# id_ex_operand_stage

<file path="config.mk">
export PLATFORM = sky130hd
export DESIGN_NAME = id_ex_operand_stage
export DESIGN_NICKNAME = d
export VERILOG_FILES = /design/src/rtl/id_ex_operand_stage_pkg.sv /design/src/rtl/id_ex_operand_stage_operand_bypass_mux.sv /design/src/rtl/id_ex_operand_stage.sv
export SDC_FILE = /design/constraint.sdc
export NUM_CORES = 1
export LEC_CHECK = 0
export CAP_MARGIN = 20
export CORE_MARGIN = 3
export CORE_UTILIZATION = 37
export CTS_BUF_LIST = sky130_fd_sc_hd__clkbuf_8 sky130_fd_sc_hd__clkbuf_16
export DETAILED_ROUTE_END_ITERATION = 8
export PLACE_DENSITY = 0.77
export SETUP_SLACK_MARGIN = 0.3
export SYNTH_ARGS = -nofsm -noshare
export SYNTH_HDL_FRONTEND = slang
export SYNTH_SLANG_ARGS = --single-unit
</file>
<file path="constraint.sdc">
create_clock -name SYS_clk -period 3.8 [get_ports SYS_clk]
set_input_delay 0.57 -clock SYS_clk [delete_from_list [all_inputs] [get_ports SYS_clk]]
set_output_delay 0.57 -clock SYS_clk [all_outputs]
set_load 0.005 [all_outputs]
</file>
<file path="src/rtl/id_ex_operand_stage_pkg.sv">
// Shared widths, the zero-register constant and EX control-bundle bit positions
// for the ID/EX operand stage.
package id_ex_operand_stage_pkg;

    localparam int DATA_W = 32;
    localparam int ADDR_W = 5;
    localparam int CTRL_W = 8;
    localparam int CNT_W  = 16;

    // Architectural zero register; reads as zero and is never a real producer.
    localparam logic [4:0] REG_ZERO = 5'd0;

    // Bit positions inside the opaque EX/MEM/WB control bundle.
    // The stage passes the bundle through untouched; these document the layout
    // for downstream stages.
    localparam int CTRL_ALU_OP_LSB  = 0;
    localparam int CTRL_ALU_OP_MSB  = 3;
    localparam int CTRL_ALU_SRC_IMM = 4;
    localparam int CTRL_MEM_WRITE   = 5;
    localparam int CTRL_BRANCH      = 6;
    localparam int CTRL_MEM_TO_REG  = 7;

endpackage

</file>
<file path="src/rtl/id_ex_operand_stage_operand_bypass_mux.sv">
// Single-source operand select: zero register, then MEM bypass, then WB
// bypass, then register-file data.
module operand_bypass_mux
    import id_ex_operand_stage_pkg::*;
#(
    parameter int DATA_W = id_ex_operand_stage_pkg::DATA_W,
    parameter int ADDR_W = id_ex_operand_stage_pkg::ADDR_W
) (
    input  logic [ADDR_W-1:0] addr_i,
    input  logic [DATA_W-1:0] rf_data_i,
    input  logic              mem_reg_write_i,
    input  logic [ADDR_W-1:0] mem_dst_addr_i,
    input  logic              mem_fwd_ok_i,
    input  logic [DATA_W-1:0] mem_data_i,
    input  logic              wb_reg_write_i,
    input  logic [ADDR_W-1:0] wb_dst_addr_i,
    input  logic [DATA_W-1:0] wb_data_i,
    output logic [DATA_W-1:0] val_o
);

    // Prioritised operand select; WB bypass covers the same-edge write/read
    // where the register file still returns the old value.
    always_comb begin
        val_o = rf_data_i;
        if (addr_i == ADDR_W'(REG_ZERO)) begin
            val_o = {DATA_W{1'b0}};
        end else if (mem_reg_write_i && (mem_dst_addr_i == addr_i) && mem_fwd_ok_i) begin
            val_o = mem_data_i;
        end else if (wb_reg_write_i && (wb_dst_addr_i == addr_i)) begin
            val_o = wb_data_i;
        end else begin
            val_o = rf_data_i;
        end
    end

endmodule

</file>
<file path="src/rtl/id_ex_operand_stage.sv">
// ID/EX pipeline register with MEM/WB bypassing, zero-register handling,
// load-use / no-EX-bypass hazard stalls, branch flush and a saturating stall
// counter.
module id_ex_operand_stage
    import id_ex_operand_stage_pkg::*;
#(
    parameter int DATA_W = id_ex_operand_stage_pkg::DATA_W,
    parameter int ADDR_W = id_ex_operand_stage_pkg::ADDR_W,
    parameter int CTRL_W = id_ex_operand_stage_pkg::CTRL_W,
    parameter int CNT_W  = id_ex_operand_stage_pkg::CNT_W
) (
    input  logic              SYS_clk,
    input  logic              SYS_reset,
    input  logic              ID_valid,
    input  logic [ADDR_W-1:0] ID_rs_addr,
    input  logic [ADDR_W-1:0] ID_rt_addr,
    input  logic              ID_uses_rt,
    input  logic [DATA_W-1:0] ID_rs_data,
    input  logic [DATA_W-1:0] ID_rt_data,
    input  logic [ADDR_W-1:0] ID_dst_addr,
    input  logic [DATA_W-1:0] ID_imm,
    input  logic              ID_reg_write,
    input  logic              ID_mem_read,
    input  logic [CTRL_W-1:0] ID_ctrl,
    input  logic              MEM_reg_write,
    input  logic [ADDR_W-1:0] MEM_dst_addr,
    input  logic              MEM_fwd_ok,
    input  logic [DATA_W-1:0] MEM_data,
    input  logic              WB_reg_write,
    input  logic [ADDR_W-1:0] WB_dst_addr,
    input  logic [DATA_W-1:0] WB_data,
    input  logic              PIPE_flush,
    output logic              ID_stall,
    output logic              EX_valid,
    output logic [DATA_W-1:0] EX_rs_val,
    output logic [DATA_W-1:0] EX_rt_val,
    output logic [DATA_W-1:0] EX_imm,
    output logic [ADDR_W-1:0] EX_dst_addr,
    output logic              EX_reg_write,
    output logic              EX_mem_read,
    output logic [CTRL_W-1:0] EX_ctrl,
    output logic [CNT_W-1:0]  STALL_cnt
);

    // Pipeline register state
    logic              valid_q,     valid_d;
    logic [DATA_W-1:0] rs_val_q,    rs_val_d;
    logic [DATA_W-1:0] rt_val_q,    rt_val_d;
    logic [DATA_W-1:0] imm_q,       imm_d;
    logic [ADDR_W-1:0] dst_q,       dst_d;
    logic              reg_write_q, reg_write_d;
    logic              mem_read_q,  mem_read_d;
    logic [CTRL_W-1:0] ctrl_q,      ctrl_d;
    logic [CNT_W-1:0]  cnt_q,       cnt_d;

    // Combinational helpers
    logic [DATA_W-1:0] rs_sel_s;
    logic [DATA_W-1:0] rt_sel_s;
    logic              rs_read_s;
    logic              rt_read_s;
    logic              ex_hazard_s;
    logic              mem_hazard_s;
    logic              stall_s;

    operand_bypass_mux #(.DATA_W(DATA_W), .ADDR_W(ADDR_W)) u_rs_mux (
        .addr_i          (ID_rs_addr),
        .rf_data_i       (ID_rs_data),
        .mem_reg_write_i (MEM_reg_write),
        .mem_dst_addr_i  (MEM_dst_addr),
        .mem_fwd_ok_i    (MEM_fwd_ok),
        .mem_data_i      (MEM_data),
        .wb_reg_write_i  (WB_reg_write),
        .wb_dst_addr_i   (WB_dst_addr),
        .wb_data_i       (WB_data),
        .val_o           (rs_sel_s)
    );

    operand_bypass_mux #(.DATA_W(DATA_W), .ADDR_W(ADDR_W)) u_rt_mux (
        .addr_i          (ID_rt_addr),
        .rf_data_i       (ID_rt_data),
        .mem_reg_write_i (MEM_reg_write),
        .mem_dst_addr_i  (MEM_dst_addr),
        .mem_fwd_ok_i    (MEM_fwd_ok),
        .mem_data_i      (MEM_data),
        .wb_reg_write_i  (WB_reg_write),
        .wb_dst_addr_i   (WB_dst_addr),
        .wb_data_i       (WB_data),
        .val_o           (rt_sel_s)
    );

    // Hazard detection: EX has no bypass path, MEM can only bypass final data.
    always_comb begin
        rs_read_s    = ID_valid && (ID_rs_addr != ADDR_W'(REG_ZERO));
        rt_read_s    = ID_valid && ID_uses_rt && (ID_rt_addr != ADDR_W'(REG_ZERO));
        ex_hazard_s  = valid_q && reg_write_q &&
                       ((rs_read_s && (dst_q == ID_rs_addr)) ||
                        (rt_read_s && (dst_q == ID_rt_addr)));
        mem_hazard_s = MEM_reg_write && !MEM_fwd_ok &&
                       ((rs_read_s && (MEM_dst_addr == ID_rs_addr)) ||
                        (rt_read_s && (MEM_dst_addr == ID_rt_addr)));
        if (PIPE_flush) begin
            stall_s = 1'b0;
        end else begin
            stall_s = ex_hazard_s || mem_hazard_s;
        end
    end

    // Next-state for the pipeline register: flush > stall bubble > capture.
    always_comb begin
        valid_d     = valid_q;
        rs_val_d    = rs_val_q;
        rt_val_d    = rt_val_q;
        imm_d       = imm_q;
        dst_d       = dst_q;
        reg_write_d = reg_write_q;
        mem_read_d  = mem_read_q;
        ctrl_d      = ctrl_q;
        if (PIPE_flush || stall_s) begin
            valid_d     = 1'b0;
            reg_write_d = 1'b0;
            mem_read_d  = 1'b0;
        end else begin
            valid_d     = ID_valid;
            rs_val_d    = rs_sel_s;
            rt_val_d    = rt_sel_s;
            imm_d       = ID_imm;
            dst_d       = ID_dst_addr;
            reg_write_d = ID_reg_write && ID_valid;
            mem_read_d  = ID_mem_read && ID_valid;
            ctrl_d      = ID_ctrl;
        end
    end

    // Saturating stall counter next-state.
    always_comb begin
        cnt_d = cnt_q;
        if (stall_s && (cnt_q != {CNT_W{1'b1}})) begin
            cnt_d = cnt_q + CNT_W'(1);
        end else begin
            cnt_d = cnt_q;
        end
    end

    // ID/EX register and counter with asynchronous clear.
    always_ff @(posedge SYS_clk or posedge SYS_reset) begin
        if (SYS_reset) begin
            valid_q     <= 1'b0;
            rs_val_q    <= {DATA_W{1'b0}};
            rt_val_q    <= {DATA_W{1'b0}};
            imm_q       <= {DATA_W{1'b0}};
            dst_q       <= {ADDR_W{1'b0}};
            reg_write_q <= 1'b0;
            mem_read_q  <= 1'b0;
            ctrl_q      <= {CTRL_W{1'b0}};
            cnt_q       <= {CNT_W{1'b0}};
        end else begin
            valid_q     <= valid_d;
            rs_val_q    <= rs_val_d;
            rt_val_q    <= rt_val_d;
            imm_q       <= imm_d;
            dst_q       <= dst_d;
            reg_write_q <= reg_write_d;
            mem_read_q  <= mem_read_d;
            ctrl_q      <= ctrl_d;
            cnt_q       <= cnt_d;
        end
    end

    assign ID_stall     = stall_s;
    assign EX_valid     = valid_q;
    assign EX_rs_val    = rs_val_q;
    assign EX_rt_val    = rt_val_q;
    assign EX_imm       = imm_q;
    assign EX_dst_addr  = dst_q;
    assign EX_reg_write = reg_write_q;
    assign EX_mem_read  = mem_read_q;
    assign EX_ctrl      = ctrl_q;
    assign STALL_cnt    = cnt_q;

endmodule
</file>
### Placement view, id_ex_operand_stage

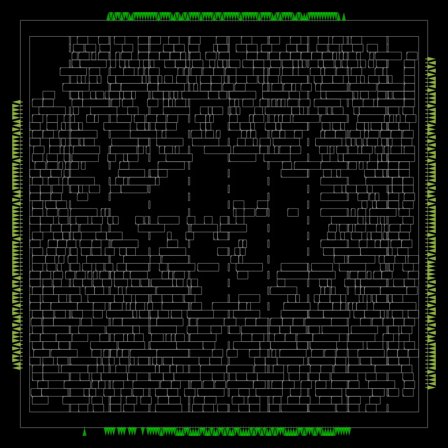
fillers: 1508
# Taps: 225
Seq/total area: 29.07%
Core ar.: 0.01766 mm^2

### Wires at chosen ports, followed through buffers, id_ex_operand_stage

Scale bar: 50 um.
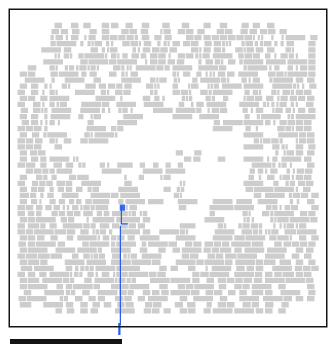
- blue: ID_reg_write (bits 1; direction input; edge bottom; end cells 1; buffers 1; wire 55.1 um)
# IOs: 332
I/O Buffers: 331

==> impl_metrics.yaml <==
# synthesis and place-and-route metrics
run_status:
  status: "complete, no violations"
hold_path:
  min_from: "EX_rt_val[17]$_DFFE_PP0N_"
critical_path:
  cp.depth: 7
  r2r_slack_ns: 1.19
  cp_top_family: "buffers and inverters"
power_and_ir_drop:
  sw_frac_of_total_pct: 24.48
  maxPowerGroup: "clock"
logic_synthesis:
  edf_count: 0
  yosys.area_share.aoi_pct: 13.19
detailed_routing:
  detail-route-antenna-nets: 0
finish:
  seqCellArea_mm2: 0.003203
placement:
  hpwl_um: 17080
grt:
  busiest_layer: "met2"
  first_global_vias: 6394
clock_network:
  hold_buffers: 0
sta:
  period_used_pct: 90.56

# mem_ctrl

### Sequential cells colored by netlist name, mem_ctrl

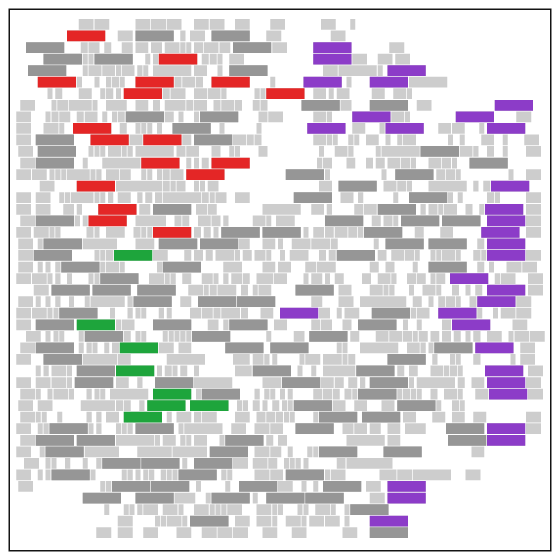
<file path="src/rtl/mem_ctrl.sv">
// -----------------------------------------------------------------------------
// mem_ctrl -- responder side of the MEM-stage memory request interface.
//
// Accepts one load or store request and performs it on a byte-wide synchronous
// RAM, one byte per cycle, little-endian. The pipeline is stalled for the whole
// access, and a load returns its sign/zero-extended result to writeback as a
// one-cycle pulse.
//
// Optional feature: define MEM_CTRL_ALIGN_CHK_EN to reject misaligned
// half-word/word requests. They finish in one DONE cycle with no RAM traffic
// and pulse misalign_o. Without the macro misalign_o is tied to 0 and
// misaligned requests proceed byte-serially like aligned ones.
//
// Ports:
//   clk, rst          rising-edge clock, asynchronous active-low reset
//   mem_ce_i          request valid
//   mem_we_i          1 = store, 0 = load
//   mem_addr_i        32-bit byte address
//   mem_data_i        store data
//   opcode_i          15 lb, 16 lh, 17 lw, 18 lbu, 19 lhu, 20 sb, 21 sh, 22 sw
//   mem_wd_i          load destination register
//   stall_req_o       hold the pipeline
//   ram_addr_o        RAM byte address (low RAM_ADDR_W bits)
//   ram_data_o        RAM write byte
//   ram_wr_o          RAM write strobe
//   ram_data_i        RAM read byte, valid the cycle after its address
//   wreg_o, wd_o      load result valid pulse and destination register
//   wdata_o           extended load data
//   misalign_o        misaligned-access pulse
// -----------------------------------------------------------------------------
module mem_ctrl #(
  parameter int RAM_ADDR_W = 17
) (
  input  logic                  clk,
  input  logic                  rst,
  input  logic                  mem_ce_i,
  input  logic                  mem_we_i,
  input  logic [31:0]           mem_addr_i,
  input  logic [31:0]           mem_data_i,
  input  logic [6:0]            opcode_i,
  input  logic [4:0]            mem_wd_i,
  output logic                  stall_req_o,
  output logic [RAM_ADDR_W-1:0] ram_addr_o,
  output logic [7:0]            ram_data_o,
  output logic                  ram_wr_o,
  input  logic [7:0]            ram_data_i,
  output logic                  wreg_o,
  output logic [4:0]            wd_o,
  output logic [31:0]           wdata_o,
  output logic                  misalign_o
);

  localparam logic [6:0] OP_LB  = 7'd15;
  localparam logic [6:0] OP_LH  = 7'd16;
  localparam logic [6:0] OP_LBU = 7'd18;
  localparam logic [6:0] OP_LHU = 7'd19;
  localparam logic [6:0] OP_SB  = 7'd20;
  localparam logic [6:0] OP_SH  = 7'd21;

  typedef enum logic [1:0] {ST_IDLE, ST_BUSY, ST_WAIT, ST_DONE} state_e;

  // Access size in bytes; lw/sw and any unrecognised opcode move a full word.
  function automatic logic [2:0] size_of(input logic [6:0] op);
    case (op)
      OP_LB, OP_LBU, OP_SB: return 3'd1;
      OP_LH, OP_LHU, OP_SH: return 3'd2;
      default:              return 3'd4;
    endcase
  endfunction

  function automatic logic [31:0] extend(input logic [6:0] op, input logic [31:0] w);
    case (op)
      OP_LB:   return {{24{w[7]}}, w[7:0]};
      OP_LH:   return {{16{w[15]}}, w[15:0]};
      OP_LBU:  return {24'd0, w[7:0]};
      OP_LHU:  return {16'd0, w[15:0]};
      default: return w;
    endcase
  endfunction

  state_e                state_q;
  logic [2:0]            idx_q;
  logic [2:0]            n_q;
  logic [31:0]           addr_q;
  logic [31:0]           data_q;
  logic [31:0]           asm_q;
  logic [6:0]            op_q;
  logic                  we_q;
  logic [4:0]            wd_q;

  logic [RAM_ADDR_W-1:0] ram_addr_q;
  logic [7:0]            ram_data_q;
  logic                  ram_wr_q;
  logic                  wreg_q;
  logic [4:0]            wd_out_q;
  logic [31:0]           wdata_q;

  logic [2:0]            n_in;
  logic [1:0]            nxt_idx;
  logic [31:0]           nxt_addr;
  logic [31:0]           asm_d;
  logic                  last_beat;
  logic                  addr_hi_unused;

  assign n_in      = size_of(opcode_i);
  assign last_beat = (idx_q == n_q - 3'd1);

  // NOTE: every variable written in always_comb gets a default first, so no
  // path through the block can leave it unassigned and infer a latch.
  always_comb begin
    nxt_idx  = idx_q[1:0] + 2'd1;
    // 32-bit add wraps modulo 2^32 before the RAM address is truncated.
    nxt_addr = addr_q + {30'd0, nxt_idx};
    // The byte on ram_data_i belongs to the address issued one cycle earlier,
    // i.e. byte idx-1. In WAIT idx equals n, so the same rule lands the last
    // byte; idx=4 wraps to 0 in two bits and 0-1 selects byte 3.
    asm_d = asm_q;
    asm_d[{idx_q[1:0] - 2'd1, 3'b000} +: 8] = ram_data_i;
  end

  assign addr_hi_unused = ^nxt_addr[31:RAM_ADDR_W];

  // Stall is combinational in IDLE so a new request freezes the pipeline in
  // its accept cycle; gated by rst so every output reads 0 during reset.
  always_comb begin
    stall_req_o = 1'b0;
    case (state_q)
      ST_IDLE:          stall_req_o = mem_ce_i & rst;
      ST_BUSY, ST_WAIT: stall_req_o = 1'b1;
      default:          stall_req_o = 1'b0;
    endcase
  end

`ifdef MEM_CTRL_ALIGN_CHK_EN
  logic misalign_q;
  logic misaligned_in;
  assign misaligned_in = ((n_in == 3'd2) && mem_addr_i[0]) ||
                         ((n_in == 3'd4) && (mem_addr_i[1:0] != 2'b00));
  assign misalign_o = misalign_q;
`else
  assign misalign_o = 1'b0;
`endif

  // RAM and writeback outputs are registered: each transition loads the
  // values the next state must present.
  // NOTE: sequential state uses non-blocking assignments so every register
  // samples pre-edge values regardless of statement order.
  always_ff @(posedge clk or negedge rst) begin
    if (!rst) begin
      state_q    <= ST_IDLE;
      idx_q      <= 3'd0;
      n_q        <= 3'd0;
      addr_q     <= 32'd0;
      data_q     <= 32'd0;
      asm_q      <= 32'd0;
      op_q       <= 7'd0;
      we_q       <= 1'b0;
      wd_q       <= 5'd0;
      ram_addr_q <= '0;
      ram_data_q <= 8'd0;
      ram_wr_q   <= 1'b0;
      wreg_q     <= 1'b0;
      wd_out_q   <= 5'd0;
      wdata_q    <= 32'd0;
`ifdef MEM_CTRL_ALIGN_CHK_EN
      misalign_q <= 1'b0;
`endif
    end else begin
      case (state_q)
        ST_IDLE: begin
          if (mem_ce_i) begin
            addr_q <= mem_addr_i;
            data_q <= mem_data_i;
            op_q   <= opcode_i;
            we_q   <= mem_we_i;
            wd_q   <= mem_wd_i;
            n_q    <= n_in;
            idx_q  <= 3'd0;
            asm_q  <= 32'd0;
`ifdef MEM_CTRL_ALIGN_CHK_EN
            if (misaligned_in) begin
              misalign_q <= 1'b1;
              state_q    <= ST_DONE;
            end else
`endif
            begin
              state_q    <= ST_BUSY;
              ram_addr_q <= mem_addr_i[RAM_ADDR_W-1:0];
              ram_wr_q   <= mem_we_i;
              ram_data_q <= mem_we_i ? mem_data_i[7:0] : 8'd0;
            end
          end
        end

        ST_BUSY: begin
          if (idx_q != 3'd0) asm_q <= asm_d;
          idx_q <= idx_q + 3'd1;
          if (last_beat) begin
            ram_addr_q <= '0;
            ram_wr_q   <= 1'b0;
            ram_data_q <= 8'd0;
            // A load still owes one read byte, which arrives during WAIT.
            state_q    <= we_q ? ST_DONE : ST_WAIT;
          end else begin
            ram_addr_q <= nxt_addr[RAM_ADDR_W-1:0];
            ram_data_q <= we_q ? data_q[{nxt_idx, 3'b000} +: 8] : 8'd0;
          end
        end

        ST_WAIT: begin
          asm_q    <= asm_d;
          wreg_q   <= 1'b1;
          wd_out_q <= wd_q;
          wdata_q  <= extend(op_q, asm_d);
          state_q  <= ST_DONE;
        end

        ST_DONE: begin
          // The request is still on the inputs this cycle, so mem_ce_i is
          // deliberately ignored here.
          wreg_q   <= 1'b0;
          wd_out_q <= 5'd0;
          wdata_q  <= 32'd0;
`ifdef MEM_CTRL_ALIGN_CHK_EN
          misalign_q <= 1'b0;
`endif
          state_q  <= ST_IDLE;
        end

        default: state_q <= ST_IDLE;
      endcase
    end
  end

  assign ram_addr_o = ram_addr_q;
  assign ram_data_o = ram_data_q;
  assign ram_wr_o   = ram_wr_q;
  assign wreg_o     = wreg_q;
  assign wd_o       = wd_out_q;
  assign wdata_o    = wdata_q;

endmodule

</file>
<file path="config.mk">
export PLATFORM = sky130hd
export DESIGN_NAME = mem_ctrl
export DESIGN_NICKNAME = d
export VERILOG_FILES = /design/src/rtl/mem_ctrl.sv
export SDC_FILE = /design/constraint.sdc
export NUM_CORES = 1
export LEC_CHECK = 0
export ABC_CLOCK_PERIOD_IN_PS = 3600
export CAP_MARGIN = 20
export CORE_UTILIZATION = 50
export DETAILED_ROUTE_END_ITERATION = 12
export PLACE_DENSITY = 0.81
export SKIP_LAST_GASP = 1
export SYNTH_ARGS = -nofsm -noshare
export SYNTH_HDL_FRONTEND = slang
export SYNTH_SLANG_ARGS = --single-unit
</file>
<file path="constraint.sdc">
create_clock -name clk -period 3.6 [get_ports clk]
set_input_delay 0.54 -clock clk [delete_from_list [all_inputs] [get_ports clk]]
set_output_delay 0.54 -clock clk [all_outputs]
set_load 0.02 [all_outputs]
</file>
==> impl_metrics.yaml <==
# synthesis and place-and-route metrics
sta:
  fin_skew_ns: 0.007286
  max_slew_margin_pct: 41.91
  period_used_pct: 81.91
  setup_viol: 0
  rsz0062_at_grt: "no"
finish:
  largest_class: "sequential cells"
  nNetsFinal: 1046
  final_cell_mix: "nand2_1 (236), dfrtp_1 (166), clkdlybuf4s50_1 (136)"
  layout_top_cell: "nand2_1"
logic_synthesis:
  yosys.area_share.simple_pct: 18.64
  post-synth-top-count-cell: "nand2_1"
floorplanning:
  core.rowCount: 45
  fp.dieW_um: 127.2
clock_network:
  cts_max_level: 4
critical_path:
  rr_worst_depth: 9
  r2r_end: "ram_addr_o[16]$_DFFE_PN0P_"
hold_path:
  min_from: "data_q[28]$_DFFE_PN0P_"
  hold_path_depth: 2
placement:
  gp_congestion: 0.8094
grt:
  grt_util_met3_pct: 6.281
  grt_overflow: 0
  met2_usage_pct: 41.47
power_and_ir_drop:
  vdd_drop_max_mv: 0.5265
  p_int_w: 0.005163
  p_comb_w: 0.00367
  finalPower_w: 0.008546
run_status:
  status: "complete, no violations"
detailed_routing:
  vias_per_cell: 5.404
Notes on 'Sequential cells colored by netlist name' of mem_ctrl above:
- purple: wdata_o (sequential cells 32)
- green: ram_data_o (sequential cells 8)
- red: addr_q (sequential cells 17; where upper left)
Flop area: 0.004154 mm^2
final core utilization: 65.25%
sequential cell power: 0.00299 W
Seq/total area: 41.72%


# execute_branch_unit

### The metal 2 layer, execute_branch_unit

Scale bar: 100 um.
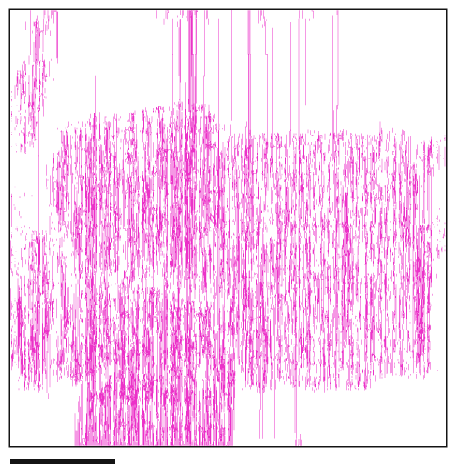
### config.mk
export PLATFORM = sky130hd
export DESIGN_NAME = execute_branch_unit
export DESIGN_NICKNAME = d
export VERILOG_FILES = /design/src/rtl/cpu_types_pkg.sv /design/src/rtl/bpu_sat_counter.sv /design/src/rtl/execute_branch_unit.sv
export SDC_FILE = /design/constraint.sdc
export NUM_CORES = 2
export LEC_CHECK = 0
export CAP_MARGIN = 20
export CORE_MARGIN = 2
export CORE_UTILIZATION = 25
export DETAILED_ROUTE_END_ITERATION = 8
export PLACE_DENSITY = 0.44
export SKIP_CTS_REPAIR_TIMING = 1
export SLEW_MARGIN = 25
export SYNTH_ARGS = -nofsm -noshare
export SYNTH_HDL_FRONTEND = slang
export SYNTH_SLANG_ARGS = --single-unit
### constraint.sdc
create_clock -name CLK -period 11.7 [get_ports CLK]
set_input_delay 3.51 -clock CLK [delete_from_list [all_inputs] [get_ports CLK]]
set_output_delay 3.51 -clock CLK [all_outputs]
set_load 0.01 [all_outputs]
### src/rtl/cpu_types_pkg.sv
// rtl/cpu_types_pkg.sv - shared CPU types: word, branch condition encoding, BTB entry layout
package cpu_types_pkg;

    typedef logic [31:0] word_t;

    // Tag field is sized for the widest legal tag; narrower TAG_W values are stored zero-extended.
    localparam int MAX_TAG_W = 30;

    typedef enum logic [2:0] {
        BEQ  = 3'b000,
        BNE  = 3'b001,
        BLT  = 3'b100,
        BGE  = 3'b101,
        BLTU = 3'b110,
        BGEU = 3'b111
    } branch_funct_t;

    typedef struct packed {
        logic                 valid;
        logic                 jump;
        logic [MAX_TAG_W-1:0] tag;
        word_t                target;
    } btb_entry_t;

endpackage

### src/rtl/bpu_sat_counter.sv
// rtl/bpu_sat_counter.sv - saturating up/down counter with parallel load for one PHT entry
module bpu_sat_counter #(
    parameter int               CNT_W   = 2,
    parameter logic [CNT_W-1:0] RST_VAL = '0
) (
    input  logic             clk,
    input  logic             rst_n,
    input  logic             en,
    input  logic             inc,
    input  logic             dec,
    input  logic             load,
    input  logic [CNT_W-1:0] load_val,
    output logic [CNT_W-1:0] cnt
);

    localparam logic [CNT_W-1:0] CNT_MAX = '1;

    always_ff @(posedge clk or negedge rst_n) begin
        if (!rst_n) begin
            cnt <= RST_VAL;
        end else if (load) begin
            cnt <= load_val;
        end else if (en) begin
            if (inc && cnt != CNT_MAX) begin
                cnt <= cnt + 1'b1;
            end else if (dec && cnt != '0) begin
                cnt <= cnt - 1'b1;
            end
        end
    end

endmodule

### src/rtl/execute_branch_unit.sv
// rtl/execute_branch_unit.sv - BTB/PHT next-PC predictor with execute-stage branch resolution and training
module execute_branch_unit
    import cpu_types_pkg::*;
#(
    parameter int BTB_DEPTH = 16,
    parameter int TAG_W     = 8,
    parameter int CNT_W     = 2,
    parameter int PERF_W    = 32
) (
    input  logic              CLK,
    input  logic              nRST,
    input  word_t             if_pc,
    output logic              pred_taken,
    output word_t             pred_target,
    input  logic              ex_valid,
    input  logic              ex_ihit,
    input  logic              ex_branch,
    input  logic              ex_jump,
    input  logic              ex_jalr,
    input  logic [2:0]        ex_funct3,
    input  word_t             ex_pc,
    input  word_t             ex_rdat1,
    input  word_t             ex_rdat2,
    input  word_t             ex_imm,
    input  word_t             ex_pred_target,
    output logic              redirect,
    output word_t             redirect_pc,
    output word_t             link_pc,
    output logic [PERF_W-1:0] branch_count,
    output logic [PERF_W-1:0] mispredict_count
);

    localparam int                IDX_W    = $clog2(BTB_DEPTH);
    localparam int                TAG_LO   = IDX_W + 2;
    localparam int                TAG_HI   = IDX_W + TAG_W + 1;
    localparam logic [CNT_W-1:0]  WEAK_NT  = {1'b0, {(CNT_W-1){1'b1}}};
    localparam logic [CNT_W-1:0]  WEAK_T   = {1'b1, {(CNT_W-1){1'b0}}};
    localparam logic [PERF_W-1:0] PERF_MAX = '1;

    btb_entry_t       btb [BTB_DEPTH];
    logic [CNT_W-1:0] pht [BTB_DEPTH];

    logic [IDX_W-1:0] if_idx, ex_idx;
    logic [TAG_W-1:0] if_tag, ex_tag;
    logic             if_hit, ex_hit;
    logic             is_ctrl, cond_taken, ex_taken, train;
    word_t            ex_target, actual_next;

    // Fetch-side lookup: zero latency, no bypass from a same-cycle training write.
    assign if_idx      = if_pc[IDX_W+1:2];
    assign if_tag      = if_pc[TAG_HI:TAG_LO];
    assign if_hit      = btb[if_idx].valid && (btb[if_idx].tag == MAX_TAG_W'(if_tag));
    assign pred_taken  = if_hit && (btb[if_idx].jump || pht[if_idx][CNT_W-1]);
    assign pred_target = pred_taken ? btb[if_idx].target : if_pc + 32'd4;

    assign ex_idx = ex_pc[IDX_W+1:2];
    assign ex_tag = ex_pc[TAG_HI:TAG_LO];
    assign ex_hit = btb[ex_idx].valid && (btb[ex_idx].tag == MAX_TAG_W'(ex_tag));

    always_comb begin
        cond_taken = 1'b0;
        case (ex_funct3)
            BEQ:     cond_taken = (ex_rdat1 == ex_rdat2);
            BNE:     cond_taken = (ex_rdat1 != ex_rdat2);
            BLT:     cond_taken = ($signed(ex_rdat1) <  $signed(ex_rdat2));
            BGE:     cond_taken = ($signed(ex_rdat1) >= $signed(ex_rdat2));
            BLTU:    cond_taken = (ex_rdat1 <  ex_rdat2);
            BGEU:    cond_taken = (ex_rdat1 >= ex_rdat2);
            default: cond_taken = 1'b0;
        endcase
    end

    assign is_ctrl     = ex_branch || ex_jump || ex_jalr;
    assign ex_taken    = ex_jump || ex_jalr || (ex_branch && cond_taken);
    assign ex_target   = ex_jalr ? ((ex_rdat1 + ex_imm) & ~32'h1) : (ex_pc + ex_imm);
    assign actual_next = ex_taken ? ex_target : ex_pc + 32'd4;
    assign link_pc     = ex_pc + 32'd4;

    // Full next-PC compare, so a correct direction with a stale target still redirects.
    assign redirect    = ex_valid && (actual_next != ex_pred_target);
    assign redirect_pc = actual_next;

    assign train = ex_valid && ex_ihit && is_ctrl;

    for (genvar g = 0; g < BTB_DEPTH; g++) begin : g_pht
        bpu_sat_counter #(
            .CNT_W   (CNT_W),
            .RST_VAL (WEAK_NT)
        ) u_cnt (
            .clk      (CLK),
            .rst_n    (nRST),
            .en       (train && ex_hit && (ex_idx == IDX_W'(g))),
            .inc      (ex_taken),
            .dec      (!ex_taken),
            .load     (train && !ex_hit && ex_taken && (ex_idx == IDX_W'(g))),
            .load_val (WEAK_T),
            .cnt      (pht[g])
        );
    end

    always_ff @(posedge CLK or negedge nRST) begin
        if (!nRST) begin
            for (int i = 0; i < BTB_DEPTH; i++) begin
                btb[i] <= '0;
            end
        end else if (train && ex_taken) begin
            if (ex_hit) begin
                btb[ex_idx].target <= ex_target;
            end else begin
                btb[ex_idx].valid  <= 1'b1;
                btb[ex_idx].jump   <= ex_jump || ex_jalr;
                btb[ex_idx].tag    <= MAX_TAG_W'(ex_tag);
                btb[ex_idx].target <= ex_target;
            end
        end
    end

    always_ff @(posedge CLK or negedge nRST) begin
        if (!nRST) begin
            branch_count     <= '0;
            mispredict_count <= '0;
        end else if (train) begin
            if (branch_count != PERF_MAX) begin
                branch_count <= branch_count + 1'b1;
            end
            if (redirect && mispredict_count != PERF_MAX) begin
                mispredict_count <= mispredict_count + 1'b1;
            end
        end
    end

endmodule
==> impl_metrics.yaml <==
# synthesis and place-and-route metrics
run_status:
  status: "complete, no violations"
detailed_routing:
  drt-initial-drc-count: 2334
  routed_wl_um: 163100
critical_path:
  required_ns: 8.19
  crit_top_cell: "buf_6"
  rr_worst_depth: 12
  r2r_end: "g_pht[5].u_cnt.cnt[1]$_DFFE_PN0P_"
logic_synthesis:
  yosys.area_share.aoi_pct: 12.72
  fp_nets: 4411
  edf_count: 0
  ys_seq_share_pct: 45.60
floorplanning:
  ioPinCount: 364
power_and_ir_drop:
  share_comb_of_total_power_pct: 24.7
  maxPowerGroup: "sequential cells"
sta:
  max_slew_margin_pct: 32.13
  hold_viol: 0
  whs_ns: 0.4661
finish:
  top_register: "btb"
  layout_top_cell: "nand2_1"
  nNetsFinal: 4978
  sh_comb_area_pct: 40.49
  largest_reg_flops: 672
  mi_logic_area_mm2: 0.02201
  drive_gt1_share_pct: 22.47
placement:
  placed_cells: 6773
grt:
  met2_usage_pct: 31.17
  track_usage_pct: 18.66
Notes on 'The metal 2 layer' of execute_branch_unit above:
- main direction: vertical
- wire length on this layer: 78.3 mm
- nets with wire on the layer: 3997
- longest straight run: 200 um
- share of all routed wire: 48%


# mio_bus_arbiter

--- src/rtl/mio_bus_arbiter.sv ---
// rtl/mio_bus_arbiter.sv - two-master arbiter for the shared MIO data bus
//
// Purpose:
//   Serialises accesses from master 0 (CPU MEM stage) and master 1 (auxiliary
//   DMA/debug engine) onto the single MIO bus. One transaction at a time,
//   MIO_ready wait states absorbed, per-master stall while an access is
//   outstanding, and a timeout that aborts hung accesses with ERR_DATA.
//
// Optional feature macro:
//   ARB_ROUND_ROBIN_EN - when defined, ties in IDLE go to the master not served
//                        last; otherwise master 0 always wins a tie.
//
// Ports:
//   clk, rst                  clock (rising edge), asynchronous active-low reset
//   mX_req/we/addr/wdata      master X request, held until mX_done
//   mX_rdata                  master X read data, valid while mX_done
//   mX_done                   one-cycle completion pulse to master X
//   mX_stall                  mX_req & ~mX_done
//   bus_req/we/addr/wdata     MIO bus request side, driven from latched values
//   bus_rdata, bus_ready      MIO bus read data and ready
//   timeout_err               pulses together with the done of an aborted access

module mio_bus_arbiter #(
    parameter int          TIMEOUT  = 255,
    parameter logic [31:0] ERR_DATA = 32'hFFFF_FFFF
) (
    input  logic        clk,
    input  logic        rst,

    input  logic        m0_req,
    input  logic        m0_we,
    input  logic [31:0] m0_addr,
    input  logic [31:0] m0_wdata,
    output logic [31:0] m0_rdata,
    output logic        m0_done,
    output logic        m0_stall,

    input  logic        m1_req,
    input  logic        m1_we,
    input  logic [31:0] m1_addr,
    input  logic [31:0] m1_wdata,
    output logic [31:0] m1_rdata,
    output logic        m1_done,
    output logic        m1_stall,

    output logic        bus_req,
    output logic        bus_we,
    output logic [31:0] bus_addr,
    output logic [31:0] bus_wdata,
    input  logic [31:0] bus_rdata,
    input  logic        bus_ready,

    output logic        timeout_err
);

    localparam int CNT_W = $clog2(TIMEOUT + 1);
    localparam logic [CNT_W-1:0] TIMEOUT_CNT = CNT_W'(TIMEOUT);

    typedef enum logic [1:0] {
        IDLE   = 2'd0,
        ACCESS = 2'd1,
        DONE   = 2'd2
    } state_t;

    state_t           state_q, state_d;
    logic             owner_q, owner_d;   // 0 = master 0, 1 = master 1
    logic             we_q, we_d;
    logic [31:0]      addr_q, addr_d;
    logic [31:0]      wdata_q, wdata_d;
    logic [CNT_W-1:0] cnt_q, cnt_d;
    logic             err_q, err_d;
    logic [31:0]      rdata0_q, rdata0_d;
    logic [31:0]      rdata1_q, rdata1_d;
    logic             grant1;

`ifdef ARB_ROUND_ROBIN_EN
    // Last served master; resets to 1 so master 0 wins the first tie.
    logic             last_q, last_d;

    always_comb begin
        grant1 = m1_req & (~m0_req | ~last_q);
    end
`else
    always_comb begin
        grant1 = m1_req & ~m0_req;
    end
`endif

    always_ff @(posedge clk or negedge rst) begin
        if (!rst) begin
            state_q  <= IDLE;
            owner_q  <= 1'b0;
            we_q     <= 1'b0;
            addr_q   <= 32'd0;
            wdata_q  <= 32'd0;
            cnt_q    <= '0;
            err_q    <= 1'b0;
            rdata0_q <= 32'd0;
            rdata1_q <= 32'd0;
`ifdef ARB_ROUND_ROBIN_EN
            last_q   <= 1'b1;
`endif
        end else begin
            state_q  <= state_d;
            owner_q  <= owner_d;
            we_q     <= we_d;
            addr_q   <= addr_d;
            wdata_q  <= wdata_d;
            cnt_q    <= cnt_d;
            err_q    <= err_d;
            rdata0_q <= rdata0_d;
            rdata1_q <= rdata1_d;
`ifdef ARB_ROUND_ROBIN_EN
            last_q   <= last_d;
`endif
        end
    end

    always_comb begin
        state_d  = state_q;
        owner_d  = owner_q;
        we_d     = we_q;
        addr_d   = addr_q;
        wdata_d  = wdata_q;
        cnt_d    = cnt_q;
        err_d    = err_q;
        rdata0_d = rdata0_q;
        rdata1_d = rdata1_q;
`ifdef ARB_ROUND_ROBIN_EN
        last_d   = last_q;
`endif

        case (state_q)
            IDLE: begin
                if (m0_req || m1_req) begin
                    owner_d = grant1;
                    we_d    = grant1 ? m1_we    : m0_we;
                    addr_d  = grant1 ? m1_addr  : m0_addr;
                    wdata_d = grant1 ? m1_wdata : m0_wdata;
                    cnt_d   = '0;
                    err_d   = 1'b0;
                    state_d = ACCESS;
`ifdef ARB_ROUND_ROBIN_EN
                    last_d  = grant1;
`endif
                end
            end

            ACCESS: begin
                // Ready wins over timeout on the same edge.
                if (bus_ready) begin
                    if (owner_q) rdata1_d = bus_rdata;
                    else         rdata0_d = bus_rdata;
                    state_d = DONE;
                end else if (cnt_q == TIMEOUT_CNT) begin
                    if (owner_q) rdata1_d = ERR_DATA;
                    else         rdata0_d = ERR_DATA;
                    err_d   = 1'b1;
                    state_d = DONE;
                end else begin
                    cnt_d = cnt_q + 1'b1;
                end
            end

            DONE: begin
                err_d   = 1'b0;
                state_d = IDLE;
            end

            default: begin
                state_d = IDLE;
            end
        endcase
    end

    assign bus_req     = (state_q == ACCESS);
    assign bus_we      = bus_req & we_q;
    assign bus_addr    = addr_q;
    assign bus_wdata   = wdata_q;

    assign m0_done     = (state_q == DONE) & ~owner_q;
    assign m1_done     = (state_q == DONE) &  owner_q;
    assign m0_rdata    = rdata0_q;
    assign m1_rdata    = rdata1_q;
    assign m0_stall    = m0_req & ~m0_done;
    assign m1_stall    = m1_req & ~m1_done;
    assign timeout_err = (state_q == DONE) & err_q;

endmodule

--- config.mk ---
export PLATFORM = sky130hd
export DESIGN_NAME = mio_bus_arbiter
export DESIGN_NICKNAME = d
export VERILOG_FILES = /design/src/rtl/mio_bus_arbiter.sv
export SDC_FILE = /design/constraint.sdc
export NUM_CORES = 1
export LEC_CHECK = 0
export ABC_AREA = 1
export CELL_PAD_IN_SITES_DETAIL_PLACEMENT = 1
export CELL_PAD_IN_SITES_GLOBAL_PLACEMENT = 1
export CORE_MARGIN = 3
export CORE_UTILIZATION = 26
export DETAILED_ROUTE_END_ITERATION = 7
export GPL_TIMING_DRIVEN = 0
export PLACE_DENSITY = 0.82
export SLEW_MARGIN = 40
export SYNTH_ARGS = -nofsm -noshare
export SYNTH_HDL_FRONTEND = slang
export SYNTH_SLANG_ARGS = --single-unit
export TNS_END_PERCENT = 100
--- constraint.sdc ---
create_clock -name clk -period 1.51 [get_ports clk]
set_input_delay 0.2265 -clock clk [delete_from_list [all_inputs] [get_ports clk]]
set_output_delay 0.2265 -clock clk [all_outputs]
set_load 0.005 [all_outputs]
### Wires at chosen ports, followed through buffers, mio_bus_arbiter

Scale bar: 50 um.
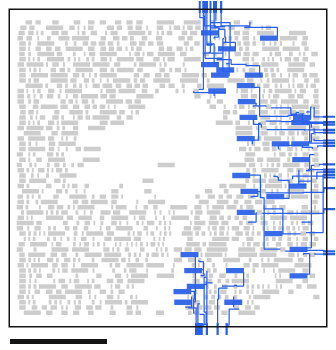
- blue: m0_rdata (bits 32; direction output; edge 17 right, 8 top, 7 bottom; end cells 32; buffers 32; wire 1270 um)

### Routed metal, one color a layer, mio_bus_arbiter

Two of the layers only.
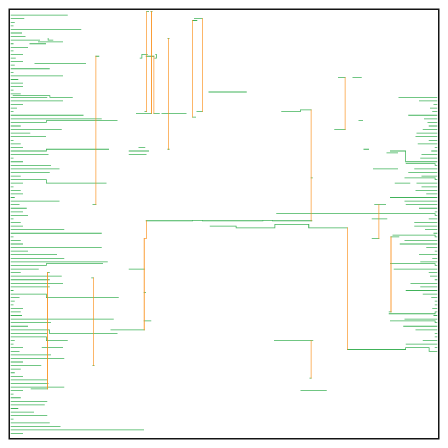
- orange: M4 (wire length 553 um)
- green: M3 (wire length 2260 um)
routed wire length: 28920 um
Tot GR Track Use: 20.68%

==> impl_metrics.yaml <==
# synthesis and place-and-route metrics
detailed_routing:
  vias: 7072
  dr.max_layer_used: "met4"
  wl_met3_um: 2264
power_and_ir_drop:
  power_density_mw_per_mm2: 1850
  clkPwrFrac_pct: 18.4
  p_comb_w: 0.0111
logic_synthesis:
  yosys-stat-area_mm2: 0.006390
  ys_top_logic_family: "simple AND/OR/NAND/NOR gates"
  post-synth-top-count-cell: "nand2_1"
  yosys.area_share.simple_pct: 27.61
grt:
  antenna_found_initial: 0
  grt_overflow: 0
  met2_usage_pct: 36.96
  grt_max_degree: 66
  grt_util_met3_pct: 6.663
critical_path:
  cp_top_family: "simple AND/OR/NAND/NOR gates"
  cp.arrival_ns: 2.02
sta:
  finalWorstSetupSlack_ns: -0.1604
  setup_viol: 72
  post-route-min-period_ns: 1.670
finish:
  nClkBuffers: 20
  clock_area_share_pct: 4.648
  fill_cells: 2719
clock_network:
  clock_latency_ns: 0.42
  cts_made_buffers: 17
run_status:
  violations: "negative setup slack"
  status: "complete, but fails checks"
floorplanning:
  die-area_mm2: 0.02649
placement:
  io_buffers: 301

# pool_window_feeder

### Sequential cells colored by netlist name, pool_window_feeder

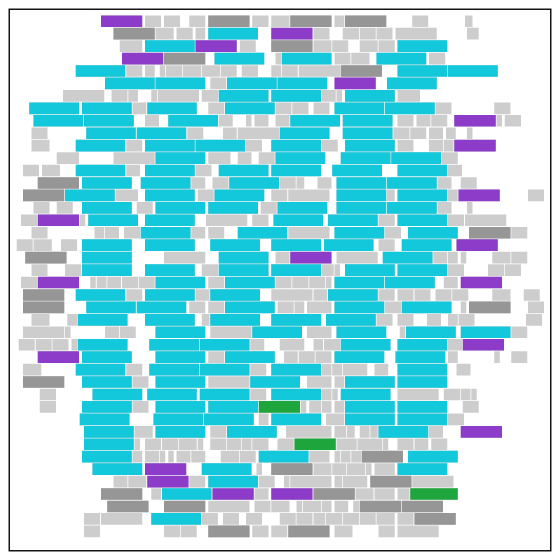
<file path="src/rtl/pool_window_feeder.sv">
// Streams a raster feature map and presents 2-pixel pairs to a max comparator.
// Optional horizontal pairing (port hpair) is enabled by defining POOL_FEEDER_HPAIR_EN.
module pool_window_feeder #(
  parameter int DATA_W   = 20,
  parameter int ROW_LEN  = 8,
  parameter int NUM_ROWS = 8
) (
  input  logic              clk,
  input  logic              rst_n,
`ifdef POOL_FEEDER_HPAIR_EN
  input  logic              hpair,
`endif
  input  logic              s_valid,
  output logic              s_ready,
  input  logic [DATA_W-1:0] s_data,
  output logic [DATA_W-1:0] ifm_pair0,
  output logic [DATA_W-1:0] ifm_pair1,
  output logic              pair_valid,
  output logic              pair_last
);

  localparam int CW = (ROW_LEN  > 1) ? $clog2(ROW_LEN)  : 1;
  localparam int RW = (NUM_ROWS > 1) ? $clog2(NUM_ROWS) : 1;
  localparam logic [CW-1:0] COL_LAST = CW'(ROW_LEN - 1);
  localparam logic [RW-1:0] ROW_LAST = RW'(NUM_ROWS - 1);

  typedef enum logic {FILL, PAIR} state_t;

  state_t            state;
  logic [CW-1:0]     col;
  logic [RW-1:0]     row;
  logic [DATA_W-1:0] line_buf [ROW_LEN];

  logic              accept;
  logic              col_last;
  logic              row_last;
  logic              emit;
  logic [DATA_W-1:0] pair0_next;

  assign accept   = s_valid & s_ready;
  assign col_last = (col == COL_LAST);
  assign row_last = (row == ROW_LAST);

`ifdef POOL_FEEDER_HPAIR_EN
  logic              h_mode;
  logic              h_now;
  logic [DATA_W-1:0] held;

  // The mode latched at the start of a frame governs every pixel of it,
  // including the first one, which sees hpair directly.
  assign h_now = (row == '0 && col == '0) ? hpair : h_mode;

  always_ff @(posedge clk or negedge rst_n) begin
    if (!rst_n) begin
      h_mode <= 1'b0;
      held   <= '0;
    end else if (accept) begin
      if (row == '0 && col == '0) h_mode <= hpair;
      if (!col[0])                held   <= s_data;
    end
  end
`endif

  // NOTE: always_comb gives every output a default first so no latch is inferred.
  always_comb begin
    emit       = accept && (state == PAIR);
    pair0_next = line_buf[col];
`ifdef POOL_FEEDER_HPAIR_EN
    if (h_now) begin
      emit       = accept && col[0];
      pair0_next = held;
    end
`endif
  end

  // NOTE: the line buffer has no reset; every entry is rewritten in FILL before
  // PAIR can read it, so clearing it would only cost reset fan-out.
  always_ff @(posedge clk) begin
    if (accept && state == FILL) line_buf[col] <= s_data;
  end

  // NOTE: sequential state uses non-blocking assignments only.
  always_ff @(posedge clk or negedge rst_n) begin
    if (!rst_n) begin
      state      <= FILL;
      col        <= '0;
      row        <= '0;
      s_ready    <= 1'b0;
      ifm_pair0  <= '0;
      ifm_pair1  <= '0;
      pair_valid <= 1'b0;
      pair_last  <= 1'b0;
    end else begin
      s_ready    <= 1'b1;
      pair_valid <= 1'b0;
      pair_last  <= 1'b0;
      if (accept) begin
        if (col_last) begin
          col   <= '0;
          row   <= row_last ? '0 : row + 1'b1;
          state <= (state == FILL) ? PAIR : FILL;
        end else begin
          col <= col + 1'b1;
        end
        if (emit) begin
          ifm_pair0  <= pair0_next;
          ifm_pair1  <= s_data;
          pair_valid <= 1'b1;
          pair_last  <= row_last && col_last;
        end
      end
    end
  end

endmodule

</file>
<file path="config.mk">
export PLATFORM = sky130hd
export DESIGN_NAME = pool_window_feeder
export DESIGN_NICKNAME = d
export VERILOG_FILES = /design/src/rtl/pool_window_feeder.sv
export SDC_FILE = /design/constraint.sdc
export NUM_CORES = 1
export LEC_CHECK = 0
export ABC_AREA = 0
export CAP_MARGIN = 20
export CORE_UTILIZATION = 60
export DETAILED_ROUTE_END_ITERATION = 6
export PLACE_DENSITY = 0.93
export SLEW_MARGIN = 0
export SYNTH_ARGS = -nofsm -noshare
export SYNTH_HDL_FRONTEND = slang
export SYNTH_SLANG_ARGS = --single-unit
</file>
<file path="constraint.sdc">
create_clock -name clk -period 6.68 [get_ports clk]
set_input_delay 1.336 -clock clk [delete_from_list [all_inputs] [get_ports clk]]
set_output_delay 1.336 -clock clk [all_outputs]
set_load 0.05 [all_outputs]
</file>
==> impl_metrics.yaml <==
# synthesis and place-and-route metrics
finish:
  nNetsFinal: 550
  n_all_buffers: 78
  layout_top_registers: "line_buf x160, ifm_pair0 x20, ifm_pair1 x20"
power_and_ir_drop:
  p_leak_nw: 3.433
  p_switching_w: 0.001482
  pg_clk_w: 0.00108
  sw_frac_of_total_pct: 34.80
clock_network:
  cts_buffer_depth: 3
  cts_resized: 0
logic_synthesis:
  synth_async_sr_flop_share_pct: 23.81
  ys_warn_count: 0
  synth_cell_types: 29
  synth.area.top_cells: "edfxtp_1 (59%), dfrtp_1 (15%), mux2i_1 (9.9%)"
  synthAdderAreaFrac_pct: 0.6193
detailed_routing:
  drc: 1
critical_path:
  rr_startpoint: "col[0]$_DFFE_PN0N_"
run_status:
  violations: "design-rule violations"
  status: "complete, but fails checks"
Notes on 'Sequential cells colored by netlist name' of pool_window_feeder above:
- green: col (sequential cells 3)
- purple: ifm_pair0 (sequential cells 20; where spread over the die)
- cyan: line_buf (sequential cells 160)


# mem_arbiter

### Wires at chosen ports, followed through buffers, mem_arbiter

Scale bar: 20 um.
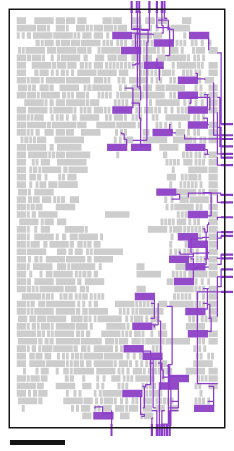
### Sequential cells colored by netlist name, mem_arbiter

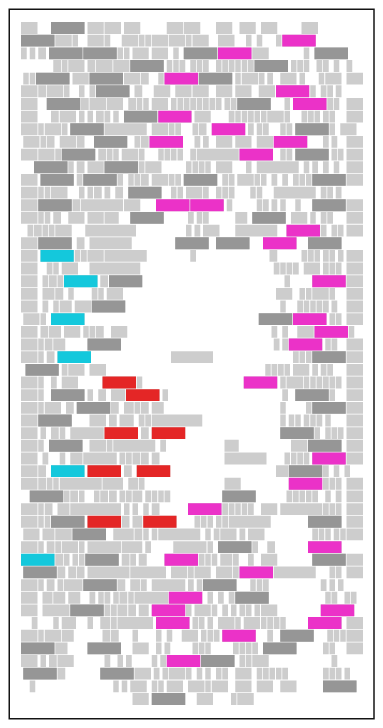
[src/rtl/mem_arbiter_pkg.sv]
// Shared types and defaults for the two-port (I/D) main-memory arbiter.
// Owner and priority encodings double as indices into the per-side arrays.
package mem_arbiter_pkg;

    localparam int ADDR_W_DEF = 6;
    localparam int DATA_W_DEF = 32;

    localparam logic OWNER_D = 1'b0;
    localparam logic OWNER_I = 1'b1;

    typedef enum logic [1:0] {
        ST_IDLE = 2'd0,
        ST_BUSY = 2'd1,
        ST_DONE = 2'd2
    } arb_state_t;

endpackage

[src/rtl/mem_arbiter_watchdog.sv]
// BUSY-cycle counter: flags the first BUSY cycle and the TIMEOUT-th BUSY cycle.
// The count clears whenever the arbiter is not in BUSY.
module arb_watchdog #(
    parameter int TIMEOUT = 255
) (
    input  logic clock,
    input  logic reset,
    input  logic busy,
    output logic first_cycle,
    output logic expired
);

    localparam int CNT_W = $clog2(TIMEOUT + 1);

    logic [CNT_W-1:0] count_reg;
    logic [CNT_W-1:0] count_next;

    always_comb begin
        count_next = '0;
        if (busy) begin
            count_next = (count_reg == CNT_W'(TIMEOUT)) ? count_reg : count_reg + 1'b1;
        end
    end

    always_ff @(posedge clock) begin
        if (reset) begin
            count_reg <= '0;
        end else begin
            count_reg <= count_next;
        end
    end

    assign first_cycle = busy && (count_reg == '0);
    assign expired     = busy && (count_reg == CNT_W'(TIMEOUT - 1));

endmodule

[src/rtl/mem_arbiter.sv]
// Round-robin arbiter sharing one main-memory port between an instruction
// cache (read-only) and a data cache; IDLE -> BUSY -> DONE per access.
module mem_arbiter
    import mem_arbiter_pkg::*;
#(
    parameter int ADDR_W  = ADDR_W_DEF,
    parameter int DATA_W  = DATA_W_DEF,
    parameter int TIMEOUT = 255
) (
    input  logic              clock,
    input  logic              reset,
    input  logic              i_mem_read,
    input  logic [ADDR_W-1:0] i_mem_address,
    output logic [DATA_W-1:0] i_mem_readdata,
    output logic              i_mem_busywait,
    input  logic              d_mem_read,
    input  logic              d_mem_write,
    input  logic [ADDR_W-1:0] d_mem_address,
    input  logic [DATA_W-1:0] d_mem_writedata,
    output logic [DATA_W-1:0] d_mem_readdata,
    output logic              d_mem_busywait,
    output logic              mem_read,
    output logic              mem_write,
    output logic [ADDR_W-1:0] mem_address,
    output logic [DATA_W-1:0] mem_writedata,
    input  logic [DATA_W-1:0] mem_readdata,
    input  logic              mem_busywait,
    output logic              timeout_err
);

    arb_state_t        state_reg, state_next;
    logic              owner_reg, owner_next;
    logic              prio_reg, prio_next;
    logic              op_write_reg, op_write_next;
    logic [ADDR_W-1:0] addr_reg, addr_next;
    logic [DATA_W-1:0] wdata_reg, wdata_next;
    logic              mem_read_reg, mem_write_reg;
    logic              timeout_reg;
    logic              grant_side;
    logic              capture;
    logic              timeout_set;
    logic              in_busy;
    logic              first_cycle;
    logic              expired;

    // Per-side vectors, indexed by the owner encoding (0 = D, 1 = I).
    logic [1:0]        req;
    logic [1:0]        busywait;
    logic [DATA_W-1:0] rdata [2];

    assign req[OWNER_D] = d_mem_read | d_mem_write;
    assign req[OWNER_I] = i_mem_read;
    assign in_busy      = (state_reg == ST_BUSY);

    arb_watchdog #(
        .TIMEOUT(TIMEOUT)
    ) u_watchdog (
        .clock      (clock),
        .reset      (reset),
        .busy       (in_busy),
        .first_cycle(first_cycle),
        .expired    (expired)
    );

    always_comb begin
        state_next    = state_reg;
        owner_next    = owner_reg;
        prio_next     = prio_reg;
        op_write_next = op_write_reg;
        addr_next     = addr_reg;
        wdata_next    = wdata_reg;
        grant_side    = OWNER_D;
        capture       = 1'b0;
        timeout_set   = 1'b0;
        case (state_reg)
            ST_IDLE: begin
                if (|req) begin
                    grant_side = (&req) ? prio_reg : req[OWNER_I];
                    owner_next = grant_side;
                    prio_next  = ~prio_reg;
                    state_next = ST_BUSY;
                    if (grant_side == OWNER_I) begin
                        addr_next     = i_mem_address;
                        op_write_next = 1'b0;
                    end else begin
                        addr_next     = d_mem_address;
                        wdata_next    = d_mem_writedata;
                        op_write_next = d_mem_write;
                    end
                end
            end
            ST_BUSY: begin
                // A genuine completion wins over a watchdog expiry in the same cycle.
                if (!first_cycle && !mem_busywait) begin
                    capture    = ~op_write_reg;
                    state_next = ST_DONE;
                end else if (expired) begin
                    timeout_set = 1'b1;
                    state_next  = ST_DONE;
                end
            end
            ST_DONE: state_next = ST_IDLE;
            default: state_next = ST_IDLE;
        endcase
    end

    always_ff @(posedge clock) begin
        if (reset) begin
            state_reg     <= ST_IDLE;
            owner_reg     <= OWNER_D;
            prio_reg      <= OWNER_D;
            op_write_reg  <= 1'b0;
            addr_reg      <= '0;
            wdata_reg     <= '0;
            mem_read_reg  <= 1'b0;
            mem_write_reg <= 1'b0;
            timeout_reg   <= 1'b0;
        end else begin
            state_reg     <= state_next;
            owner_reg     <= owner_next;
            prio_reg      <= prio_next;
            op_write_reg  <= op_write_next;
            addr_reg      <= addr_next;
            wdata_reg     <= wdata_next;
            mem_read_reg  <= (state_next == ST_BUSY) && !op_write_next;
            mem_write_reg <= (state_next == ST_BUSY) && op_write_next;
            timeout_reg   <= timeout_reg | timeout_set;
        end
    end

    for (genvar gi = 0; gi < 2; gi++) begin : g_side
        logic [DATA_W-1:0] rdata_reg;

        always_ff @(posedge clock) begin
            if (reset) begin
                rdata_reg <= '0;
            end else if (capture && (owner_reg == 1'(gi))) begin
                rdata_reg <= mem_readdata;
            end
        end

        assign rdata[gi]    = rdata_reg;
        assign busywait[gi] = req[gi] && !((state_reg == ST_DONE) && (owner_reg == 1'(gi)));
    end

    assign i_mem_readdata = rdata[OWNER_I];
    assign d_mem_readdata = rdata[OWNER_D];
    assign i_mem_busywait = busywait[OWNER_I];
    assign d_mem_busywait = busywait[OWNER_D];
    assign mem_read       = mem_read_reg;
    assign mem_write      = mem_write_reg;
    assign mem_address    = addr_reg;
    assign mem_writedata  = wdata_reg;
    assign timeout_err    = timeout_reg;

endmodule

[config.mk]
export PLATFORM = sky130hd
export DESIGN_NAME = mem_arbiter
export DESIGN_NICKNAME = d
export VERILOG_FILES = /design/src/rtl/mem_arbiter_pkg.sv /design/src/rtl/mem_arbiter_watchdog.sv /design/src/rtl/mem_arbiter.sv
export SDC_FILE = /design/constraint.sdc
export NUM_CORES = 1
export LEC_CHECK = 0
export ABC_AREA = 1
export CAP_MARGIN = 5
export CORE_ASPECT_RATIO = 2
export CORE_MARGIN = 2
export CORE_UTILIZATION = 44
export CTS_BUF_LIST = sky130_fd_sc_hd__clkbuf_16
export DETAILED_ROUTE_END_ITERATION = 10
export GPL_ROUTABILITY_DRIVEN = 0
export PLACE_DENSITY = 0.9
export SLEW_MARGIN = 30
export SYNTH_ARGS = -nofsm -noshare
export SYNTH_HDL_FRONTEND = slang
export SYNTH_SLANG_ARGS = --single-unit
[constraint.sdc]
create_clock -name clock -period 2 [get_ports clock]
set_input_delay 0.3 -clock clock [delete_from_list [all_inputs] [get_ports clock]]
set_output_delay 0.3 -clock clock [all_outputs]
set_load 0.01 [all_outputs]
==> impl_metrics.yaml <==
# synthesis and place-and-route metrics
placement:
  dpl_cell_area_mm2: 0.006820
finish:
  inverters: 92
  seq_share_pct: 31.78
  seqCellArea_mm2: 0.002362
  clock_area_share_pct: 8.248
  final_util_pct: 68.76
run_status:
  status: "complete, no violations"
logic_synthesis:
  ys_sh_xor_pct: 0.3630
  yosys.area_share.simple_pct: 31.35
  yosys-top-cells-count: "nor2_1 (204), nand2_1 (153), dfxtp_1 (118), inv_1 (88), o21ai_0 (33)"
  fp_nets: 772
  synth.area.top_cells: "dfxtp_1 (49%), nor2_1 (16%), nand2_1 (12%)"
sta:
  fin_skew_ns: 0.008879
clock_network:
  cts_made_buffers: 17
  clock_latency_ns: 0.41
power_and_ir_drop:
  finalPower_w: 0.007542
grt:
  first_global_vias: 4651
  antenna_found_initial: 0
  met2_usage_pct: 42.82
floorplanning:
  core.rowCount: 54
  coreArea_mm2: 0.01081
detailed_routing:
  post_drt_wl_per_cell_um: 12.84
critical_path:
  setup.worst_path.start: "d_mem_write"
  worst_path_largest_cell_delay_ns: 0.47
Notes on 'Wires at chosen ports, followed through buffers' of mem_arbiter above:
- purple: d_mem_readdata (bits 32; direction output; edge 17 right, 8 bottom, 7 top; end cells 32; buffers 32; wire 936 um)

Notes on 'Sequential cells colored by netlist name' of mem_arbiter above:
- magenta: i_mem_readdata (sequential cells 32)
- red: u_watchdog.count_reg (sequential cells 8)
- cyan: mem_address (sequential cells 6; where middle left)
- not colored: 72


# paralelo_serial_tx

**src/rtl/paralelo_serial_tx.sv**
```systemverilog
// Transmit-side serializer: sends a comma preamble after reset, then MSB-first user bytes at clk_32f.
// Optional TX_BYTE_COUNT_EN adds a 16-bit count of accepted user bytes on tx_count.
module paralelo_serial_tx #(
  parameter int unsigned SYNC_COMMAS = 6,  // legal range 5..15 (comma counter is 4 bits)
  parameter logic [7:0]  COMMA       = 8'hBC
) (
  input  logic        clk_32f,
  input  logic        reset,
  input  logic [7:0]  data_in,
  input  logic        valid_in,
  output logic        ready_out,
  output logic        data_out,
  output logic        active
`ifdef TX_BYTE_COUNT_EN
  ,
  output logic [15:0] tx_count
`endif
);

  typedef enum logic {StSync, StActive} state_e;

  state_e      state_q, state_d;
  logic [2:0]  bit_cnt_q, bit_cnt_d;
  logic [7:0]  shift_q, shift_d;
  logic        data_out_q, data_out_d;
  logic [3:0]  comma_cnt_q, comma_cnt_d;
  logic        slot_start;
  logic        accept;
  logic [7:0]  byte_sel;

  assign slot_start = (bit_cnt_q == 3'd0);

  // FSM: state register
  always_ff @(posedge clk_32f or negedge reset) begin
    if (!reset) begin
      state_q <= StSync;
    end else begin
      state_q <= state_d;
    end
  end

  // FSM: next state; leave SYNC on the edge that loads the last preamble comma
  always_comb begin
    state_d = state_q;
    unique case (state_q)
      StSync: begin
        if (slot_start && (comma_cnt_q == 4'(SYNC_COMMAS - 1))) begin
          state_d = StActive;
        end
      end
      StActive: state_d = StActive;
      default:  state_d = StSync;
    endcase
  end

  // FSM: Moore outputs, derived from registered state only
  always_comb begin
    active    = (state_q == StActive);
    ready_out = (state_q == StActive) && slot_start;
  end

  assign accept   = ready_out && valid_in;
  assign byte_sel = accept ? data_in : COMMA;

  always_comb begin
    if (slot_start) begin
      data_out_d = byte_sel[7];
      shift_d    = {byte_sel[6:0], 1'b0};
      bit_cnt_d  = 3'd1;
    end else begin
      data_out_d = shift_q[7];
      shift_d    = {shift_q[6:0], 1'b0};
      bit_cnt_d  = bit_cnt_q + 3'd1;  // 7 -> 0 wrap marks the next slot
    end
  end

  always_comb begin
    comma_cnt_d = comma_cnt_q;
    if ((state_q == StSync) && slot_start) begin
      comma_cnt_d = comma_cnt_q + 4'd1;
    end
  end

  always_ff @(posedge clk_32f or negedge reset) begin
    if (!reset) begin
      bit_cnt_q   <= 3'd0;
      shift_q     <= 8'd0;
      data_out_q  <= 1'b0;
      comma_cnt_q <= 4'd0;
    end else begin
      bit_cnt_q   <= bit_cnt_d;
      shift_q     <= shift_d;
      data_out_q  <= data_out_d;
      comma_cnt_q <= comma_cnt_d;
    end
  end

  assign data_out = data_out_q;

`ifdef TX_BYTE_COUNT_EN
  logic [15:0] tx_count_q;

  always_ff @(posedge clk_32f or negedge reset) begin
    if (!reset) begin
      tx_count_q <= 16'd0;
    end else if (accept) begin
      tx_count_q <= tx_count_q + 16'd1;
    end
  end

  assign tx_count = tx_count_q;
`endif

endmodule

```
**config.mk**
```make
export PLATFORM = sky130hd
export DESIGN_NAME = paralelo_serial_tx
export DESIGN_NICKNAME = d
export VERILOG_FILES = /design/src/rtl/paralelo_serial_tx.sv
export SDC_FILE = /design/constraint.sdc
export NUM_CORES = 1
export LEC_CHECK = 0
export ABC_AREA = 1
export CORE_MARGIN = 5
export CORE_UTILIZATION = 46
export CTS_BUF_LIST = sky130_fd_sc_hd__clkbuf_8
export DETAILED_ROUTE_END_ITERATION = 16
export HOLD_SLACK_MARGIN = 0.15
export PLACE_DENSITY = 0.76
export SETUP_SLACK_MARGIN = 0.15
export SYNTH_ARGS = -nofsm -noshare
export SYNTH_HDL_FRONTEND = slang
export SYNTH_SLANG_ARGS = --single-unit
```
**constraint.sdc**
```tcl
create_clock -name clk_32f -period 1.1 [get_ports clk_32f]
set_input_delay 0.11 -clock clk_32f [delete_from_list [all_inputs] [get_ports clk_32f]]
set_output_delay 0.11 -clock clk_32f [all_outputs]
set_load 0.02 [all_outputs]
```
### Wires at chosen ports, followed through buffers, paralelo_serial_tx

Scale bar: 10 um.
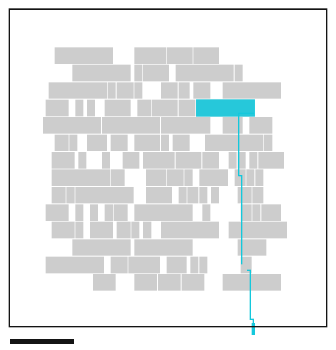
- cyan: data_out (bits 1; direction output; edge bottom; end cells 1; buffers 1; wire 35.5 um)

==> impl_metrics.yaml <==
# synthesis and place-and-route metrics
clock_network:
  cts_buffer_depth: 2
  root_buffer: "clkbuf_8"
sta:
  setup_viol: 13
  worst_pin_slew_ns: 0.2002
  drv_slew: 0
  finalWorstSetupSlack_ns: -0.1212
run_status:
  violations: "negative setup slack"
  status: "complete, but fails checks"
detailed_routing:
  dr.max_layer_used: "met4"
  met2_wirelength_um: 814
floorplanning:
  core.rowCount: 14
  tap_cells: 16
finish:
  fill_cells: 118
  layout_top_cell: "dfrtp_1"
  seqCellArea_um2: 400.4
  final_util_pct: 71.76
grt:
  grt_max_degree: 17
logic_synthesis:
  ys_sh_xor_pct: 2.469
  yosys.area_share.simple_pct: 23.28
  synth_cell_types: 17
power_and_ir_drop:
  pg_clk_w: 0.000435
placement:
  dp_slack_ns: -0.3198
  dpl_cell_area_um2: 955.9
critical_path:
  crit_buf_inv: 2

# fp16_result_pairer

$ cat config.mk
export PLATFORM = sky130hd
export DESIGN_NAME = fp16_result_pairer
export DESIGN_NICKNAME = d
export VERILOG_FILES = /design/src/rtl/fp16_pkg.sv /design/src/rtl/fp16_tag_fifo.sv /design/src/rtl/fp16_result_pairer.sv
export SDC_FILE = /design/constraint.sdc
export NUM_CORES = 1
export LEC_CHECK = 0
export CORE_UTILIZATION = 40
export CTS_CLUSTER_SIZE = 24
export DETAILED_ROUTE_END_ITERATION = 10
export PLACE_DENSITY = 0.59
export RECOVER_POWER = 50
export SYNTH_ARGS = -nofsm -noshare
export SYNTH_HDL_FRONTEND = slang
export SYNTH_SLANG_ARGS = --single-unit
$ cat constraint.sdc
create_clock -name clock -period 6.1 [get_ports clock]
set_clock_uncertainty 0.1 [all_clocks]
set_input_delay 1.83 -clock clock [delete_from_list [all_inputs] [get_ports clock]]
set_output_delay 1.83 -clock clock [all_outputs]
set_load 0.005 [all_outputs]
$ cat src/rtl/fp16_pkg.sv
// Shared fp16 types for the activation-operator response path.
// Provides operand pair / result record bundles and a few fp16 constants.
package fp16_pkg;

   typedef logic [15:0] fp16_t;

   typedef struct packed {
      fp16_t a;
      fp16_t x;
   } fp16_pair_t;

   typedef struct packed {
      fp16_t a;
      fp16_t x;
      fp16_t y;
   } fp16_rec_t;

   localparam fp16_t FP16_ONE          = 16'h3c00;
   localparam fp16_t FP16_MIN_NEG_NORM = 16'h8400;
   localparam fp16_t FP16_MAX_NEG_NORM = 16'hfbff;

endpackage

$ cat src/rtl/fp16_tag_fifo.sv
// In-order tag FIFO of operand pairs; head is visible combinationally.
// Ports: clk_i, rst_ni (sync), push_i/wdata_i, pop_i/rdata_o,
// empty_o, full_o, count_o (entries held).
module fp16_tag_fifo
   import fp16_pkg::*;
#(
   parameter int unsigned DEPTH = 16,
   parameter int unsigned CW    = $clog2(DEPTH + 1)
) (
   input  logic          clk_i,
   input  logic          rst_ni,
   input  logic          push_i,
   input  fp16_pair_t    wdata_i,
   input  logic          pop_i,
   output fp16_pair_t    rdata_o,
   output logic          empty_o,
   output logic          full_o,
   output logic [CW-1:0] count_o
);

   localparam int unsigned PW = $clog2(DEPTH);

   fp16_pair_t mem_q [DEPTH];

   logic [PW-1:0] wr_ptr_q, wr_ptr_d;
   logic [PW-1:0] rd_ptr_q, rd_ptr_d;
   logic [CW-1:0] count_q, count_d;

   // DEPTH is a power of two, so pointers wrap by plain overflow.
   always_comb begin
      wr_ptr_d = wr_ptr_q;
      rd_ptr_d = rd_ptr_q;
      count_d  = count_q;
      if (push_i) wr_ptr_d = wr_ptr_q + PW'(1);
      if (pop_i)  rd_ptr_d = rd_ptr_q + PW'(1);
      unique case ({push_i, pop_i})
         2'b10:   count_d = count_q + CW'(1);
         2'b01:   count_d = count_q - CW'(1);
         default: count_d = count_q;
      endcase
   end

   always_ff @(posedge clk_i) begin
      if (!rst_ni) begin
         wr_ptr_q <= '0;
         rd_ptr_q <= '0;
         count_q  <= '0;
      end else begin
         wr_ptr_q <= wr_ptr_d;
         rd_ptr_q <= rd_ptr_d;
         count_q  <= count_d;
      end
   end

   always_ff @(posedge clk_i) begin
      if (push_i) mem_q[wr_ptr_q] <= wdata_i;
   end

   assign rdata_o = mem_q[rd_ptr_q];
   assign empty_o = (count_q == '0);
   assign full_o  = (count_q == CW'(DEPTH));
   assign count_o = count_q;

endmodule

$ cat src/rtl/fp16_result_pairer.sv
// Forwards operand pairs to an fp16 operator and rejoins each result
// with its operands as an {a, x, y} record.
// Ports: s_* operand stream in, dut_* operator side, m_* record out,
// inflight/rec_count/orphan_err status.
module fp16_result_pairer
   import fp16_pkg::*;
#(
   parameter int unsigned DEPTH = 16,
   parameter int unsigned CNT_W = 32
) (
   input  logic                         clock,
   input  logic                         resetn,
   input  logic                         s_valid,
   output logic                         s_ready,
   input  logic [15:0]                  s_x,
   input  logic [15:0]                  s_a,
   output logic                         dut_ivalid,
   input  logic                         dut_iready,
   output logic [15:0]                  dut_datain_x,
   output logic [15:0]                  dut_datain_a,
   input  logic                         dut_ovalid,
   output logic                         dut_oready,
   input  logic [15:0]                  dut_dataout,
   output logic                         m_valid,
   input  logic                         m_ready,
   output logic [15:0]                  m_a,
   output logic [15:0]                  m_x,
   output logic [15:0]                  m_y,
   output logic [$clog2(DEPTH+1)-1:0]   inflight,
   output logic [CNT_W-1:0]             rec_count,
   output logic                         orphan_err
);

   logic       full, empty;
   logic       accept, ret, good_ret, bad_ret;
   fp16_pair_t tag_in, head;

   fp16_rec_t        rec_q, rec_d;
   logic             m_valid_q, m_valid_d;
   logic [CNT_W-1:0] cnt_q, cnt_d;
   logic             orphan_q, orphan_d;

   // Credit limit comes from the registered tag count, so a pop
   // frees a slot only from the following cycle.
   assign dut_datain_x = s_x;
   assign dut_datain_a = s_a;
   assign dut_ivalid   = s_valid & ~full;
   assign s_ready      = dut_iready & ~full;
   assign accept       = s_valid & s_ready;

   assign dut_oready = ~m_valid_q | m_ready;
   assign ret        = dut_ovalid & dut_oready;
   assign good_ret   = ret & ~empty;
   assign bad_ret    = ret & empty;

   assign tag_in.a = s_a;
   assign tag_in.x = s_x;

   fp16_tag_fifo #(
      .DEPTH (DEPTH)
   ) u_tags (
      .clk_i   (clock),
      .rst_ni  (resetn),
      .push_i  (accept),
      .wdata_i (tag_in),
      .pop_i   (good_ret),
      .rdata_o (head),
      .empty_o (empty),
      .full_o  (full),
      .count_o (inflight)
   );

   always_comb begin
      rec_d     = rec_q;
      m_valid_d = m_valid_q;
      cnt_d     = cnt_q;
      orphan_d  = orphan_q | bad_ret;
      if (good_ret) begin
         rec_d.a   = head.a;
         rec_d.x   = head.x;
         rec_d.y   = dut_dataout;
         m_valid_d = 1'b1;
      end else if (m_ready) begin
         m_valid_d = 1'b0;
      end
      if (m_valid_q && m_ready && !(&cnt_q))
         cnt_d = cnt_q + CNT_W'(1);
   end

   always_ff @(posedge clock) begin
      if (!resetn) begin
         rec_q     <= '0;
         m_valid_q <= 1'b0;
         cnt_q     <= '0;
         orphan_q  <= 1'b0;
      end else begin
         rec_q     <= rec_d;
         m_valid_q <= m_valid_d;
         cnt_q     <= cnt_d;
         orphan_q  <= orphan_d;
      end
   end

   assign m_valid    = m_valid_q;
   assign m_a        = rec_q.a;
   assign m_x        = rec_q.x;
   assign m_y        = rec_q.y;
   assign rec_count  = cnt_q;
   assign orphan_err = orphan_q;

endmodule

### The metal 2 layer, fp16_result_pairer

Scale bar: 50 um.
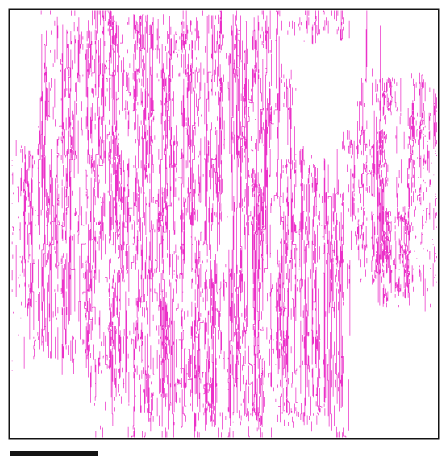
- share of all routed wire: 50%
- nets with wire on the layer: 1338
routed wire length: 56170 um
vias post-DR: 12610
grt met2 use: 31.94%

==> impl_metrics.yaml <==
# synthesis and place-and-route metrics
run_status:
  status: "complete, but fails checks"
  violations: "max-capacitance violations, max-slew violations"
power_and_ir_drop:
  maxPowerGroup: "sequential cells"
logic_synthesis:
  yosys.area_share.aoi_pct: 5.786
  mux_share_pct: 12.43
job:
  maxCapViolCount: 1
sta:
  drv_slew: 59
  period_used_pct: 91.00
critical_path:
  required_ns: 4.17
grt:
  use_met1_pct: 25.46
  grt_max_degree: 91
detailed_routing:
  drc: 0
  drt-initial-drc-count: 937
finish:
  final_cell_mix: "edfxtp_1 (512), mux4_2 (128), a21oi_1 (107)"
  nNetsFinal: 1549
clock_network:
  hold_buffers: 0
  cts_buffer_depth: 3

# wb_port_arbiter

$ cat src/rtl/wb_port_arbiter.sv
// Write-back port arbiter: EXE always owns port 0 when it writes, LOAD/MULT/DIV
// share the rest round-robin. Define WB_PERF_EN to build per-requester stall counters.
`ifdef WB_PERF_EN
module wb_stall_ctr (
  input  logic        clk,
  input  logic        rst,
  input  logic        i_inc,
  output logic [15:0] o_cnt
);
  logic [15:0] r_cnt;

  always_ff @(posedge clk or posedge rst) begin
    if (rst)                              r_cnt <= '0;
    else if (i_inc && r_cnt != 16'hFFFF)  r_cnt <= r_cnt + 16'd1;
  end

  assign o_cnt = r_cnt;
endmodule
`endif

module wb_port_arbiter #(
  parameter int XLEN      = 32,
  parameter int NREQ_LONG = 3
) (
  input  logic                      clk,
  input  logic                      rst,
  input  logic                      exe_vld,
  input  logic [4:0]                exe_rd,
  input  logic [XLEN-1:0]           exe_data,
  input  logic [NREQ_LONG-1:0]      req_vld,
  input  logic [5*NREQ_LONG-1:0]    req_rd,
  input  logic [XLEN*NREQ_LONG-1:0] req_data,
  output logic [NREQ_LONG-1:0]      req_rdy,
  input  logic                      MEM_flush,
  output logic                      wr0_en,
  output logic [4:0]                wr0_rd,
  output logic [XLEN-1:0]           wr0_data,
  output logic                      wr1_en,
  output logic [4:0]                wr1_rd,
  output logic [XLEN-1:0]           wr1_data,
  output logic [1:0]                rel_vld,
  output logic [16*NREQ_LONG-1:0]   stall_cnt
);
  localparam int PW = (NREQ_LONG > 2) ? $clog2(NREQ_LONG) : 1;
  localparam int SW = PW + 1;
  typedef logic [PW-1:0] idx_t;

  logic [NREQ_LONG-1:0][4:0]      w_rd;
  logic [NREQ_LONG-1:0][XLEN-1:0] w_data;
  logic [NREQ_LONG-1:0]           w_elig, w_zero, w_cand, w_gnt;
  logic                           w_exe_port;
  logic                           w_g0_vld, w_g1_vld, w_g1_use;
  idx_t                           w_g0, w_g1, w_last, w_rr_nxt;
  logic                           w_p0_en, w_p1_en;
  logic [4:0]                     w_p0_rd, w_p1_rd;
  logic [XLEN-1:0]                w_p0_data, w_p1_data;

  idx_t                           r_rr_ptr;
  logic                           r_wr0_en, r_wr1_en;
  logic [4:0]                     r_wr0_rd, r_wr1_rd;
  logic [XLEN-1:0]                r_wr0_data, r_wr1_data;

  assign w_rd       = req_rd;
  assign w_data     = req_data;
  // An EXE write to x0 is architecturally void, so it leaves port 0 free.
  assign w_exe_port = exe_vld && (exe_rd != 5'd0);

  // A requester targeting the same rd as a live EXE write is deferred so the
  // younger EXE value is never overwritten by an older long-latency result.
  always_comb begin
    w_elig = '0;
    w_zero = '0;
    w_cand = '0;
    for (int i = 0; i < NREQ_LONG; i++) begin
      w_elig[i] = req_vld[i] && !(i == 0 && MEM_flush) &&
                  !(exe_vld && w_rd[i] != 5'd0 && w_rd[i] == exe_rd);
      w_zero[i] = w_elig[i] && (w_rd[i] == 5'd0);
      w_cand[i] = w_elig[i] && (w_rd[i] != 5'd0);
    end
  end

  // Round-robin scan from rr_ptr; the second pick must not share rd with the first.
  always_comb begin
    logic [SW-1:0] s;
    idx_t          idx;
    s        = '0;
    idx      = '0;
    w_g0_vld = 1'b0;
    w_g0     = '0;
    w_g1_vld = 1'b0;
    w_g1     = '0;
    for (int k = 0; k < NREQ_LONG; k++) begin
      s = {1'b0, r_rr_ptr} + SW'(k);
      if (s >= SW'(NREQ_LONG)) s = s - SW'(NREQ_LONG);
      idx = s[PW-1:0];
      if (w_cand[idx]) begin
        if (!w_g0_vld) begin
          w_g0_vld = 1'b1;
          w_g0     = idx;
        end else if (!w_g1_vld && w_rd[idx] != w_rd[w_g0]) begin
          w_g1_vld = 1'b1;
          w_g1     = idx;
        end
      end
    end
  end

  always_comb begin
    w_g1_use = w_g1_vld && !w_exe_port;
    w_gnt    = '0;
    if (w_g0_vld) w_gnt[w_g0] = 1'b1;
    if (w_g1_use) w_gnt[w_g1] = 1'b1;
    w_last   = w_g1_use ? w_g1 : w_g0;
    w_rr_nxt = (w_last == idx_t'(NREQ_LONG-1)) ? '0 : w_last + idx_t'(1);
  end

  always_comb begin
    w_p0_en   = 1'b0;
    w_p0_rd   = '0;
    w_p0_data = '0;
    w_p1_en   = 1'b0;
    w_p1_rd   = '0;
    w_p1_data = '0;
    if (w_exe_port) begin
      w_p0_en   = 1'b1;
      w_p0_rd   = exe_rd;
      w_p0_data = exe_data;
      if (w_g0_vld) begin
        w_p1_en   = 1'b1;
        w_p1_rd   = w_rd[w_g0];
        w_p1_data = w_data[w_g0];
      end
    end else begin
      if (w_g0_vld) begin
        w_p0_en   = 1'b1;
        w_p0_rd   = w_rd[w_g0];
        w_p0_data = w_data[w_g0];
      end
      if (w_g1_vld) begin
        w_p1_en   = 1'b1;
        w_p1_rd   = w_rd[w_g1];
        w_p1_data = w_data[w_g1];
      end
    end
  end

  assign req_rdy = rst ? '0 : (w_zero | w_gnt);

  always_ff @(posedge clk or posedge rst) begin
    if (rst) begin
      r_rr_ptr   <= '0;
      r_wr0_en   <= 1'b0;
      r_wr0_rd   <= '0;
      r_wr0_data <= '0;
      r_wr1_en   <= 1'b0;
      r_wr1_rd   <= '0;
      r_wr1_data <= '0;
    end else begin
      if (w_g0_vld) r_rr_ptr <= w_rr_nxt;
      r_wr0_en   <= w_p0_en;
      r_wr0_rd   <= w_p0_rd;
      r_wr0_data <= w_p0_data;
      r_wr1_en   <= w_p1_en;
      r_wr1_rd   <= w_p1_rd;
      r_wr1_data <= w_p1_data;
    end
  end

  assign wr0_en   = r_wr0_en;
  assign wr0_rd   = r_wr0_rd;
  assign wr0_data = r_wr0_data;
  assign wr1_en   = r_wr1_en;
  assign wr1_rd   = r_wr1_rd;
  assign wr1_data = r_wr1_data;
  assign rel_vld  = {r_wr1_en, r_wr0_en};

`ifdef WB_PERF_EN
  for (genvar i = 0; i < NREQ_LONG; i++) begin : g_stall
    wb_stall_ctr u_ctr (
      .clk   (clk),
      .rst   (rst),
      .i_inc (req_vld[i] && !req_rdy[i]),
      .o_cnt (stall_cnt[16*i +: 16])
    );
  end
`else
  assign stall_cnt = '0;
`endif
endmodule

$ cat config.mk
export PLATFORM = sky130hd
export DESIGN_NAME = wb_port_arbiter
export DESIGN_NICKNAME = d
export VERILOG_FILES = /design/src/rtl/wb_port_arbiter.sv
export SDC_FILE = /design/constraint.sdc
export NUM_CORES = 1
export LEC_CHECK = 0
export ABC_AREA = 1
export CAP_MARGIN = 20
export CORE_UTILIZATION = 48
export CTS_CLUSTER_SIZE = 12
export DETAILED_ROUTE_END_ITERATION = 7
export GPL_TIMING_DRIVEN = 1
export PLACE_DENSITY_LB_ADDON = 0.08
export SYNTH_ARGS = -nofsm -noshare
export SYNTH_HDL_FRONTEND = slang
export SYNTH_SLANG_ARGS = --single-unit
$ cat constraint.sdc
create_clock -name clk -period 6.32 [get_ports clk]
set_clock_uncertainty 0.05 [all_clocks]
set_input_delay 0.948 -clock clk [delete_from_list [all_inputs] [get_ports clk]]
set_output_delay 0.948 -clock clk [all_outputs]
set_load 0.02 [all_outputs]
### Placement view, wb_port_arbiter

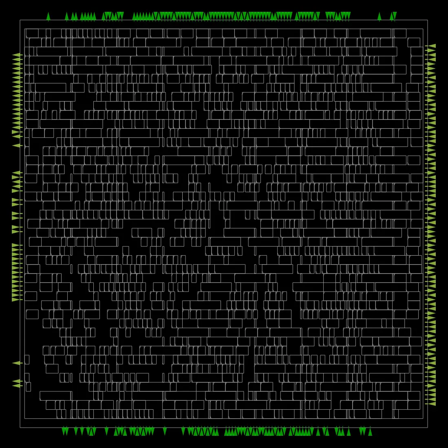
FP Rows: 43
Core ar.: 0.01399 mm^2

==> impl_metrics.yaml <==
# synthesis and place-and-route metrics
run_status:
  status: "complete, no violations"
power_and_ir_drop:
  maxPowerGroup: "combinational logic"
  finalPower_w: 0.004984
  p_switching_w: 0.002633
  power_density_mw_per_mm2: 533.4
sta:
  max_slew_margin_pct: 46.77
  fin_tns_setup_ns: 0
logic_synthesis:
  ys_warn_count: 0
  post-synth-top-count-cell: "nand2_1"
  mux_share_pct: 0
finish:
  clock_area_share_pct: 3.308
  final_cell_mix: "nand2_1 (474), clkdlybuf4s50_1 (235), nand3_1 (104)"
  seq_cells: 78
  buf_share_pct: 25.98
  sh_comb_area_pct: 42.55
clock_network:
  cts_num_sinks: 78
  cts_tree: "yes"
grt:
  grt_util_met3_pct: 5.390
critical_path:
  path_cells: "clkdlybuf4s50_1 > inv_2 > nand2_1 > nor2_2 > nor2_1 > nand2_1 > nand3_2 > inv_2 > nand3_2 > nand2_2 > inv_1 > nand3_1 > nand2_1 > nand2_1 > nand2_1 > nor2_1 > nand2_2 > nand3_1 > nand2_1 > nor3_1 > nor2_1 > nor2_1 > clkdlybuf4s50_1"
  cp.depth: 23
  required_ns: 5.32
job:
  maxCapViolCount: 0
detailed_routing:
  detail-route-antenna-nets: 0
  drc: 0
hold_path:
  hold_path_class: "reg2reg"

# io_uart_flat

### The metal 2 layer, io_uart_flat

Scale bar: 20 um.
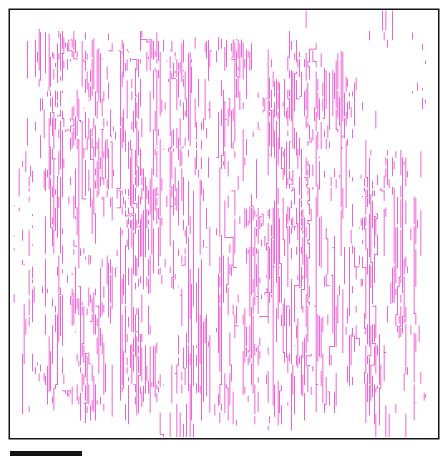
### Routed metal, one color a layer, io_uart_flat

Two of the layers only.
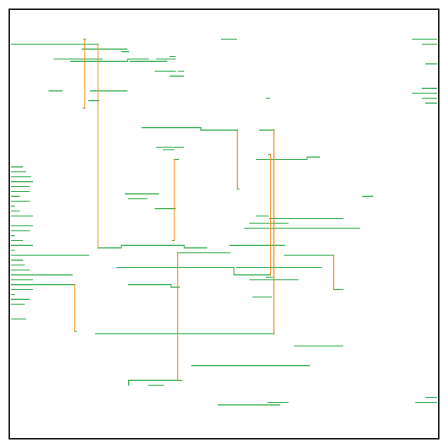
<file path="config.mk">
export PLATFORM = sky130hd
export DESIGN_NAME = io_uart_flat
export DESIGN_NICKNAME = d
export VERILOG_FILES = /design/src/rtl/io_pkg.sv /design/src/rtl/io_uart_if.sv /design/src/rtl/io_fifo.sv /design/src/rtl/io_uart.sv /design/src/flat_wrapper.sv
export SDC_FILE = /design/constraint.sdc
export NUM_CORES = 1
export LEC_CHECK = 0
export ABC_AREA = 1
export ABC_CLOCK_PERIOD_IN_PS = 2550
export CAP_MARGIN = 20
export CORE_MARGIN = 2
export CORE_UTILIZATION = 50
export CTS_CLUSTER_DIAMETER = 80
export DETAILED_ROUTE_END_ITERATION = 8
export GPL_TIMING_DRIVEN = 0
export PLACE_DENSITY_LB_ADDON = 0.05
export SETUP_SLACK_MARGIN = 0.05
export SYNTH_ARGS = -nofsm -noshare
export SYNTH_HDL_FRONTEND = slang
export SYNTH_HIERARCHICAL = 1
export SYNTH_SLANG_ARGS = --single-unit
</file>
<file path="constraint.sdc">
create_clock -name clk -period 2.55 [get_ports clk]
set_input_delay 0.6375 -clock clk [delete_from_list [all_inputs] [get_ports clk]]
set_output_delay 0.6375 -clock clk [all_outputs]
set_load 0.01 [all_outputs]
</file>
<file path="src/rtl/io_pkg.sv">
// Shared definitions for the io_uart transmitter: register offsets,
// STATUS bit positions and transmitter FSM encoding.
package io_pkg;

  localparam logic [1:0] REG_TXDATA  = 2'd0;
  localparam logic [1:0] REG_STATUS  = 2'd1;
  localparam logic [1:0] REG_DIVISOR = 2'd2;
  localparam logic [1:0] REG_RSVD    = 2'd3;

  localparam int ST_BUSY_BIT  = 0;
  localparam int ST_FULL_BIT  = 1;
  localparam int ST_EMPTY_BIT = 2;
  localparam int ST_OVF_BIT   = 3;
  localparam int ST_CNT_LSB   = 4;

  typedef enum logic [1:0] {
    S_IDLE  = 2'd0,
    S_START = 2'd1,
    S_DATA  = 2'd2,
    S_STOP  = 2'd3
  } uart_state_e;

  // STATUS has a 4-bit count field; deeper FIFOs report 15 when fuller.
  function automatic logic [3:0] sat_count(input logic [15:0] cnt);
    return (cnt > 16'd15) ? 4'hF : cnt[3:0];
  endfunction

endpackage

</file>
<file path="src/rtl/io_uart_if.sv">
// CPU IO-port bus as seen by the UART: chip enable, write strobe,
// byte address, write data and combinational read data.
interface io_uart_if;
  logic        ce;
  logic        we;
  logic [31:0] addr;
  logic [31:0] dataIn;
  logic [31:0] dataOut;

  modport master (output ce, we, addr, dataIn, input dataOut);
  modport slave  (input ce, we, addr, dataIn, output dataOut);
endinterface

</file>
<file path="src/rtl/io_fifo.sv">
// Byte FIFO for the transmit path. A push into a full FIFO is accepted
// when a pop happens in the same cycle.
module io_fifo #(
  parameter int DEPTH = 8
) (
  input  logic                     clk,
  input  logic                     rst,
  input  logic                     push,
  input  logic [7:0]               wdata,
  input  logic                     pop,
  output logic [7:0]               rdata,
  output logic                     full,
  output logic                     empty,
  output logic [$clog2(DEPTH):0]   count
);
  localparam int AW = $clog2(DEPTH);

  logic [7:0]    mem_q [DEPTH];
  logic [AW-1:0] wr_ptr_q, wr_ptr_d;
  logic [AW-1:0] rd_ptr_q, rd_ptr_d;
  logic [AW:0]   count_q, count_d;
  logic          push_ok, pop_ok;

  // DEPTH is a power of two, so count can only reach DEPTH with its MSB set.
  assign full    = count_q[AW];
  assign empty   = (count_q == '0);
  assign count   = count_q;
  assign rdata   = mem_q[rd_ptr_q];
  assign pop_ok  = pop && !empty;
  assign push_ok = push && (!full || pop_ok);

  always_comb begin
    // NOTE: every output gets a default first so no path leaves a latch.
    wr_ptr_d = wr_ptr_q;
    rd_ptr_d = rd_ptr_q;
    count_d  = count_q;
    if (push_ok) wr_ptr_d = wr_ptr_q + 1'b1;
    if (pop_ok)  rd_ptr_d = rd_ptr_q + 1'b1;
    case ({push_ok, pop_ok})
      2'b10:   count_d = count_q + 1'b1;
      2'b01:   count_d = count_q - 1'b1;
      default: count_d = count_q;
    endcase
  end

  // NOTE: sequential state uses non-blocking assignments only.
  always_ff @(posedge clk) begin
    if (rst) begin
      wr_ptr_q <= '0;
      rd_ptr_q <= '0;
      count_q  <= '0;
    end else begin
      wr_ptr_q <= wr_ptr_d;
      rd_ptr_q <= rd_ptr_d;
      count_q  <= count_d;
    end
  end

  // NOTE: storage is not reset; empty pointers make stale contents unreachable.
  always_ff @(posedge clk) begin
    if (push_ok) mem_q[wr_ptr_q] <= wdata;
  end

endmodule

</file>
<file path="src/rtl/io_uart.sv">
// Memory-mapped UART transmitter: bus decode, baud timer and 8N1 framing
// FSM fed from an io_fifo transmit queue.
module io_uart
  import io_pkg::*;
#(
  parameter int          FIFO_DEPTH = 8,
  parameter logic [15:0] DIV_RESET  = 16'd434
) (
  input  logic      clk,
  input  logic      rst,
  io_uart_if.slave  bus,
  output logic      txd
);
  localparam int CW = $clog2(FIFO_DEPTH) + 1;

  uart_state_e state_q, state_d;
  logic        txd_q, txd_d;
  logic [7:0]  shift_q, shift_d;
  logic [2:0]  bit_cnt_q, bit_cnt_d;
  logic [15:0] timer_q, timer_d;
  logic [15:0] div_q, div_d;
  logic        ovf_q, ovf_d;

  logic        fifo_pop, fifo_full, fifo_empty;
  logic [7:0]  fifo_rdata;
  logic [CW-1:0] fifo_count;
  logic        wr_tx, wr_status, wr_div, ovf_event, bit_done;
  logic [15:0] reload;
  logic [31:0] status_word;
  logic        unused_bus_bits;

  assign wr_tx     = bus.ce && bus.we && (bus.addr[3:2] == REG_TXDATA);
  assign wr_status = bus.ce && bus.we && (bus.addr[3:2] == REG_STATUS);
  assign wr_div    = bus.ce && bus.we && (bus.addr[3:2] == REG_DIVISOR);
  assign unused_bus_bits = ^{bus.addr[31:4], bus.addr[1:0], bus.dataIn[31:16]};

  // A stored divisor of 0 behaves as 1; the timer counts reload..0 per bit.
  assign reload    = (div_q == 16'd0) ? 16'd0 : div_q - 16'd1;
  assign bit_done  = (timer_q == 16'd0);
  assign ovf_event = wr_tx && fifo_full && !fifo_pop;
  assign txd       = txd_q;

  io_fifo #(.DEPTH(FIFO_DEPTH)) u_fifo (
    .clk   (clk),
    .rst   (rst),
    .push  (wr_tx),
    .wdata (bus.dataIn[7:0]),
    .pop   (fifo_pop),
    .rdata (fifo_rdata),
    .full  (fifo_full),
    .empty (fifo_empty),
    .count (fifo_count)
  );

  always_comb begin
    state_d   = state_q;
    txd_d     = txd_q;
    shift_d   = shift_q;
    bit_cnt_d = bit_cnt_q;
    timer_d   = timer_q - 16'd1;
    fifo_pop  = 1'b0;
    case (state_q)
      S_IDLE: begin
        timer_d = '0;
        if (!fifo_empty) begin
          fifo_pop = 1'b1;
          state_d  = S_START;
          txd_d    = 1'b0;
          shift_d  = fifo_rdata;
          timer_d  = reload;
        end
      end
      S_START: if (bit_done) begin
        state_d   = S_DATA;
        txd_d     = shift_q[0];
        shift_d   = {1'b0, shift_q[7:1]};
        bit_cnt_d = '0;
        timer_d   = reload;
      end
      S_DATA: if (bit_done) begin
        timer_d = reload;
        if (bit_cnt_q == 3'd7) begin
          state_d = S_STOP;
          txd_d   = 1'b1;
        end else begin
          bit_cnt_d = bit_cnt_q + 3'd1;
          txd_d     = shift_q[0];
          shift_d   = {1'b0, shift_q[7:1]};
        end
      end
      S_STOP: if (bit_done) begin
        // Chain straight into the next start bit so queued frames have no gap.
        if (!fifo_empty) begin
          fifo_pop = 1'b1;
          state_d  = S_START;
          txd_d    = 1'b0;
          shift_d  = fifo_rdata;
          timer_d  = reload;
        end else begin
          state_d = S_IDLE;
          timer_d = '0;
        end
      end
      default: state_d = S_IDLE;
    endcase
  end

  always_comb begin
    div_d = div_q;
    ovf_d = ovf_q;
    if (wr_div) div_d = bus.dataIn[15:0];
    if (wr_status && bus.dataIn[ST_OVF_BIT]) ovf_d = 1'b0;
    if (ovf_event) ovf_d = 1'b1;
  end

  always_comb begin
    status_word                       = '0;
    status_word[ST_BUSY_BIT]          = (state_q != S_IDLE);
    status_word[ST_FULL_BIT]          = fifo_full;
    status_word[ST_EMPTY_BIT]         = fifo_empty;
    status_word[ST_OVF_BIT]           = ovf_q;
    status_word[ST_CNT_LSB +: 4]      = sat_count(16'(fifo_count));
    bus.dataOut = '0;
    if (bus.ce) begin
      case (bus.addr[3:2])
        REG_STATUS:  bus.dataOut = status_word;
        REG_DIVISOR: bus.dataOut = {16'h0000, div_q};
        default:     bus.dataOut = '0;
      endcase
    end
  end

  always_ff @(posedge clk) begin
    if (rst) begin
      state_q   <= S_IDLE;
      txd_q     <= 1'b1;
      shift_q   <= '0;
      bit_cnt_q <= '0;
      timer_q   <= '0;
      div_q     <= DIV_RESET;
      ovf_q     <= 1'b0;
    end else begin
      state_q   <= state_d;
      txd_q     <= txd_d;
      shift_q   <= shift_d;
      bit_cnt_q <= bit_cnt_d;
      timer_q   <= timer_d;
      div_q     <= div_d;
      ovf_q     <= ovf_d;
    end
  end

endmodule

</file>
<file path="src/flat_wrapper.sv">
// flat-port wrapper written by rule: the top's interface ports become plain ports
module io_uart_flat import io_pkg::*;
#(
  parameter int          FIFO_DEPTH = 8,
  parameter logic [15:0] DIV_RESET  = 16'd434
)
  (clk, rst, txd, bus_ce, bus_we, bus_addr, bus_dataIn, bus_dataOut);
  io_uart_if bus_i ();
  input  logic clk;
  input  logic rst;
  output logic txd;
  input wire logic [$bits(bus_i.ce)-1:0] bus_ce;
  input wire logic [$bits(bus_i.we)-1:0] bus_we;
  input wire logic [$bits(bus_i.addr)-1:0] bus_addr;
  input wire logic [$bits(bus_i.dataIn)-1:0] bus_dataIn;
  output wire logic [$bits(bus_i.dataOut)-1:0] bus_dataOut;
  assign bus_i.ce = bus_ce;
  assign bus_i.we = bus_we;
  assign bus_i.addr = bus_addr;
  assign bus_i.dataIn = bus_dataIn;
  assign bus_dataOut = bus_i.dataOut;
  io_uart #(.FIFO_DEPTH(FIFO_DEPTH), .DIV_RESET(DIV_RESET)) u_core (.clk(clk), .rst(rst), .bus(bus_i), .txd(txd));
endmodule
</file>
==> impl_metrics.yaml <==
# synthesis and place-and-route metrics
sta:
  whs_ns: 0.4684
  drv_slew: 0
  fin_tns_setup_ns: 0
placement:
  placed_cells: 1006
detailed_routing:
  met2_wirelength_um: 7458
critical_path:
  cp.depth: 14
  critPathSlowestCell: "nor2_2"
power_and_ir_drop:
  pwr-share-seq_pct: 27.7
  sequentialPower_w: 0.00248
  pg_clk_w: 0.00242
hold_path:
  hold_end: "u_core/txd$_SDFFE_PP1P_"
  min_from: "u_core/txd$_SDFFE_PP1P_"
finish:
  largest_class: "sequential cells"
  final_util_pct: 62.63
  sh_comb_area_pct: 38.82
run_status:
  status: "complete, no violations"
logic_synthesis:
  syn_area_per_cell_um2: 8.412
floorplanning:
  coreArea_mm2: 0.01272
  core.rowCount: 41
## Picture notes: 'The metal 2 layer' of io_uart_flat
- wire length on this layer: 7460 um
- main direction: vertical
- nets with wire on the layer: 718

## Picture notes: 'Routed metal, one color a layer' of io_uart_flat
- green: M3 (wire length 786 um)
- orange: M4 (wire length 262 um)
routed wire length: 15580 um
average wire per standard cell: 14.95 um
vias post-DR: 5388
Tot GR Track Use: 23.13%


# inst_fetch_flat

### Routed metal, one color a layer, inst_fetch_flat

Two of the layers only.
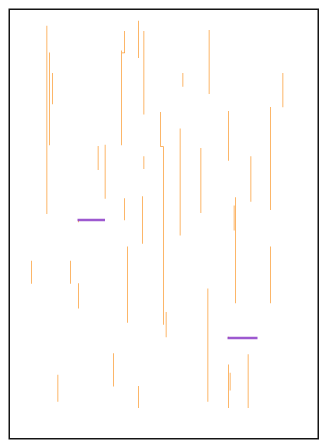
### Wires at chosen ports, followed through buffers, inst_fetch_flat

Scale bar: 50 um.
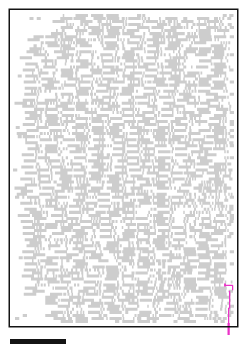
`src/rtl/cpu_pkg.sv`:
```
// cpu_pkg: definitions shared by the CPU pipeline stages.
//   INST_W       instruction word width
//   opcode_e     opcode encodings carried in the oper field
//   *_HI/*_LO    bit positions of the IR fields
//   is_halt()    true when a word carries the HALT opcode
package cpu_pkg;

   localparam int INST_W = 32;

   typedef enum logic [4:0] {
      OP_MOVSGPR = 5'd0,
      OP_MOV     = 5'd1,
      OP_ADD     = 5'd2,
      OP_SUB     = 5'd3,
      OP_MUL     = 5'd4,
      OP_HALT    = 5'd31
   } opcode_e;

   localparam int OPER_HI      = 31;
   localparam int OPER_LO      = 27;
   localparam int RDST_HI      = 26;
   localparam int RDST_LO      = 22;
   localparam int RSRC1_HI     = 21;
   localparam int RSRC1_LO     = 17;
   localparam int IMM_MODE_BIT = 16;
   localparam int RSRC2_HI     = 15;
   localparam int RSRC2_LO     = 11;
   localparam int ISRC_HI      = 15;
   localparam int ISRC_LO      = 0;

   function automatic logic is_halt(input logic [INST_W-1:0] word);
      return word[OPER_HI:OPER_LO] == OP_HALT;
   endfunction

endpackage

```
`src/rtl/inst_fetch_if.sv`:
```
// inst_fetch_if: instruction hand-off from fetch to decode.
//   ir_out    instruction word (IR)
//   ir_valid  ir_out/ir_pc are valid
//   ir_ready  downstream accepts the word this cycle
//   ir_pc     PC of ir_out
// master = fetch side, slave = decode side.
interface inst_fetch_if
   import cpu_pkg::*;
#(
   parameter int PC_W = 4
);
   logic [INST_W-1:0] ir_out;
   logic              ir_valid;
   logic              ir_ready;
   logic [PC_W-1:0]   ir_pc;

   modport master (output ir_out, output ir_valid, output ir_pc, input ir_ready);
   modport slave  (input ir_out, input ir_valid, input ir_pc, output ir_ready);
endinterface

```
`src/rtl/inst_fetch_fifo.sv`:
```
// fetch_fifo: 2-entry FIFO of {pc, word} between the instruction memory
// read port and the decode handshake.
//   clk, rst    clock, synchronous active-high reset
//   push        write push_data at the tail
//   pop         drop the head entry
//   flush       discard every entry (takes priority over push/pop)
//   count       number of stored entries (0..2)
//   head_data   head entry, meaningful when head_vld
//   head_vld    FIFO not empty
module fetch_fifo #(
   parameter int ENTRY_W = 36
) (
   input  logic               clk,
   input  logic               rst,
   input  logic               push,
   input  logic [ENTRY_W-1:0] push_data,
   input  logic               pop,
   input  logic               flush,
   output logic [1:0]         count,
   output logic [ENTRY_W-1:0] head_data,
   output logic               head_vld
);

   logic [ENTRY_W-1:0] mem [2];
   logic               wr_ptr;
   logic               rd_ptr;

   always_ff @(posedge clk) begin
      if (rst || flush) begin
         wr_ptr <= 1'b0;
         rd_ptr <= 1'b0;
         count  <= 2'd0;
      end else begin
         if (push) wr_ptr <= ~wr_ptr;
         if (pop)  rd_ptr <= ~rd_ptr;
         count <= count + {1'b0, push} - {1'b0, pop};
      end
   end

   // Storage carries no reset; head_vld qualifies it.
   always_ff @(posedge clk) begin
      if (push) mem[wr_ptr] <= push_data;
   end

   assign head_data = mem[rd_ptr];
   assign head_vld  = (count != 2'd0);

endmodule

```
`src/rtl/inst_fetch.sv`:
```
// inst_fetch: instruction fetch stage. Holds the PC and a synchronous-read
// instruction memory and hands 32-bit words to decode over a valid/ready
// interface, with a 2-entry skid FIFO, PC redirect and stop-at-HALT.
//   clk, sys_rst       clock, synchronous active-high reset
//   prog_we/addr/wdata program load port, honoured only while run=0
//   run                enables fetching
//   redirect_valid/pc  one-cycle pulse: load PC, flush, clear halted
//   ir_if (master)     ir_out / ir_valid / ir_ready / ir_pc
//   halted             a HALT word has been fetched; issue stopped
// Build option: define FETCH_PERF_EN to add fetch_cnt (handshakes) and
// stall_cnt (cycles with ir_valid & !ir_ready), both saturating.
module inst_fetch
   import cpu_pkg::*;
#(
   parameter int IMEM_DEPTH = 16,
   parameter int PC_W       = $clog2(IMEM_DEPTH)
) (
   input  logic              clk,
   input  logic              sys_rst,
   input  logic              prog_we,
   input  logic [PC_W-1:0]   prog_addr,
   input  logic [INST_W-1:0] prog_wdata,
   input  logic              run,
   input  logic              redirect_valid,
   input  logic [PC_W-1:0]   redirect_pc,
   inst_fetch_if.master      ir_if,
   output logic              halted
`ifdef FETCH_PERF_EN
   ,
   output logic [31:0]       fetch_cnt,
   output logic [31:0]       stall_cnt
`endif
);

   localparam int ENTRY_W = PC_W + INST_W;

   logic [INST_W-1:0]  imem [IMEM_DEPTH];

   logic [PC_W-1:0]    pc_p0;
   logic               issue_p0;
   logic [2:0]         occ_p0;

   logic               vld_p1;
   logic [PC_W-1:0]    pc_p1;
   logic [INST_W-1:0]  word_p1;
   logic               push_p1;
   logic               halt_push_p1;

   logic [1:0]         fifo_count;
   logic [ENTRY_W-1:0] head;
   logic               head_vld;
   logic               pop;

   // ---- stage p0: issue ----
   assign pop = ir_if.ir_valid & ir_if.ir_ready;

   // Occupancy counts the handshake of this cycle as already gone, so a
   // slot freed by decode can be reserved immediately; that keeps the
   // stream at one word per cycle while still never overflowing the FIFO.
   assign occ_p0 = {1'b0, fifo_count} + {2'b00, vld_p1} - {2'b00, pop};

   // halted only rises on the edge after the HALT word lands, so the landing
   // cycle itself must also block issue or the word after HALT would leak.
   assign issue_p0 = run && !halted && !redirect_valid && !halt_push_p1 &&
                     (occ_p0 < 3'd2);

   always_ff @(posedge clk) begin
      if (sys_rst) begin
         pc_p0  <= '0;
         vld_p1 <= 1'b0;
         halted <= 1'b0;
      end else begin
         vld_p1 <= issue_p0;
         if (redirect_valid) begin
            pc_p0  <= redirect_pc;
            halted <= 1'b0;
         end else begin
            if (issue_p0)     pc_p0  <= pc_p0 + PC_W'(1);
            if (halt_push_p1) halted <= 1'b1;
         end
      end
   end

   // Memory write and synchronous read; the read port is only used while
   // run=1, when writes are locked out.
   always_ff @(posedge clk) begin
      if (prog_we && !run) imem[prog_addr] <= prog_wdata;
      if (issue_p0) begin
         word_p1 <= imem[pc_p0];
         pc_p1   <= pc_p0;
      end
   end

   // ---- stage p1: read return into the FIFO ----
   // A redirect in the return cycle discards the word in flight.
   assign push_p1      = vld_p1 && !redirect_valid;
   assign halt_push_p1 = push_p1 && is_halt(word_p1);

   fetch_fifo #(
      .ENTRY_W (ENTRY_W)
   ) u_fifo (
      .clk       (clk),
      .rst       (sys_rst),
      .push      (push_p1),
      .push_data ({pc_p1, word_p1}),
      .pop       (pop),
      .flush     (redirect_valid),
      .count     (fifo_count),
      .head_data (head),
      .head_vld  (head_vld)
   );

   // ---- output: FIFO head ----
   // Zero the bus when empty so it reads 0 out of reset.
   assign ir_if.ir_valid = head_vld;
   assign ir_if.ir_out   = head_vld ? head[INST_W-1:0] : '0;
   assign ir_if.ir_pc    = head_vld ? head[ENTRY_W-1:INST_W] : '0;

`ifdef FETCH_PERF_EN
   function automatic logic [31:0] sat_inc(input logic [31:0] v);
      return (v == '1) ? v : v + 32'd1;
   endfunction

   always_ff @(posedge clk) begin
      if (sys_rst) begin
         fetch_cnt <= '0;
         stall_cnt <= '0;
      end else begin
         if (pop) fetch_cnt <= sat_inc(fetch_cnt);
         if (ir_if.ir_valid && !ir_if.ir_ready) stall_cnt <= sat_inc(stall_cnt);
      end
   end
`else
   // No performance counters in this build.
`endif

endmodule

```
`src/flat_wrapper.sv`:
```
// flat-port wrapper written by rule: the top's interface ports become plain ports
module inst_fetch_flat import cpu_pkg::*;
#(
   parameter int IMEM_DEPTH = 16,
   parameter int PC_W       = $clog2(IMEM_DEPTH)
)
  (clk, sys_rst, prog_we, prog_addr, prog_wdata, run, redirect_valid, redirect_pc, halted, ir_if_ir_out, ir_if_ir_valid, ir_if_ir_pc, ir_if_ir_ready);
  inst_fetch_if #(.PC_W(PC_W)) ir_if_i ();
  input  logic clk;
  input  logic sys_rst;
  input  logic prog_we;
  input  logic [PC_W-1:0] prog_addr;
  input  logic [INST_W-1:0] prog_wdata;
  input  logic run;
  input  logic redirect_valid;
  input  logic [PC_W-1:0] redirect_pc;
  output logic halted;
  output wire logic [$bits(ir_if_i.ir_out)-1:0] ir_if_ir_out;
  output wire logic [$bits(ir_if_i.ir_valid)-1:0] ir_if_ir_valid;
  output wire logic [$bits(ir_if_i.ir_pc)-1:0] ir_if_ir_pc;
  input wire logic [$bits(ir_if_i.ir_ready)-1:0] ir_if_ir_ready;
  assign ir_if_ir_out = ir_if_i.ir_out;
  assign ir_if_ir_valid = ir_if_i.ir_valid;
  assign ir_if_ir_pc = ir_if_i.ir_pc;
  assign ir_if_i.ir_ready = ir_if_ir_ready;
  inst_fetch #(.IMEM_DEPTH(IMEM_DEPTH), .PC_W(PC_W)) u_core (.clk(clk), .sys_rst(sys_rst), .prog_we(prog_we), .prog_addr(prog_addr), .prog_wdata(prog_wdata), .run(run), .redirect_valid(redirect_valid), .redirect_pc(redirect_pc), .ir_if(ir_if_i), .halted(halted));
endmodule
```
`config.mk`:
```
export PLATFORM = sky130hd
export DESIGN_NAME = inst_fetch_flat
export DESIGN_NICKNAME = d
export VERILOG_FILES = /design/src/rtl/cpu_pkg.sv /design/src/rtl/inst_fetch_if.sv /design/src/rtl/inst_fetch_fifo.sv /design/src/rtl/inst_fetch.sv /design/src/flat_wrapper.sv
export SDC_FILE = /design/constraint.sdc
export NUM_CORES = 1
export LEC_CHECK = 0
export ABC_AREA = 1
export CELL_PAD_IN_SITES_DETAIL_PLACEMENT = 1
export CELL_PAD_IN_SITES_GLOBAL_PLACEMENT = 1
export CORE_ASPECT_RATIO = 1.4
export CORE_MARGIN = 2
export CORE_UTILIZATION = 45
export DETAILED_ROUTE_END_ITERATION = 7
export HOLD_SLACK_MARGIN = 0.08
export PLACE_DENSITY_LB_ADDON = 0.1
export SLEW_MARGIN = 20
export SYNTH_ARGS = -nofsm -noshare
export SYNTH_HDL_FRONTEND = slang
export SYNTH_SLANG_ARGS = --single-unit
```
`constraint.sdc`:
```
create_clock -name clk -period 10 [get_ports clk]
set_clock_uncertainty 0.1 [all_clocks]
set_input_delay 2 -clock clk [delete_from_list [all_inputs] [get_ports clk]]
set_output_delay 2 -clock clk [all_outputs]
set_load 0.01 [all_outputs]
```
==> impl_metrics.yaml <==
# synthesis and place-and-route metrics
run_status:
  status: "complete, no violations"
sta:
  whs_ns: 0.3457
  worst_pin_slew_ns: 1.107
critical_path:
  cp.depth: 5
  cp_top_family: "buffers and inverters"
  crit_path_start_kind: "register"
grt:
  use_met1_pct: 28.33
  grt_pass1_wl_um: 94260
  first_global_vias: 15770
  grt_overflow: 0
power_and_ir_drop:
  pg_clk_w: 0.00219
  p_comb_w: 0.000341
  finalPower_w: 0.005515
  sequentialPower_w: 0.00299
  maxPowerGroup: "sequential cells"
finish:
  layout_top_cell: "edfxtp_1"
  seqCellArea_mm2: 0.01885
  largest_reg_flops: 512
  buf_share_pct: 3.867
  n_all_buffers: 111
  drive_gt1_share_pct: 6.728
  fin_area_mm2: 0.02860
job:
  maxCapViolCount: 0
logic_synthesis:
  synth_area_mm2: 0.02514
  yosys-top-cells-count: "edfxtp_1 (620), inv_1 (273), nand2_1 (264), nand3_1 (202), a21oi_1 (169)"
  synth_cell_types: 26
detailed_routing:
  drt-initial-drc-count: 983
  dr.pass1.iters: 5
  detail-route-antenna-nets: 0
hold_path:
  hold_path_depth: 0
Notes on 'Routed metal, one color a layer' of inst_fetch_flat above:
- orange: M4 (wire length 1370 um)
- purple: M5 (wire length 35.0 um)
vias post-DR: 15130
Tot GR Track Use: 21.71%
routed wire length: 62170 um

Notes on 'Wires at chosen ports, followed through buffers' of inst_fetch_flat above:
- magenta: prog_we (bits 1; direction input; edge bottom; end cells 1; buffers 1; wire 43.6 um)
I/O Buffers: 83
# IOs: 84


# ogsc_seq

### Placement view, ogsc_seq

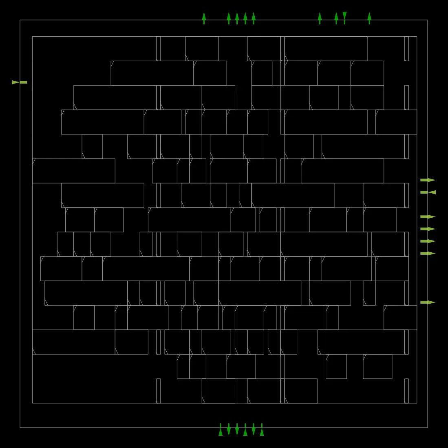
File: src/rtl/ogsc_seq.sv
// rtl/ogsc_seq.sv - three-stage start/select sequencer with per-stage dwell, stall, abort and op counter
module ogsc_seq #(
    parameter int STAGE_CYCLES = 1,
    parameter int OPS_W        = 8
) (
    input  logic             clk,
    input  logic             rst_n,
    input  logic             start,
    input  logic             mode,
    input  logic             stall,
    input  logic             abort,
    output logic [1:0]       q,
    output logic             e,
    output logic             m,
    output logic             s0,
    output logic             s1,
    output logic             s2,
    output logic             done,
    output logic             busy,
    output logic [OPS_W-1:0] ops
);

    typedef enum logic [1:0] {
        IDLE = 2'b00,
        ST1  = 2'b01,
        ST2  = 2'b10,
        FIN  = 2'b11
    } state_t;

    localparam logic [3:0] DWELL_LAST = 4'(STAGE_CYCLES - 1);

    state_t           state;
    logic             mode_r;
    logic [3:0]       dwell;
    logic [OPS_W-1:0] ops_r;

    always_ff @(posedge clk or negedge rst_n) begin
        if (!rst_n) begin
            state  <= IDLE;
            mode_r <= 1'b0;
            dwell  <= 4'd0;
            ops_r  <= '0;
        end else if (abort && state != IDLE) begin
            // abort beats everything, including the FIN counter update
            state <= IDLE;
            dwell <= 4'd0;
        end else begin
            case (state)
                IDLE: begin
                    if (start) begin
                        mode_r <= mode;
                        dwell  <= 4'd0;
                        state  <= ST1;
                    end
                end
                ST1, ST2: begin
                    if (!stall) begin
                        if (dwell == DWELL_LAST) begin
                            dwell <= 4'd0;
                            state <= (state == ST1) ? ST2 : FIN;
                        end else begin
                            dwell <= dwell + 4'd1;
                        end
                    end
                end
                FIN: begin
                    ops_r <= ops_r + 1'b1;
                    if (start) begin
                        mode_r <= mode;
                        dwell  <= 4'd0;
                        state  <= ST1;
                    end else begin
                        state <= IDLE;
                    end
                end
                default: state <= IDLE;
            endcase
        end
    end

    always_comb begin
        e    = 1'b0;
        m    = 1'b0;
        s0   = 1'b0;
        s1   = 1'b0;
        s2   = 1'b0;
        done = 1'b0;
        case (state)
            ST1: begin
                e  = ~stall;
                m  = mode_r;
                s0 = 1'b1;
            end
            ST2: begin
                e  = ~stall;
                m  = ~mode_r;
                s0 = 1'b1;
                s1 = 1'b1;
            end
            FIN: begin
                e    = 1'b1;
                m    = 1'b1;
                s0   = 1'b1;
                s1   = 1'b1;
                s2   = 1'b1;
                done = 1'b1;
            end
            default: ;
        endcase
    end

    assign q    = state;
    assign busy = (state != IDLE);
    assign ops  = ops_r;

endmodule

File: config.mk
export PLATFORM = sky130hd
export DESIGN_NAME = ogsc_seq
export DESIGN_NICKNAME = d
export VERILOG_FILES = /design/src/rtl/ogsc_seq.sv
export SDC_FILE = /design/constraint.sdc
export NUM_CORES = 1
export LEC_CHECK = 0
export ABC_CLOCK_PERIOD_IN_PS = 2100
export CAP_MARGIN = 0
export CORE_UTILIZATION = 47
export CTS_BUF_LIST = sky130_fd_sc_hd__clkbuf_4 sky130_fd_sc_hd__clkbuf_8 sky130_fd_sc_hd__clkbuf_16
export DETAILED_ROUTE_END_ITERATION = 10
export HOLD_SLACK_MARGIN = 0.06
export PLACE_DENSITY = 0.78
export SETUP_SLACK_MARGIN = 0.3
export SYNTH_ARGS = -nofsm -noshare
export SYNTH_HDL_FRONTEND = slang
export SYNTH_SLANG_ARGS = --single-unit
export TNS_END_PERCENT = 30
File: constraint.sdc
create_clock -name clk -period 2.1 [get_ports clk]
set_clock_uncertainty 0.05 [all_clocks]
set_input_delay 0.21 -clock clk [delete_from_list [all_inputs] [get_ports clk]]
set_output_delay 0.21 -clock clk [all_outputs]
set_load 0.02 [all_outputs]
==> impl_metrics.yaml <==
# synthesis and place-and-route metrics
run_status:
  status: "complete, no violations"
finish:
  final_cells: 134
  drive_gt1_share_pct: 16.51
  nMultiInputCombCells: 58
  buf_share_pct: 19.25
  largest_class: "combinational gates"
logic_synthesis:
  top_area_share_pct: 42.49
  post-synth-top-count-cell: "dfrtp_1"
  syn_inst: 85
  synth_cell_types: 30
detailed_routing:
  vias_per_cell: 5.209
  detail-route-antenna-nets: 0
  routed_wl_um: 1673
clock_network:
  cts.clk_slew.worst_paths_ns: 0.09
critical_path:
  rr_startpoint: "q[1]$_DFFE_PN0P_"
  endpoint: "s1"
  cp.arrival_ns: 1.59
Notes on 'Placement view' of ogsc_seq above:
fillers: 148
final core utilization: 66.67%
FP Rows: 15
Seq Cell Count: 15
Core ar.: 0.001745 mm^2


# wb_reg_file_flat

$ cat src/rtl/wb_reg_file_if.sv
// Bus bundle between the MEM/WB stage, the decode read ports and the commit trace.
interface wb_reg_file_if #(
  parameter int unsigned DATA_W = 32,
  parameter int unsigned ADDR_W = 5,
  parameter int unsigned CNT_W  = 32
);
  logic                  RegDest_in;
  logic                  RegWrite_in;
  logic [DATA_W-1:0]     WB_data_in;
  logic [3*ADDR_W-1:0]   rs_rt_rd_in;
  logic [ADDR_W-1:0]     rd_addr1;
  logic [ADDR_W-1:0]     rd_addr2;
  logic [DATA_W-1:0]     rd_data1;
  logic [DATA_W-1:0]     rd_data2;
  logic                  commit_valid;
  logic [ADDR_W-1:0]     commit_addr;
  logic [DATA_W-1:0]     commit_data;
  logic [CNT_W-1:0]      commit_count;

  modport master (
    output RegDest_in, RegWrite_in, WB_data_in, rs_rt_rd_in, rd_addr1, rd_addr2,
    input  rd_data1, rd_data2, commit_valid, commit_addr, commit_data, commit_count
  );

  modport slave (
    input  RegDest_in, RegWrite_in, WB_data_in, rs_rt_rd_in, rd_addr1, rd_addr2,
    output rd_data1, rd_data2, commit_valid, commit_addr, commit_data, commit_count
  );
endinterface

$ cat src/rtl/wb_reg_file.sv
// Write-back register file: 32 GPRs with $zero hardwired, two bypassed read
// ports and a registered commit trace/counter.
module wb_reg_file #(
  parameter int unsigned DATA_W = 32,
  parameter int unsigned ADDR_W = 5,
  parameter bit          BYPASS = 1'b1,
  parameter int unsigned CNT_W  = 32
) (
  input  logic           clk,
  input  logic           reset,
  wb_reg_file_if.slave   bus
);
  localparam int unsigned NUM_REGS = 2 ** ADDR_W;

  logic [DATA_W-1:0] gpr [NUM_REGS];
  logic [ADDR_W-1:0] dest;
  logic              we;
  logic              unusedRs;

  // rs only matters to the read side of the pipeline; writes ignore it
  assign unusedRs = ^bus.rs_rt_rd_in[3*ADDR_W-1:2*ADDR_W];

  assign dest = bus.RegDest_in ? bus.rs_rt_rd_in[ADDR_W-1:0]
                               : bus.rs_rt_rd_in[2*ADDR_W-1:ADDR_W];
  assign we   = bus.RegWrite_in && (dest != '0) && !reset;

  always_ff @(posedge clk) begin
    if (reset) begin
      for (int i = 0; i < int'(NUM_REGS); i++) begin
        gpr[i] <= '0;
      end
      bus.commit_valid <= 1'b0;
      bus.commit_addr  <= '0;
      bus.commit_data  <= '0;
      bus.commit_count <= '0;
    end else begin
      bus.commit_valid <= we;
      if (we) begin
        gpr[dest]        <= bus.WB_data_in;
        bus.commit_addr  <= dest;
        bus.commit_data  <= bus.WB_data_in;
        bus.commit_count <= bus.commit_count + CNT_W'(1);
      end
    end
  end

  // Same-cycle write-before-read so ID sees the WB result without a stall
  always_comb begin
    bus.rd_data1 = '0;
    if (BYPASS && we && (dest == bus.rd_addr1)) begin
      bus.rd_data1 = bus.WB_data_in;
    end else if (bus.rd_addr1 != '0) begin
      bus.rd_data1 = gpr[bus.rd_addr1];
    end
  end

  always_comb begin
    bus.rd_data2 = '0;
    if (BYPASS && we && (dest == bus.rd_addr2)) begin
      bus.rd_data2 = bus.WB_data_in;
    end else if (bus.rd_addr2 != '0) begin
      bus.rd_data2 = gpr[bus.rd_addr2];
    end
  end
endmodule
$ cat src/flat_wrapper.sv
// flat-port wrapper written by rule: the top's interface ports become plain ports
module wb_reg_file_flat 
#(
  parameter int unsigned DATA_W = 32,
  parameter int unsigned ADDR_W = 5,
  parameter bit          BYPASS = 1'b1,
  parameter int unsigned CNT_W  = 32
)
  (clk, reset, bus_RegDest_in, bus_RegWrite_in, bus_WB_data_in, bus_rs_rt_rd_in, bus_rd_addr1, bus_rd_addr2, bus_rd_data1, bus_rd_data2, bus_commit_valid, bus_commit_addr, bus_commit_data, bus_commit_count);
  wb_reg_file_if #(.DATA_W(DATA_W), .ADDR_W(ADDR_W), .CNT_W(CNT_W)) bus_i ();
  input  logic clk;
  input  logic reset;
  input wire logic [$bits(bus_i.RegDest_in)-1:0] bus_RegDest_in;
  input wire logic [$bits(bus_i.RegWrite_in)-1:0] bus_RegWrite_in;
  input wire logic [$bits(bus_i.WB_data_in)-1:0] bus_WB_data_in;
  input wire logic [$bits(bus_i.rs_rt_rd_in)-1:0] bus_rs_rt_rd_in;
  input wire logic [$bits(bus_i.rd_addr1)-1:0] bus_rd_addr1;
  input wire logic [$bits(bus_i.rd_addr2)-1:0] bus_rd_addr2;
  output wire logic [$bits(bus_i.rd_data1)-1:0] bus_rd_data1;
  output wire logic [$bits(bus_i.rd_data2)-1:0] bus_rd_data2;
  output wire logic [$bits(bus_i.commit_valid)-1:0] bus_commit_valid;
  output wire logic [$bits(bus_i.commit_addr)-1:0] bus_commit_addr;
  output wire logic [$bits(bus_i.commit_data)-1:0] bus_commit_data;
  output wire logic [$bits(bus_i.commit_count)-1:0] bus_commit_count;
  assign bus_i.RegDest_in = bus_RegDest_in;
  assign bus_i.RegWrite_in = bus_RegWrite_in;
  assign bus_i.WB_data_in = bus_WB_data_in;
  assign bus_i.rs_rt_rd_in = bus_rs_rt_rd_in;
  assign bus_i.rd_addr1 = bus_rd_addr1;
  assign bus_i.rd_addr2 = bus_rd_addr2;
  assign bus_rd_data1 = bus_i.rd_data1;
  assign bus_rd_data2 = bus_i.rd_data2;
  assign bus_commit_valid = bus_i.commit_valid;
  assign bus_commit_addr = bus_i.commit_addr;
  assign bus_commit_data = bus_i.commit_data;
  assign bus_commit_count = bus_i.commit_count;
  wb_reg_file #(.DATA_W(DATA_W), .ADDR_W(ADDR_W), .BYPASS(BYPASS), .CNT_W(CNT_W)) u_core (.clk(clk), .reset(reset), .bus(bus_i));
endmodule
$ cat config.mk
export PLATFORM = sky130hd
export DESIGN_NAME = wb_reg_file_flat
export DESIGN_NICKNAME = d
export VERILOG_FILES = /design/src/rtl/wb_reg_file_if.sv /design/src/rtl/wb_reg_file.sv /design/src/flat_wrapper.sv
export SDC_FILE = /design/constraint.sdc
export NUM_CORES = 2
export LEC_CHECK = 0
export ABC_AREA = 1
export CAP_MARGIN = 15
export CORE_UTILIZATION = 42
export CTS_CLUSTER_DIAMETER = 200
export DETAILED_ROUTE_END_ITERATION = 8
export PLACE_DENSITY = 0.63
export SETUP_SLACK_MARGIN = 0.2
export SLEW_MARGIN = 20
export SYNTH_ARGS = -nofsm -noshare
export SYNTH_HDL_FRONTEND = slang
export SYNTH_SLANG_ARGS = --single-unit
$ cat constraint.sdc
create_clock -name clk -period 2.99 [get_ports clk]
set_input_delay 0.299 -clock clk [delete_from_list [all_inputs] [get_ports clk]]
set_output_delay 0.299 -clock clk [all_outputs]
set_load 0.01 [all_outputs]
### The metal 2 layer, wb_reg_file_flat

Scale bar: 100 um.
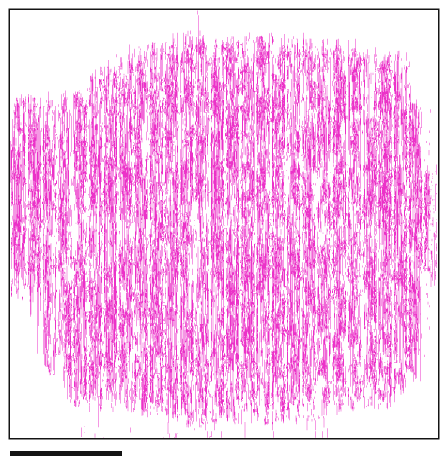
- wire length on this layer: 104 mm
- nets with wire on the layer: 5922
- longest straight run: 97.6 um
grt met2 use: 48.58%
routed wire length: 236600 um

### Wires at chosen ports, followed through buffers, wb_reg_file_flat

Scale bar: 100 um.
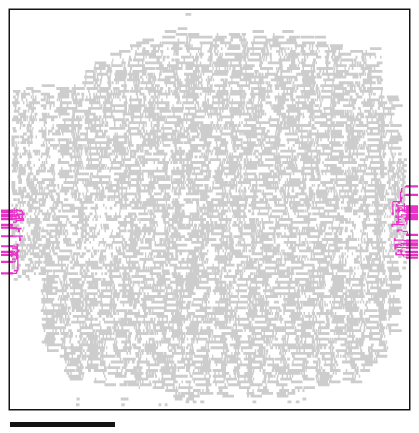
- magenta: bus_rd_data1 (bits 32; direction output; edge 19 right, 13 left; end cells 32; buffers 32; wire 483 um)

==> impl_metrics.yaml <==
# synthesis and place-and-route metrics
run_status:
  status: "complete, no violations"
grt:
  busiest_layer: "met2"
logic_synthesis:
  post-synth-top-count-cell: "nand2_1"
  mux_share_pct: 0
  yosys.area_share.simple_pct: 31.31
  ys_warn_count: 0
  edf_count: 1024
power_and_ir_drop:
  share_comb_of_total_power_pct: 15.5
  p_switching_w: 0.01105
finish:
  seq_cells: 1094
  n_all_buffers: 637
  mi_logic_area_mm2: 0.02507
  largest_reg_flops: 1024
  fill_cells: 13240
clock_network:
  root_buffer: "clkbuf_16"
  cts.clk_slew.worst_paths_ns: 0.06
  hold_buffers: 1
detailed_routing:
  drc: 0
  met1Wirelength_um: 92060
  dr.pass1.iters: 7
sta:
  post-route-min-period_ns: 2.733
  clock.fmax_mhz: 365.9
  drv_slew: 0
placement:
  gp_congestion: 0.9502
  placed_cells: 9683
critical_path:
  worstSetupPathType: "reg2out"
floorplanning:
  dieHeight_um: 380.9
  fp.dieW_um: 380.9

# beat_tone_player

### Routed metal, one color a layer, beat_tone_player

Two of the layers only.
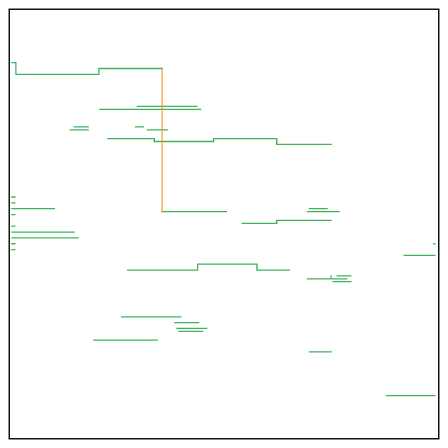
### Sequential cells colored by netlist name, beat_tone_player

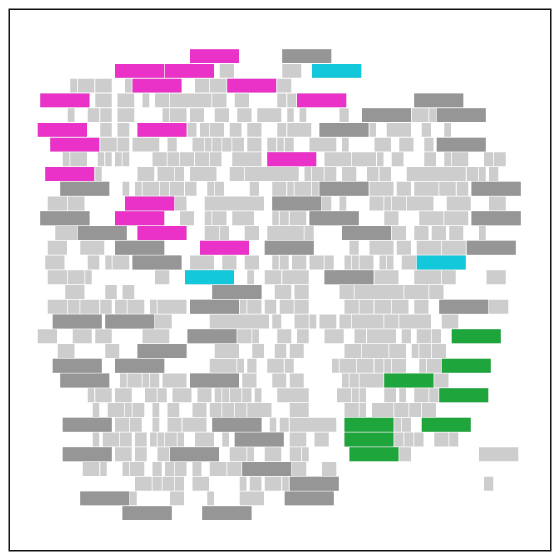
### The metal 2 layer, beat_tone_player

Scale bar: 20 um.
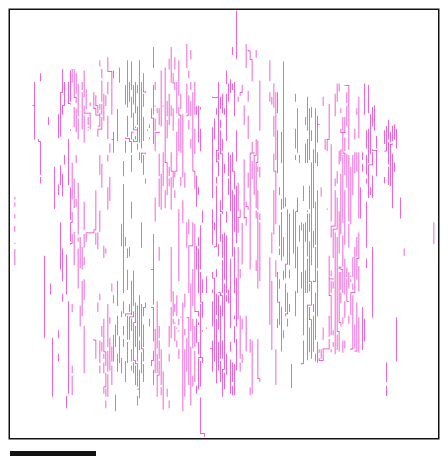
File: src/rtl/beat_tone_pkg.sv
// rtl/beat_tone_pkg.sv - shared states and intensity lookup tables for the beat tone player
package beat_tone_pkg;

    typedef enum logic [1:0] {
        IDLE = 2'd0,
        PLAY = 2'd1,
        GAP  = 2'd2
    } state_t;

    // Indexed by the 2-bit beat intensity.
    localparam logic [7:0] DUTY   [4] = '{8'd64, 8'd128, 8'd192, 8'd255};
    localparam logic [7:0] DUR_MS [4] = '{8'd25, 8'd50, 8'd100, 8'd200};

endpackage

File: src/rtl/beat_tone_player_sync.sv
// rtl/beat_tone_player_sync.sv - two-flop synchronizer with rising-edge detect on the MSB strobe
module beat_sync #(
    parameter int WIDTH = 3
) (
    input  logic             clk,
    input  logic             rst_n,
    input  logic [WIDTH-1:0] d,
    output logic [WIDTH-2:0] q,
    output logic             rise
);

    logic [WIDTH-1:0] s1;
    logic [WIDTH-1:0] s2;
    logic             last;

    always_ff @(posedge clk or negedge rst_n) begin
        if (!rst_n) begin
            s1   <= '0;
            s2   <= '0;
            last <= 1'b0;
        end else begin
            s1   <= d;
            s2   <= s1;
            last <= s2[WIDTH-1];
        end
    end

    assign q    = s2[WIDTH-2:0];
    assign rise = s2[WIDTH-1] & ~last;

endmodule

File: src/rtl/beat_tone_player.sv
// rtl/beat_tone_player.sv - turns synchronized beats into intensity-shaped, PWM-gated tone bursts
module beat_tone_player
    import beat_tone_pkg::*;
#(
    parameter int TICK_DIV  = 50000,
    parameter int TONE_HALF = 56818,
    parameter int GAP_MS    = 20
) (
    input  logic       clk,
    input  logic       rst_n,
    input  logic       beat_en,
    input  logic [1:0] beat_intensity,
    output logic       spk_out,
    output logic       busy,
    output logic [7:0] dropped_cnt
);

    localparam int TW = (TICK_DIV > 1) ? $clog2(TICK_DIV) : 1;
    localparam int HW = (TONE_HALF > 1) ? $clog2(TONE_HALF) : 1;

    logic [1:0]    sync_int;
    logic          beat_rise;
    state_t        state;
    state_t        state_next;
    logic [1:0]    int_q;
    logic [TW-1:0] tick_cnt;
    logic [7:0]    ms_cnt;
    logic [HW-1:0] tone_cnt;
    logic          tone_ph;
    logic [7:0]    pwm_cnt;
    logic          tick;
    logic          restart;
    logic          enter;
    logic          pwm_on;

    beat_sync #(.WIDTH(3)) u_sync (
        .clk  (clk),
        .rst_n(rst_n),
        .d    ({beat_en, beat_intensity}),
        .q    (sync_int),
        .rise (beat_rise)
    );

    assign tick    = (tick_cnt == TW'(TICK_DIV - 1));
    assign restart = (state == PLAY) && beat_rise;
    assign enter   = (state_next != state) || restart;
    assign pwm_on  = (pwm_cnt < DUTY[int_q]);
    assign busy    = (state != IDLE);

    // Expiry compares against target-1 so the transition lands on the tick that reaches it.
    always_comb begin
        state_next = state;
        case (state)
            IDLE: if (beat_rise) state_next = PLAY;
            PLAY: if (!beat_rise && tick && ms_cnt == DUR_MS[int_q] - 8'd1) state_next = GAP;
            GAP:  if (tick && ms_cnt == 8'(GAP_MS - 1)) state_next = IDLE;
            default: state_next = IDLE;
        endcase
    end

    always_ff @(posedge clk or negedge rst_n) begin
        if (!rst_n) begin
            state       <= IDLE;
            int_q       <= 2'd0;
            tick_cnt    <= '0;
            ms_cnt      <= 8'd0;
            tone_cnt    <= '0;
            tone_ph     <= 1'b0;
            pwm_cnt     <= 8'd0;
            dropped_cnt <= 8'd0;
            spk_out     <= 1'b0;
        end else begin
            state <= state_next;

            if (enter) begin
                tick_cnt <= '0;
                ms_cnt   <= 8'd0;
            end else if (state != IDLE) begin
                if (tick) begin
                    tick_cnt <= '0;
                    ms_cnt   <= ms_cnt + 8'd1;
                end else begin
                    tick_cnt <= tick_cnt + TW'(1);
                end
            end

            if (beat_rise && state != GAP) int_q <= sync_int;

            if (enter && state_next == PLAY) begin
                tone_cnt <= '0;
                tone_ph  <= 1'b1;
                pwm_cnt  <= 8'd0;
            end else if (state == PLAY) begin
                pwm_cnt <= pwm_cnt + 8'd1;
                if (tone_cnt == HW'(TONE_HALF - 1)) begin
                    tone_cnt <= '0;
                    tone_ph  <= ~tone_ph;
                end else begin
                    tone_cnt <= tone_cnt + HW'(1);
                end
            end

            if (state == GAP && beat_rise && dropped_cnt != 8'hFF)
                dropped_cnt <= dropped_cnt + 8'd1;

            // Also gated by the next state so the pin is silent from the first GAP cycle.
            spk_out <= tone_ph && pwm_on && (state == PLAY) && (state_next == PLAY);
        end
    end

endmodule

File: config.mk
export PLATFORM = sky130hd
export DESIGN_NAME = beat_tone_player
export DESIGN_NICKNAME = d
export VERILOG_FILES = /design/src/rtl/beat_tone_pkg.sv /design/src/rtl/beat_tone_player_sync.sv /design/src/rtl/beat_tone_player.sv
export SDC_FILE = /design/constraint.sdc
export NUM_CORES = 1
export LEC_CHECK = 0
export CAP_MARGIN = 5
export CORE_MARGIN = 5
export CORE_UTILIZATION = 47
export CTS_BUF_LIST = sky130_fd_sc_hd__clkbuf_8
export DETAILED_ROUTE_END_ITERATION = 10
export PLACE_DENSITY = 0.66
export SKIP_CTS_REPAIR_TIMING = 1
export SYNTH_ARGS = -nofsm -noshare
export SYNTH_HDL_FRONTEND = slang
export SYNTH_SLANG_ARGS = --single-unit
File: constraint.sdc
create_clock -name clk -period 1.9 [get_ports clk]
set_input_delay 0.38 -clock clk [delete_from_list [all_inputs] [get_ports clk]]
set_output_delay 0.38 -clock clk [all_outputs]
set_load 0.005 [all_outputs]
==> impl_metrics.yaml <==
# synthesis and place-and-route metrics
run_status:
  status: "complete, but fails checks"
  violations: "negative setup slack"
sta:
  setup_viol: 6
  finalWorstSetupSlack_ns: -0.04591
  fin_skew_ns: 0.008149
  whs_ns: 0.05038
placement:
  gp_congestion: 0.8826
floorplanning:
  tap_cells: 102
grt:
  busiest_layer: "met2"
  grt_pass1_wl_um: 13980
finish:
  fin_area_mm2: 0.004711
  nClkBuffers: 10
logic_synthesis:
  edf_count: 0
  synth_async_sr_flop_share_pct: 100.0
clock_network:
  cts_made_buffers: 9
  cts_max_level: 3
About 'Routed metal, one color a layer' of beat_tone_player:
- green: M3 (wire length 364 um)
- orange: M4 (wire length 33.3 um)
average wire per standard cell: 14.50 um
Tot GR Track Use: 17.35%
vias post-DR: 3065
routed wire length: 7987 um

About 'Sequential cells colored by netlist name' of beat_tone_player:
- cyan: u_sync.s2 (sequential cells 3)
- green: ms_cnt (sequential cells 8; where lower right)
- magenta: tone_cnt (sequential cells 16)
sequential cell power: 0.00174 W
Seq/total area: 36.65%
final core utilization: 60.65%
Flop area: 0.001727 mm^2

About 'The metal 2 layer' of beat_tone_player:
- main direction: vertical
- longest straight run: 34.0 um
- nets with wire on the layer: 392


# rvc_asap_dmem_arb_flat

### Placement view, rvc_asap_dmem_arb_flat

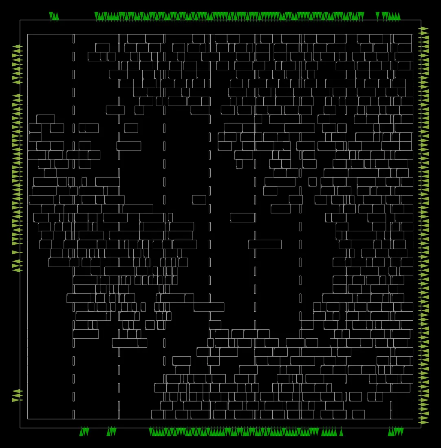
### Wires at chosen ports, followed through buffers, rvc_asap_dmem_arb_flat

Scale bar: 20 um.
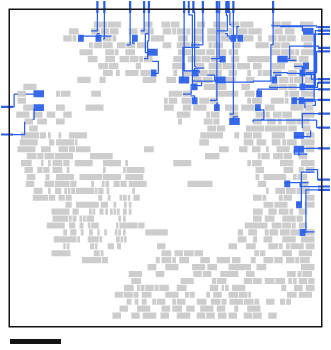
### Routed metal, one color a layer, rvc_asap_dmem_arb_flat

Two of the layers only.
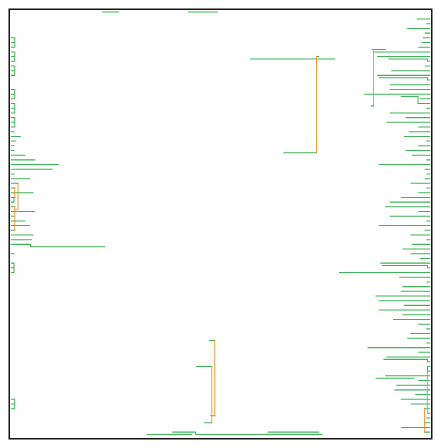
==> config.mk <==
export PLATFORM = sky130hd
export DESIGN_NAME = rvc_asap_dmem_arb_flat
export DESIGN_NICKNAME = d
export VERILOG_FILES = /design/src/rtl/rvc_asap_dmem_arb_if.sv /design/src/rtl/rvc_asap_dmem_arb.sv /design/src/flat_wrapper.sv
export SDC_FILE = /design/constraint.sdc
export NUM_CORES = 1
export LEC_CHECK = 0
export ABC_AREA = 1
export CAP_MARGIN = 10
export CORE_AREA = 2 2 120 122
export CTS_BUF_LIST = sky130_fd_sc_hd__clkbuf_16
export DETAILED_ROUTE_END_ITERATION = 10
export DIE_AREA = 0 0 122 124
export PLACE_DENSITY_LB_ADDON = 0.2
export SKIP_CTS_REPAIR_TIMING = 1
export SYNTH_ARGS = -nofsm -noshare
export SYNTH_HDL_FRONTEND = slang
export SYNTH_SLANG_ARGS = --single-unit
==> constraint.sdc <==
create_clock -name Clock -period 1.62 [get_ports Clock]
set_input_delay 0.324 -clock Clock [delete_from_list [all_inputs] [get_ports Clock]]
set_output_delay 0.324 -clock Clock [all_outputs]
set_load 0.05 [all_outputs]
==> src/rtl/rvc_asap_dmem_arb_if.sv <==
// Data-memory arbitration bundle: core Q103H port, external valid/ready master,
// and the single memory port. The arbiter uses the slave modport.
interface rvc_asap_dmem_arb_if;
    logic [31:0] CoreWrDataQ103H;
    logic [31:0] CoreAddressQ103H;
    logic [3:0]  CoreByteEnQ103H;
    logic        CoreWrEnQ103H;
    logic        CoreRdEnQ103H;
    logic        CoreStallQ103H;
    logic [31:0] CoreRdRspQ104H;

    logic        ExtReqValid;
    logic        ExtReqWrEn;
    logic [31:0] ExtAddress;
    logic [31:0] ExtWrData;
    logic [3:0]  ExtByteEn;
    logic        ExtReqReady;
    logic        ExtRspValid;
    logic [31:0] ExtRdRsp;

    logic [31:0] DMemWrDataQ103H;
    logic [31:0] DMemAddressQ103H;
    logic [3:0]  DMemByteEnQ103H;
    logic        DMemWrEnQ103H;
    logic        DMemRdEnQ103H;
    logic [31:0] DMemRdRspQ104H;

    modport slave (
        input  CoreWrDataQ103H, CoreAddressQ103H, CoreByteEnQ103H,
        input  CoreWrEnQ103H, CoreRdEnQ103H,
        output CoreStallQ103H, CoreRdRspQ104H,
        input  ExtReqValid, ExtReqWrEn, ExtAddress, ExtWrData, ExtByteEn,
        output ExtReqReady, ExtRspValid, ExtRdRsp,
        output DMemWrDataQ103H, DMemAddressQ103H, DMemByteEnQ103H,
        output DMemWrEnQ103H, DMemRdEnQ103H,
        input  DMemRdRspQ104H
    );

    modport master (
        output CoreWrDataQ103H, CoreAddressQ103H, CoreByteEnQ103H,
        output CoreWrEnQ103H, CoreRdEnQ103H,
        input  CoreStallQ103H, CoreRdRspQ104H,
        output ExtReqValid, ExtReqWrEn, ExtAddress, ExtWrData, ExtByteEn,
        input  ExtReqReady, ExtRspValid, ExtRdRsp,
        input  DMemWrDataQ103H, DMemAddressQ103H, DMemByteEnQ103H,
        input  DMemWrEnQ103H, DMemRdEnQ103H,
        output DMemRdRspQ104H
    );
endinterface

==> src/rtl/rvc_asap_dmem_arb.sv <==
// Core-priority data-memory arbiter with a starvation counter that forces one
// external slot after MAX_WAIT blocked cycles; read data is routed by owner.
module rvc_asap_dmem_arb #(
    parameter int unsigned MAX_WAIT = 8,
    parameter int unsigned CNT_W    = 8
) (
    input logic                 Clock,
    input logic                 Rst,
    rvc_asap_dmem_arb_if.slave  bus
);

    localparam logic [CNT_W-1:0] LP_MAX = CNT_W'(MAX_WAIT);

    logic [CNT_W-1:0] r_wait_cnt;
    logic             r_rsp_pend;
    logic             r_rsp_owner;

    logic w_core_req;
    logic w_force_ext;
    logic w_gnt_ext;
    logic w_gnt_core;

    always_comb begin
        w_core_req  = bus.CoreWrEnQ103H | bus.CoreRdEnQ103H;
        w_force_ext = bus.ExtReqValid & (r_wait_cnt == LP_MAX);
        w_gnt_ext   = ~Rst & bus.ExtReqValid & (~w_core_req | w_force_ext);
        w_gnt_core  = ~Rst & w_core_req & ~w_gnt_ext;
    end

    always_comb begin
        bus.ExtReqReady      = w_gnt_ext;
        bus.CoreStallQ103H   = w_core_req & w_gnt_ext;
        bus.DMemWrDataQ103H  = '0;
        bus.DMemAddressQ103H = '0;
        bus.DMemByteEnQ103H  = '0;
        bus.DMemWrEnQ103H    = 1'b0;
        bus.DMemRdEnQ103H    = 1'b0;
        if (w_gnt_ext) begin
            bus.DMemWrDataQ103H  = bus.ExtWrData;
            bus.DMemAddressQ103H = bus.ExtAddress;
            bus.DMemByteEnQ103H  = bus.ExtByteEn;
            bus.DMemWrEnQ103H    = bus.ExtReqWrEn;
            bus.DMemRdEnQ103H    = ~bus.ExtReqWrEn;
        end else if (w_gnt_core) begin
            bus.DMemWrDataQ103H  = bus.CoreWrDataQ103H;
            bus.DMemAddressQ103H = bus.CoreAddressQ103H;
            bus.DMemByteEnQ103H  = bus.CoreByteEnQ103H;
            bus.DMemWrEnQ103H    = bus.CoreWrEnQ103H;
            bus.DMemRdEnQ103H    = bus.CoreRdEnQ103H;
        end
    end

    // Counter only advances while the external request is actually blocked.
    always_ff @(posedge Clock) begin
        if (Rst || w_gnt_ext) begin
            r_wait_cnt <= '0;
        end else if (bus.ExtReqValid && (r_wait_cnt != LP_MAX)) begin
            r_wait_cnt <= r_wait_cnt + CNT_W'(1);
        end
    end

    always_ff @(posedge Clock) begin
        if (Rst) begin
            r_rsp_pend  <= 1'b0;
            r_rsp_owner <= 1'b0;
        end else begin
            r_rsp_pend  <= bus.DMemRdEnQ103H;
            r_rsp_owner <= w_gnt_ext;
        end
    end

    always_comb begin
        bus.ExtRspValid    = ~Rst & r_rsp_pend & r_rsp_owner;
        bus.ExtRdRsp       = bus.DMemRdRspQ104H;
        bus.CoreRdRspQ104H = bus.DMemRdRspQ104H;
    end

endmodule

==> src/flat_wrapper.sv <==
// flat-port wrapper written by rule: the top's interface ports become plain ports
module rvc_asap_dmem_arb_flat 
#(
    parameter int unsigned MAX_WAIT = 8,
    parameter int unsigned CNT_W    = 8
)
  (Clock, Rst, bus_CoreWrDataQ103H, bus_CoreAddressQ103H, bus_CoreByteEnQ103H, bus_CoreWrEnQ103H, bus_CoreRdEnQ103H, bus_CoreStallQ103H, bus_CoreRdRspQ104H, bus_ExtReqValid, bus_ExtReqWrEn, bus_ExtAddress, bus_ExtWrData, bus_ExtByteEn, bus_ExtReqReady, bus_ExtRspValid, bus_ExtRdRsp, bus_DMemWrDataQ103H, bus_DMemAddressQ103H, bus_DMemByteEnQ103H, bus_DMemWrEnQ103H, bus_DMemRdEnQ103H, bus_DMemRdRspQ104H);
  rvc_asap_dmem_arb_if bus_i ();
  input logic Clock;
  input logic Rst;
  input wire logic [$bits(bus_i.CoreWrDataQ103H)-1:0] bus_CoreWrDataQ103H;
  input wire logic [$bits(bus_i.CoreAddressQ103H)-1:0] bus_CoreAddressQ103H;
  input wire logic [$bits(bus_i.CoreByteEnQ103H)-1:0] bus_CoreByteEnQ103H;
  input wire logic [$bits(bus_i.CoreWrEnQ103H)-1:0] bus_CoreWrEnQ103H;
  input wire logic [$bits(bus_i.CoreRdEnQ103H)-1:0] bus_CoreRdEnQ103H;
  output wire logic [$bits(bus_i.CoreStallQ103H)-1:0] bus_CoreStallQ103H;
  output wire logic [$bits(bus_i.CoreRdRspQ104H)-1:0] bus_CoreRdRspQ104H;
  input wire logic [$bits(bus_i.ExtReqValid)-1:0] bus_ExtReqValid;
  input wire logic [$bits(bus_i.ExtReqWrEn)-1:0] bus_ExtReqWrEn;
  input wire logic [$bits(bus_i.ExtAddress)-1:0] bus_ExtAddress;
  input wire logic [$bits(bus_i.ExtWrData)-1:0] bus_ExtWrData;
  input wire logic [$bits(bus_i.ExtByteEn)-1:0] bus_ExtByteEn;
  output wire logic [$bits(bus_i.ExtReqReady)-1:0] bus_ExtReqReady;
  output wire logic [$bits(bus_i.ExtRspValid)-1:0] bus_ExtRspValid;
  output wire logic [$bits(bus_i.ExtRdRsp)-1:0] bus_ExtRdRsp;
  output wire logic [$bits(bus_i.DMemWrDataQ103H)-1:0] bus_DMemWrDataQ103H;
  output wire logic [$bits(bus_i.DMemAddressQ103H)-1:0] bus_DMemAddressQ103H;
  output wire logic [$bits(bus_i.DMemByteEnQ103H)-1:0] bus_DMemByteEnQ103H;
  output wire logic [$bits(bus_i.DMemWrEnQ103H)-1:0] bus_DMemWrEnQ103H;
  output wire logic [$bits(bus_i.DMemRdEnQ103H)-1:0] bus_DMemRdEnQ103H;
  input wire logic [$bits(bus_i.DMemRdRspQ104H)-1:0] bus_DMemRdRspQ104H;
  assign bus_i.CoreWrDataQ103H = bus_CoreWrDataQ103H;
  assign bus_i.CoreAddressQ103H = bus_CoreAddressQ103H;
  assign bus_i.CoreByteEnQ103H = bus_CoreByteEnQ103H;
  assign bus_i.CoreWrEnQ103H = bus_CoreWrEnQ103H;
  assign bus_i.CoreRdEnQ103H = bus_CoreRdEnQ103H;
  assign bus_CoreStallQ103H = bus_i.CoreStallQ103H;
  assign bus_CoreRdRspQ104H = bus_i.CoreRdRspQ104H;
  assign bus_i.ExtReqValid = bus_ExtReqValid;
  assign bus_i.ExtReqWrEn = bus_ExtReqWrEn;
  assign bus_i.ExtAddress = bus_ExtAddress;
  assign bus_i.ExtWrData = bus_ExtWrData;
  assign bus_i.ExtByteEn = bus_ExtByteEn;
  assign bus_ExtReqReady = bus_i.ExtReqReady;
  assign bus_ExtRspValid = bus_i.ExtRspValid;
  assign bus_ExtRdRsp = bus_i.ExtRdRsp;
  assign bus_DMemWrDataQ103H = bus_i.DMemWrDataQ103H;
  assign bus_DMemAddressQ103H = bus_i.DMemAddressQ103H;
  assign bus_DMemByteEnQ103H = bus_i.DMemByteEnQ103H;
  assign bus_DMemWrEnQ103H = bus_i.DMemWrEnQ103H;
  assign bus_DMemRdEnQ103H = bus_i.DMemRdEnQ103H;
  assign bus_i.DMemRdRspQ104H = bus_DMemRdRspQ104H;
  rvc_asap_dmem_arb #(.MAX_WAIT(MAX_WAIT), .CNT_W(CNT_W)) u_core (.Clock(Clock), .Rst(Rst), .bus(bus_i));
endmodule
==> impl_metrics.yaml <==
# synthesis and place-and-route metrics
placement:
  hpwl_um: 8332
  dp_slack_ns: -0.6229
logic_synthesis:
  synthAdderAreaFrac_pct: 1.200
  syn_area_per_cell_um2: 5.376
run_status:
  violations: "negative setup slack"
  status: "complete, but fails checks"
clock_network:
  cts.clk_slew.worst_paths_ns: 0.04
power_and_ir_drop:
  pg_clk_w: 0.000428
  vdd_drop_max_mv: 0.2439
  maxPowerGroup: "combinational logic"
grt:
  grt_pass1_wl_um: 14680
  track_usage_pct: 11.97
  busiest_layer: "met2"
job:
  maxCapViolCount: 0
sta:
  finalWorstSetupSlack_ns: -0.5633
  setup_viol: 79
finish:
  seqCellArea_um2: 202.7
## Picture notes: 'Placement view' of rvc_asap_dmem_arb_flat
Non-Filler Instances: 746
FP Rows: 43
Core ar.: 0.01372 mm^2
Seq Cell Count: 10

## Picture notes: 'Wires at chosen ports, followed through buffers' of rvc_asap_dmem_arb_flat
- blue: bus_ExtAddress (bits 32; direction input; edge 15 right, 15 top, 2 left; end cells 32; buffers 32; wire 876 um)

## Picture notes: 'Routed metal, one color a layer' of rvc_asap_dmem_arb_flat
- orange: M4 (wire length 119 um)
- green: M3 (wire length 933 um)


# store_narrow_buffer

$ cat src/rtl/store_narrow_buffer.sv
// store_narrow_buffer
//   Narrows 32-bit store data from the MEM stage to byte/halfword/word writes with
//   byte enables. Checks alignment and queues legal stores in a DEPTH-entry FIFO that
//   the bus side drains with a valid/ready handshake.
// Ports
//   clk, reset             clock (rising edge), asynchronous active-high reset
//   req_valid/req_ready    store request handshake (req_ready = !full)
//   req_type               00 sw, 01 sh, 10 sb, 11 illegal
//   req_addr, req_data     byte address and register rt value
//   exc_valid, exc_addr    1-cycle pulse for a misaligned/illegal request, offending address
//   bus_valid/bus_ready    head-entry handshake (bus_valid = !empty)
//   bus_addr/be/wdata      head entry: word address, byte enables, lane-replicated data
//   count                  entries held, 0..DEPTH
module store_narrow_buffer #(
    parameter int unsigned DEPTH = 4,
    localparam int unsigned CNT_W = $clog2(DEPTH) + 1
) (
    input  logic             clk,
    input  logic             reset,
    input  logic             req_valid,
    output logic             req_ready,
    input  logic [1:0]       req_type,
    input  logic [31:0]      req_addr,
    input  logic [31:0]      req_data,
    output logic             exc_valid,
    output logic [31:0]      exc_addr,
    output logic             bus_valid,
    input  logic             bus_ready,
    output logic [31:0]      bus_addr,
    output logic [3:0]       bus_be,
    output logic [31:0]      bus_wdata,
    output logic [CNT_W-1:0] count
);

    localparam int unsigned PTR_W = $clog2(DEPTH);

    logic [PTR_W-1:0] rd_ptr_q, wr_ptr_q;
    logic [CNT_W-1:0] cnt_q;
    logic             exc_valid_q;
    logic [31:0]      exc_addr_q;

    // Only the word address is stored; the byte offset is folded into the enables.
    logic [29:0] mem_addr  [DEPTH];
    logic [3:0]  mem_be    [DEPTH];
    logic [31:0] mem_wdata [DEPTH];

    logic        full, empty, accept, legal, push, pop;
    logic [3:0]  be_n;
    logic [31:0] wdata_n;

    assign full   = (cnt_q == CNT_W'(DEPTH));
    assign empty  = (cnt_q == '0);
    assign accept = req_valid & ~full;
    assign push   = accept & legal;
    assign pop    = ~empty & bus_ready;

    always_comb begin
        legal   = 1'b0;
        be_n    = 4'b0000;
        wdata_n = req_data;
        unique case (req_type)
            2'b00: begin
                legal   = (req_addr[1:0] == 2'b00);
                be_n    = 4'b1111;
                wdata_n = req_data;
            end
            2'b01: begin
                legal   = ~req_addr[0];
                be_n    = req_addr[1] ? 4'b1100 : 4'b0011;
                wdata_n = {2{req_data[15:0]}};
            end
            2'b10: begin
                legal   = 1'b1;
                be_n    = 4'b0001 << req_addr[1:0];
                wdata_n = {4{req_data[7:0]}};
            end
            2'b11: begin
                legal = 1'b0;
            end
        endcase
    end

    always_ff @(posedge clk or posedge reset) begin
        if (reset) begin
            rd_ptr_q    <= '0;
            wr_ptr_q    <= '0;
            cnt_q       <= '0;
            exc_valid_q <= 1'b0;
            exc_addr_q  <= '0;
            // Storage is cleared so the head outputs read zero out of reset.
            for (int i = 0; i < DEPTH; i++) begin
                mem_addr[i]  <= '0;
                mem_be[i]    <= '0;
                mem_wdata[i] <= '0;
            end
        end else begin
            // Rejected requests still complete the handshake; they only raise the pulse.
            exc_valid_q <= accept & ~legal;
            if (accept & ~legal) begin
                exc_addr_q <= req_addr;
            end
            if (push) begin
                mem_addr[wr_ptr_q]  <= req_addr[31:2];
                mem_be[wr_ptr_q]    <= be_n;
                mem_wdata[wr_ptr_q] <= wdata_n;
                wr_ptr_q            <= wr_ptr_q + 1'b1;
            end
            if (pop) begin
                rd_ptr_q <= rd_ptr_q + 1'b1;
            end
            unique case ({push, pop})
                2'b10:   cnt_q <= cnt_q + 1'b1;
                2'b01:   cnt_q <= cnt_q - 1'b1;
                default: cnt_q <= cnt_q;
            endcase
        end
    end

    assign req_ready = ~full;
    assign bus_valid = ~empty;
    assign bus_addr  = {mem_addr[rd_ptr_q], 2'b00};
    assign bus_be    = mem_be[rd_ptr_q];
    assign bus_wdata = mem_wdata[rd_ptr_q];
    assign exc_valid = exc_valid_q;
    assign exc_addr  = exc_addr_q;
    assign count     = cnt_q;

endmodule

$ cat config.mk
export PLATFORM = sky130hd
export DESIGN_NAME = store_narrow_buffer
export DESIGN_NICKNAME = d
export VERILOG_FILES = /design/src/rtl/store_narrow_buffer.sv
export SDC_FILE = /design/constraint.sdc
export NUM_CORES = 1
export LEC_CHECK = 0
export CORE_MARGIN = 1.5
export CORE_UTILIZATION = 40
export CTS_BUF_LIST = sky130_fd_sc_hd__clkbuf_4 sky130_fd_sc_hd__clkbuf_8
export DETAILED_ROUTE_END_ITERATION = 6
export HOLD_SLACK_MARGIN = 0.15
export PLACE_DENSITY = 0.67
export SLEW_MARGIN = 0
export SYNTH_ARGS = -nofsm -noshare
export SYNTH_HDL_FRONTEND = slang
export SYNTH_SLANG_ARGS = --single-unit
$ cat constraint.sdc
create_clock -name clk -period 12.4 [get_ports clk]
set_clock_uncertainty 0.15 [all_clocks]
set_input_delay 1.86 -clock clk [delete_from_list [all_inputs] [get_ports clk]]
set_output_delay 1.86 -clock clk [all_outputs]
set_load 0.02 [all_outputs]
==> impl_metrics.yaml <==
# synthesis and place-and-route metrics
run_status:
  status: "complete, no violations"
logic_synthesis:
  ys_sh_xor_pct: 0.3841
  syn_area_per_cell_um2: 15.95
  mux_share_pct: 35.09
  synth.area.top_cells: "dfrtp_1 (56%), mux2_2 (11%), mux4_2 (11%)"
clock_network:
  cts_num_sinks: 304
  cts_made_buffers: 52
  hold_buffers: 0
  post_cts.repair.setup_buffers: 0
  cts.clk_slew.worst_paths_ns: 0.06
critical_path:
  critPathCaptureType: "output port"
  cp_top_family: "buffers and inverters"
  cp.arrival_ns: 3.36
finish:
  largest_reg_flops: 128
  top_register: "mem_wdata"
  seq_share_pct: 45.32
power_and_ir_drop:
  vdd_drop_max_mv: 0.1676
detailed_routing:
  routed_wl_um: 30300
  vias_per_cell: 5.153
  dr.pass1.iters: 4
  vias: 7890
  drc: 0
floorplanning:
  fp.dieW_um: 187.9
grt:
  grt_max_degree: 114
sta:
  post-route-min-period_ns: 5.367
hold_path:
  hold_path_class: "reg2reg"
  hold_path_depth: 1
placement:
  gp_congestion: 0.7728
### Wires at chosen ports, followed through buffers, store_narrow_buffer

Scale bar: 50 um.
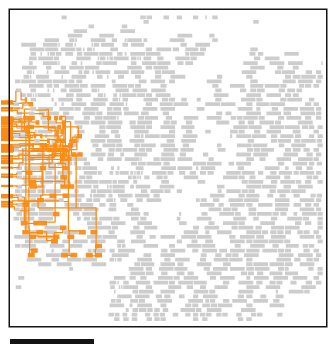
- orange: req_data (bits 32; direction input; edge left; end cells 72; buffers 32; wire 1560 um)


# mem_port_arbiter

--- config.mk ---
export PLATFORM = sky130hd
export DESIGN_NAME = mem_port_arbiter
export DESIGN_NICKNAME = d
export VERILOG_FILES = /design/src/rtl/mem_port_arbiter_pkg.sv /design/src/rtl/mem_port_arbiter_arb_pick.sv /design/src/rtl/mem_port_arbiter.sv
export SDC_FILE = /design/constraint.sdc
export NUM_CORES = 1
export LEC_CHECK = 0
export ABC_AREA = 1
export CORE_ASPECT_RATIO = 2
export CORE_MARGIN = 2
export CORE_UTILIZATION = 42
export DETAILED_ROUTE_END_ITERATION = 12
export PLACE_DENSITY = 0.82
export SLEW_MARGIN = 40
export SYNTH_ARGS = -nofsm -noshare
export SYNTH_HDL_FRONTEND = slang
export SYNTH_SLANG_ARGS = --single-unit
--- constraint.sdc ---
create_clock -name clk_i -period 1.8 [get_ports clk_i]
set_input_delay 0.27 -clock clk_i [delete_from_list [all_inputs] [get_ports clk_i]]
set_output_delay 0.27 -clock clk_i [all_outputs]
set_load 0.02 [all_outputs]
--- src/rtl/mem_port_arbiter_pkg.sv ---
// Shared types for the data-memory port arbiter: FSM states, port identifiers
// and the latched request record.
package mem_port_arbiter_pkg;

  typedef enum logic [1:0] {
    ARB_IDLE,
    ARB_ISSUE,
    ARB_WAIT,
    ARB_RESP
  } arb_state_e;

  typedef enum logic {
    PORT_CPU = 1'b0,
    PORT_DMA = 1'b1
  } arb_port_e;

  typedef struct packed {
    logic        we;
    logic [31:0] addr;
    logic [31:0] wdata;
    logic [3:0]  bytemask;
  } mem_req_struct;

endpackage

--- src/rtl/mem_port_arbiter_arb_pick.sv ---
// Combinational winner select between the CPU and DMA ports.
// ARB_ROUND_ROBIN_EN: ties alternate via last_grant; otherwise the CPU always wins ties.
module arb_pick
  import mem_port_arbiter_pkg::*;
(
  input  logic      cpu_req,
  input  logic      dma_req,
`ifdef ARB_ROUND_ROBIN_EN
  input  arb_port_e last_grant,
`endif
  output logic      valid,
  output arb_port_e winner
);

  always_comb begin
    valid  = cpu_req | dma_req;
    winner = PORT_CPU;
`ifdef ARB_ROUND_ROBIN_EN
    if (cpu_req && dma_req) begin
      winner = (last_grant == PORT_CPU) ? PORT_DMA : PORT_CPU;
    end else if (dma_req) begin
      winner = PORT_DMA;
    end
`else
    if (!cpu_req && dma_req) begin
      winner = PORT_DMA;
    end
`endif
  end

endmodule

--- src/rtl/mem_port_arbiter.sv ---
// Two-port arbiter (CPU / DMA) in front of a fixed-latency single-port data memory.
// Optional feature macro: ARB_ROUND_ROBIN_EN (alternating tie-break instead of CPU priority).
module mem_port_arbiter
  import mem_port_arbiter_pkg::*;
#(
  parameter int unsigned MEM_LAT = 2
) (
  input  logic        clk_i,
  input  logic        rst_ni,
  input  logic        cpu_req_i,
  input  logic        cpu_we_i,
  input  logic [31:0] cpu_addr_i,
  input  logic [31:0] cpu_wdata_i,
  input  logic [3:0]  cpu_bytemask_i,
  output logic [31:0] cpu_rdata_o,
  output logic        cpu_ack_o,
  output logic        cpu_stall_o,
  input  logic        dma_req_i,
  input  logic        dma_we_i,
  input  logic [31:0] dma_addr_i,
  input  logic [31:0] dma_wdata_i,
  input  logic [3:0]  dma_bytemask_i,
  output logic [31:0] dma_rdata_o,
  output logic        dma_ack_o,
  output logic        mem_req_o,
  output logic        mem_we_o,
  output logic [31:0] mem_addr_o,
  output logic [31:0] mem_wdata_o,
  output logic [3:0]  mem_bytemask_o,
  input  logic [31:0] mem_rdata_i
);

  if (MEM_LAT < 1 || MEM_LAT > 7) begin : g_lat_check
    $error("mem_port_arbiter: MEM_LAT must be in 1..7");
  end

  localparam logic [2:0] LAT_LOAD = 3'(MEM_LAT - 1);

  arb_state_e    state, next_state;
  logic [2:0]    cnt;
  arb_port_e     grant_port;
  mem_req_struct req_q;
  mem_req_struct cpu_fields, dma_fields;
  logic [31:0]   cpu_rdata_q, dma_rdata_q;
  logic          pick_valid;
  arb_port_e     pick_port;

`ifdef ARB_ROUND_ROBIN_EN
  arb_port_e     last_grant;
`endif

  assign cpu_fields = '{we: cpu_we_i, addr: cpu_addr_i, wdata: cpu_wdata_i, bytemask: cpu_bytemask_i};
  assign dma_fields = '{we: dma_we_i, addr: dma_addr_i, wdata: dma_wdata_i, bytemask: dma_bytemask_i};

  arb_pick u_pick (
    .cpu_req    (cpu_req_i),
    .dma_req    (dma_req_i),
`ifdef ARB_ROUND_ROBIN_EN
    .last_grant (last_grant),
`endif
    .valid      (pick_valid),
    .winner     (pick_port)
  );

  always_ff @(posedge clk_i or negedge rst_ni) begin
    if (!rst_ni) begin
      state <= ARB_IDLE;
    end else begin
      state <= next_state;
    end
  end

  always_comb begin
    next_state = state;
    mem_req_o  = 1'b0;
    cpu_ack_o  = 1'b0;
    dma_ack_o  = 1'b0;
    case (state)
      ARB_IDLE: begin
        if (pick_valid) begin
          next_state = ARB_ISSUE;
        end
      end
      ARB_ISSUE: begin
        mem_req_o  = 1'b1;
        next_state = ARB_WAIT;
      end
      ARB_WAIT: begin
        if (cnt == '0) begin
          next_state = ARB_RESP;
        end
      end
      ARB_RESP: begin
        cpu_ack_o  = (grant_port == PORT_CPU);
        dma_ack_o  = (grant_port == PORT_DMA);
        next_state = ARB_IDLE;
      end
      default: next_state = ARB_IDLE;
    endcase
  end

  // Request fields are frozen at grant so a requester that misbehaves after
  // acceptance cannot disturb the access in flight.
  always_ff @(posedge clk_i or negedge rst_ni) begin
    if (!rst_ni) begin
      cnt         <= '0;
      grant_port  <= PORT_CPU;
      req_q       <= '0;
      cpu_rdata_q <= '0;
      dma_rdata_q <= '0;
`ifdef ARB_ROUND_ROBIN_EN
      last_grant  <= PORT_DMA;
`endif
    end else begin
      case (state)
        ARB_IDLE: begin
          if (pick_valid) begin
            grant_port <= pick_port;
            req_q      <= (pick_port == PORT_CPU) ? cpu_fields : dma_fields;
`ifdef ARB_ROUND_ROBIN_EN
            last_grant <= pick_port;
`endif
          end
        end
        ARB_ISSUE: cnt <= LAT_LOAD;
        ARB_WAIT: begin
          if (cnt == '0) begin
            if (!req_q.we) begin
              if (grant_port == PORT_CPU) cpu_rdata_q <= mem_rdata_i;
              else                        dma_rdata_q <= mem_rdata_i;
            end
          end else begin
            cnt <= cnt - 3'd1;
          end
        end
        default: ;
      endcase
    end
  end

  assign mem_we_o       = req_q.we;
  assign mem_addr_o     = req_q.addr;
  assign mem_wdata_o    = req_q.wdata;
  assign mem_bytemask_o = req_q.bytemask;
  assign cpu_rdata_o    = cpu_rdata_q;
  assign dma_rdata_o    = dma_rdata_q;
  assign cpu_stall_o    = cpu_req_i & ~cpu_ack_o;

endmodule

### Wires at chosen ports, followed through buffers, mem_port_arbiter

Scale bar: 20 um.
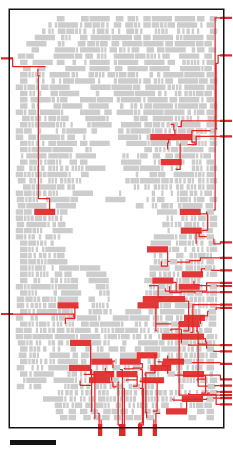
- red: mem_wdata_o (bits 32; direction output; edge 21 right, 9 bottom, 2 left; end cells 32; buffers 32; wire 1110 um)

### The metal 2 layer, mem_port_arbiter

Scale bar: 20 um.
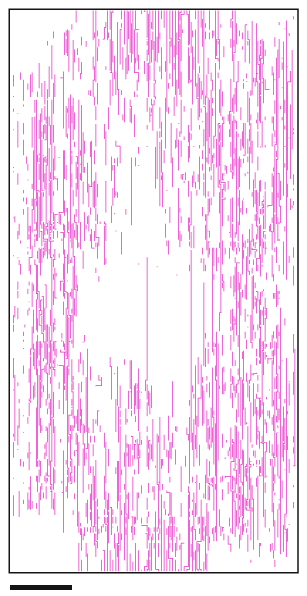
- nets with wire on the layer: 1099
- share of all routed wire: 47%
- wire length on this layer: 9600 um
- main direction: vertical
grt met2 use: 40.32%
routed wire length: 20340 um
vias post-DR: 6722

==> impl_metrics.yaml <==
# synthesis and place-and-route metrics
run_status:
  status: "complete, no violations"
logic_synthesis:
  ys_sh_xor_pct: 0
  fp_nets: 1061
  yosys-stat-area_mm2: 0.006651
  yosys.area_share.simple_pct: 27.39
  yosys.area.top_type: "dfrtp_1"
  flop_cell: "dfrtp_1"
finish:
  largest_class: "sequential cells"
  seq_share_pct: 32.75
  mi_logic_area_mm2: 0.002278
  n_all_buffers: 330
  n_antenna_cell: 1
detailed_routing:
  drt-initial-drc-count: 331
  post_drt_wl_per_cell_um: 14.57
hold_path:
  min_from: "dma_req_i"
grt:
  track_usage_pct: 24.41
  grt_max_degree: 65
power_and_ir_drop:
  p_int_w: 0.01066
  finalPower_w: 0.01762
clock_network:
  post_cts.repair.setup_buffers: 0
  cts_tree: "yes"
sta:
  rsz0062_at_grt: "no"
floorplanning:
  die-area_mm2: 0.01692
critical_path:
  r2r_end: "cpu_rdata_o[9]$_DFFE_PN0P_"

# pio_tx_cpl_engine

**config.mk**
```make
export PLATFORM = sky130hd
export DESIGN_NAME = pio_tx_cpl_engine
export DESIGN_NICKNAME = d
export VERILOG_FILES = /design/src/rtl/pio_pkg.sv /design/src/rtl/pio_cpl_bc_calc.sv /design/src/rtl/pio_tx_cpl_engine.sv
export SDC_FILE = /design/constraint.sdc
export NUM_CORES = 1
export LEC_CHECK = 0
export ABC_AREA = 1
export CORE_MARGIN = 10
export CORE_UTILIZATION = 42
export DETAILED_ROUTE_END_ITERATION = 6
export GPL_TIMING_DRIVEN = 1
export PLACE_DENSITY = 0.81
export RECOVER_POWER = 100
export SYNTH_ARGS = -nofsm -noshare
export SYNTH_HDL_FRONTEND = slang
export SYNTH_SLANG_ARGS = --single-unit
```
**constraint.sdc**
```tcl
create_clock -name clk -period 1.8 [get_ports clk]
set_input_delay 0.36 -clock clk [delete_from_list [all_inputs] [get_ports clk]]
set_output_delay 0.36 -clock clk [all_outputs]
set_load 0.02 [all_outputs]
```
**src/rtl/pio_pkg.sv**
```systemverilog
// Shared constants, state encoding and helpers for the PIO completion TX path.
package pio_pkg;

    localparam logic [1:0] FMT_CPLD = 2'b10;
    localparam logic [1:0] FMT_CPL  = 2'b00;

    localparam logic [4:0] TYPE_CPL = 5'b01010;

    typedef logic [1:0] pio_state_t;

    localparam pio_state_t ST_IDLE    = 2'd0;
    localparam pio_state_t ST_RD_WAIT = 2'd1;
    localparam pio_state_t ST_BEAT0   = 2'd2;
    localparam pio_state_t ST_BEAT1   = 2'd3;

    localparam logic [7:0] KEEP_ALL   = 8'hFF;
    localparam logic [7:0] KEEP_LO_DW = 8'h0F;

    // Register space is little-endian; the TLP payload carries bytes in wire order.
    function automatic logic [31:0] byteswap32(input logic [31:0] x);
        return {x[7:0], x[15:8], x[23:16], x[31:24]};
    endfunction

endpackage

```
**src/rtl/pio_cpl_bc_calc.sv**
```systemverilog
// Byte count and lower address of a single-DW completion, from first-DW byte enables.
module pio_cpl_bc_calc (
    input  logic [3:0]  be,
    input  logic [6:0]  addr,
    output logic [11:0] byte_count,
    output logic [6:0]  lower_addr
);

    logic [1:0] low2;
    logic       unused_addr_lsb;

    // The low two address bits come from the byte enables, never from the request address.
    assign unused_addr_lsb = ^addr[1:0];

    always_comb begin
        byte_count = 12'd1;
        casez (be)
            4'b1??1:                   byte_count = 12'd4;
            4'b01?1, 4'b1?10:          byte_count = 12'd3;
            4'b0011, 4'b0110, 4'b1100: byte_count = 12'd2;
            default:                   byte_count = 12'd1;
        endcase
    end

    always_comb begin
        low2 = 2'b00;
        if (be[0]) begin
            low2 = 2'b00;
        end else if (be[1]) begin
            low2 = 2'b01;
        end else if (be[2]) begin
            low2 = 2'b10;
        end else if (be[3]) begin
            low2 = 2'b11;
        end
    end

    assign lower_addr = {addr[6:2], low2};

endmodule

```
**src/rtl/pio_tx_cpl_engine.sv**
```systemverilog
// Builds a 3-DW Cpl/CplD for one PIO read request and sends it as two 64-bit AXI-Stream beats.
// Handshake: a beat transfers on a cycle where tvalid and tready are both high at the rising
// edge; while tready is low, tdata/tkeep/tlast hold and are never derived from tready.
module pio_tx_cpl_engine
    import pio_pkg::*;
#(
    parameter int TCQ = 1
) (
    input  logic        clk,
    input  logic        sys_rst_n,

    input  logic        req_compl,
    input  logic        req_compl_wd,
    input  logic [2:0]  req_tc,
    input  logic        req_td,
    input  logic        req_ep,
    input  logic [1:0]  req_attr,
    input  logic [9:0]  req_len,
    input  logic [15:0] req_rid,
    input  logic [7:0]  req_tag,
    input  logic [3:0]  req_be,
    input  logic [13:0] req_addr,
    input  logic [1:0]  req_bar,
    input  logic [15:0] completer_id,

    output logic [13:0] rd_addr,
    output logic [3:0]  rd_be,
    input  logic [31:0] rd_data,

    output logic [63:0] s_axis_tx_tdata,
    output logic [7:0]  s_axis_tx_tkeep,
    output logic        s_axis_tx_tlast,
    output logic        s_axis_tx_tvalid,
    input  logic        s_axis_tx_tready,
    output logic [3:0]  s_axis_tx_tuser,

    output logic        compl_done,
    output logic        compl_busy,
    output logic [1:0]  dbg_state
);

    // Registers are zero-delay; TCQ is kept only for drop-in compatibility.
    localparam int unused_tcq = TCQ;

    pio_state_t state_q, state_d;

    logic        wd_q;
    logic [2:0]  tc_q;
    logic        td_q;
    logic        ep_q;
    logic [1:0]  attr_q;
    logic [9:0]  len_q;
    logic [15:0] rid_q;
    logic [7:0]  tag_q;
    logic [3:0]  be_q;
    logic [13:0] addr_q;
    logic [1:0]  bar_q;
    logic [31:0] rd_data_q;
    logic        done_q, done_d;

    logic        capture;
    logic        handshake;
    logic [11:0] byte_count;
    logic [6:0]  lower_addr;
    logic [31:0] dw0, dw1, dw2;

    assign capture   = (state_q == ST_IDLE) && req_compl;
    assign handshake = s_axis_tx_tvalid && s_axis_tx_tready;

    always_comb begin
        state_d = state_q;
        case (state_q)
            ST_IDLE:    if (req_compl) state_d = ST_RD_WAIT;
            ST_RD_WAIT: state_d = ST_BEAT0;
            ST_BEAT0:   if (handshake) state_d = ST_BEAT1;
            ST_BEAT1:   if (handshake) state_d = ST_IDLE;
            default:    state_d = ST_IDLE;
        endcase
    end

    assign done_d = (state_q == ST_BEAT1) && handshake;

    always_ff @(posedge clk or negedge sys_rst_n) begin
        if (!sys_rst_n) begin
            state_q <= ST_IDLE;
            done_q  <= 1'b0;
        end else begin
            state_q <= state_d;
            done_q  <= done_d;
        end
    end

    always_ff @(posedge clk or negedge sys_rst_n) begin
        if (!sys_rst_n) begin
            wd_q   <= 1'b0;
            tc_q   <= 3'd0;
            td_q   <= 1'b0;
            ep_q   <= 1'b0;
            attr_q <= 2'd0;
            len_q  <= 10'd0;
            rid_q  <= 16'd0;
            tag_q  <= 8'd0;
            be_q   <= 4'd0;
            addr_q <= 14'd0;
            bar_q  <= 2'd0;
        end else if (capture) begin
            wd_q   <= req_compl_wd;
            tc_q   <= req_tc;
            td_q   <= req_td;
            ep_q   <= req_ep;
            attr_q <= req_attr;
            len_q  <= req_len;
            rid_q  <= req_rid;
            tag_q  <= req_tag;
            be_q   <= req_be;
            addr_q <= req_addr;
            bar_q  <= req_bar;
        end
    end

    // The read port settles during RD_WAIT; the word is frozen here for BEAT1.
    always_ff @(posedge clk or negedge sys_rst_n) begin
        if (!sys_rst_n) begin
            rd_data_q <= 32'd0;
        end else if (state_q == ST_RD_WAIT) begin
            rd_data_q <= rd_data;
        end
    end

    pio_cpl_bc_calc u_bc_calc (
        .be         (be_q),
        .addr       (addr_q[6:0]),
        .byte_count (byte_count),
        .lower_addr (lower_addr)
    );

    assign dw0 = {1'b0, (wd_q ? FMT_CPLD : FMT_CPL), TYPE_CPL, 1'b0, tc_q, 4'b0000,
                  td_q, ep_q, attr_q, 2'b00, len_q};
    assign dw1 = {completer_id, 3'b000, 1'b0, byte_count};
    assign dw2 = {rid_q, tag_q, 1'b0, lower_addr};

    always_comb begin
        s_axis_tx_tdata  = 64'd0;
        s_axis_tx_tkeep  = 8'd0;
        s_axis_tx_tlast  = 1'b0;
        s_axis_tx_tvalid = 1'b0;
        case (state_q)
            ST_BEAT0: begin
                s_axis_tx_tdata  = {dw1, dw0};
                s_axis_tx_tkeep  = KEEP_ALL;
                s_axis_tx_tvalid = 1'b1;
            end
            ST_BEAT1: begin
                if (wd_q) begin
                    s_axis_tx_tdata = {byteswap32(rd_data_q), dw2};
                    s_axis_tx_tkeep = KEEP_ALL;
                end else begin
                    s_axis_tx_tdata = {32'd0, dw2};
                    s_axis_tx_tkeep = KEEP_LO_DW;
                end
                s_axis_tx_tlast  = 1'b1;
                s_axis_tx_tvalid = 1'b1;
            end
            default: ;
        endcase
    end

    assign compl_busy      = (state_q != ST_IDLE);
    assign rd_addr         = compl_busy ? {bar_q, addr_q[13:2]} : 14'd0;
    assign rd_be           = compl_busy ? be_q : 4'd0;
    assign compl_done      = done_q;
    assign s_axis_tx_tuser = 4'b0000;
    assign dbg_state       = state_q;

endmodule

```
==> impl_metrics.yaml <==
# synthesis and place-and-route metrics
logic_synthesis:
  ys_top_logic_family: "multiplexers"
  synthAdderAreaFrac_pct: 1.083
  synth_area_mm2: 0.004621
  yosys-stat-area_mm2: 0.004621
sta:
  setup_viol: 128
  finalWorstSetupSlack_ns: -0.2241
grt:
  busiest_layer: "met2"
finish:
  final_cell_mix: "clkdlybuf4s50_1 (111), dfrtp_1 (93), buf_6 (74)"
  layout_top_registers: "rd_data_q x32, rid_q x16, addr_q x12"
  nNetsFinal: 834
run_status:
  status: "complete, but fails checks"
  violations: "negative setup slack"
placement:
  placed_cells: 830
  gp_congestion: 0.8620
critical_path:
  crit_buf_inv: 4
clock_network:
  post_cts.repair.setup_buffers: 1
### The metal 2 layer, pio_tx_cpl_engine

Scale bar: 20 um.
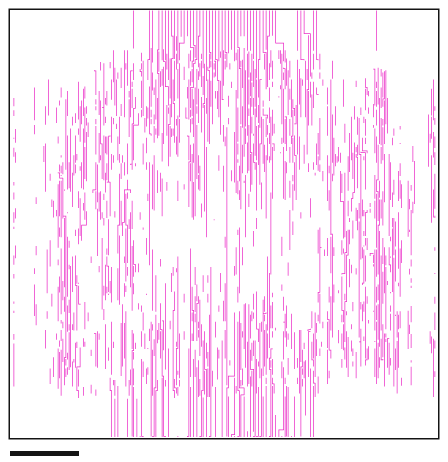
- longest straight run: 75.1 um
- nets with wire on the layer: 758
- share of all routed wire: 52%

### Sequential cells colored by netlist name, pio_tx_cpl_engine

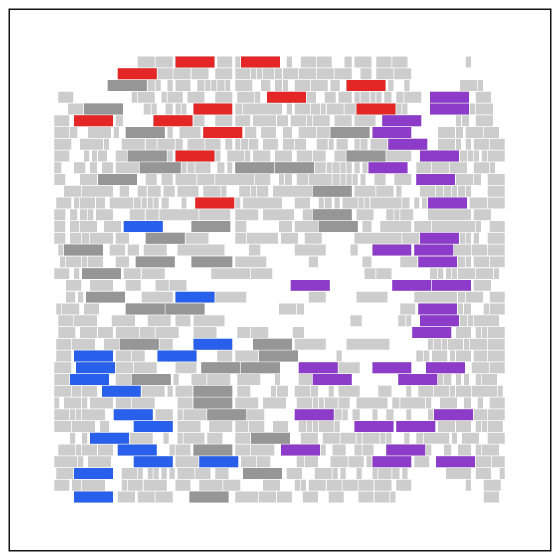
- blue: rid_q (sequential cells 16)
- red: addr_q (sequential cells 12)
- purple: rd_data_q (sequential cells 32)
sequential cell power: 0.00375 W
Seq/total area: 29.66%
Flop area: 0.002380 mm^2
final core utilization: 74.35%

### Wires at chosen ports, followed through buffers, pio_tx_cpl_engine

Scale bar: 20 um.
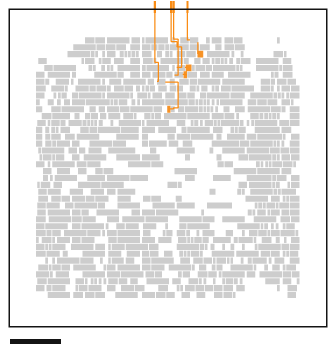
- orange: req_be (bits 4; direction input; edge top; end cells 4; buffers 4; wire 125 um)
# IOs: 214
I/O Buffers: 207


# argmin_sequencer

### Placement view, argmin_sequencer

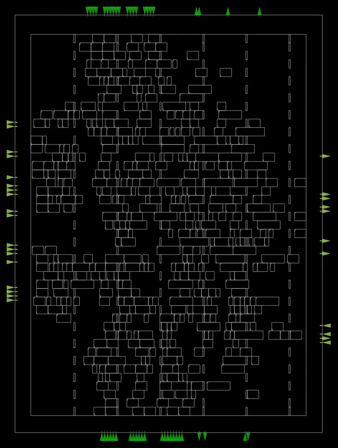
### Wires at chosen ports, followed through buffers, argmin_sequencer

Scale bar: 20 um.
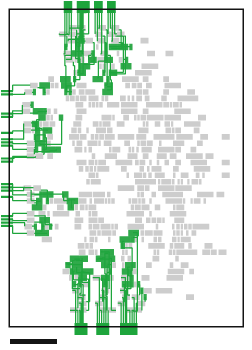
<file path="config.mk">
export PLATFORM = sky130hd
export DESIGN_NAME = argmin_sequencer
export DESIGN_NICKNAME = d
export VERILOG_FILES = /design/src/rtl/argmin_sequencer.sv
export SDC_FILE = /design/constraint.sdc
export NUM_CORES = 1
export LEC_CHECK = 0
export CORE_ASPECT_RATIO = 1.4
export CORE_MARGIN = 5
export CORE_UTILIZATION = 30
export CTS_CLUSTER_SIZE = 25
export DETAILED_ROUTE_END_ITERATION = 8
export GPL_TIMING_DRIVEN = 1
export REMOVE_ABC_BUFFERS = 1
export SLEW_MARGIN = 20
export SYNTH_ARGS = -nofsm -noshare
export SYNTH_HDL_FRONTEND = slang
export SYNTH_SLANG_ARGS = --single-unit
</file>
<file path="constraint.sdc">
create_clock -name clk -period 13.45 [get_ports clk]
set_input_delay 4.035 -clock clk [delete_from_list [all_inputs] [get_ports clk]]
set_output_delay 4.035 -clock clk [all_outputs]
set_load 0.01 [all_outputs]
</file>
<file path="src/rtl/argmin_sequencer.sv">
// argmin_sequencer: per-pixel disparity selector. One combinational argmin
// over INPUTS lanes is reused across CHUNKS beats; a running minimum/index is
// kept across beats and one (value, index) result is emitted per pixel.
// Optional macro ARGMIN_SEQ_LAST_CHECK_EN adds in_last/err framing check.

// Combinational argmin over INPUTS packed words; ties resolve to the lower lane.
module argmin #(
   parameter int WIDTH  = 7,
   parameter int INPUTS = 8,
   localparam int SEL_W = $clog2(INPUTS)
) (
   input  logic [WIDTH*INPUTS-1:0] words,
   output logic [WIDTH-1:0]        min_value,
   output logic [SEL_W-1:0]        min_index
);

   logic [WIDTH-1:0] lane_word [INPUTS];
   logic [WIDTH-1:0] red_val   [INPUTS];
   logic [SEL_W-1:0] red_idx   [INPUTS];

   for (genvar gi = 0; gi < INPUTS; gi++) begin : g_lane
      assign lane_word[gi] = words[gi*WIDTH +: WIDTH];
   end

   // Pairwise tree reduction in place; the right operand only wins when
   // strictly smaller, so equal costs keep the lower lane.
   always_comb begin
      for (int i = 0; i < INPUTS; i++) begin
         red_val[i] = lane_word[i];
         red_idx[i] = SEL_W'(i);
      end
      for (int s = 1; s < INPUTS; s = s * 2) begin
         for (int i = 0; i < INPUTS; i = i + 2 * s) begin
            if (red_val[i+s] < red_val[i]) begin
               red_val[i] = red_val[i+s];
               red_idx[i] = red_idx[i+s];
            end
         end
      end
      min_value = red_val[0];
      min_index = red_idx[0];
   end

endmodule

module argmin_sequencer #(
   parameter int WIDTH  = 7,
   parameter int INPUTS = 8,
   parameter int CHUNKS = 8,
   localparam int IDX_WIDTH = $clog2(INPUTS*CHUNKS)
) (
   input  logic                      clk,
   input  logic                      rst,
   input  logic                      in_valid,
   output logic                      in_ready,
   input  logic [WIDTH*INPUTS-1:0]   in_words,
`ifdef ARGMIN_SEQ_LAST_CHECK_EN
   input  logic                      in_last,
   output logic                      err,
`endif
   output logic                      out_valid,
   input  logic                      out_ready,
   output logic [WIDTH-1:0]          out_min_value,
   output logic [IDX_WIDTH-1:0]      out_min_index
);

   localparam int SEL_W = $clog2(INPUTS);
   localparam int CNT_W = (CHUNKS > 1) ? $clog2(CHUNKS) : 1;

   logic [CNT_W-1:0]     cnt_reg;
   logic [WIDTH-1:0]     acc_val_reg;
   logic [IDX_WIDTH-1:0] acc_idx_reg;
   logic                 out_valid_reg;
   logic [WIDTH-1:0]     out_val_reg;
   logic [IDX_WIDTH-1:0] out_idx_reg;

   logic [WIDTH-1:0]     beat_val;
   logic [SEL_W-1:0]     beat_sel;
   logic [IDX_WIDTH-1:0] beat_idx;
   logic                 accept;
   logic                 is_first;
   logic                 is_last;
   logic                 take_beat;
   logic [WIDTH-1:0]     win_val;
   logic [IDX_WIDTH-1:0] win_idx;

   argmin #(
      .WIDTH  (WIDTH),
      .INPUTS (INPUTS)
   ) u_argmin (
      .words     (in_words),
      .min_value (beat_val),
      .min_index (beat_sel)
   );

   // Ready depends only on registered out_valid and the downstream ready.
   assign in_ready = !out_valid_reg || out_ready;
   assign accept   = in_valid && in_ready;
   assign is_first = (cnt_reg == '0);
   assign is_last  = (cnt_reg == CNT_W'(CHUNKS - 1));

   // Global disparity = chunk * INPUTS + lane.
   assign beat_idx  = (IDX_WIDTH'(cnt_reg) << SEL_W) | IDX_WIDTH'(beat_sel);
   // Strict compare: on a cross-chunk tie the earlier chunk is kept.
   assign take_beat = is_first || (beat_val < acc_val_reg);
   assign win_val   = take_beat ? beat_val : acc_val_reg;
   assign win_idx   = take_beat ? beat_idx : acc_idx_reg;

   assign out_valid     = out_valid_reg;
   assign out_min_value = out_val_reg;
   assign out_min_index = out_idx_reg;

   // Chunk framing, running minimum and result register with handshake.
   always_ff @(posedge clk) begin
      if (rst) begin
         cnt_reg       <= '0;
         acc_val_reg   <= '0;
         acc_idx_reg   <= '0;
         out_valid_reg <= 1'b0;
         out_val_reg   <= '0;
         out_idx_reg   <= '0;
      end else begin
         if (out_valid_reg && out_ready) begin
            out_valid_reg <= 1'b0;
         end
         if (accept) begin
            if (is_last) begin
               out_val_reg   <= win_val;
               out_idx_reg   <= win_idx;
               out_valid_reg <= 1'b1;
               cnt_reg       <= '0;
            end else begin
               acc_val_reg <= win_val;
               acc_idx_reg <= win_idx;
               cnt_reg     <= cnt_reg + CNT_W'(1);
            end
         end
      end
   end

`ifdef ARGMIN_SEQ_LAST_CHECK_EN
   logic err_reg;

   assign err = err_reg;

   // Sticky flag: in_last disagreed with the counter's view of the last beat.
   always_ff @(posedge clk) begin
      if (rst) begin
         err_reg <= 1'b0;
      end else if (accept && (in_last != is_last)) begin
         err_reg <= 1'b1;
      end
   end
`endif

endmodule

</file>
==> impl_metrics.yaml <==
# synthesis and place-and-route metrics
critical_path:
  required_ns: 13.65
  critPathCaptureType: "register"
  rr_startpoint: "acc_val_reg[4]$_SDFFE_PP0P_"
  rr_worst_depth: 10
logic_synthesis:
  ys_warn_count: 0
  yosys-top-cells-count: "inv_1 (49), ha_1 (47), a21oi_1 (42), nor2_1 (39), nand2_1 (32)"
  post-synth-top-count-cell: "inv_1"
  ys_top_logic_family: "AND-OR/OR-AND gates"
clock_network:
  post_cts.repair.setup_buffers: 0
grt:
  met2_usage_pct: 26.19
  grt_util_met3_pct: 1.769
floorplanning:
  fp.dieW_um: 98.60
  dieHeight_um: 134.0
detailed_routing:
  drt-initial-drc-count: 92
  routed_wl_um: 8671
  vias: 3221
  wl_met3_um: 254
finish:
  sh_comb_area_pct: 56.65
  final_cell_mix: "clkdlybuf4s50_1 (74), inv_1 (49), ha_1 (47)"
  nMultiInputCombCells: 328
run_status:
  status: "complete, no violations"
placement:
  gp_congestion: 0.8761
power_and_ir_drop:
  p_switching_w: 0.0002278
sta:
  fin_skew_ns: 0.007214
job:
  warnings: 26
Notes on 'Placement view' of argmin_sequencer above:
Seq Cell Count: 30
fillers: 1127
# Taps: 141

Notes on 'Wires at chosen ports, followed through buffers' of argmin_sequencer above:
- green: in_words (bits 56; direction input; edge 20 bottom, 18 left, 18 top; end cells 89; buffers 56; wire 1460 um)
I/O Buffers: 74
# IOs: 75


# uart_rx_ctrl

### Placement view, uart_rx_ctrl

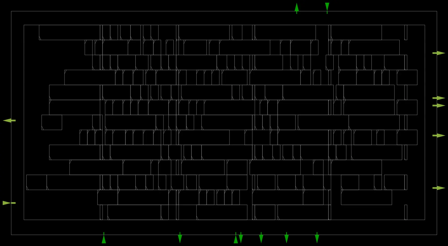
### Sequential cells colored by netlist name, uart_rx_ctrl

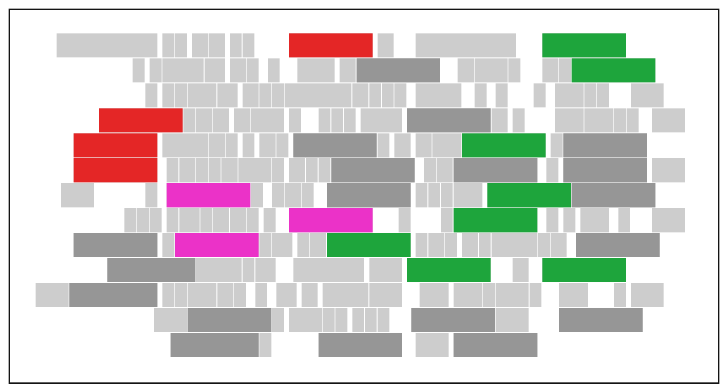
### Routed metal, one color a layer, uart_rx_ctrl

Two of the layers only.
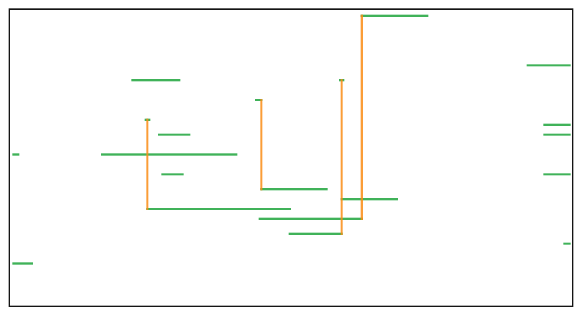
<file path="config.mk">
export PLATFORM = sky130hd
export DESIGN_NAME = uart_rx_ctrl
export DESIGN_NICKNAME = d
export VERILOG_FILES = /design/src/rtl/uart_rx_ctrl_pkg.sv /design/src/rtl/uart_rx_sync.sv /design/src/rtl/uart_rx_ctrl.sv
export SDC_FILE = /design/constraint.sdc
export NUM_CORES = 1
export LEC_CHECK = 0
export ABC_AREA = 1
export CAP_MARGIN = 20
export CORE_ASPECT_RATIO = 0.5
export CORE_MARGIN = 2
export CORE_UTILIZATION = 59
export DETAILED_ROUTE_END_ITERATION = 8
export GPL_ROUTABILITY_DRIVEN = 0
export GPL_TIMING_DRIVEN = 0
export PLACE_DENSITY = 0.9
export REMOVE_ABC_BUFFERS = 1
export SLEW_MARGIN = 20
export SYNTH_ARGS = -nofsm -noshare
export SYNTH_HDL_FRONTEND = slang
export SYNTH_HIERARCHICAL = 1
export SYNTH_SLANG_ARGS = --single-unit
</file>
<file path="constraint.sdc">
create_clock -name clk -period 3.8 [get_ports clk]
set_clock_uncertainty 0.1 [all_clocks]
set_input_delay 0.76 -clock clk [delete_from_list [all_inputs] [get_ports clk]]
set_output_delay 0.76 -clock clk [all_outputs]
set_load 0.005 [all_outputs]
</file>
<file path="src/rtl/uart_rx_ctrl_pkg.sv">
// rtl/uart_rx_ctrl_pkg.sv - shared UART receive state encodings and default frame geometry
package uart_rx_ctrl_pkg;

  typedef enum logic [2:0] {
    ST_IDLE   = 3'd0,
    ST_START  = 3'd1,
    ST_DATA   = 3'd2,
    ST_PARITY = 3'd3,
    ST_STOP   = 3'd4
  } rx_state_t;

  localparam int DEF_CLKS_PER_BIT = 16;
  localparam int DEF_DATA_BITS    = 8;

endpackage

</file>
<file path="src/rtl/uart_rx_sync.sv">
// rtl/uart_rx_sync.sv - two-flop synchroniser for the raw serial line plus falling-edge detect
module uart_rx_sync (
  input  logic clk,
  input  logic rst,
  input  logic rx,
  output logic rx_s,
  output logic start_edge
);

  logic meta;
  logic sync_q;
  logic prev_q;

  // Reset to the idle (high) level so a released reset never looks like a start edge.
  always_ff @(posedge clk or posedge rst) begin
    if (rst) begin
      meta   <= 1'b1;
      sync_q <= 1'b1;
      prev_q <= 1'b1;
    end else begin
      meta   <= rx;
      sync_q <= meta;
      prev_q <= sync_q;
    end
  end

  assign rx_s       = sync_q;
  assign start_edge = prev_q & ~sync_q;

endmodule

</file>
<file path="src/rtl/uart_rx_ctrl.sv">
// rtl/uart_rx_ctrl.sv - UART receive frame sequencer with single-entry valid/ready output buffer
// Optional even-parity checking is built in when UART_RX_PARITY_EN is defined.
module uart_rx_ctrl
  import uart_rx_ctrl_pkg::*;
#(
  parameter int CLKS_PER_BIT = DEF_CLKS_PER_BIT,
  parameter int DATA_BITS    = DEF_DATA_BITS
) (
  input  logic                 clk,
  input  logic                 rst,
  input  logic                 rx,
  output logic [DATA_BITS-1:0] rx_data,
  output logic                 rx_valid,
  input  logic                 rx_ready,
  output logic                 frame_err,
  output logic                 overrun,
  output logic                 busy
`ifdef UART_RX_PARITY_EN
  , output logic               parity_err
`endif
);

  localparam int TW = $clog2(CLKS_PER_BIT);
  localparam int BW = $clog2(DATA_BITS + 1);

  localparam logic [TW-1:0] TICK_ONE  = TW'(1);
  localparam logic [TW-1:0] TICK_HALF = TW'(CLKS_PER_BIT / 2 - 1);
  localparam logic [TW-1:0] TICK_LAST = TW'(CLKS_PER_BIT - 1);
  localparam logic [BW-1:0] BITS_LAST = BW'(DATA_BITS - 1);

  logic                 rx_s;
  logic                 start_edge;
  rx_state_t            state;
  logic [TW-1:0]        tick;
  logic [BW-1:0]        bit_cnt;
  logic [DATA_BITS-1:0] shreg;

`ifdef UART_RX_PARITY_EN
  logic par_acc;
  logic par_bad;
`endif

  uart_rx_sync u_sync (
    .clk        (clk),
    .rst        (rst),
    .rx         (rx),
    .rx_s       (rx_s),
    .start_edge (start_edge)
  );

  always_ff @(posedge clk or posedge rst) begin
    if (rst) begin
      state     <= ST_IDLE;
      tick      <= '0;
      bit_cnt   <= '0;
      shreg     <= '0;
      busy      <= 1'b0;
      rx_data   <= '0;
      rx_valid  <= 1'b0;
      frame_err <= 1'b0;
      overrun   <= 1'b0;
`ifdef UART_RX_PARITY_EN
      par_acc    <= 1'b0;
      par_bad    <= 1'b0;
      parity_err <= 1'b0;
`endif
    end else begin
      frame_err <= 1'b0;
      overrun   <= 1'b0;
`ifdef UART_RX_PARITY_EN
      parity_err <= 1'b0;
`endif
      // A commit in the same cycle overrides this clear further down.
      if (rx_valid && rx_ready) begin
        rx_valid <= 1'b0;
      end

      case (state)
        ST_IDLE: begin
          // The start-edge cycle itself counts as tick 0 of the start bit.
          tick    <= TICK_ONE;
          bit_cnt <= '0;
`ifdef UART_RX_PARITY_EN
          par_acc <= 1'b0;
          par_bad <= 1'b0;
`endif
          if (start_edge) begin
            state <= ST_START;
            busy  <= 1'b1;
          end
        end

        ST_START: begin
          if (tick == TICK_HALF) begin
            tick <= '0;
            if (!rx_s) begin
              state <= ST_DATA;
            end else begin
              state <= ST_IDLE;
              busy  <= 1'b0;
            end
          end else begin
            tick <= tick + TICK_ONE;
          end
        end

        ST_DATA: begin
          if (tick == TICK_LAST) begin
            tick    <= '0;
            shreg   <= {rx_s, shreg[DATA_BITS-1:1]};
            bit_cnt <= bit_cnt + BW'(1);
`ifdef UART_RX_PARITY_EN
            par_acc <= par_acc ^ rx_s;
            if (bit_cnt == BITS_LAST) begin
              state <= ST_PARITY;
            end
`else
            if (bit_cnt == BITS_LAST) begin
              state <= ST_STOP;
            end
`endif
          end else begin
            tick <= tick + TICK_ONE;
          end
        end

`ifdef UART_RX_PARITY_EN
        ST_PARITY: begin
          if (tick == TICK_LAST) begin
            tick    <= '0;
            par_bad <= par_acc ^ rx_s;
            state   <= ST_STOP;
          end else begin
            tick <= tick + TICK_ONE;
          end
        end
`endif

        ST_STOP: begin
          if (tick == TICK_LAST) begin
            tick  <= '0;
            state <= ST_IDLE;
            busy  <= 1'b0;
            if (!rx_s) begin
              frame_err <= 1'b1;
`ifdef UART_RX_PARITY_EN
            end else if (par_bad) begin
              parity_err <= 1'b1;
`endif
            end else if (!rx_valid || rx_ready) begin
              rx_data  <= shreg;
              rx_valid <= 1'b1;
            end else begin
              overrun <= 1'b1;
            end
          end else begin
            tick <= tick + TICK_ONE;
          end
        end

        default: begin
          state <= ST_IDLE;
          busy  <= 1'b0;
        end
      endcase
    end
  end

endmodule
</file>
==> impl_metrics.yaml <==
# synthesis and place-and-route metrics
run_status:
  status: "complete, no violations"
finish:
  final_cell_mix: "nand2_1 (45), dfrtp_1 (31), inv_1 (29)"
  final_util_pct: 73.37
  fill_cells: 187
  synthToLayoutAreaGrowth_pct: 19.41
  drive_gt1_share_pct: 16.33
  n_all_buffers: 15
  nNetsFinal: 201
job:
  warnings: 25
placement:
  dpl_cell_area_mm2: 0.001748
  io_buffers: 15
  dp_slack_ns: 1.702
power_and_ir_drop:
  power_density_mw_per_mm2: 613.2
  pwr-share-seq_pct: 38.6
  p_switching_w: 0.0003846
  vdd_drop_max_mv: 0.3692
logic_synthesis:
  top_area_share_pct: 49.13
  synthAdderAreaFrac_pct: 1.585
sta:
  finalWorstSetupSlack_ns: 1.787
  period_used_pct: 52.96
floorplanning:
  ioPinCount: 16
detailed_routing:
  post_drt_wl_per_cell_um: 11.92
grt:
  antenna_found_initial: 0
  use_met1_pct: 22.57
critical_path:
  cp.depth: 1
  crit_path_max_fanout: 2
  crit_path_start_kind: "register"
hold_path:
  hold_end: "u_sync/rx_s$_DFF_PP1_"
About 'Placement view' of uart_rx_ctrl:
Seq/total area: 45.32%
Non-Filler Instances: 233
FP Rows: 13
Seq Cell Count: 34
# Taps: 37

About 'Sequential cells colored by netlist name' of uart_rx_ctrl:
- red: tick (sequential cells 4)
- green: shreg (sequential cells 8)
- magenta: state (sequential cells 3)
- not colored: 19

About 'Routed metal, one color a layer' of uart_rx_ctrl:
- orange: M4 (wire length 73.4 um)
- green: M3 (wire length 119 um)


# score_fnd_scan

### Sequential cells colored by netlist name, score_fnd_scan

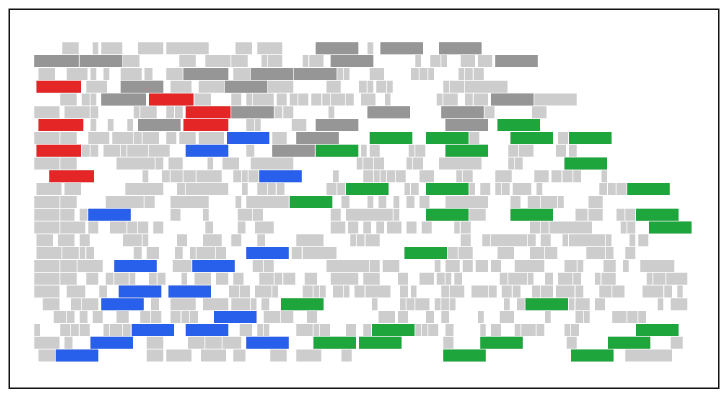
### Routed metal, one color a layer, score_fnd_scan

Two of the layers only.
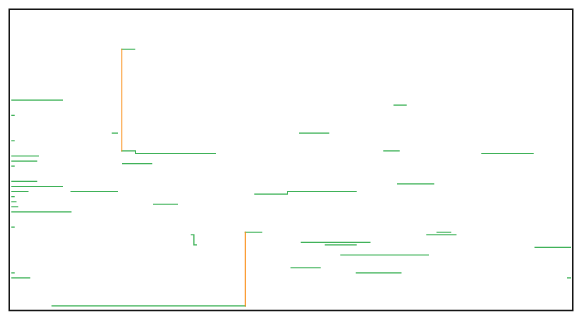
===== config.mk =====
export PLATFORM = sky130hd
export DESIGN_NAME = score_fnd_scan
export DESIGN_NICKNAME = d
export VERILOG_FILES = /design/src/rtl/score_fnd_scan.sv
export SDC_FILE = /design/constraint.sdc
export NUM_CORES = 1
export LEC_CHECK = 0
export CAP_MARGIN = 40
export CORE_ASPECT_RATIO = 0.5
export CORE_MARGIN = 5
export CORE_UTILIZATION = 45
export CTS_BUF_LIST = sky130_fd_sc_hd__clkbuf_16
export DETAILED_ROUTE_END_ITERATION = 7
export HOLD_SLACK_MARGIN = 0.08
export SLEW_MARGIN = 20
export SYNTH_ARGS = -nofsm -noshare
export SYNTH_HDL_FRONTEND = slang
export SYNTH_SLANG_ARGS = --single-unit

===== constraint.sdc =====
create_clock -name CLK -period 5.2 [get_ports CLK]
set_input_delay 1.04 -clock CLK [delete_from_list [all_inputs] [get_ports CLK]]
set_output_delay 1.04 -clock CLK [all_outputs]
set_load 0.1 [all_outputs]

===== src/rtl/score_fnd_scan.sv =====
// BCD score counter with 1x/2x tick prescaler and a multiplexed, leading-zero-blanked FND driver.
// Optional high-score register and display select when SCORE_HISCORE_EN is defined.
module score_fnd_scan #(
  parameter int DIGITS   = 4,
  parameter int CLK_HZ   = 50_000_000,
  parameter int SCAN_DIV = 65536
) (
  input  logic                  CLK,
  input  logic                  RESET_N,
  input  logic                  CLEAR,
  input  logic                  RUN,
  input  logic                  FAST,
`ifdef SCORE_HISCORE_EN
  input  logic                  HISCORE_SHOW,
  output logic [4*DIGITS-1:0]   HISCORE,
`endif
  output logic [4*DIGITS-1:0]   SCORE,
  output logic                  SAT,
  output logic [DIGITS-1:0]     FND_COM,
  output logic [7:0]            FND_DATA
);

  localparam int PW = $clog2(CLK_HZ) + 1;
  localparam int SW = (SCAN_DIV > 1) ? $clog2(SCAN_DIV) : 1;
  localparam int IW = (DIGITS > 1) ? $clog2(DIGITS) : 1;
  localparam logic [PW-1:0]       HZ    = PW'(CLK_HZ);
  localparam logic [SW-1:0]       SMAX  = SW'(SCAN_DIV - 1);
  localparam logic [4*DIGITS-1:0] NINES = {DIGITS{4'h9}};

  logic [PW-1:0]       pres;
  logic [PW-1:0]       pres_nxt;
  logic                tick;
  logic [4*DIGITS-1:0] score;
  logic [4*DIGITS-1:0] score_inc;
  logic                carry;
  logic [SW-1:0]       scan_cnt;
  logic                scan_wrap;
  logic [IW-1:0]       pos;
  logic [4*DIGITS-1:0] disp;
  logic [DIGITS-1:0]   show;
  logic                nz;
  logic [3:0]          digit;

  function automatic logic [7:0] seg7(input logic [3:0] d);
    case (d)
      4'd0:    seg7 = 8'hC0;
      4'd1:    seg7 = 8'hF9;
      4'd2:    seg7 = 8'hA4;
      4'd3:    seg7 = 8'hB0;
      4'd4:    seg7 = 8'h99;
      4'd5:    seg7 = 8'h92;
      4'd6:    seg7 = 8'h82;
      4'd7:    seg7 = 8'hF8;
      4'd8:    seg7 = 8'h80;
      4'd9:    seg7 = 8'h90;
      default: seg7 = 8'hFF;
    endcase
  endfunction

  assign pres_nxt = pres + (FAST ? PW'(2) : PW'(1));
  assign tick     = RUN && (pres_nxt >= HZ);

  always_ff @(posedge CLK or negedge RESET_N) begin
    if (!RESET_N)   pres <= '0;
    else if (CLEAR) pres <= '0;
    else if (RUN)   pres <= tick ? '0 : pres_nxt;
  end

  always_comb begin
    score_inc = score;
    carry     = 1'b1;
    for (int unsigned i = 0; i < DIGITS; i++) begin
      if (carry) begin
        if (score[4*i +: 4] == 4'd9) begin
          score_inc[4*i +: 4] = '0;
        end else begin
          score_inc[4*i +: 4] = score[4*i +: 4] + 4'd1;
          carry = 1'b0;
        end
      end
    end
  end

  assign SAT   = (score == NINES);
  assign SCORE = score;

  // A tick at all-nines is dropped rather than wrapping to zero.
  always_ff @(posedge CLK or negedge RESET_N) begin
    if (!RESET_N)          score <= '0;
    else if (CLEAR)        score <= '0;
    else if (tick && !SAT) score <= score_inc;
  end

`ifdef SCORE_HISCORE_EN
  logic [4*DIGITS-1:0] hiscore;

  always_ff @(posedge CLK or negedge RESET_N) begin
    if (!RESET_N)            hiscore <= '0;
    else if (score > hiscore) hiscore <= score;
  end

  assign HISCORE = hiscore;
  assign disp    = HISCORE_SHOW ? hiscore : score;
`else
  assign disp    = score;
`endif

  assign scan_wrap = (scan_cnt == SMAX);

  // pos counts down so that DIGITS-1 (leftmost) is scanned first.
  always_ff @(posedge CLK or negedge RESET_N) begin
    if (!RESET_N) begin
      scan_cnt <= '0;
      pos      <= IW'(DIGITS - 1);
    end else begin
      scan_cnt <= scan_wrap ? '0 : scan_cnt + SW'(1);
      if (scan_wrap) pos <= (pos == '0) ? IW'(DIGITS - 1) : pos - IW'(1);
    end
  end

  always_comb begin
    nz   = 1'b0;
    show = '0;
    for (int unsigned k = 0; k < DIGITS; k++) begin
      nz = nz | (disp[4*(DIGITS-1-k) +: 4] != 4'd0);
      show[DIGITS-1-k] = nz;
    end
    show[0] = 1'b1;
  end

  assign digit = disp[{pos, 2'b00} +: 4];

  always_ff @(posedge CLK or negedge RESET_N) begin
    if (!RESET_N) begin
      FND_COM  <= DIGITS'(1) << (DIGITS - 1);
      FND_DATA <= 8'hFF;
    end else begin
      FND_COM  <= DIGITS'(1) << pos;
      FND_DATA <= show[pos] ? seg7(digit) : 8'hFF;
    end
  end

endmodule

==> impl_metrics.yaml <==
# synthesis and place-and-route metrics
run_status:
  status: "complete, no violations"
critical_path:
  worstSetupPathType: "in2reg"
  worst_path_largest_cell_delay_ns: 0.43
  cp.depth: 14
hold_path:
  hold_path_class: "reg2reg"
finish:
  buf_share_pct: 14.60
  inverters: 16
  final_cell_mix: "dfrtp_1 (62), nand2_1 (40), nor2_1 (37)"
  largest_reg_flops: 27
logic_synthesis:
  mux_share_pct: 5.554
  synth_async_sr_flop_share_pct: 100.0
  yosys.area_share.aoi_pct: 15.87
sta:
  period_used_pct: 85.59
  max_slew_margin_pct: 60.47
job:
  maxCapViolCount: 0
grt:
  grt_overflow: 0
  track_usage_pct: 18.83
power_and_ir_drop:
  clkPwrFrac_pct: 48.8
  pwr-share-seq_pct: 46.2
detailed_routing:
  wl_met3_um: 355
Notes on 'Sequential cells colored by netlist name' of score_fnd_scan above:
- green: pres (sequential cells 27)
- blue: SCORE (sequential cells 16)
- red: FND_DATA (sequential cells 7)
- not colored: 22

Notes on 'Routed metal, one color a layer' of score_fnd_scan above:
- green: M3 (wire length 355 um)
- orange: M4 (wire length 46.9 um)
vias post-DR: 3657
routed wire length: 10200 um


# wshb_arbiter

### Wires at chosen ports, followed through buffers, wshb_arbiter

Scale bar: 50 um.
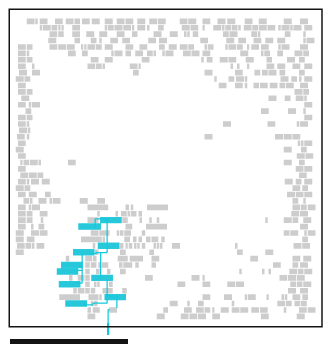
### Routed metal, one color a layer, wshb_arbiter

Two of the layers only.
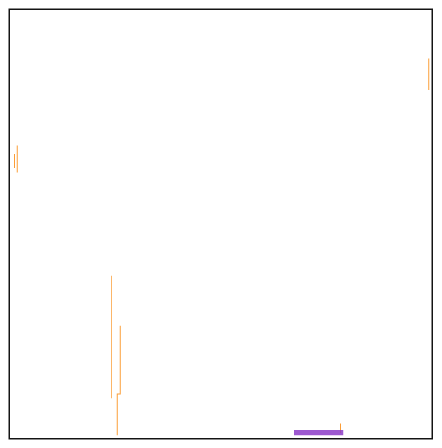
### The metal 2 layer, wshb_arbiter

Scale bar: 50 um.
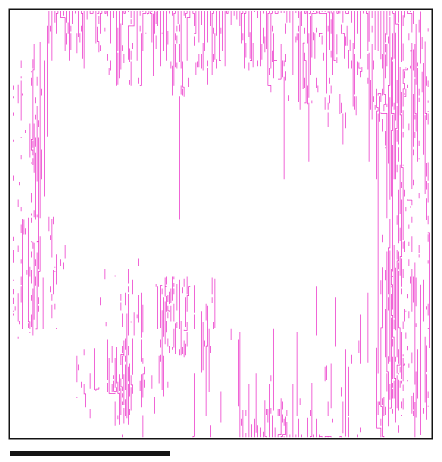
## src/rtl/wshb_arb_pkg.sv

```systemverilog
// Shared types and constants for the two-master Wishbone SDRAM arbiter.
package wshb_arb_pkg;

    typedef enum logic [1:0] {
        IDLE = 2'd0,
        GNT0 = 2'd1,
        GNT1 = 2'd2,
        GAP  = 2'd3
    } arb_state_t;

    localparam logic [2:0] CTI_CLASSIC = 3'b000;
    localparam logic [2:0] CTI_END     = 3'b111;

    localparam int unsigned MAX_BURST_DEF = 64;

    // Round-robin pick: on a tie the master not served last wins.
    function automatic arb_state_t arb_pick(input logic cyc0, input logic cyc1, input logic last_m1);
        arb_state_t pick;
        pick = IDLE;
        if (cyc0 && cyc1) begin
            pick = last_m1 ? GNT0 : GNT1;
        end else if (cyc0) begin
            pick = GNT0;
        end else if (cyc1) begin
            pick = GNT1;
        end
        return pick;
    endfunction

endpackage

```

## src/rtl/wshb_arb_burst_cnt.sv

```systemverilog
// Saturating per-grant ack counter with synchronous clear.
module wshb_arb_burst_cnt #(
    parameter int unsigned MAX   = 64,
    parameter int unsigned CNT_W = 7
) (
    input  logic             clk,
    input  logic             rst_n,
    input  logic             clr,
    input  logic             inc,
    output logic [CNT_W-1:0] count
);

    always_ff @(posedge clk or negedge rst_n) begin
        if (!rst_n) begin
            count <= '0;
        end else if (clr) begin
            count <= '0;
        end else if (inc && (count != CNT_W'(MAX))) begin
            count <= count + CNT_W'(1);
        end
    end

endmodule

```

## src/rtl/wshb_arbiter.sv

```systemverilog
// Two-master round-robin Wishbone arbiter with bounded grant in front of the SDRAM slave.
// Optional ack/preemption statistics ports are enabled by defining WSHB_ARB_STATS_EN.
module wshb_arbiter
    import wshb_arb_pkg::*;
#(
    parameter int unsigned ADR_W     = 32,
    parameter int unsigned DAT_W     = 32,
    parameter int unsigned MAX_BURST = MAX_BURST_DEF
) (
    input  logic               clk,
    input  logic               rst_n,
    input  logic               m0_cyc,
    input  logic               m0_stb,
    input  logic               m0_we,
    input  logic [ADR_W-1:0]   m0_adr,
    input  logic [DAT_W-1:0]   m0_dat_ms,
    input  logic [DAT_W/8-1:0] m0_sel,
    input  logic [2:0]         m0_cti,
    input  logic [1:0]         m0_bte,
    output logic               m0_ack,
    output logic [DAT_W-1:0]   m0_dat_sm,
    input  logic               m1_cyc,
    input  logic               m1_stb,
    input  logic               m1_we,
    input  logic [ADR_W-1:0]   m1_adr,
    input  logic [DAT_W-1:0]   m1_dat_ms,
    input  logic [DAT_W/8-1:0] m1_sel,
    input  logic [2:0]         m1_cti,
    input  logic [1:0]         m1_bte,
    output logic               m1_ack,
    output logic [DAT_W-1:0]   m1_dat_sm,
    output logic               s_cyc,
    output logic               s_stb,
    output logic               s_we,
    output logic [ADR_W-1:0]   s_adr,
    output logic [DAT_W-1:0]   s_dat_ms,
    output logic [DAT_W/8-1:0] s_sel,
    output logic [2:0]         s_cti,
    output logic [1:0]         s_bte,
    input  logic               s_ack,
    input  logic [DAT_W-1:0]   s_dat_sm,
    output logic [1:0]         gnt
`ifdef WSHB_ARB_STATS_EN
    ,
    output logic [31:0]        stat_ack0,
    output logic [31:0]        stat_ack1,
    output logic [15:0]        stat_preempt
`endif
);

    localparam int unsigned CNT_W = $clog2(MAX_BURST + 1);

    arb_state_t       state;
    arb_state_t       state_next;
    logic             last_m1;
    logic [CNT_W-1:0] burst_cnt;
    logic             at_limit;

    wshb_arb_burst_cnt #(
        .MAX   (MAX_BURST),
        .CNT_W (CNT_W)
    ) u_burst_cnt (
        .clk   (clk),
        .rst_n (rst_n),
        .clr   (state_next != state),
        .inc   (s_ack && ((state == GNT0) || (state == GNT1))),
        .count (burst_cnt)
    );

    // The ack in flight is the one that brings the count to MAX_BURST.
    assign at_limit = (burst_cnt >= CNT_W'(MAX_BURST - 1));

    always_ff @(posedge clk or negedge rst_n) begin
        if (!rst_n) begin
            state   <= IDLE;
            last_m1 <= 1'b1;
        end else begin
            state <= state_next;
            if (state_next == GNT0) begin
                last_m1 <= 1'b0;
            end else if (state_next == GNT1) begin
                last_m1 <= 1'b1;
            end
        end
    end

    // GAP is a one-cycle bus release after preemption; it arbitrates like IDLE.
    always_comb begin
        state_next = state;
        case (state)
            IDLE, GAP: state_next = arb_pick(m0_cyc, m1_cyc, last_m1);
            GNT0: begin
                if (!m0_cyc) begin
                    state_next = m1_cyc ? GNT1 : IDLE;
                end else if (s_ack && at_limit && m1_cyc) begin
                    state_next = GAP;
                end
            end
            GNT1: begin
                if (!m1_cyc) begin
                    state_next = m0_cyc ? GNT0 : IDLE;
                end else if (s_ack && at_limit && m0_cyc) begin
                    state_next = GAP;
                end
            end
            default: state_next = IDLE;
        endcase
    end

    // Slave-side mux and ack routing; nothing reaches the slave outside a grant.
    always_comb begin
        s_cyc    = 1'b0;
        s_stb    = 1'b0;
        s_we     = 1'b0;
        s_adr    = '0;
        s_dat_ms = '0;
        s_sel    = '0;
        s_cti    = CTI_CLASSIC;
        s_bte    = 2'b00;
        m0_ack   = 1'b0;
        m1_ack   = 1'b0;
        case (state)
            GNT0: begin
                s_cyc    = m0_cyc;
                s_stb    = m0_stb;
                s_we     = m0_we;
                s_adr    = m0_adr;
                s_dat_ms = m0_dat_ms;
                s_sel    = m0_sel;
                s_cti    = m0_cti;
                s_bte    = m0_bte;
                m0_ack   = s_ack;
            end
            GNT1: begin
                s_cyc    = m1_cyc;
                s_stb    = m1_stb;
                s_we     = m1_we;
                s_adr    = m1_adr;
                s_dat_ms = m1_dat_ms;
                s_sel    = m1_sel;
                s_cti    = m1_cti;
                s_bte    = m1_bte;
                m1_ack   = s_ack;
            end
            default: ;
        endcase
    end

    assign m0_dat_sm = s_dat_sm;
    assign m1_dat_sm = s_dat_sm;
    assign gnt       = {state == GNT1, state == GNT0};

`ifdef WSHB_ARB_STATS_EN
    logic preempt_c;
    assign preempt_c = (state_next == GAP);

    always_ff @(posedge clk or negedge rst_n) begin
        if (!rst_n) begin
            stat_ack0    <= '0;
            stat_ack1    <= '0;
            stat_preempt <= '0;
        end else begin
            if (m0_ack) begin
                stat_ack0 <= stat_ack0 + 32'd1;
            end
            if (m1_ack) begin
                stat_ack1 <= stat_ack1 + 32'd1;
            end
            if (preempt_c && (stat_preempt != 16'hFFFF)) begin
                stat_preempt <= stat_preempt + 16'd1;
            end
        end
    end
`endif

endmodule

```

## config.mk

```make
export PLATFORM = sky130hd
export DESIGN_NAME = wshb_arbiter
export DESIGN_NICKNAME = d
export VERILOG_FILES = /design/src/rtl/wshb_arb_pkg.sv /design/src/rtl/wshb_arb_burst_cnt.sv /design/src/rtl/wshb_arbiter.sv
export SDC_FILE = /design/constraint.sdc
export NUM_CORES = 1
export LEC_CHECK = 0
export CAP_MARGIN = 25
export CORE_AREA = 2 2 130 132
export CTS_CLUSTER_SIZE = 40
export DETAILED_ROUTE_END_ITERATION = 12
export DIE_AREA = 0 0 132 134
export SLEW_MARGIN = 25
export SYNTH_ARGS = -nofsm -noshare
export SYNTH_HDL_FRONTEND = slang
export SYNTH_SLANG_ARGS = --single-unit
```

## constraint.sdc

```tcl
create_clock -name clk -period 6.5 [get_ports clk]
set_clock_uncertainty 0.05 [all_clocks]
set_input_delay 0.65 -clock clk [delete_from_list [all_inputs] [get_ports clk]]
set_output_delay 0.65 -clock clk [all_outputs]
set_load 0.1 [all_outputs]
```

==> impl_metrics.yaml <==
# synthesis and place-and-route metrics
run_status:
  status: "complete, no violations"
floorplanning:
  core.rowCount: 47
  die-area_mm2: 0.01769
finish:
  sh_comb_area_pct: 30.79
  seq_cells: 10
  final_cell_mix: "clkdlybuf4s50_1 (234), nor2_1 (78), a22oi_1 (76)"
  layout_top_registers: "u_burst_cnt.count x7, state x2, last_m1 x1"
power_and_ir_drop:
  vdd_drop_max_mv: 0.3098
  pg_clk_w: 0.000123
  share_comb_of_total_power_pct: 92.1
  clkPwrFrac_pct: 4.5
logic_synthesis:
  ys_top_logic_family: "AND-OR/OR-AND gates"
  synth_cell_types: 35
grt:
  track_usage_pct: 12.69
  grt_pass1_wl_um: 17680
  antenna_found_initial: 1
  grt_util_met3_pct: 4.875
detailed_routing:
  drt-initial-drc-count: 210
  met1Wirelength_um: 4912
critical_path:
  cp.depth: 6
  critPathSlowestCell: "clkdlybuf4s50_1"
About 'Wires at chosen ports, followed through buffers' of wshb_arbiter:
- cyan: rst_n (bits 1; direction input; edge bottom; end cells 10; buffers 1; wire 98.2 um)

About 'Routed metal, one color a layer' of wshb_arbiter:
- orange: M4 (wire length 97.5 um)
- purple: M5 (wire length 13.8 um)

About 'The metal 2 layer' of wshb_arbiter:
- share of all routed wire: 47%
- wire length on this layer: 5650 um
- nets with wire on the layer: 563
- longest straight run: 81.3 um
routed wire length: 11980 um
grt met2 use: 20.92%
vias post-DR: 2978


# hilo_div_ctrl

## config.mk

```make
export PLATFORM = sky130hd
export DESIGN_NAME = hilo_div_ctrl
export DESIGN_NICKNAME = d
export VERILOG_FILES = /design/src/rtl/hilo_div_ctrl.sv
export SDC_FILE = /design/constraint.sdc
export NUM_CORES = 1
export LEC_CHECK = 0
export CAP_MARGIN = 10
export CORE_ASPECT_RATIO = 0.8
export CORE_MARGIN = 4
export CORE_UTILIZATION = 45
export DETAILED_ROUTE_END_ITERATION = 6
export HOLD_SLACK_MARGIN = 0.15
export PLACE_DENSITY = 0.67
export SLEW_MARGIN = 20
export SYNTH_ARGS = -nofsm -noshare
export SYNTH_HDL_FRONTEND = slang
export SYNTH_SLANG_ARGS = --single-unit
```

## constraint.sdc

```tcl
create_clock -name clk -period 3.8 [get_ports clk]
set_clock_uncertainty 0.05 [all_clocks]
set_input_delay 0.38 -clock clk [delete_from_list [all_inputs] [get_ports clk]]
set_output_delay 0.38 -clock clk [all_outputs]
set_load 0.005 [all_outputs]
```

## src/rtl/hilo_div_ctrl.sv

```systemverilog
// Purpose : sequencer for a multi-cycle radix-2 restoring divider (DIV/DIVU) feeding the hi/lo write path.
// Latency : start in cycle 0 -> DONE in cycle DATA_WIDTH+2; a zero divisor reaches DONE in cycle 1.
// Backpr. : stall_req holds IF/ID/EX while busy; start is ignored outside IDLE; annul abandons the operation.
//
// Ports:
//   clk, rst                      clock and synchronous active-high reset
//   start, signed_div             divide request and DIV(1)/DIVU(0) select, sampled in IDLE
//   dividend, divisor             operands, sampled with start
//   annul                         flush; next state IDLE, no write pulse, outputs keep their values
//   stall_req                     pipeline hold request (combinational)
//   ready, we_hi, we_lo           one-cycle result strobes in DONE
//   hi_out, lo_out, div_by_zero   remainder, quotient, zero-divisor flag (held until the next DONE)
module hilo_div_ctrl #(
    parameter int DATA_WIDTH = 32
) (
    input  logic                  clk,
    input  logic                  rst,
    input  logic                  start,
    input  logic                  signed_div,
    input  logic [DATA_WIDTH-1:0] dividend,
    input  logic [DATA_WIDTH-1:0] divisor,
    input  logic                  annul,
    output logic                  stall_req,
    output logic                  ready,
    output logic                  we_hi,
    output logic                  we_lo,
    output logic [DATA_WIDTH-1:0] hi_out,
    output logic [DATA_WIDTH-1:0] lo_out,
    output logic                  div_by_zero
);

    localparam int W  = DATA_WIDTH;
    localparam int CW = $clog2(DATA_WIDTH + 1);

    localparam logic [1:0] S_IDLE = 2'd0;
    localparam logic [1:0] S_CALC = 2'd1;
    localparam logic [1:0] S_FIX  = 2'd2;
    localparam logic [1:0] S_DONE = 2'd3;

    logic [1:0]    state_q, state_d;
    logic [CW-1:0] cnt_q,   cnt_d;
    logic [W-1:0]  rem_q,   rem_d;   // partial remainder
    logic [W-1:0]  quo_q,   quo_d;   // dividend magnitude shifting out, quotient bits shifting in
    logic [W-1:0]  dvs_q,   dvs_d;   // divisor magnitude
    logic          sd_q,    sd_d;    // signed operation
    logic          sa_q,    sa_d;    // dividend negative (signed mode only)
    logic          sb_q,    sb_d;    // divisor negative (signed mode only)
    logic [W-1:0]  hi_q,    hi_d;
    logic [W-1:0]  lo_q,    lo_d;
    logic          dbz_q,   dbz_d;

    // One restoring step: the shifted remainder is W+1 bits wide so the
    // carried-out MSB takes part in the trial compare. When the trial
    // succeeds the difference is below the divisor, so W bits hold it.
    logic [W:0]   rem_sh;
    logic         trial_ge;
    logic [W-1:0] trial_diff;
    logic [W-1:0] quo_fix;
    logic [W-1:0] rem_fix;

    always_comb begin
        rem_sh     = {rem_q, quo_q[W-1]};
        trial_ge   = (rem_sh >= {1'b0, dvs_q});
        trial_diff = rem_sh[W-1:0] - dvs_q;
        // Quotient sign is the XOR of operand signs; remainder follows the dividend.
        quo_fix    = (sd_q && (sa_q ^ sb_q)) ? (~quo_q + 1'b1) : quo_q;
        rem_fix    = (sd_q && sa_q) ? (~rem_q + 1'b1) : rem_q;
    end

    always_comb begin
        state_d = state_q;
        cnt_d   = cnt_q;
        rem_d   = rem_q;
        quo_d   = quo_q;
        dvs_d   = dvs_q;
        sd_d    = sd_q;
        sa_d    = sa_q;
        sb_d    = sb_q;
        hi_d    = hi_q;
        lo_d    = lo_q;
        dbz_d   = dbz_q;

        case (state_q)
            S_IDLE: begin
                if (start) begin
                    sd_d = signed_div;
                    sa_d = signed_div & dividend[W-1];
                    sb_d = signed_div & divisor[W-1];
                    if (divisor == '0) begin
                        // Short-circuit: raw dividend to hi, all ones to lo.
                        hi_d    = dividend;
                        lo_d    = '1;
                        dbz_d   = 1'b1;
                        state_d = S_DONE;
                    end else begin
                        // Magnitudes are unsigned, so the most negative value maps to itself.
                        quo_d   = (signed_div && dividend[W-1]) ? (~dividend + 1'b1) : dividend;
                        dvs_d   = (signed_div && divisor[W-1])  ? (~divisor + 1'b1)  : divisor;
                        rem_d   = '0;
                        cnt_d   = '0;
                        state_d = S_CALC;
                    end
                end
            end
            S_CALC: begin
                rem_d = trial_ge ? trial_diff : rem_sh[W-1:0];
                quo_d = {quo_q[W-2:0], trial_ge};
                cnt_d = cnt_q + 1'b1;
                if (cnt_q == CW'(W - 1)) begin
                    state_d = S_FIX;
                end
            end
            S_FIX: begin
                hi_d    = rem_fix;
                lo_d    = quo_fix;
                dbz_d   = 1'b0;
                state_d = S_DONE;
            end
            default: begin
                state_d = S_IDLE;
            end
        endcase

        // Flush wins over everything but reset: drop the operation and keep
        // the previously committed result visible.
        if (annul) begin
            state_d = S_IDLE;
            cnt_d   = '0;
            hi_d    = hi_q;
            lo_d    = lo_q;
            dbz_d   = dbz_q;
        end
    end

    always_ff @(posedge clk) begin
        if (rst) begin
            state_q <= S_IDLE;
            cnt_q   <= '0;
            rem_q   <= '0;
            quo_q   <= '0;
            dvs_q   <= '0;
            sd_q    <= 1'b0;
            sa_q    <= 1'b0;
            sb_q    <= 1'b0;
            hi_q    <= '0;
            lo_q    <= '0;
            dbz_q   <= 1'b0;
        end else begin
            state_q <= state_d;
            cnt_q   <= cnt_d;
            rem_q   <= rem_d;
            quo_q   <= quo_d;
            dvs_q   <= dvs_d;
            sd_q    <= sd_d;
            sa_q    <= sa_d;
            sb_q    <= sb_d;
            hi_q    <= hi_d;
            lo_q    <= lo_d;
            dbz_q   <= dbz_d;
        end
    end

    // A flush releases the pipeline in the same cycle and suppresses any commit.
    assign stall_req   = ~annul & (((state_q == S_IDLE) & start) |
                                   (state_q == S_CALC) | (state_q == S_FIX));
    assign ready       = (state_q == S_DONE);
    assign we_hi       = (state_q == S_DONE) & ~annul;
    assign we_lo       = (state_q == S_DONE) & ~annul;
    assign hi_out      = hi_q;
    assign lo_out      = lo_q;
    assign div_by_zero = dbz_q;

endmodule

```

==> impl_metrics.yaml <==
# synthesis and place-and-route metrics
run_status:
  status: "complete, no violations"
placement:
  dp_slack_ns: 0.1144
  gp_congestion: 0.9186
clock_network:
  cts_tree: "yes"
  cts_num_sinks: 172
  root_buffer: "clkbuf_16"
grt:
  grt_overflow: 0
  track_usage_pct: 25.39
  grt_util_met3_pct: 4.666
detailed_routing:
  detail-route-antenna-nets: 0
critical_path:
  rr_startpoint: "quo_q[31]$_SDFFE_PP0P_"
finish:
  sh_comb_area_pct: 53.07
  fin_area_mm2: 0.01363
  nMultiInputCombCells: 1172
  synthToLayoutAreaGrowth_pct: 21.11
  clock_area_share_pct: 4.543
  mi_logic_area_mm2: 0.007234
logic_synthesis:
  flop_cell: "dfxtp_1"
  synth_cell_types: 58
  ys_sh_xor_pct: 11.59
sta:
  whs_ns: 0.3682
  clock.fmax_mhz: 264.0
  finalWorstSetupSlack_ns: 0.01203
power_and_ir_drop:
  p_comb_w: 0.000885
floorplanning:
  ioPinCount: 138
### Wires at chosen ports, followed through buffers, hilo_div_ctrl

Scale bar: 50 um.
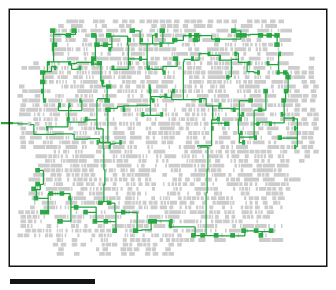
- green: rst (bits 1; direction input; edge left; end cells 132; buffers 2; wire 1450 um)

### Routed metal per tile, hilo_div_ctrl

The die is cut into 37 by 30 equal tiles; white is low, dark blue is high, scaled to the fullest tile. Values are wire area over tile area, all layers added.
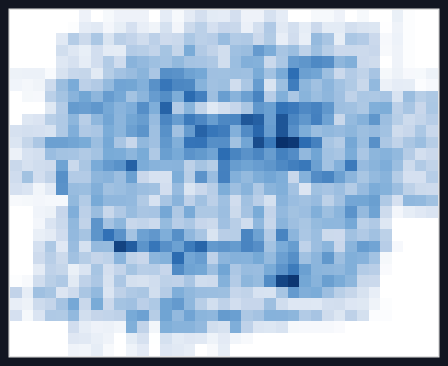
- emptiest ninth of the die: lower right
- mean over tiles: 0.21
- fullest tile: 0.69

### Placement view, hilo_div_ctrl

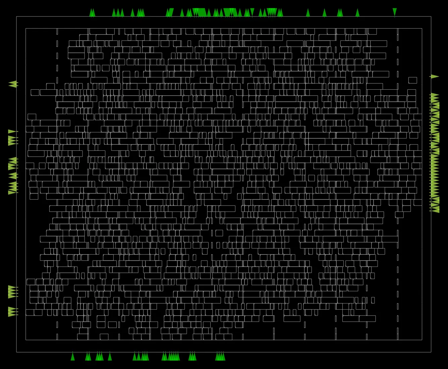
final core utilization: 55.64%
FP Rows: 51
Non-Filler Instances: 1929
Seq Cell Count: 172
# Taps: 318


# sync_fifo

<file path="src/rtl/sync_fifo.sv">
// sync_fifo: single-clock FIFO with registered read data, occupancy count,
// programmable almost-full/almost-empty thresholds and one-cycle
// overflow/underflow pulses. Every location is usable, so the count
// register runs from 0 to DEPTH and is one bit wider than the pointers.

module sync_fifo #(
    parameter int DATA_W = 8,
    parameter int ADDR_W = 4,
    parameter int AF_LVL = (1 << ADDR_W) - 2,
    parameter int AE_LVL = 2
) (
    input  logic              clk,
    input  logic              rst,
    input  logic [DATA_W-1:0] din,
    input  logic              wr_en,
    input  logic              rd_en,
    output logic [DATA_W-1:0] dout,
    output logic              empty,
    output logic              full,
    output logic              almost_full,
    output logic              almost_empty,
    output logic [ADDR_W:0]   count,
    output logic              overflow,
    output logic              underflow
);

    localparam int DEPTH = 1 << ADDR_W;

    // Thresholds pre-sized to the count width so the flag decodes compare
    // like-for-like vectors.
    localparam logic [ADDR_W:0]   DEPTH_CNT = (ADDR_W+1)'(DEPTH);
    localparam logic [ADDR_W:0]   AF_CNT    = (ADDR_W+1)'(AF_LVL);
    localparam logic [ADDR_W:0]   AE_CNT    = (ADDR_W+1)'(AE_LVL);
    localparam logic [ADDR_W:0]   CNT_ONE   = (ADDR_W+1)'(1);
    localparam logic [ADDR_W:0]   CNT_ZERO  = '0;
    localparam logic [ADDR_W-1:0] PTR_ONE   = ADDR_W'(1);

    logic [DATA_W-1:0] mem [DEPTH];
    logic [ADDR_W-1:0] wr_ptr;
    logic [ADDR_W-1:0] rd_ptr;
    logic              wr_ok;
    logic              rd_ok;

    // Status flags are pure decodes of the registered count, so they change
    // the cycle after the edge that moved the count.
    assign empty        = (count == CNT_ZERO);
    assign full         = (count == DEPTH_CNT);
    assign almost_full  = (count >= AF_CNT);
    assign almost_empty = (count <= AE_CNT);

    // Acceptance uses the pre-edge flags: a full FIFO refuses a write even if
    // a read frees a slot this cycle, and an empty FIFO never falls through.
    assign wr_ok = wr_en && !full;
    assign rd_ok = rd_en && !empty;

    // Storage array: not reset, and writes are held off while reset is high.
    always_ff @(posedge clk) begin
        if (!rst && wr_ok) begin
            mem[wr_ptr] <= din;
        end
    end

    // Pointers wrap naturally at DEPTH because they are exactly ADDR_W bits.
    always_ff @(posedge clk) begin
        if (rst) begin
            wr_ptr <= '0;
            rd_ptr <= '0;
        end else begin
            if (wr_ok) begin
                wr_ptr <= wr_ptr + PTR_ONE;
            end
            if (rd_ok) begin
                rd_ptr <= rd_ptr + PTR_ONE;
            end
        end
    end

    // Occupancy moves only when exactly one side is accepted.
    always_ff @(posedge clk) begin
        if (rst) begin
            count <= '0;
        end else begin
            case ({wr_ok, rd_ok})
                2'b10:   count <= count + CNT_ONE;
                2'b01:   count <= count - CNT_ONE;
                default: count <= count;
            endcase
        end
    end

    // Read data register: loads on an accepted read, otherwise holds.
    always_ff @(posedge clk) begin
        if (rst) begin
            dout <= '0;
        end else if (rd_ok) begin
            dout <= mem[rd_ptr];
        end
    end

    // Error pulses: one cycle high after any edge that saw a request
    // against a full (write) or empty (read) FIFO.
    always_ff @(posedge clk) begin
        if (rst) begin
            overflow  <= 1'b0;
            underflow <= 1'b0;
        end else begin
            overflow  <= wr_en && full;
            underflow <= rd_en && empty;
        end
    end

endmodule

</file>
<file path="config.mk">
export PLATFORM = sky130hd
export DESIGN_NAME = sync_fifo
export DESIGN_NICKNAME = d
export VERILOG_FILES = /design/src/rtl/sync_fifo.sv
export SDC_FILE = /design/constraint.sdc
export NUM_CORES = 1
export LEC_CHECK = 0
export ABC_AREA = 1
export CAP_MARGIN = 20
export CORE_MARGIN = 2
export CORE_UTILIZATION = 35
export DETAILED_ROUTE_END_ITERATION = 8
export GPL_TIMING_DRIVEN = 0
export PLACE_DENSITY_LB_ADDON = 0.1
export SLEW_MARGIN = 25
export SYNTH_ARGS = -nofsm -noshare
export SYNTH_HDL_FRONTEND = slang
export SYNTH_SLANG_ARGS = --single-unit
</file>
<file path="constraint.sdc">
create_clock -name clk -period 5.5 [get_ports clk]
set_clock_uncertainty 0.1 [all_clocks]
set_input_delay 0.825 -clock clk [delete_from_list [all_inputs] [get_ports clk]]
set_output_delay 0.825 -clock clk [all_outputs]
set_load 0.02 [all_outputs]
</file>
==> impl_metrics.yaml <==
# synthesis and place-and-route metrics
clock_network:
  hold_buffers: 0
  post_cts.repair.setup_buffers: 0
logic_synthesis:
  fp_nets: 699
  ys_warn_count: 0
  synth.area.top_cells: "edfxtp_1 (58%), nand2_1 (12%), dfxtp_1 (6.9%)"
  synth_cell_types: 33
power_and_ir_drop:
  p_switching_w: 0.001239
critical_path:
  rr_startpoint: "count[4]$_SDFFE_PP0P_"
  path_cells: "clkdlybuf4s50_1 > nand2_2 > inv_4 > buf_6 > ha_1 > inv_1 > fa_1 > inv_1 > nand2_1 > a21boi_1 > o21bai_1 > nand2_1 > nand2_1 > a21oi_1"
  crit_buf_inv: 5
  r2r_end: "count[4]$_SDFFE_PP0P_"
sta:
  drv_slew: 0
  hold_viol: 0
floorplanning:
  core.rowCount: 50
detailed_routing:
  drc: 0
  met2_wirelength_um: 8050
run_status:
  status: "complete, no violations"
grt:
  first_global_vias: 4596
  antenna_found_initial: 0
finish:
  inverters: 98
  synthToLayoutAreaGrowth_pct: 17.87
job:
  warnings: 29
### Routed metal, one color a layer, sync_fifo

Two of the layers only.
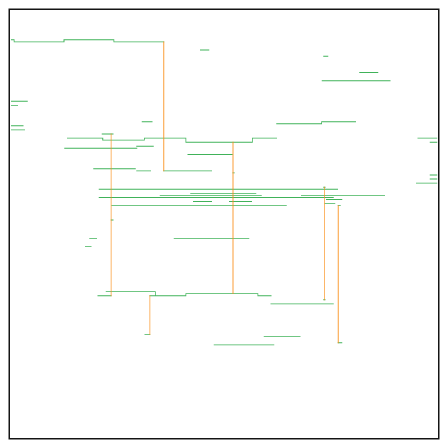
- orange: M4 (wire length 243 um)
- green: M3 (wire length 775 um)


# bsod_mode_ctrl

### Wires at chosen ports, followed through buffers, bsod_mode_ctrl

Scale bar: 20 um.
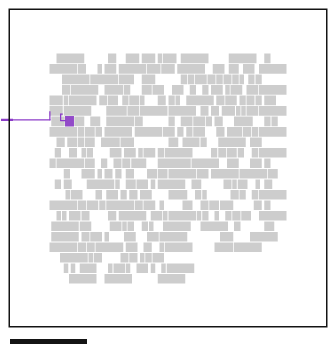
### Sequential cells colored by netlist name, bsod_mode_ctrl

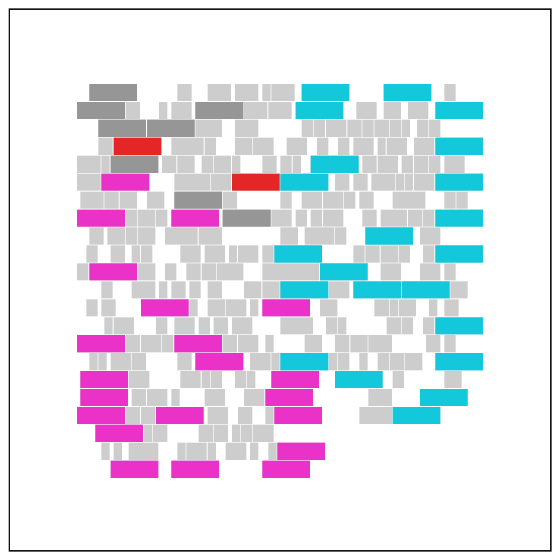
### The metal 2 layer, bsod_mode_ctrl

Scale bar: 20 um.
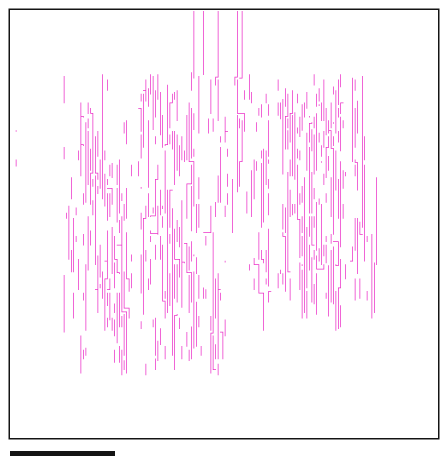
===== config.mk =====
export PLATFORM = sky130hd
export DESIGN_NAME = bsod_mode_ctrl
export DESIGN_NICKNAME = d
export VERILOG_FILES = /design/src/rtl/bsod_mode_ctrl.sv
export SDC_FILE = /design/constraint.sdc
export NUM_CORES = 1
export LEC_CHECK = 0
export CORE_MARGIN = 10
export CORE_UTILIZATION = 64
export DETAILED_ROUTE_END_ITERATION = 7
export PLACE_DENSITY = 0.86
export SLEW_MARGIN = 5
export SYNTH_ARGS = -nofsm -noshare
export SYNTH_HDL_FRONTEND = slang
export SYNTH_SLANG_ARGS = --single-unit

===== constraint.sdc =====
create_clock -name clk_in -period 3.9 [get_ports clk_in]
set_input_delay 0.585 -clock clk_in [delete_from_list [all_inputs] [get_ports clk_in]]
set_output_delay 0.585 -clock clk_in [all_outputs]
set_load 0.03 [all_outputs]

===== src/rtl/bsod_mode_ctrl.sv =====
`default_nettype none
// ============================================================================
// Module      : bsod_mode_ctrl
// Description : Selects between HDMI pass-through and the BSOD picture.
//               A debounced active-low button (trig_n) or the force_bsod
//               level arms a switch.  The switch is applied on the next
//               frame start (vs_in rising edge).  A watchdog forces the
//               switch if vsync goes missing.  The optional hold timer
//               (macro BSOD_HOLD_TIMER_EN) leaves BSOD after HOLD_FRAMES
//               frames.  Without that macro, BSOD is left only by a press
//               while force_bsod is low.
//
// Ports       : clk_in      in   148.5 MHz pixel clock (only clock)
//               resetb      in   synchronous active-low reset
//               trig_n      in   asynchronous active-low button
//               force_bsod  in   level; 1 holds BSOD indefinitely
//               vs_in       in   active-high vsync, synchronous to clk_in
//               hdmi_sw     out  1 = pass-through, 0 = BSOD (registered)
//               bsod_active out  1 while in BSOD (registered)
//               state_o     out  current state encoding
//
// Config      : `define BSOD_HOLD_TIMER_EN enables the frame-count exit
//
// Revision    : 1.0  initial release
// ============================================================================
module bsod_mode_ctrl #(
  parameter int DEBOUNCE_CYCLES = 1485000,
  parameter int HOLD_FRAMES     = 600,
  parameter int VS_TIMEOUT      = 2970000
) (
  input  logic       clk_in,
  input  logic       resetb,
  input  logic       trig_n,
  input  logic       force_bsod,
  input  logic       vs_in,
  output logic       hdmi_sw,
  output logic       bsod_active,
  output logic [1:0] state_o
);

  typedef enum logic [1:0] {
    ST_PASS   = 2'b00,
    ST_ARM    = 2'b01,
    ST_BSOD   = 2'b10,
    ST_DISARM = 2'b11
  } state_t;

  localparam int c_DB_W = (DEBOUNCE_CYCLES > 1) ? $clog2(DEBOUNCE_CYCLES) : 1;
  localparam logic [c_DB_W-1:0] c_DB_LAST = c_DB_W'(DEBOUNCE_CYCLES - 1);
  localparam int c_WD_W = (VS_TIMEOUT > 1) ? $clog2(VS_TIMEOUT) : 1;
  localparam logic [c_WD_W-1:0] c_WD_LAST = c_WD_W'(VS_TIMEOUT - 1);

  state_t            r_state;
  state_t            w_state_next;
  logic              r_hdmi_sw;
  logic              r_bsod_active;

  logic              r_sync1;
  logic              r_sync2;
  logic              r_db_level;
  logic [c_DB_W-1:0] r_db_cnt;
  logic              w_db_accept;
  logic              w_press;

  logic              r_vs;
  logic              r_vs_prev;
  logic              r_frame_start;

  logic [c_WD_W-1:0] r_wd_cnt;
  logic              w_wd_run;
  logic              w_wd_expired;

  logic              w_frame_last;

  // --------------------------------------------------------------------------
  // Button: 2-flop synchronizer followed by a debouncer.  The counter tracks
  // how many consecutive samples have disagreed with the accepted level; it
  // restarts whenever the input agrees again, so it never passes c_DB_LAST.
  // --------------------------------------------------------------------------
  assign w_db_accept = (r_sync2 != r_db_level) && (r_db_cnt == c_DB_LAST);
  // Only the accepted 1->0 transition is an event; release is silent.
  assign w_press     = w_db_accept && !r_sync2;

  always_ff @(posedge clk_in) begin
    if (!resetb) begin
      r_sync1    <= 1'b1;
      r_sync2    <= 1'b1;
      r_db_level <= 1'b1;
      r_db_cnt   <= '0;
    end else begin
      r_sync1 <= trig_n;
      r_sync2 <= r_sync1;
      if (r_sync2 == r_db_level) begin
        r_db_cnt <= '0;
      end else if (w_db_accept) begin
        r_db_level <= r_sync2;
        r_db_cnt   <= '0;
      end else begin
        r_db_cnt <= r_db_cnt + c_DB_W'(1);
      end
    end
  end

  // --------------------------------------------------------------------------
  // Frame start: vs_in registered once, edge-detected, and the pulse itself
  // registered.  A rising edge captured at edge N therefore moves the state
  // (and hdmi_sw) at edge N+2.
  // --------------------------------------------------------------------------
  always_ff @(posedge clk_in) begin
    if (!resetb) begin
      r_vs          <= 1'b0;
      r_vs_prev     <= 1'b0;
      r_frame_start <= 1'b0;
    end else begin
      r_vs          <= vs_in;
      r_vs_prev     <= r_vs;
      r_frame_start <= r_vs && !r_vs_prev;
    end
  end

  // --------------------------------------------------------------------------
  // Missing-vsync watchdog: runs only while a switch is pending.
  // --------------------------------------------------------------------------
  assign w_wd_run     = (r_state == ST_ARM) || (r_state == ST_DISARM);
  assign w_wd_expired = w_wd_run && (r_wd_cnt == c_WD_LAST);

  always_ff @(posedge clk_in) begin
    if (!resetb) begin
      r_wd_cnt <= '0;
    end else if (!w_wd_run || r_frame_start || (w_state_next != r_state)) begin
      // Leaving a state clears it, so every entry starts from zero.
      r_wd_cnt <= '0;
    end else if (r_wd_cnt != c_WD_LAST) begin
      r_wd_cnt <= r_wd_cnt + c_WD_W'(1);
    end
  end

  // --------------------------------------------------------------------------
  // Optional hold timer: counts frames spent in BSOD.
  // --------------------------------------------------------------------------
`ifdef BSOD_HOLD_TIMER_EN
  localparam int c_FRM_W = (HOLD_FRAMES > 1) ? $clog2(HOLD_FRAMES) : 1;
  localparam logic [c_FRM_W-1:0] c_FRM_LAST = c_FRM_W'(HOLD_FRAMES - 1);

  logic [c_FRM_W-1:0] r_frame_cnt;

  assign w_frame_last = (r_frame_cnt == c_FRM_LAST);

  always_ff @(posedge clk_in) begin
    if (!resetb) begin
      r_frame_cnt <= '0;
    end else if ((r_state == ST_ARM) && (w_state_next == ST_BSOD)) begin
      r_frame_cnt <= '0;
    end else if ((r_state == ST_BSOD) && !force_bsod && r_frame_start &&
                 (w_state_next == ST_BSOD) && !w_frame_last) begin
      // Frozen while forced; the last frame exits instead of wrapping, and
      // a DISARM->BSOD re-entry keeps the count.
      r_frame_cnt <= r_frame_cnt + c_FRM_W'(1);
    end
  end
`else
  // No hold timer: BSOD never ends on a frame count.
  assign w_frame_last = 1'b0;
`endif

  // --------------------------------------------------------------------------
  // Mode FSM
  // --------------------------------------------------------------------------
  always_comb begin
    w_state_next = r_state;
    case (r_state)
      ST_PASS: begin
        if (w_press || force_bsod) begin
          w_state_next = ST_ARM;
        end
      end
      ST_ARM: begin
        // A frame start in the same cycle as a press still switches.
        if (r_frame_start || w_wd_expired) begin
          w_state_next = ST_BSOD;
        end else if (w_press && !force_bsod) begin
          w_state_next = ST_PASS;
        end
      end
      ST_BSOD: begin
        if (!force_bsod) begin
          if (w_press) begin
            w_state_next = ST_DISARM;
          end else if (r_frame_start && w_frame_last) begin
            w_state_next = ST_DISARM;
          end
        end
      end
      ST_DISARM: begin
        if (force_bsod) begin
          w_state_next = ST_BSOD;
        end else if (r_frame_start || w_wd_expired) begin
          w_state_next = ST_PASS;
        end
      end
      default: begin
        w_state_next = ST_PASS;
      end
    endcase
  end

  // Outputs are registered from the next state so they move with state_o.
  always_ff @(posedge clk_in) begin
    if (!resetb) begin
      r_state       <= ST_PASS;
      r_hdmi_sw     <= 1'b1;
      r_bsod_active <= 1'b0;
    end else begin
      r_state       <= w_state_next;
      r_hdmi_sw     <= (w_state_next != ST_BSOD);
      r_bsod_active <= (w_state_next == ST_BSOD);
    end
  end

  assign hdmi_sw     = r_hdmi_sw;
  assign bsod_active = r_bsod_active;
  assign state_o     = r_state;

endmodule
`default_nettype wire

==> impl_metrics.yaml <==
# synthesis and place-and-route metrics
power_and_ir_drop:
  share_comb_of_total_power_pct: 3.3
  vdd_drop_max_mv: 0.2568
finish:
  largest_reg_flops: 22
  nNetsFinal: 276
  sh_comb_area_pct: 49.33
  final_util_pct: 70.49
detailed_routing:
  vias_per_cell: 6.057
  detail-route-antenna-nets: 0
critical_path:
  rr_worst_depth: 4
  cp.arrival_ns: 2.60
floorplanning:
  coreArea_mm2: 0.003689
  dieHeight_um: 81.87
logic_synthesis:
  synth_cell_types: 47
  yosys.area_share.aoi_pct: 10.98
  flop_cell: "dfxtp_1"
  yosys.area_share.simple_pct: 31.05
  yosys-stat-cells: 266
clock_network:
  cts_buffer_depth: 2
  hold_buffers: 0
grt:
  grt_max_degree: 23
sta:
  setup_viol: 0
run_status:
  status: "complete, no violations"
placement:
  placed_cells: 310
Notes on 'Wires at chosen ports, followed through buffers' of bsod_mode_ctrl above:
- purple: trig_n (bits 1; direction input; edge left; end cells 1; buffers 1; wire 15.6 um)
# IOs: 9
I/O Buffers: 8

Notes on 'Sequential cells colored by netlist name' of bsod_mode_ctrl above:
- cyan: r_wd_cnt (sequential cells 22)
- red: state_o (sequential cells 2)
- magenta: r_db_cnt (sequential cells 21)
- not colored: 8
sequential cell power: 0.000550 W
Seq/total area: 40.81%
Flop area: 0.001061 mm^2

Notes on 'The metal 2 layer' of bsod_mode_ctrl above:
- longest straight run: 28.9 um
- nets with wire on the layer: 234
- wire length on this layer: 2210 um
- main direction: vertical
vias post-DR: 1926
routed wire length: 4516 um
grt met2 use: 24.37%


# id_decode_stage

### Placement view, id_decode_stage

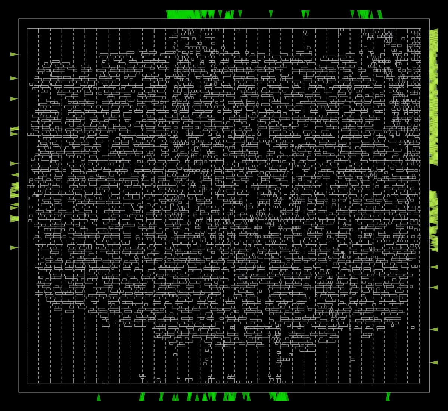
### Wires at chosen ports, followed through buffers, id_decode_stage

Scale bar: 100 um.
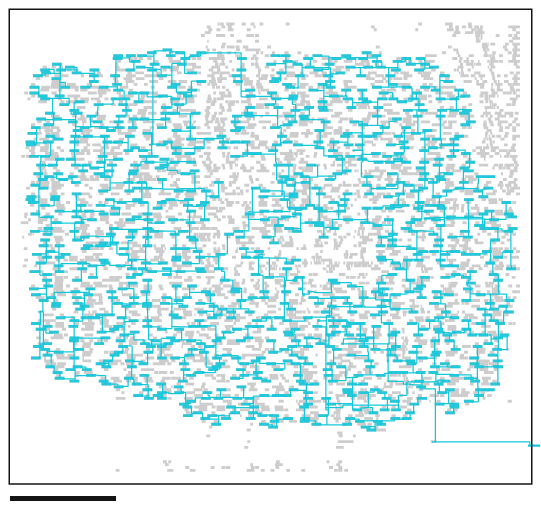
File: src/rtl/id_decode_stage.sv
// ---------------------------------------------------------------------------
// id_decode_stage
//
// Purpose:
//   Instruction-decode stage of a five-stage MIPS-style pipeline. It produces
//   every D-suffixed signal captured by the ID/EX register. It contains:
//   - the 32-entry register file, written from WB and readable in the same
//     cycle through a write-before-read bypass;
//   - the main decoder and the ALU decoder;
//   - the sign extender and the branch-target adder;
//   - early beq resolution, with forwarding from MEM;
//   - load-use and branch hazard detection.
//
// Port summary:
//   clk, rst_n            rising-edge clock, asynchronous active-low reset
//   InstrD, PCPlus4D      instruction and PC+4 from the IF/ID register
//   RegWriteW, WriteRegW,
//   ResultW               register-file write port driven by WB
//   RegWriteE, MemtoRegE,
//   WriteRegE, RtE        EX-stage instruction info for hazard detection
//   RegWriteM, MemtoRegM,
//   WriteRegM, ALUOutM    MEM-stage info for branch forwarding and stalls
//   RegWriteD .. RegDstD,
//   ALUControlD           decoded control
//                         (ALUControlD: 00 ADD, 01 SUB, 10 AND, 11 OR)
//   RD1_D, RD2_D          register read data for rs and rt
//   RsD, RtD, RdD         register fields of the instruction
//   ext_imm32D            sign-extended 16-bit immediate
//   PCSrcD, PCBranchD     branch taken flag and branch target
//   StallF, StallD,
//   FlushE                hazard controls toward IF/ID and ID/EX
// ---------------------------------------------------------------------------
module id_decode_stage #(
   parameter int NREG = 32,
   parameter int XLEN = 32
) (
   input  logic            clk,
   input  logic            rst_n,
   input  logic [31:0]     InstrD,
   input  logic [XLEN-1:0] PCPlus4D,
   input  logic            RegWriteW,
   input  logic [4:0]      WriteRegW,
   input  logic [XLEN-1:0] ResultW,
   input  logic            RegWriteE,
   input  logic            MemtoRegE,
   input  logic [4:0]      WriteRegE,
   input  logic [4:0]      RtE,
   input  logic            RegWriteM,
   input  logic            MemtoRegM,
   input  logic [4:0]      WriteRegM,
   input  logic [XLEN-1:0] ALUOutM,
   output logic            RegWriteD,
   output logic            MemtoRegD,
   output logic            MemWriteD,
   output logic            ALUsrcD,
   output logic            RegDstD,
   output logic [1:0]      ALUControlD,
   output logic [XLEN-1:0] RD1_D,
   output logic [XLEN-1:0] RD2_D,
   output logic [4:0]      RsD,
   output logic [4:0]      RtD,
   output logic [4:0]      RdD,
   output logic [XLEN-1:0] ext_imm32D,
   output logic            PCSrcD,
   output logic [XLEN-1:0] PCBranchD,
   output logic            StallF,
   output logic            StallD,
   output logic            FlushE
);

   localparam logic [5:0] OP_RTYPE = 6'b000000;
   localparam logic [5:0] OP_LW    = 6'b100011;
   localparam logic [5:0] OP_SW    = 6'b101011;
   localparam logic [5:0] OP_ADDI  = 6'b001000;
   localparam logic [5:0] OP_BEQ   = 6'b000100;

   localparam logic [5:0] FN_ADD = 6'h20;
   localparam logic [5:0] FN_SUB = 6'h22;
   localparam logic [5:0] FN_AND = 6'h24;
   localparam logic [5:0] FN_OR  = 6'h25;

   // ALU operation class handed from the main decoder to the ALU decoder.
   localparam logic [1:0] ALUOP_ADD   = 2'b00;
   localparam logic [1:0] ALUOP_SUB   = 2'b01;
   localparam logic [1:0] ALUOP_FUNCT = 2'b10;

   logic [XLEN-1:0] regs_q [NREG];

   logic [5:0]      opcode;
   logic [5:0]      funct;
   logic [1:0]      aluOp;
   logic            branchD;
   logic [XLEN-1:0] cmpA;
   logic [XLEN-1:0] cmpB;
   logic            loadUseStall;
   logic            branchStall;
   logic            stall;

   assign opcode = InstrD[31:26];
   assign funct  = InstrD[5:0];
   assign RsD    = InstrD[25:21];
   assign RtD    = InstrD[20:16];
   assign RdD    = InstrD[15:11];

   // The register file is cleared asynchronously. Entry 0 is never written,
   // so it keeps its reset value of zero.
   always_ff @(posedge clk or negedge rst_n) begin
      if (!rst_n) begin
         for (int i = 0; i < NREG; i++) begin
            regs_q[i] <= '0;
         end
      end else if (RegWriteW && (WriteRegW != 5'd0)) begin
         regs_q[WriteRegW] <= ResultW;
      end
   end

   // Combinational read ports. Register 0 reads as zero, and both ports read
   // zero while reset is held. A WB write to the same register in the same
   // cycle is bypassed, so ID sees the value that is about to be stored.
   always_comb begin
      RD1_D = '0;
      RD2_D = '0;
      if (rst_n) begin
         if (RsD != 5'd0) begin
            RD1_D = (RegWriteW && (WriteRegW == RsD)) ? ResultW : regs_q[RsD];
         end
         if (RtD != 5'd0) begin
            RD2_D = (RegWriteW && (WriteRegW == RtD)) ? ResultW : regs_q[RtD];
         end
      end
   end

   // Main decoder. Unknown opcodes fall through to an all-zero NOP.
   always_comb begin
      RegWriteD = 1'b0;
      RegDstD   = 1'b0;
      ALUsrcD   = 1'b0;
      MemWriteD = 1'b0;
      MemtoRegD = 1'b0;
      branchD   = 1'b0;
      aluOp     = ALUOP_ADD;
      unique case (opcode)
         OP_RTYPE: begin
            RegWriteD = 1'b1;
            RegDstD   = 1'b1;
            aluOp     = ALUOP_FUNCT;
         end
         OP_LW: begin
            RegWriteD = 1'b1;
            ALUsrcD   = 1'b1;
            MemtoRegD = 1'b1;
         end
         OP_SW: begin
            ALUsrcD   = 1'b1;
            MemWriteD = 1'b1;
         end
         OP_ADDI: begin
            RegWriteD = 1'b1;
            ALUsrcD   = 1'b1;
         end
         OP_BEQ: begin
            branchD = 1'b1;
            aluOp   = ALUOP_SUB;
         end
         default: begin
         end
      endcase
   end

   // ALU decoder. Unrecognised R-type funct codes behave as ADD.
   always_comb begin
      ALUControlD = 2'b00;
      if (aluOp == ALUOP_SUB) begin
         ALUControlD = 2'b01;
      end else if (aluOp == ALUOP_FUNCT) begin
         unique case (funct)
            FN_ADD:  ALUControlD = 2'b00;
            FN_SUB:  ALUControlD = 2'b01;
            FN_AND:  ALUControlD = 2'b10;
            FN_OR:   ALUControlD = 2'b11;
            default: ALUControlD = 2'b00;
         endcase
      end
   end

   assign ext_imm32D = {{(XLEN-16){InstrD[15]}}, InstrD[15:0]};
   assign PCBranchD  = PCPlus4D + (ext_imm32D << 2);

   // The branch comparator sits in ID, so a result still in MEM must be
   // forwarded around the register file to resolve beq without waiting.
   always_comb begin
      cmpA = RD1_D;
      cmpB = RD2_D;
      if (RegWriteM && (WriteRegM != 5'd0) && (WriteRegM == RsD)) begin
         cmpA = ALUOutM;
      end
      if (RegWriteM && (WriteRegM != 5'd0) && (WriteRegM == RtD)) begin
         cmpB = ALUOutM;
      end
   end

   // Hazard detection. A load in EX cannot forward in time for the consumer
   // in ID. beq needs its operands in ID, so it must also wait for an ALU
   // result still in EX, or for a load result still in MEM.
   always_comb begin
      loadUseStall = MemtoRegE && ((RtE == RsD) || (RtE == RtD));
      branchStall  = branchD &&
                     ((RegWriteE && (WriteRegE != 5'd0) &&
                       ((WriteRegE == RsD) || (WriteRegE == RtD))) ||
                      (MemtoRegM && (WriteRegM != 5'd0) &&
                       ((WriteRegM == RsD) || (WriteRegM == RtD))));
      stall        = loadUseStall || branchStall;
   end

   assign StallF = stall;
   assign StallD = stall;
   assign FlushE = stall;

   // A stalled branch must not redirect the PC, because its operands are
   // not yet valid.
   assign PCSrcD = branchD && (cmpA == cmpB) && !stall;

endmodule

File: config.mk
export PLATFORM = sky130hd
export DESIGN_NAME = id_decode_stage
export DESIGN_NICKNAME = d
export VERILOG_FILES = /design/src/rtl/id_decode_stage.sv
export SDC_FILE = /design/constraint.sdc
export NUM_CORES = 2
export LEC_CHECK = 0
export CAP_MARGIN = 20
export CORE_AREA = 10 10 482 437
export DETAILED_ROUTE_END_ITERATION = 8
export DIE_AREA = 0 0 492 447
export PLACE_DENSITY = 0.42
export SLEW_MARGIN = 0
export SYNTH_ARGS = -nofsm -noshare
export SYNTH_HDL_FRONTEND = slang
export SYNTH_SLANG_ARGS = --single-unit
File: constraint.sdc
create_clock -name clk -period 11.6 [get_ports clk]
set_input_delay 2.9 -clock clk [delete_from_list [all_inputs] [get_ports clk]]
set_output_delay 2.9 -clock clk [all_outputs]
set_load 0.005 [all_outputs]
==> impl_metrics.yaml <==
# synthesis and place-and-route metrics
run_status:
  status: "complete, no violations"
clock_network:
  cts_max_level: 3
sta:
  clock.fmax_mhz: 91.65
  drv_slew: 0
placement:
  gp_congestion: 0.8099
  placed_cells: 6745
grt:
  use_met1_pct: 28.03
  met2_usage_pct: 34.55
logic_synthesis:
  ys_top_logic_family: "multiplexers"
  yosys.area_share.simple_pct: 2.102
finish:
  fin_area_mm2: 0.06905
detailed_routing:
  routed_wl_um: 239500
  met1Wirelength_um: 103900
  dr.max_layer_used: "met5"
critical_path:
  path_cells: "buf_6 > buf_4 > or4_4 > o21a_2 > o31ai_1 > a21oi_2 > xnor2_1 > a22oi_1 > nor4_1 > nand4_1 > nand4b_1 > a21oi_1 > buf_4 > clkdlybuf4s50_1"
floorplanning:
  coreArea_mm2: 0.2001
  fp_util_pct: 29.87
## Picture notes: 'Placement view' of id_decode_stage
Seq Cell Count: 1024
final core utilization: 34.51%

## Picture notes: 'Wires at chosen ports, followed through buffers' of id_decode_stage
- cyan: rst_n (bits 1; direction input; edge right; end cells 1031; buffers 17; wire 11000 um)
I/O Buffers: 304
# IOs: 309


# uart_transmitter

--- config.mk ---
export PLATFORM = sky130hd
export DESIGN_NAME = uart_transmitter
export DESIGN_NICKNAME = d
export VERILOG_FILES = /design/src/rtl/uart_pkg.sv /design/src/rtl/uart_baud_gen.sv /design/src/rtl/uart_transmitter.sv
export SDC_FILE = /design/constraint.sdc
export NUM_CORES = 1
export LEC_CHECK = 0
export CAP_MARGIN = 10
export CORE_ASPECT_RATIO = 2
export CORE_MARGIN = 1.5
export CORE_UTILIZATION = 25
export CTS_CLUSTER_DIAMETER = 50
export DETAILED_ROUTE_END_ITERATION = 16
export PLACE_DENSITY = 0.47
export SYNTH_ARGS = -nofsm -noshare
export SYNTH_HDL_FRONTEND = slang
export SYNTH_HIERARCHICAL = 1
export SYNTH_SLANG_ARGS = --single-unit
--- constraint.sdc ---
create_clock -name clk -period 2.96 [get_ports clk]
set_input_delay 0.74 -clock clk [delete_from_list [all_inputs] [get_ports clk]]
set_output_delay 0.74 -clock clk [all_outputs]
set_load 0.02 [all_outputs]
--- src/rtl/uart_pkg.sv ---
// uart_pkg: shared type and default constants for the UART transmitter slice.
//   uart_tx_state_t    : transmitter FSM state encoding
//   UART_CLKS_PER_BIT  : default clock cycles per serial bit
//   UART_DATA_BITS     : default payload bits per frame
//   UART_STOP_BITS     : default stop bits per frame
package uart_pkg;

   typedef enum logic [2:0] {
      ST_IDLE  = 3'd0,
      ST_START = 3'd1,
      ST_DATA  = 3'd2,
      ST_STOP  = 3'd3,
      ST_DONE  = 3'd4
   } uart_tx_state_t;

   localparam int UART_CLKS_PER_BIT = 868;
   localparam int UART_DATA_BITS    = 8;
   localparam int UART_STOP_BITS    = 1;

endpackage : uart_pkg

--- src/rtl/uart_baud_gen.sv ---
// uart_baud_gen: bit-period timer for the UART transmitter.
//   clk      : system clock
//   i_reset  : asynchronous active-high reset
//   clear    : holds the counter at 0 (restarts the bit period)
//   bit_done : high on the final cycle (count CLKS_PER_BIT-1) of each bit period
module uart_baud_gen #(
   parameter int CLKS_PER_BIT = 868
) (
   input  logic clk,
   input  logic i_reset,
   input  logic clear,
   output logic bit_done
);

   localparam int CNT_W = $clog2(CLKS_PER_BIT);
   localparam logic [CNT_W-1:0] CNT_LAST = CNT_W'(CLKS_PER_BIT - 1);

   logic [CNT_W-1:0] cnt_r;
   logic             last_s;

   // Terminal-count decode; suppressed while the timer is held in clear.
   always_comb begin
      last_s   = (cnt_r == CNT_LAST);
      bit_done = 1'b0;
      if (!clear) begin
         bit_done = last_s;
      end else begin
         bit_done = 1'b0;
      end
   end

   // Free-running 0..CLKS_PER_BIT-1 counter that wraps at the end of every bit.
   always_ff @(posedge clk or posedge i_reset) begin
      if (i_reset) begin
         cnt_r <= '0;
      end else if (clear) begin
         cnt_r <= '0;
      end else if (last_s) begin
         cnt_r <= '0;
      end else begin
         cnt_r <= cnt_r + CNT_W'(1);
      end
   end

endmodule : uart_baud_gen

--- src/rtl/uart_transmitter.sv ---
// uart_transmitter: 8N1-style UART transmitter (configurable data/stop bits, no parity).
//   clk                  : system clock
//   i_reset              : asynchronous active-high reset
//   i_start_transmission : level-sensitive send request, honoured only in IDLE
//   i_data               : payload, captured on the accepting edge
//   o_tx                 : serial line (idle high), registered
//   o_busy               : high while start/data/stop bits are on the line
//   o_done               : one-cycle pulse after the last stop bit
module uart_transmitter
   import uart_pkg::*;
#(
   parameter int CLKS_PER_BIT = UART_CLKS_PER_BIT,
   parameter int DATA_BITS    = UART_DATA_BITS,
   parameter int STOP_BITS    = UART_STOP_BITS
) (
   input  logic                 clk,
   input  logic                 i_reset,
   input  logic                 i_start_transmission,
   input  logic [DATA_BITS-1:0] i_data,
   output logic                 o_tx,
   output logic                 o_busy,
   output logic                 o_done
);

   localparam int DATA_IDX_W = $clog2(DATA_BITS);
   // A single stop bit would give a zero-width index; keep at least one bit.
   localparam int STOP_IDX_W = (STOP_BITS > 1) ? $clog2(STOP_BITS) : 1;
   localparam logic [DATA_IDX_W-1:0] DATA_LAST = DATA_IDX_W'(DATA_BITS - 1);
   localparam logic [STOP_IDX_W-1:0] STOP_LAST = STOP_IDX_W'(STOP_BITS - 1);

   uart_tx_state_t          state_r, next_state_s;
   logic [DATA_BITS-1:0]    shift_r, shift_next_s;
   logic [DATA_IDX_W-1:0]   data_idx_r, data_idx_next_s;
   logic [STOP_IDX_W-1:0]   stop_idx_r, stop_idx_next_s;
   logic                    tx_r, busy_r, done_r;
   logic                    tx_next_s, busy_next_s, done_next_s;
   logic                    baud_clear_s, bit_done_s;

   // The bit timer runs only while a bit is on the line, so it starts from 0 on acceptance.
   always_comb begin
      baud_clear_s = 1'b1;
      case (state_r)
         ST_START, ST_DATA, ST_STOP: baud_clear_s = 1'b0;
         default:                    baud_clear_s = 1'b1;
      endcase
   end

   uart_baud_gen #(
      .CLKS_PER_BIT (CLKS_PER_BIT)
   ) u_baud_gen (
      .clk      (clk),
      .i_reset  (i_reset),
      .clear    (baud_clear_s),
      .bit_done (bit_done_s)
   );

   // Next-state, shift register and bit-index update.
   always_comb begin
      next_state_s    = state_r;
      shift_next_s    = shift_r;
      data_idx_next_s = data_idx_r;
      stop_idx_next_s = stop_idx_r;
      case (state_r)
         ST_IDLE: begin
            if (i_start_transmission) begin
               next_state_s    = ST_START;
               shift_next_s    = i_data;
               data_idx_next_s = '0;
               stop_idx_next_s = '0;
            end else begin
               next_state_s = ST_IDLE;
            end
         end
         ST_START: begin
            if (bit_done_s) begin
               next_state_s = ST_DATA;
            end else begin
               next_state_s = ST_START;
            end
         end
         ST_DATA: begin
            if (bit_done_s) begin
               if (data_idx_r == DATA_LAST) begin
                  next_state_s    = ST_STOP;
                  data_idx_next_s = '0;
               end else begin
                  data_idx_next_s = data_idx_r + DATA_IDX_W'(1);
                  shift_next_s    = {1'b0, shift_r[DATA_BITS-1:1]};
               end
            end else begin
               next_state_s = ST_DATA;
            end
         end
         ST_STOP: begin
            if (bit_done_s) begin
               if (stop_idx_r == STOP_LAST) begin
                  next_state_s    = ST_DONE;
                  stop_idx_next_s = '0;
               end else begin
                  stop_idx_next_s = stop_idx_r + STOP_IDX_W'(1);
               end
            end else begin
               next_state_s = ST_STOP;
            end
         end
         ST_DONE: next_state_s = ST_IDLE;
         default: next_state_s = ST_IDLE;
      endcase
   end

   // Outputs are decoded from the next state so the registered line changes on the
   // same edge as the state (o_tx goes low right after the accepting edge).
   always_comb begin
      tx_next_s   = 1'b1;
      busy_next_s = 1'b0;
      done_next_s = 1'b0;
      case (next_state_s)
         ST_START: begin
            tx_next_s   = 1'b0;
            busy_next_s = 1'b1;
         end
         ST_DATA: begin
            tx_next_s   = shift_next_s[0];
            busy_next_s = 1'b1;
         end
         ST_STOP: begin
            tx_next_s   = 1'b1;
            busy_next_s = 1'b1;
         end
         ST_DONE: begin
            tx_next_s   = 1'b1;
            done_next_s = 1'b1;
         end
         default: begin
            tx_next_s   = 1'b1;
            busy_next_s = 1'b0;
            done_next_s = 1'b0;
         end
      endcase
   end

   // State, datapath and output registers; reset aborts any frame immediately.
   always_ff @(posedge clk or posedge i_reset) begin
      if (i_reset) begin
         state_r    <= ST_IDLE;
         shift_r    <= '0;
         data_idx_r <= '0;
         stop_idx_r <= '0;
         tx_r       <= 1'b1;
         busy_r     <= 1'b0;
         done_r     <= 1'b0;
      end else begin
         state_r    <= next_state_s;
         shift_r    <= shift_next_s;
         data_idx_r <= data_idx_next_s;
         stop_idx_r <= stop_idx_next_s;
         tx_r       <= tx_next_s;
         busy_r     <= busy_next_s;
         done_r     <= done_next_s;
      end
   end

   assign o_tx   = tx_r;
   assign o_busy = busy_r;
   assign o_done = done_r;

endmodule : uart_transmitter

### The metal 2 layer, uart_transmitter

Scale bar: 20 um.
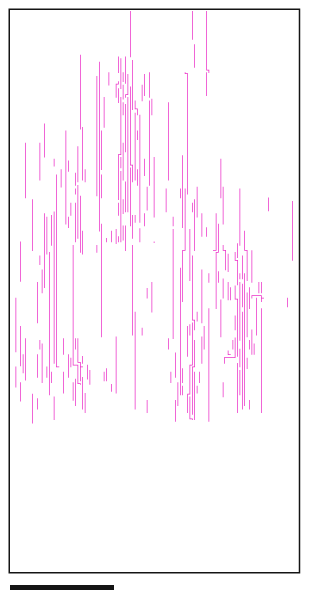
- nets with wire on the layer: 139
- main direction: vertical
grt met2 use: 17.94%
routed wire length: 2685 um
vias post-DR: 1008

==> impl_metrics.yaml <==
# synthesis and place-and-route metrics
run_status:
  status: "complete, no violations"
clock_network:
  cts_num_sinks: 27
grt:
  first_global_vias: 1012
  use_met1_pct: 10.99
  grt_max_degree: 18
critical_path:
  rr_worst_depth: 8
  required_ns: 3.17
  rr_startpoint: "u_baud_gen/cnt_r[0]$_DFF_PP0_"
  cp.arrival_ns: 2.69
sta:
  period_used_pct: 83.62
finish:
  largest_class: "sequential cells"
  final_cells: 199
  fill_cells: 571
  drive_gt1_share_pct: 13.67
  clock_area_share_pct: 2.789
  synthToLayoutAreaGrowth_pct: 16.10
logic_synthesis:
  top_area_share_pct: 46.76
  yosys.area_share.aoi_pct: 16.37
  synthAdderAreaFrac_pct: 2.698
  ys_sh_xor_pct: 3.777
placement:
  hpwl_um: 2071
detailed_routing:
  detail-route-antenna-nets: 0
floorplanning:
  fp_util_pct: 25.90
### Sequential cells colored by netlist name, uart_transmitter

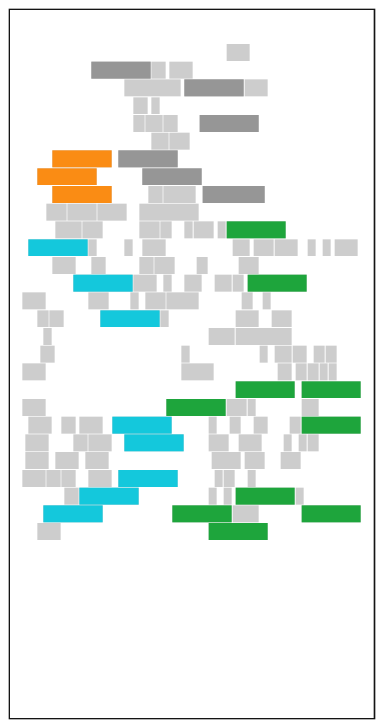
- green: u_baud_gen/cnt_r (sequential cells 10)
- orange: data_idx_r (sequential cells 3)
- cyan: shift_r (sequential cells 8)
- not colored: 6
Seq/total area: 41.91%
sequential cell power: 0.000378 W



==> gallery <==
Sequential cells colored by netlist name.
image #1
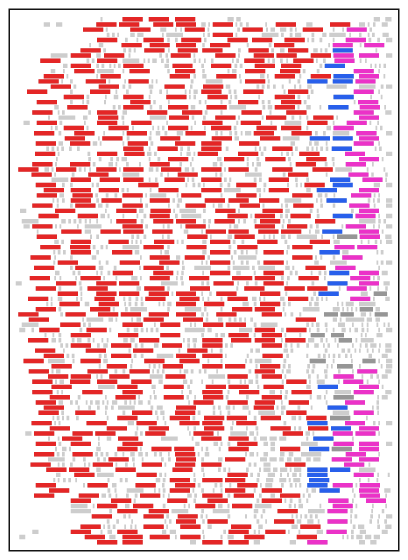
image #2
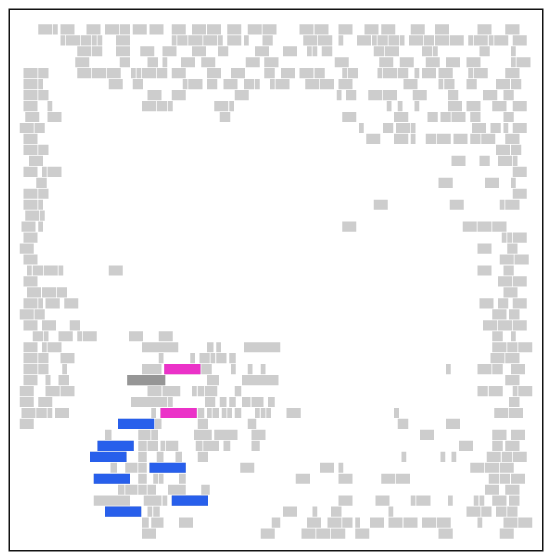
image #3
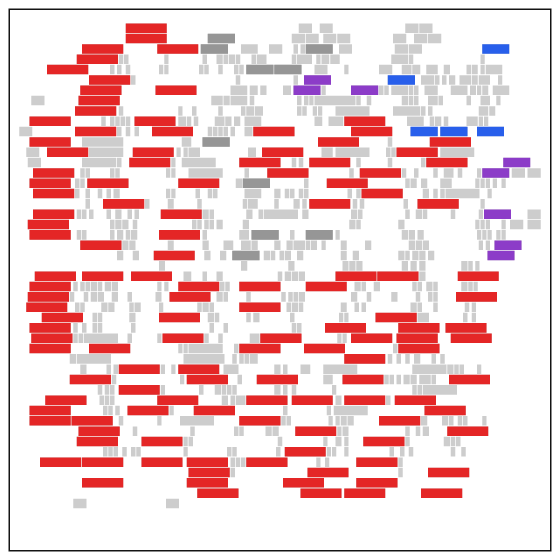
image #4
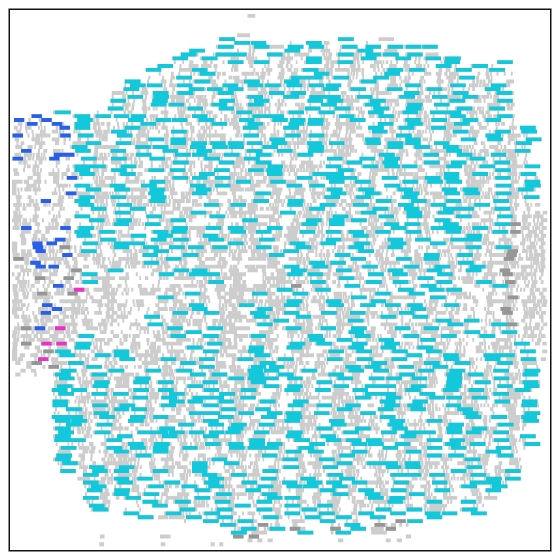
image #5
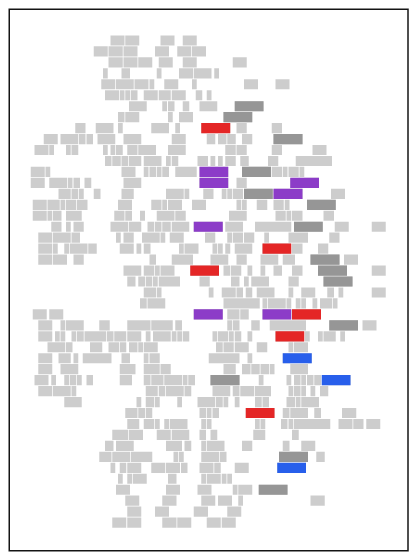
image #6
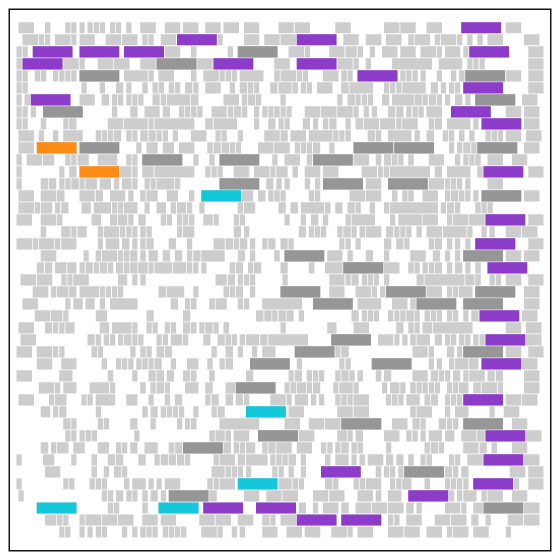
image #6: wb_port_arbiter
image #1: inst_fetch_flat
image #3: sync_fifo
image #4: wb_reg_file_flat
image #5: argmin_sequencer
image #2: wshb_arbiter
The one with the most cells is image #4.
The one with the fewest sequential cells is image #2.

Key to image #4:
- blue: u_core.bus.commit_count (sequential cells 32)
- magenta: u_core.bus.commit_addr (sequential cells 5)
- cyan: u_core.gpr (sequential cells 1024; where spread over the die)


==> layout pictures side by side <==
Placement view.
Plate I
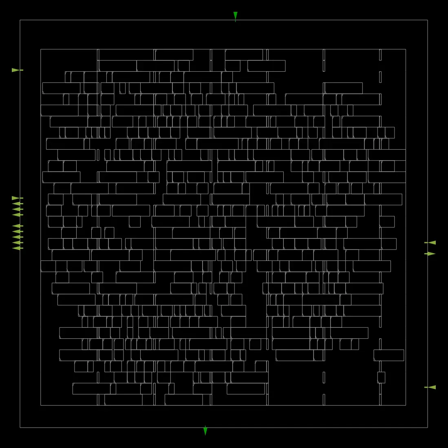
Plate II
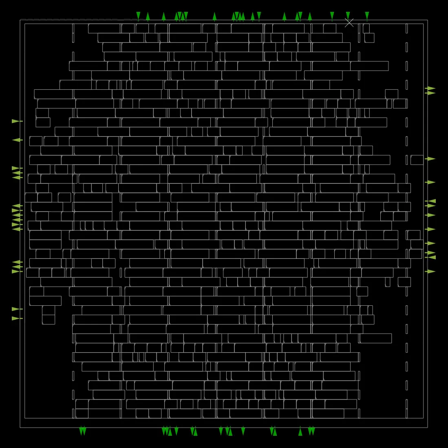
Plate III
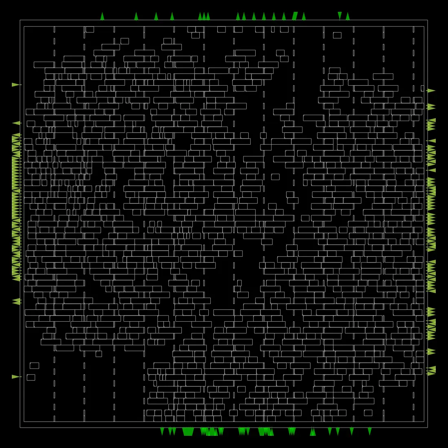
Plate IV
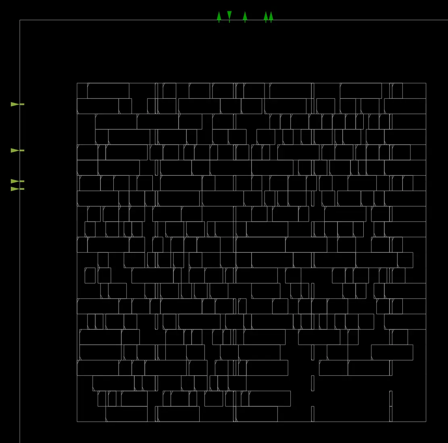
Plate V
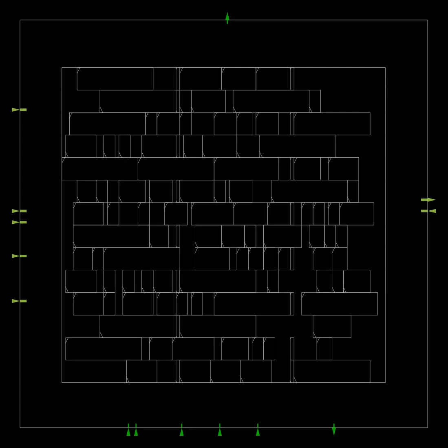
Plate VI
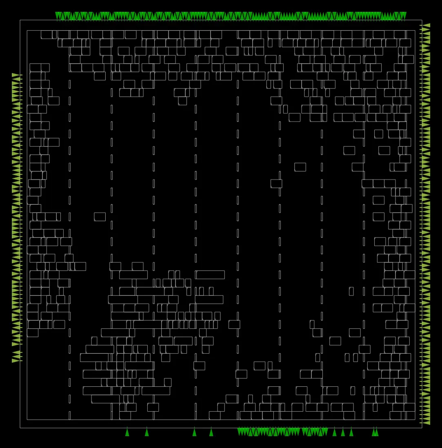
- Plate I = beat_tone_player
- Plate IV = bsod_mode_ctrl
- Plate VI = wshb_arbiter
- Plate II = pool_window_feeder
- Plate III = store_narrow_buffer
- Plate V = paralelo_serial_tx

Power figures rest on the tool's default switching activity, not on a simulated workload.
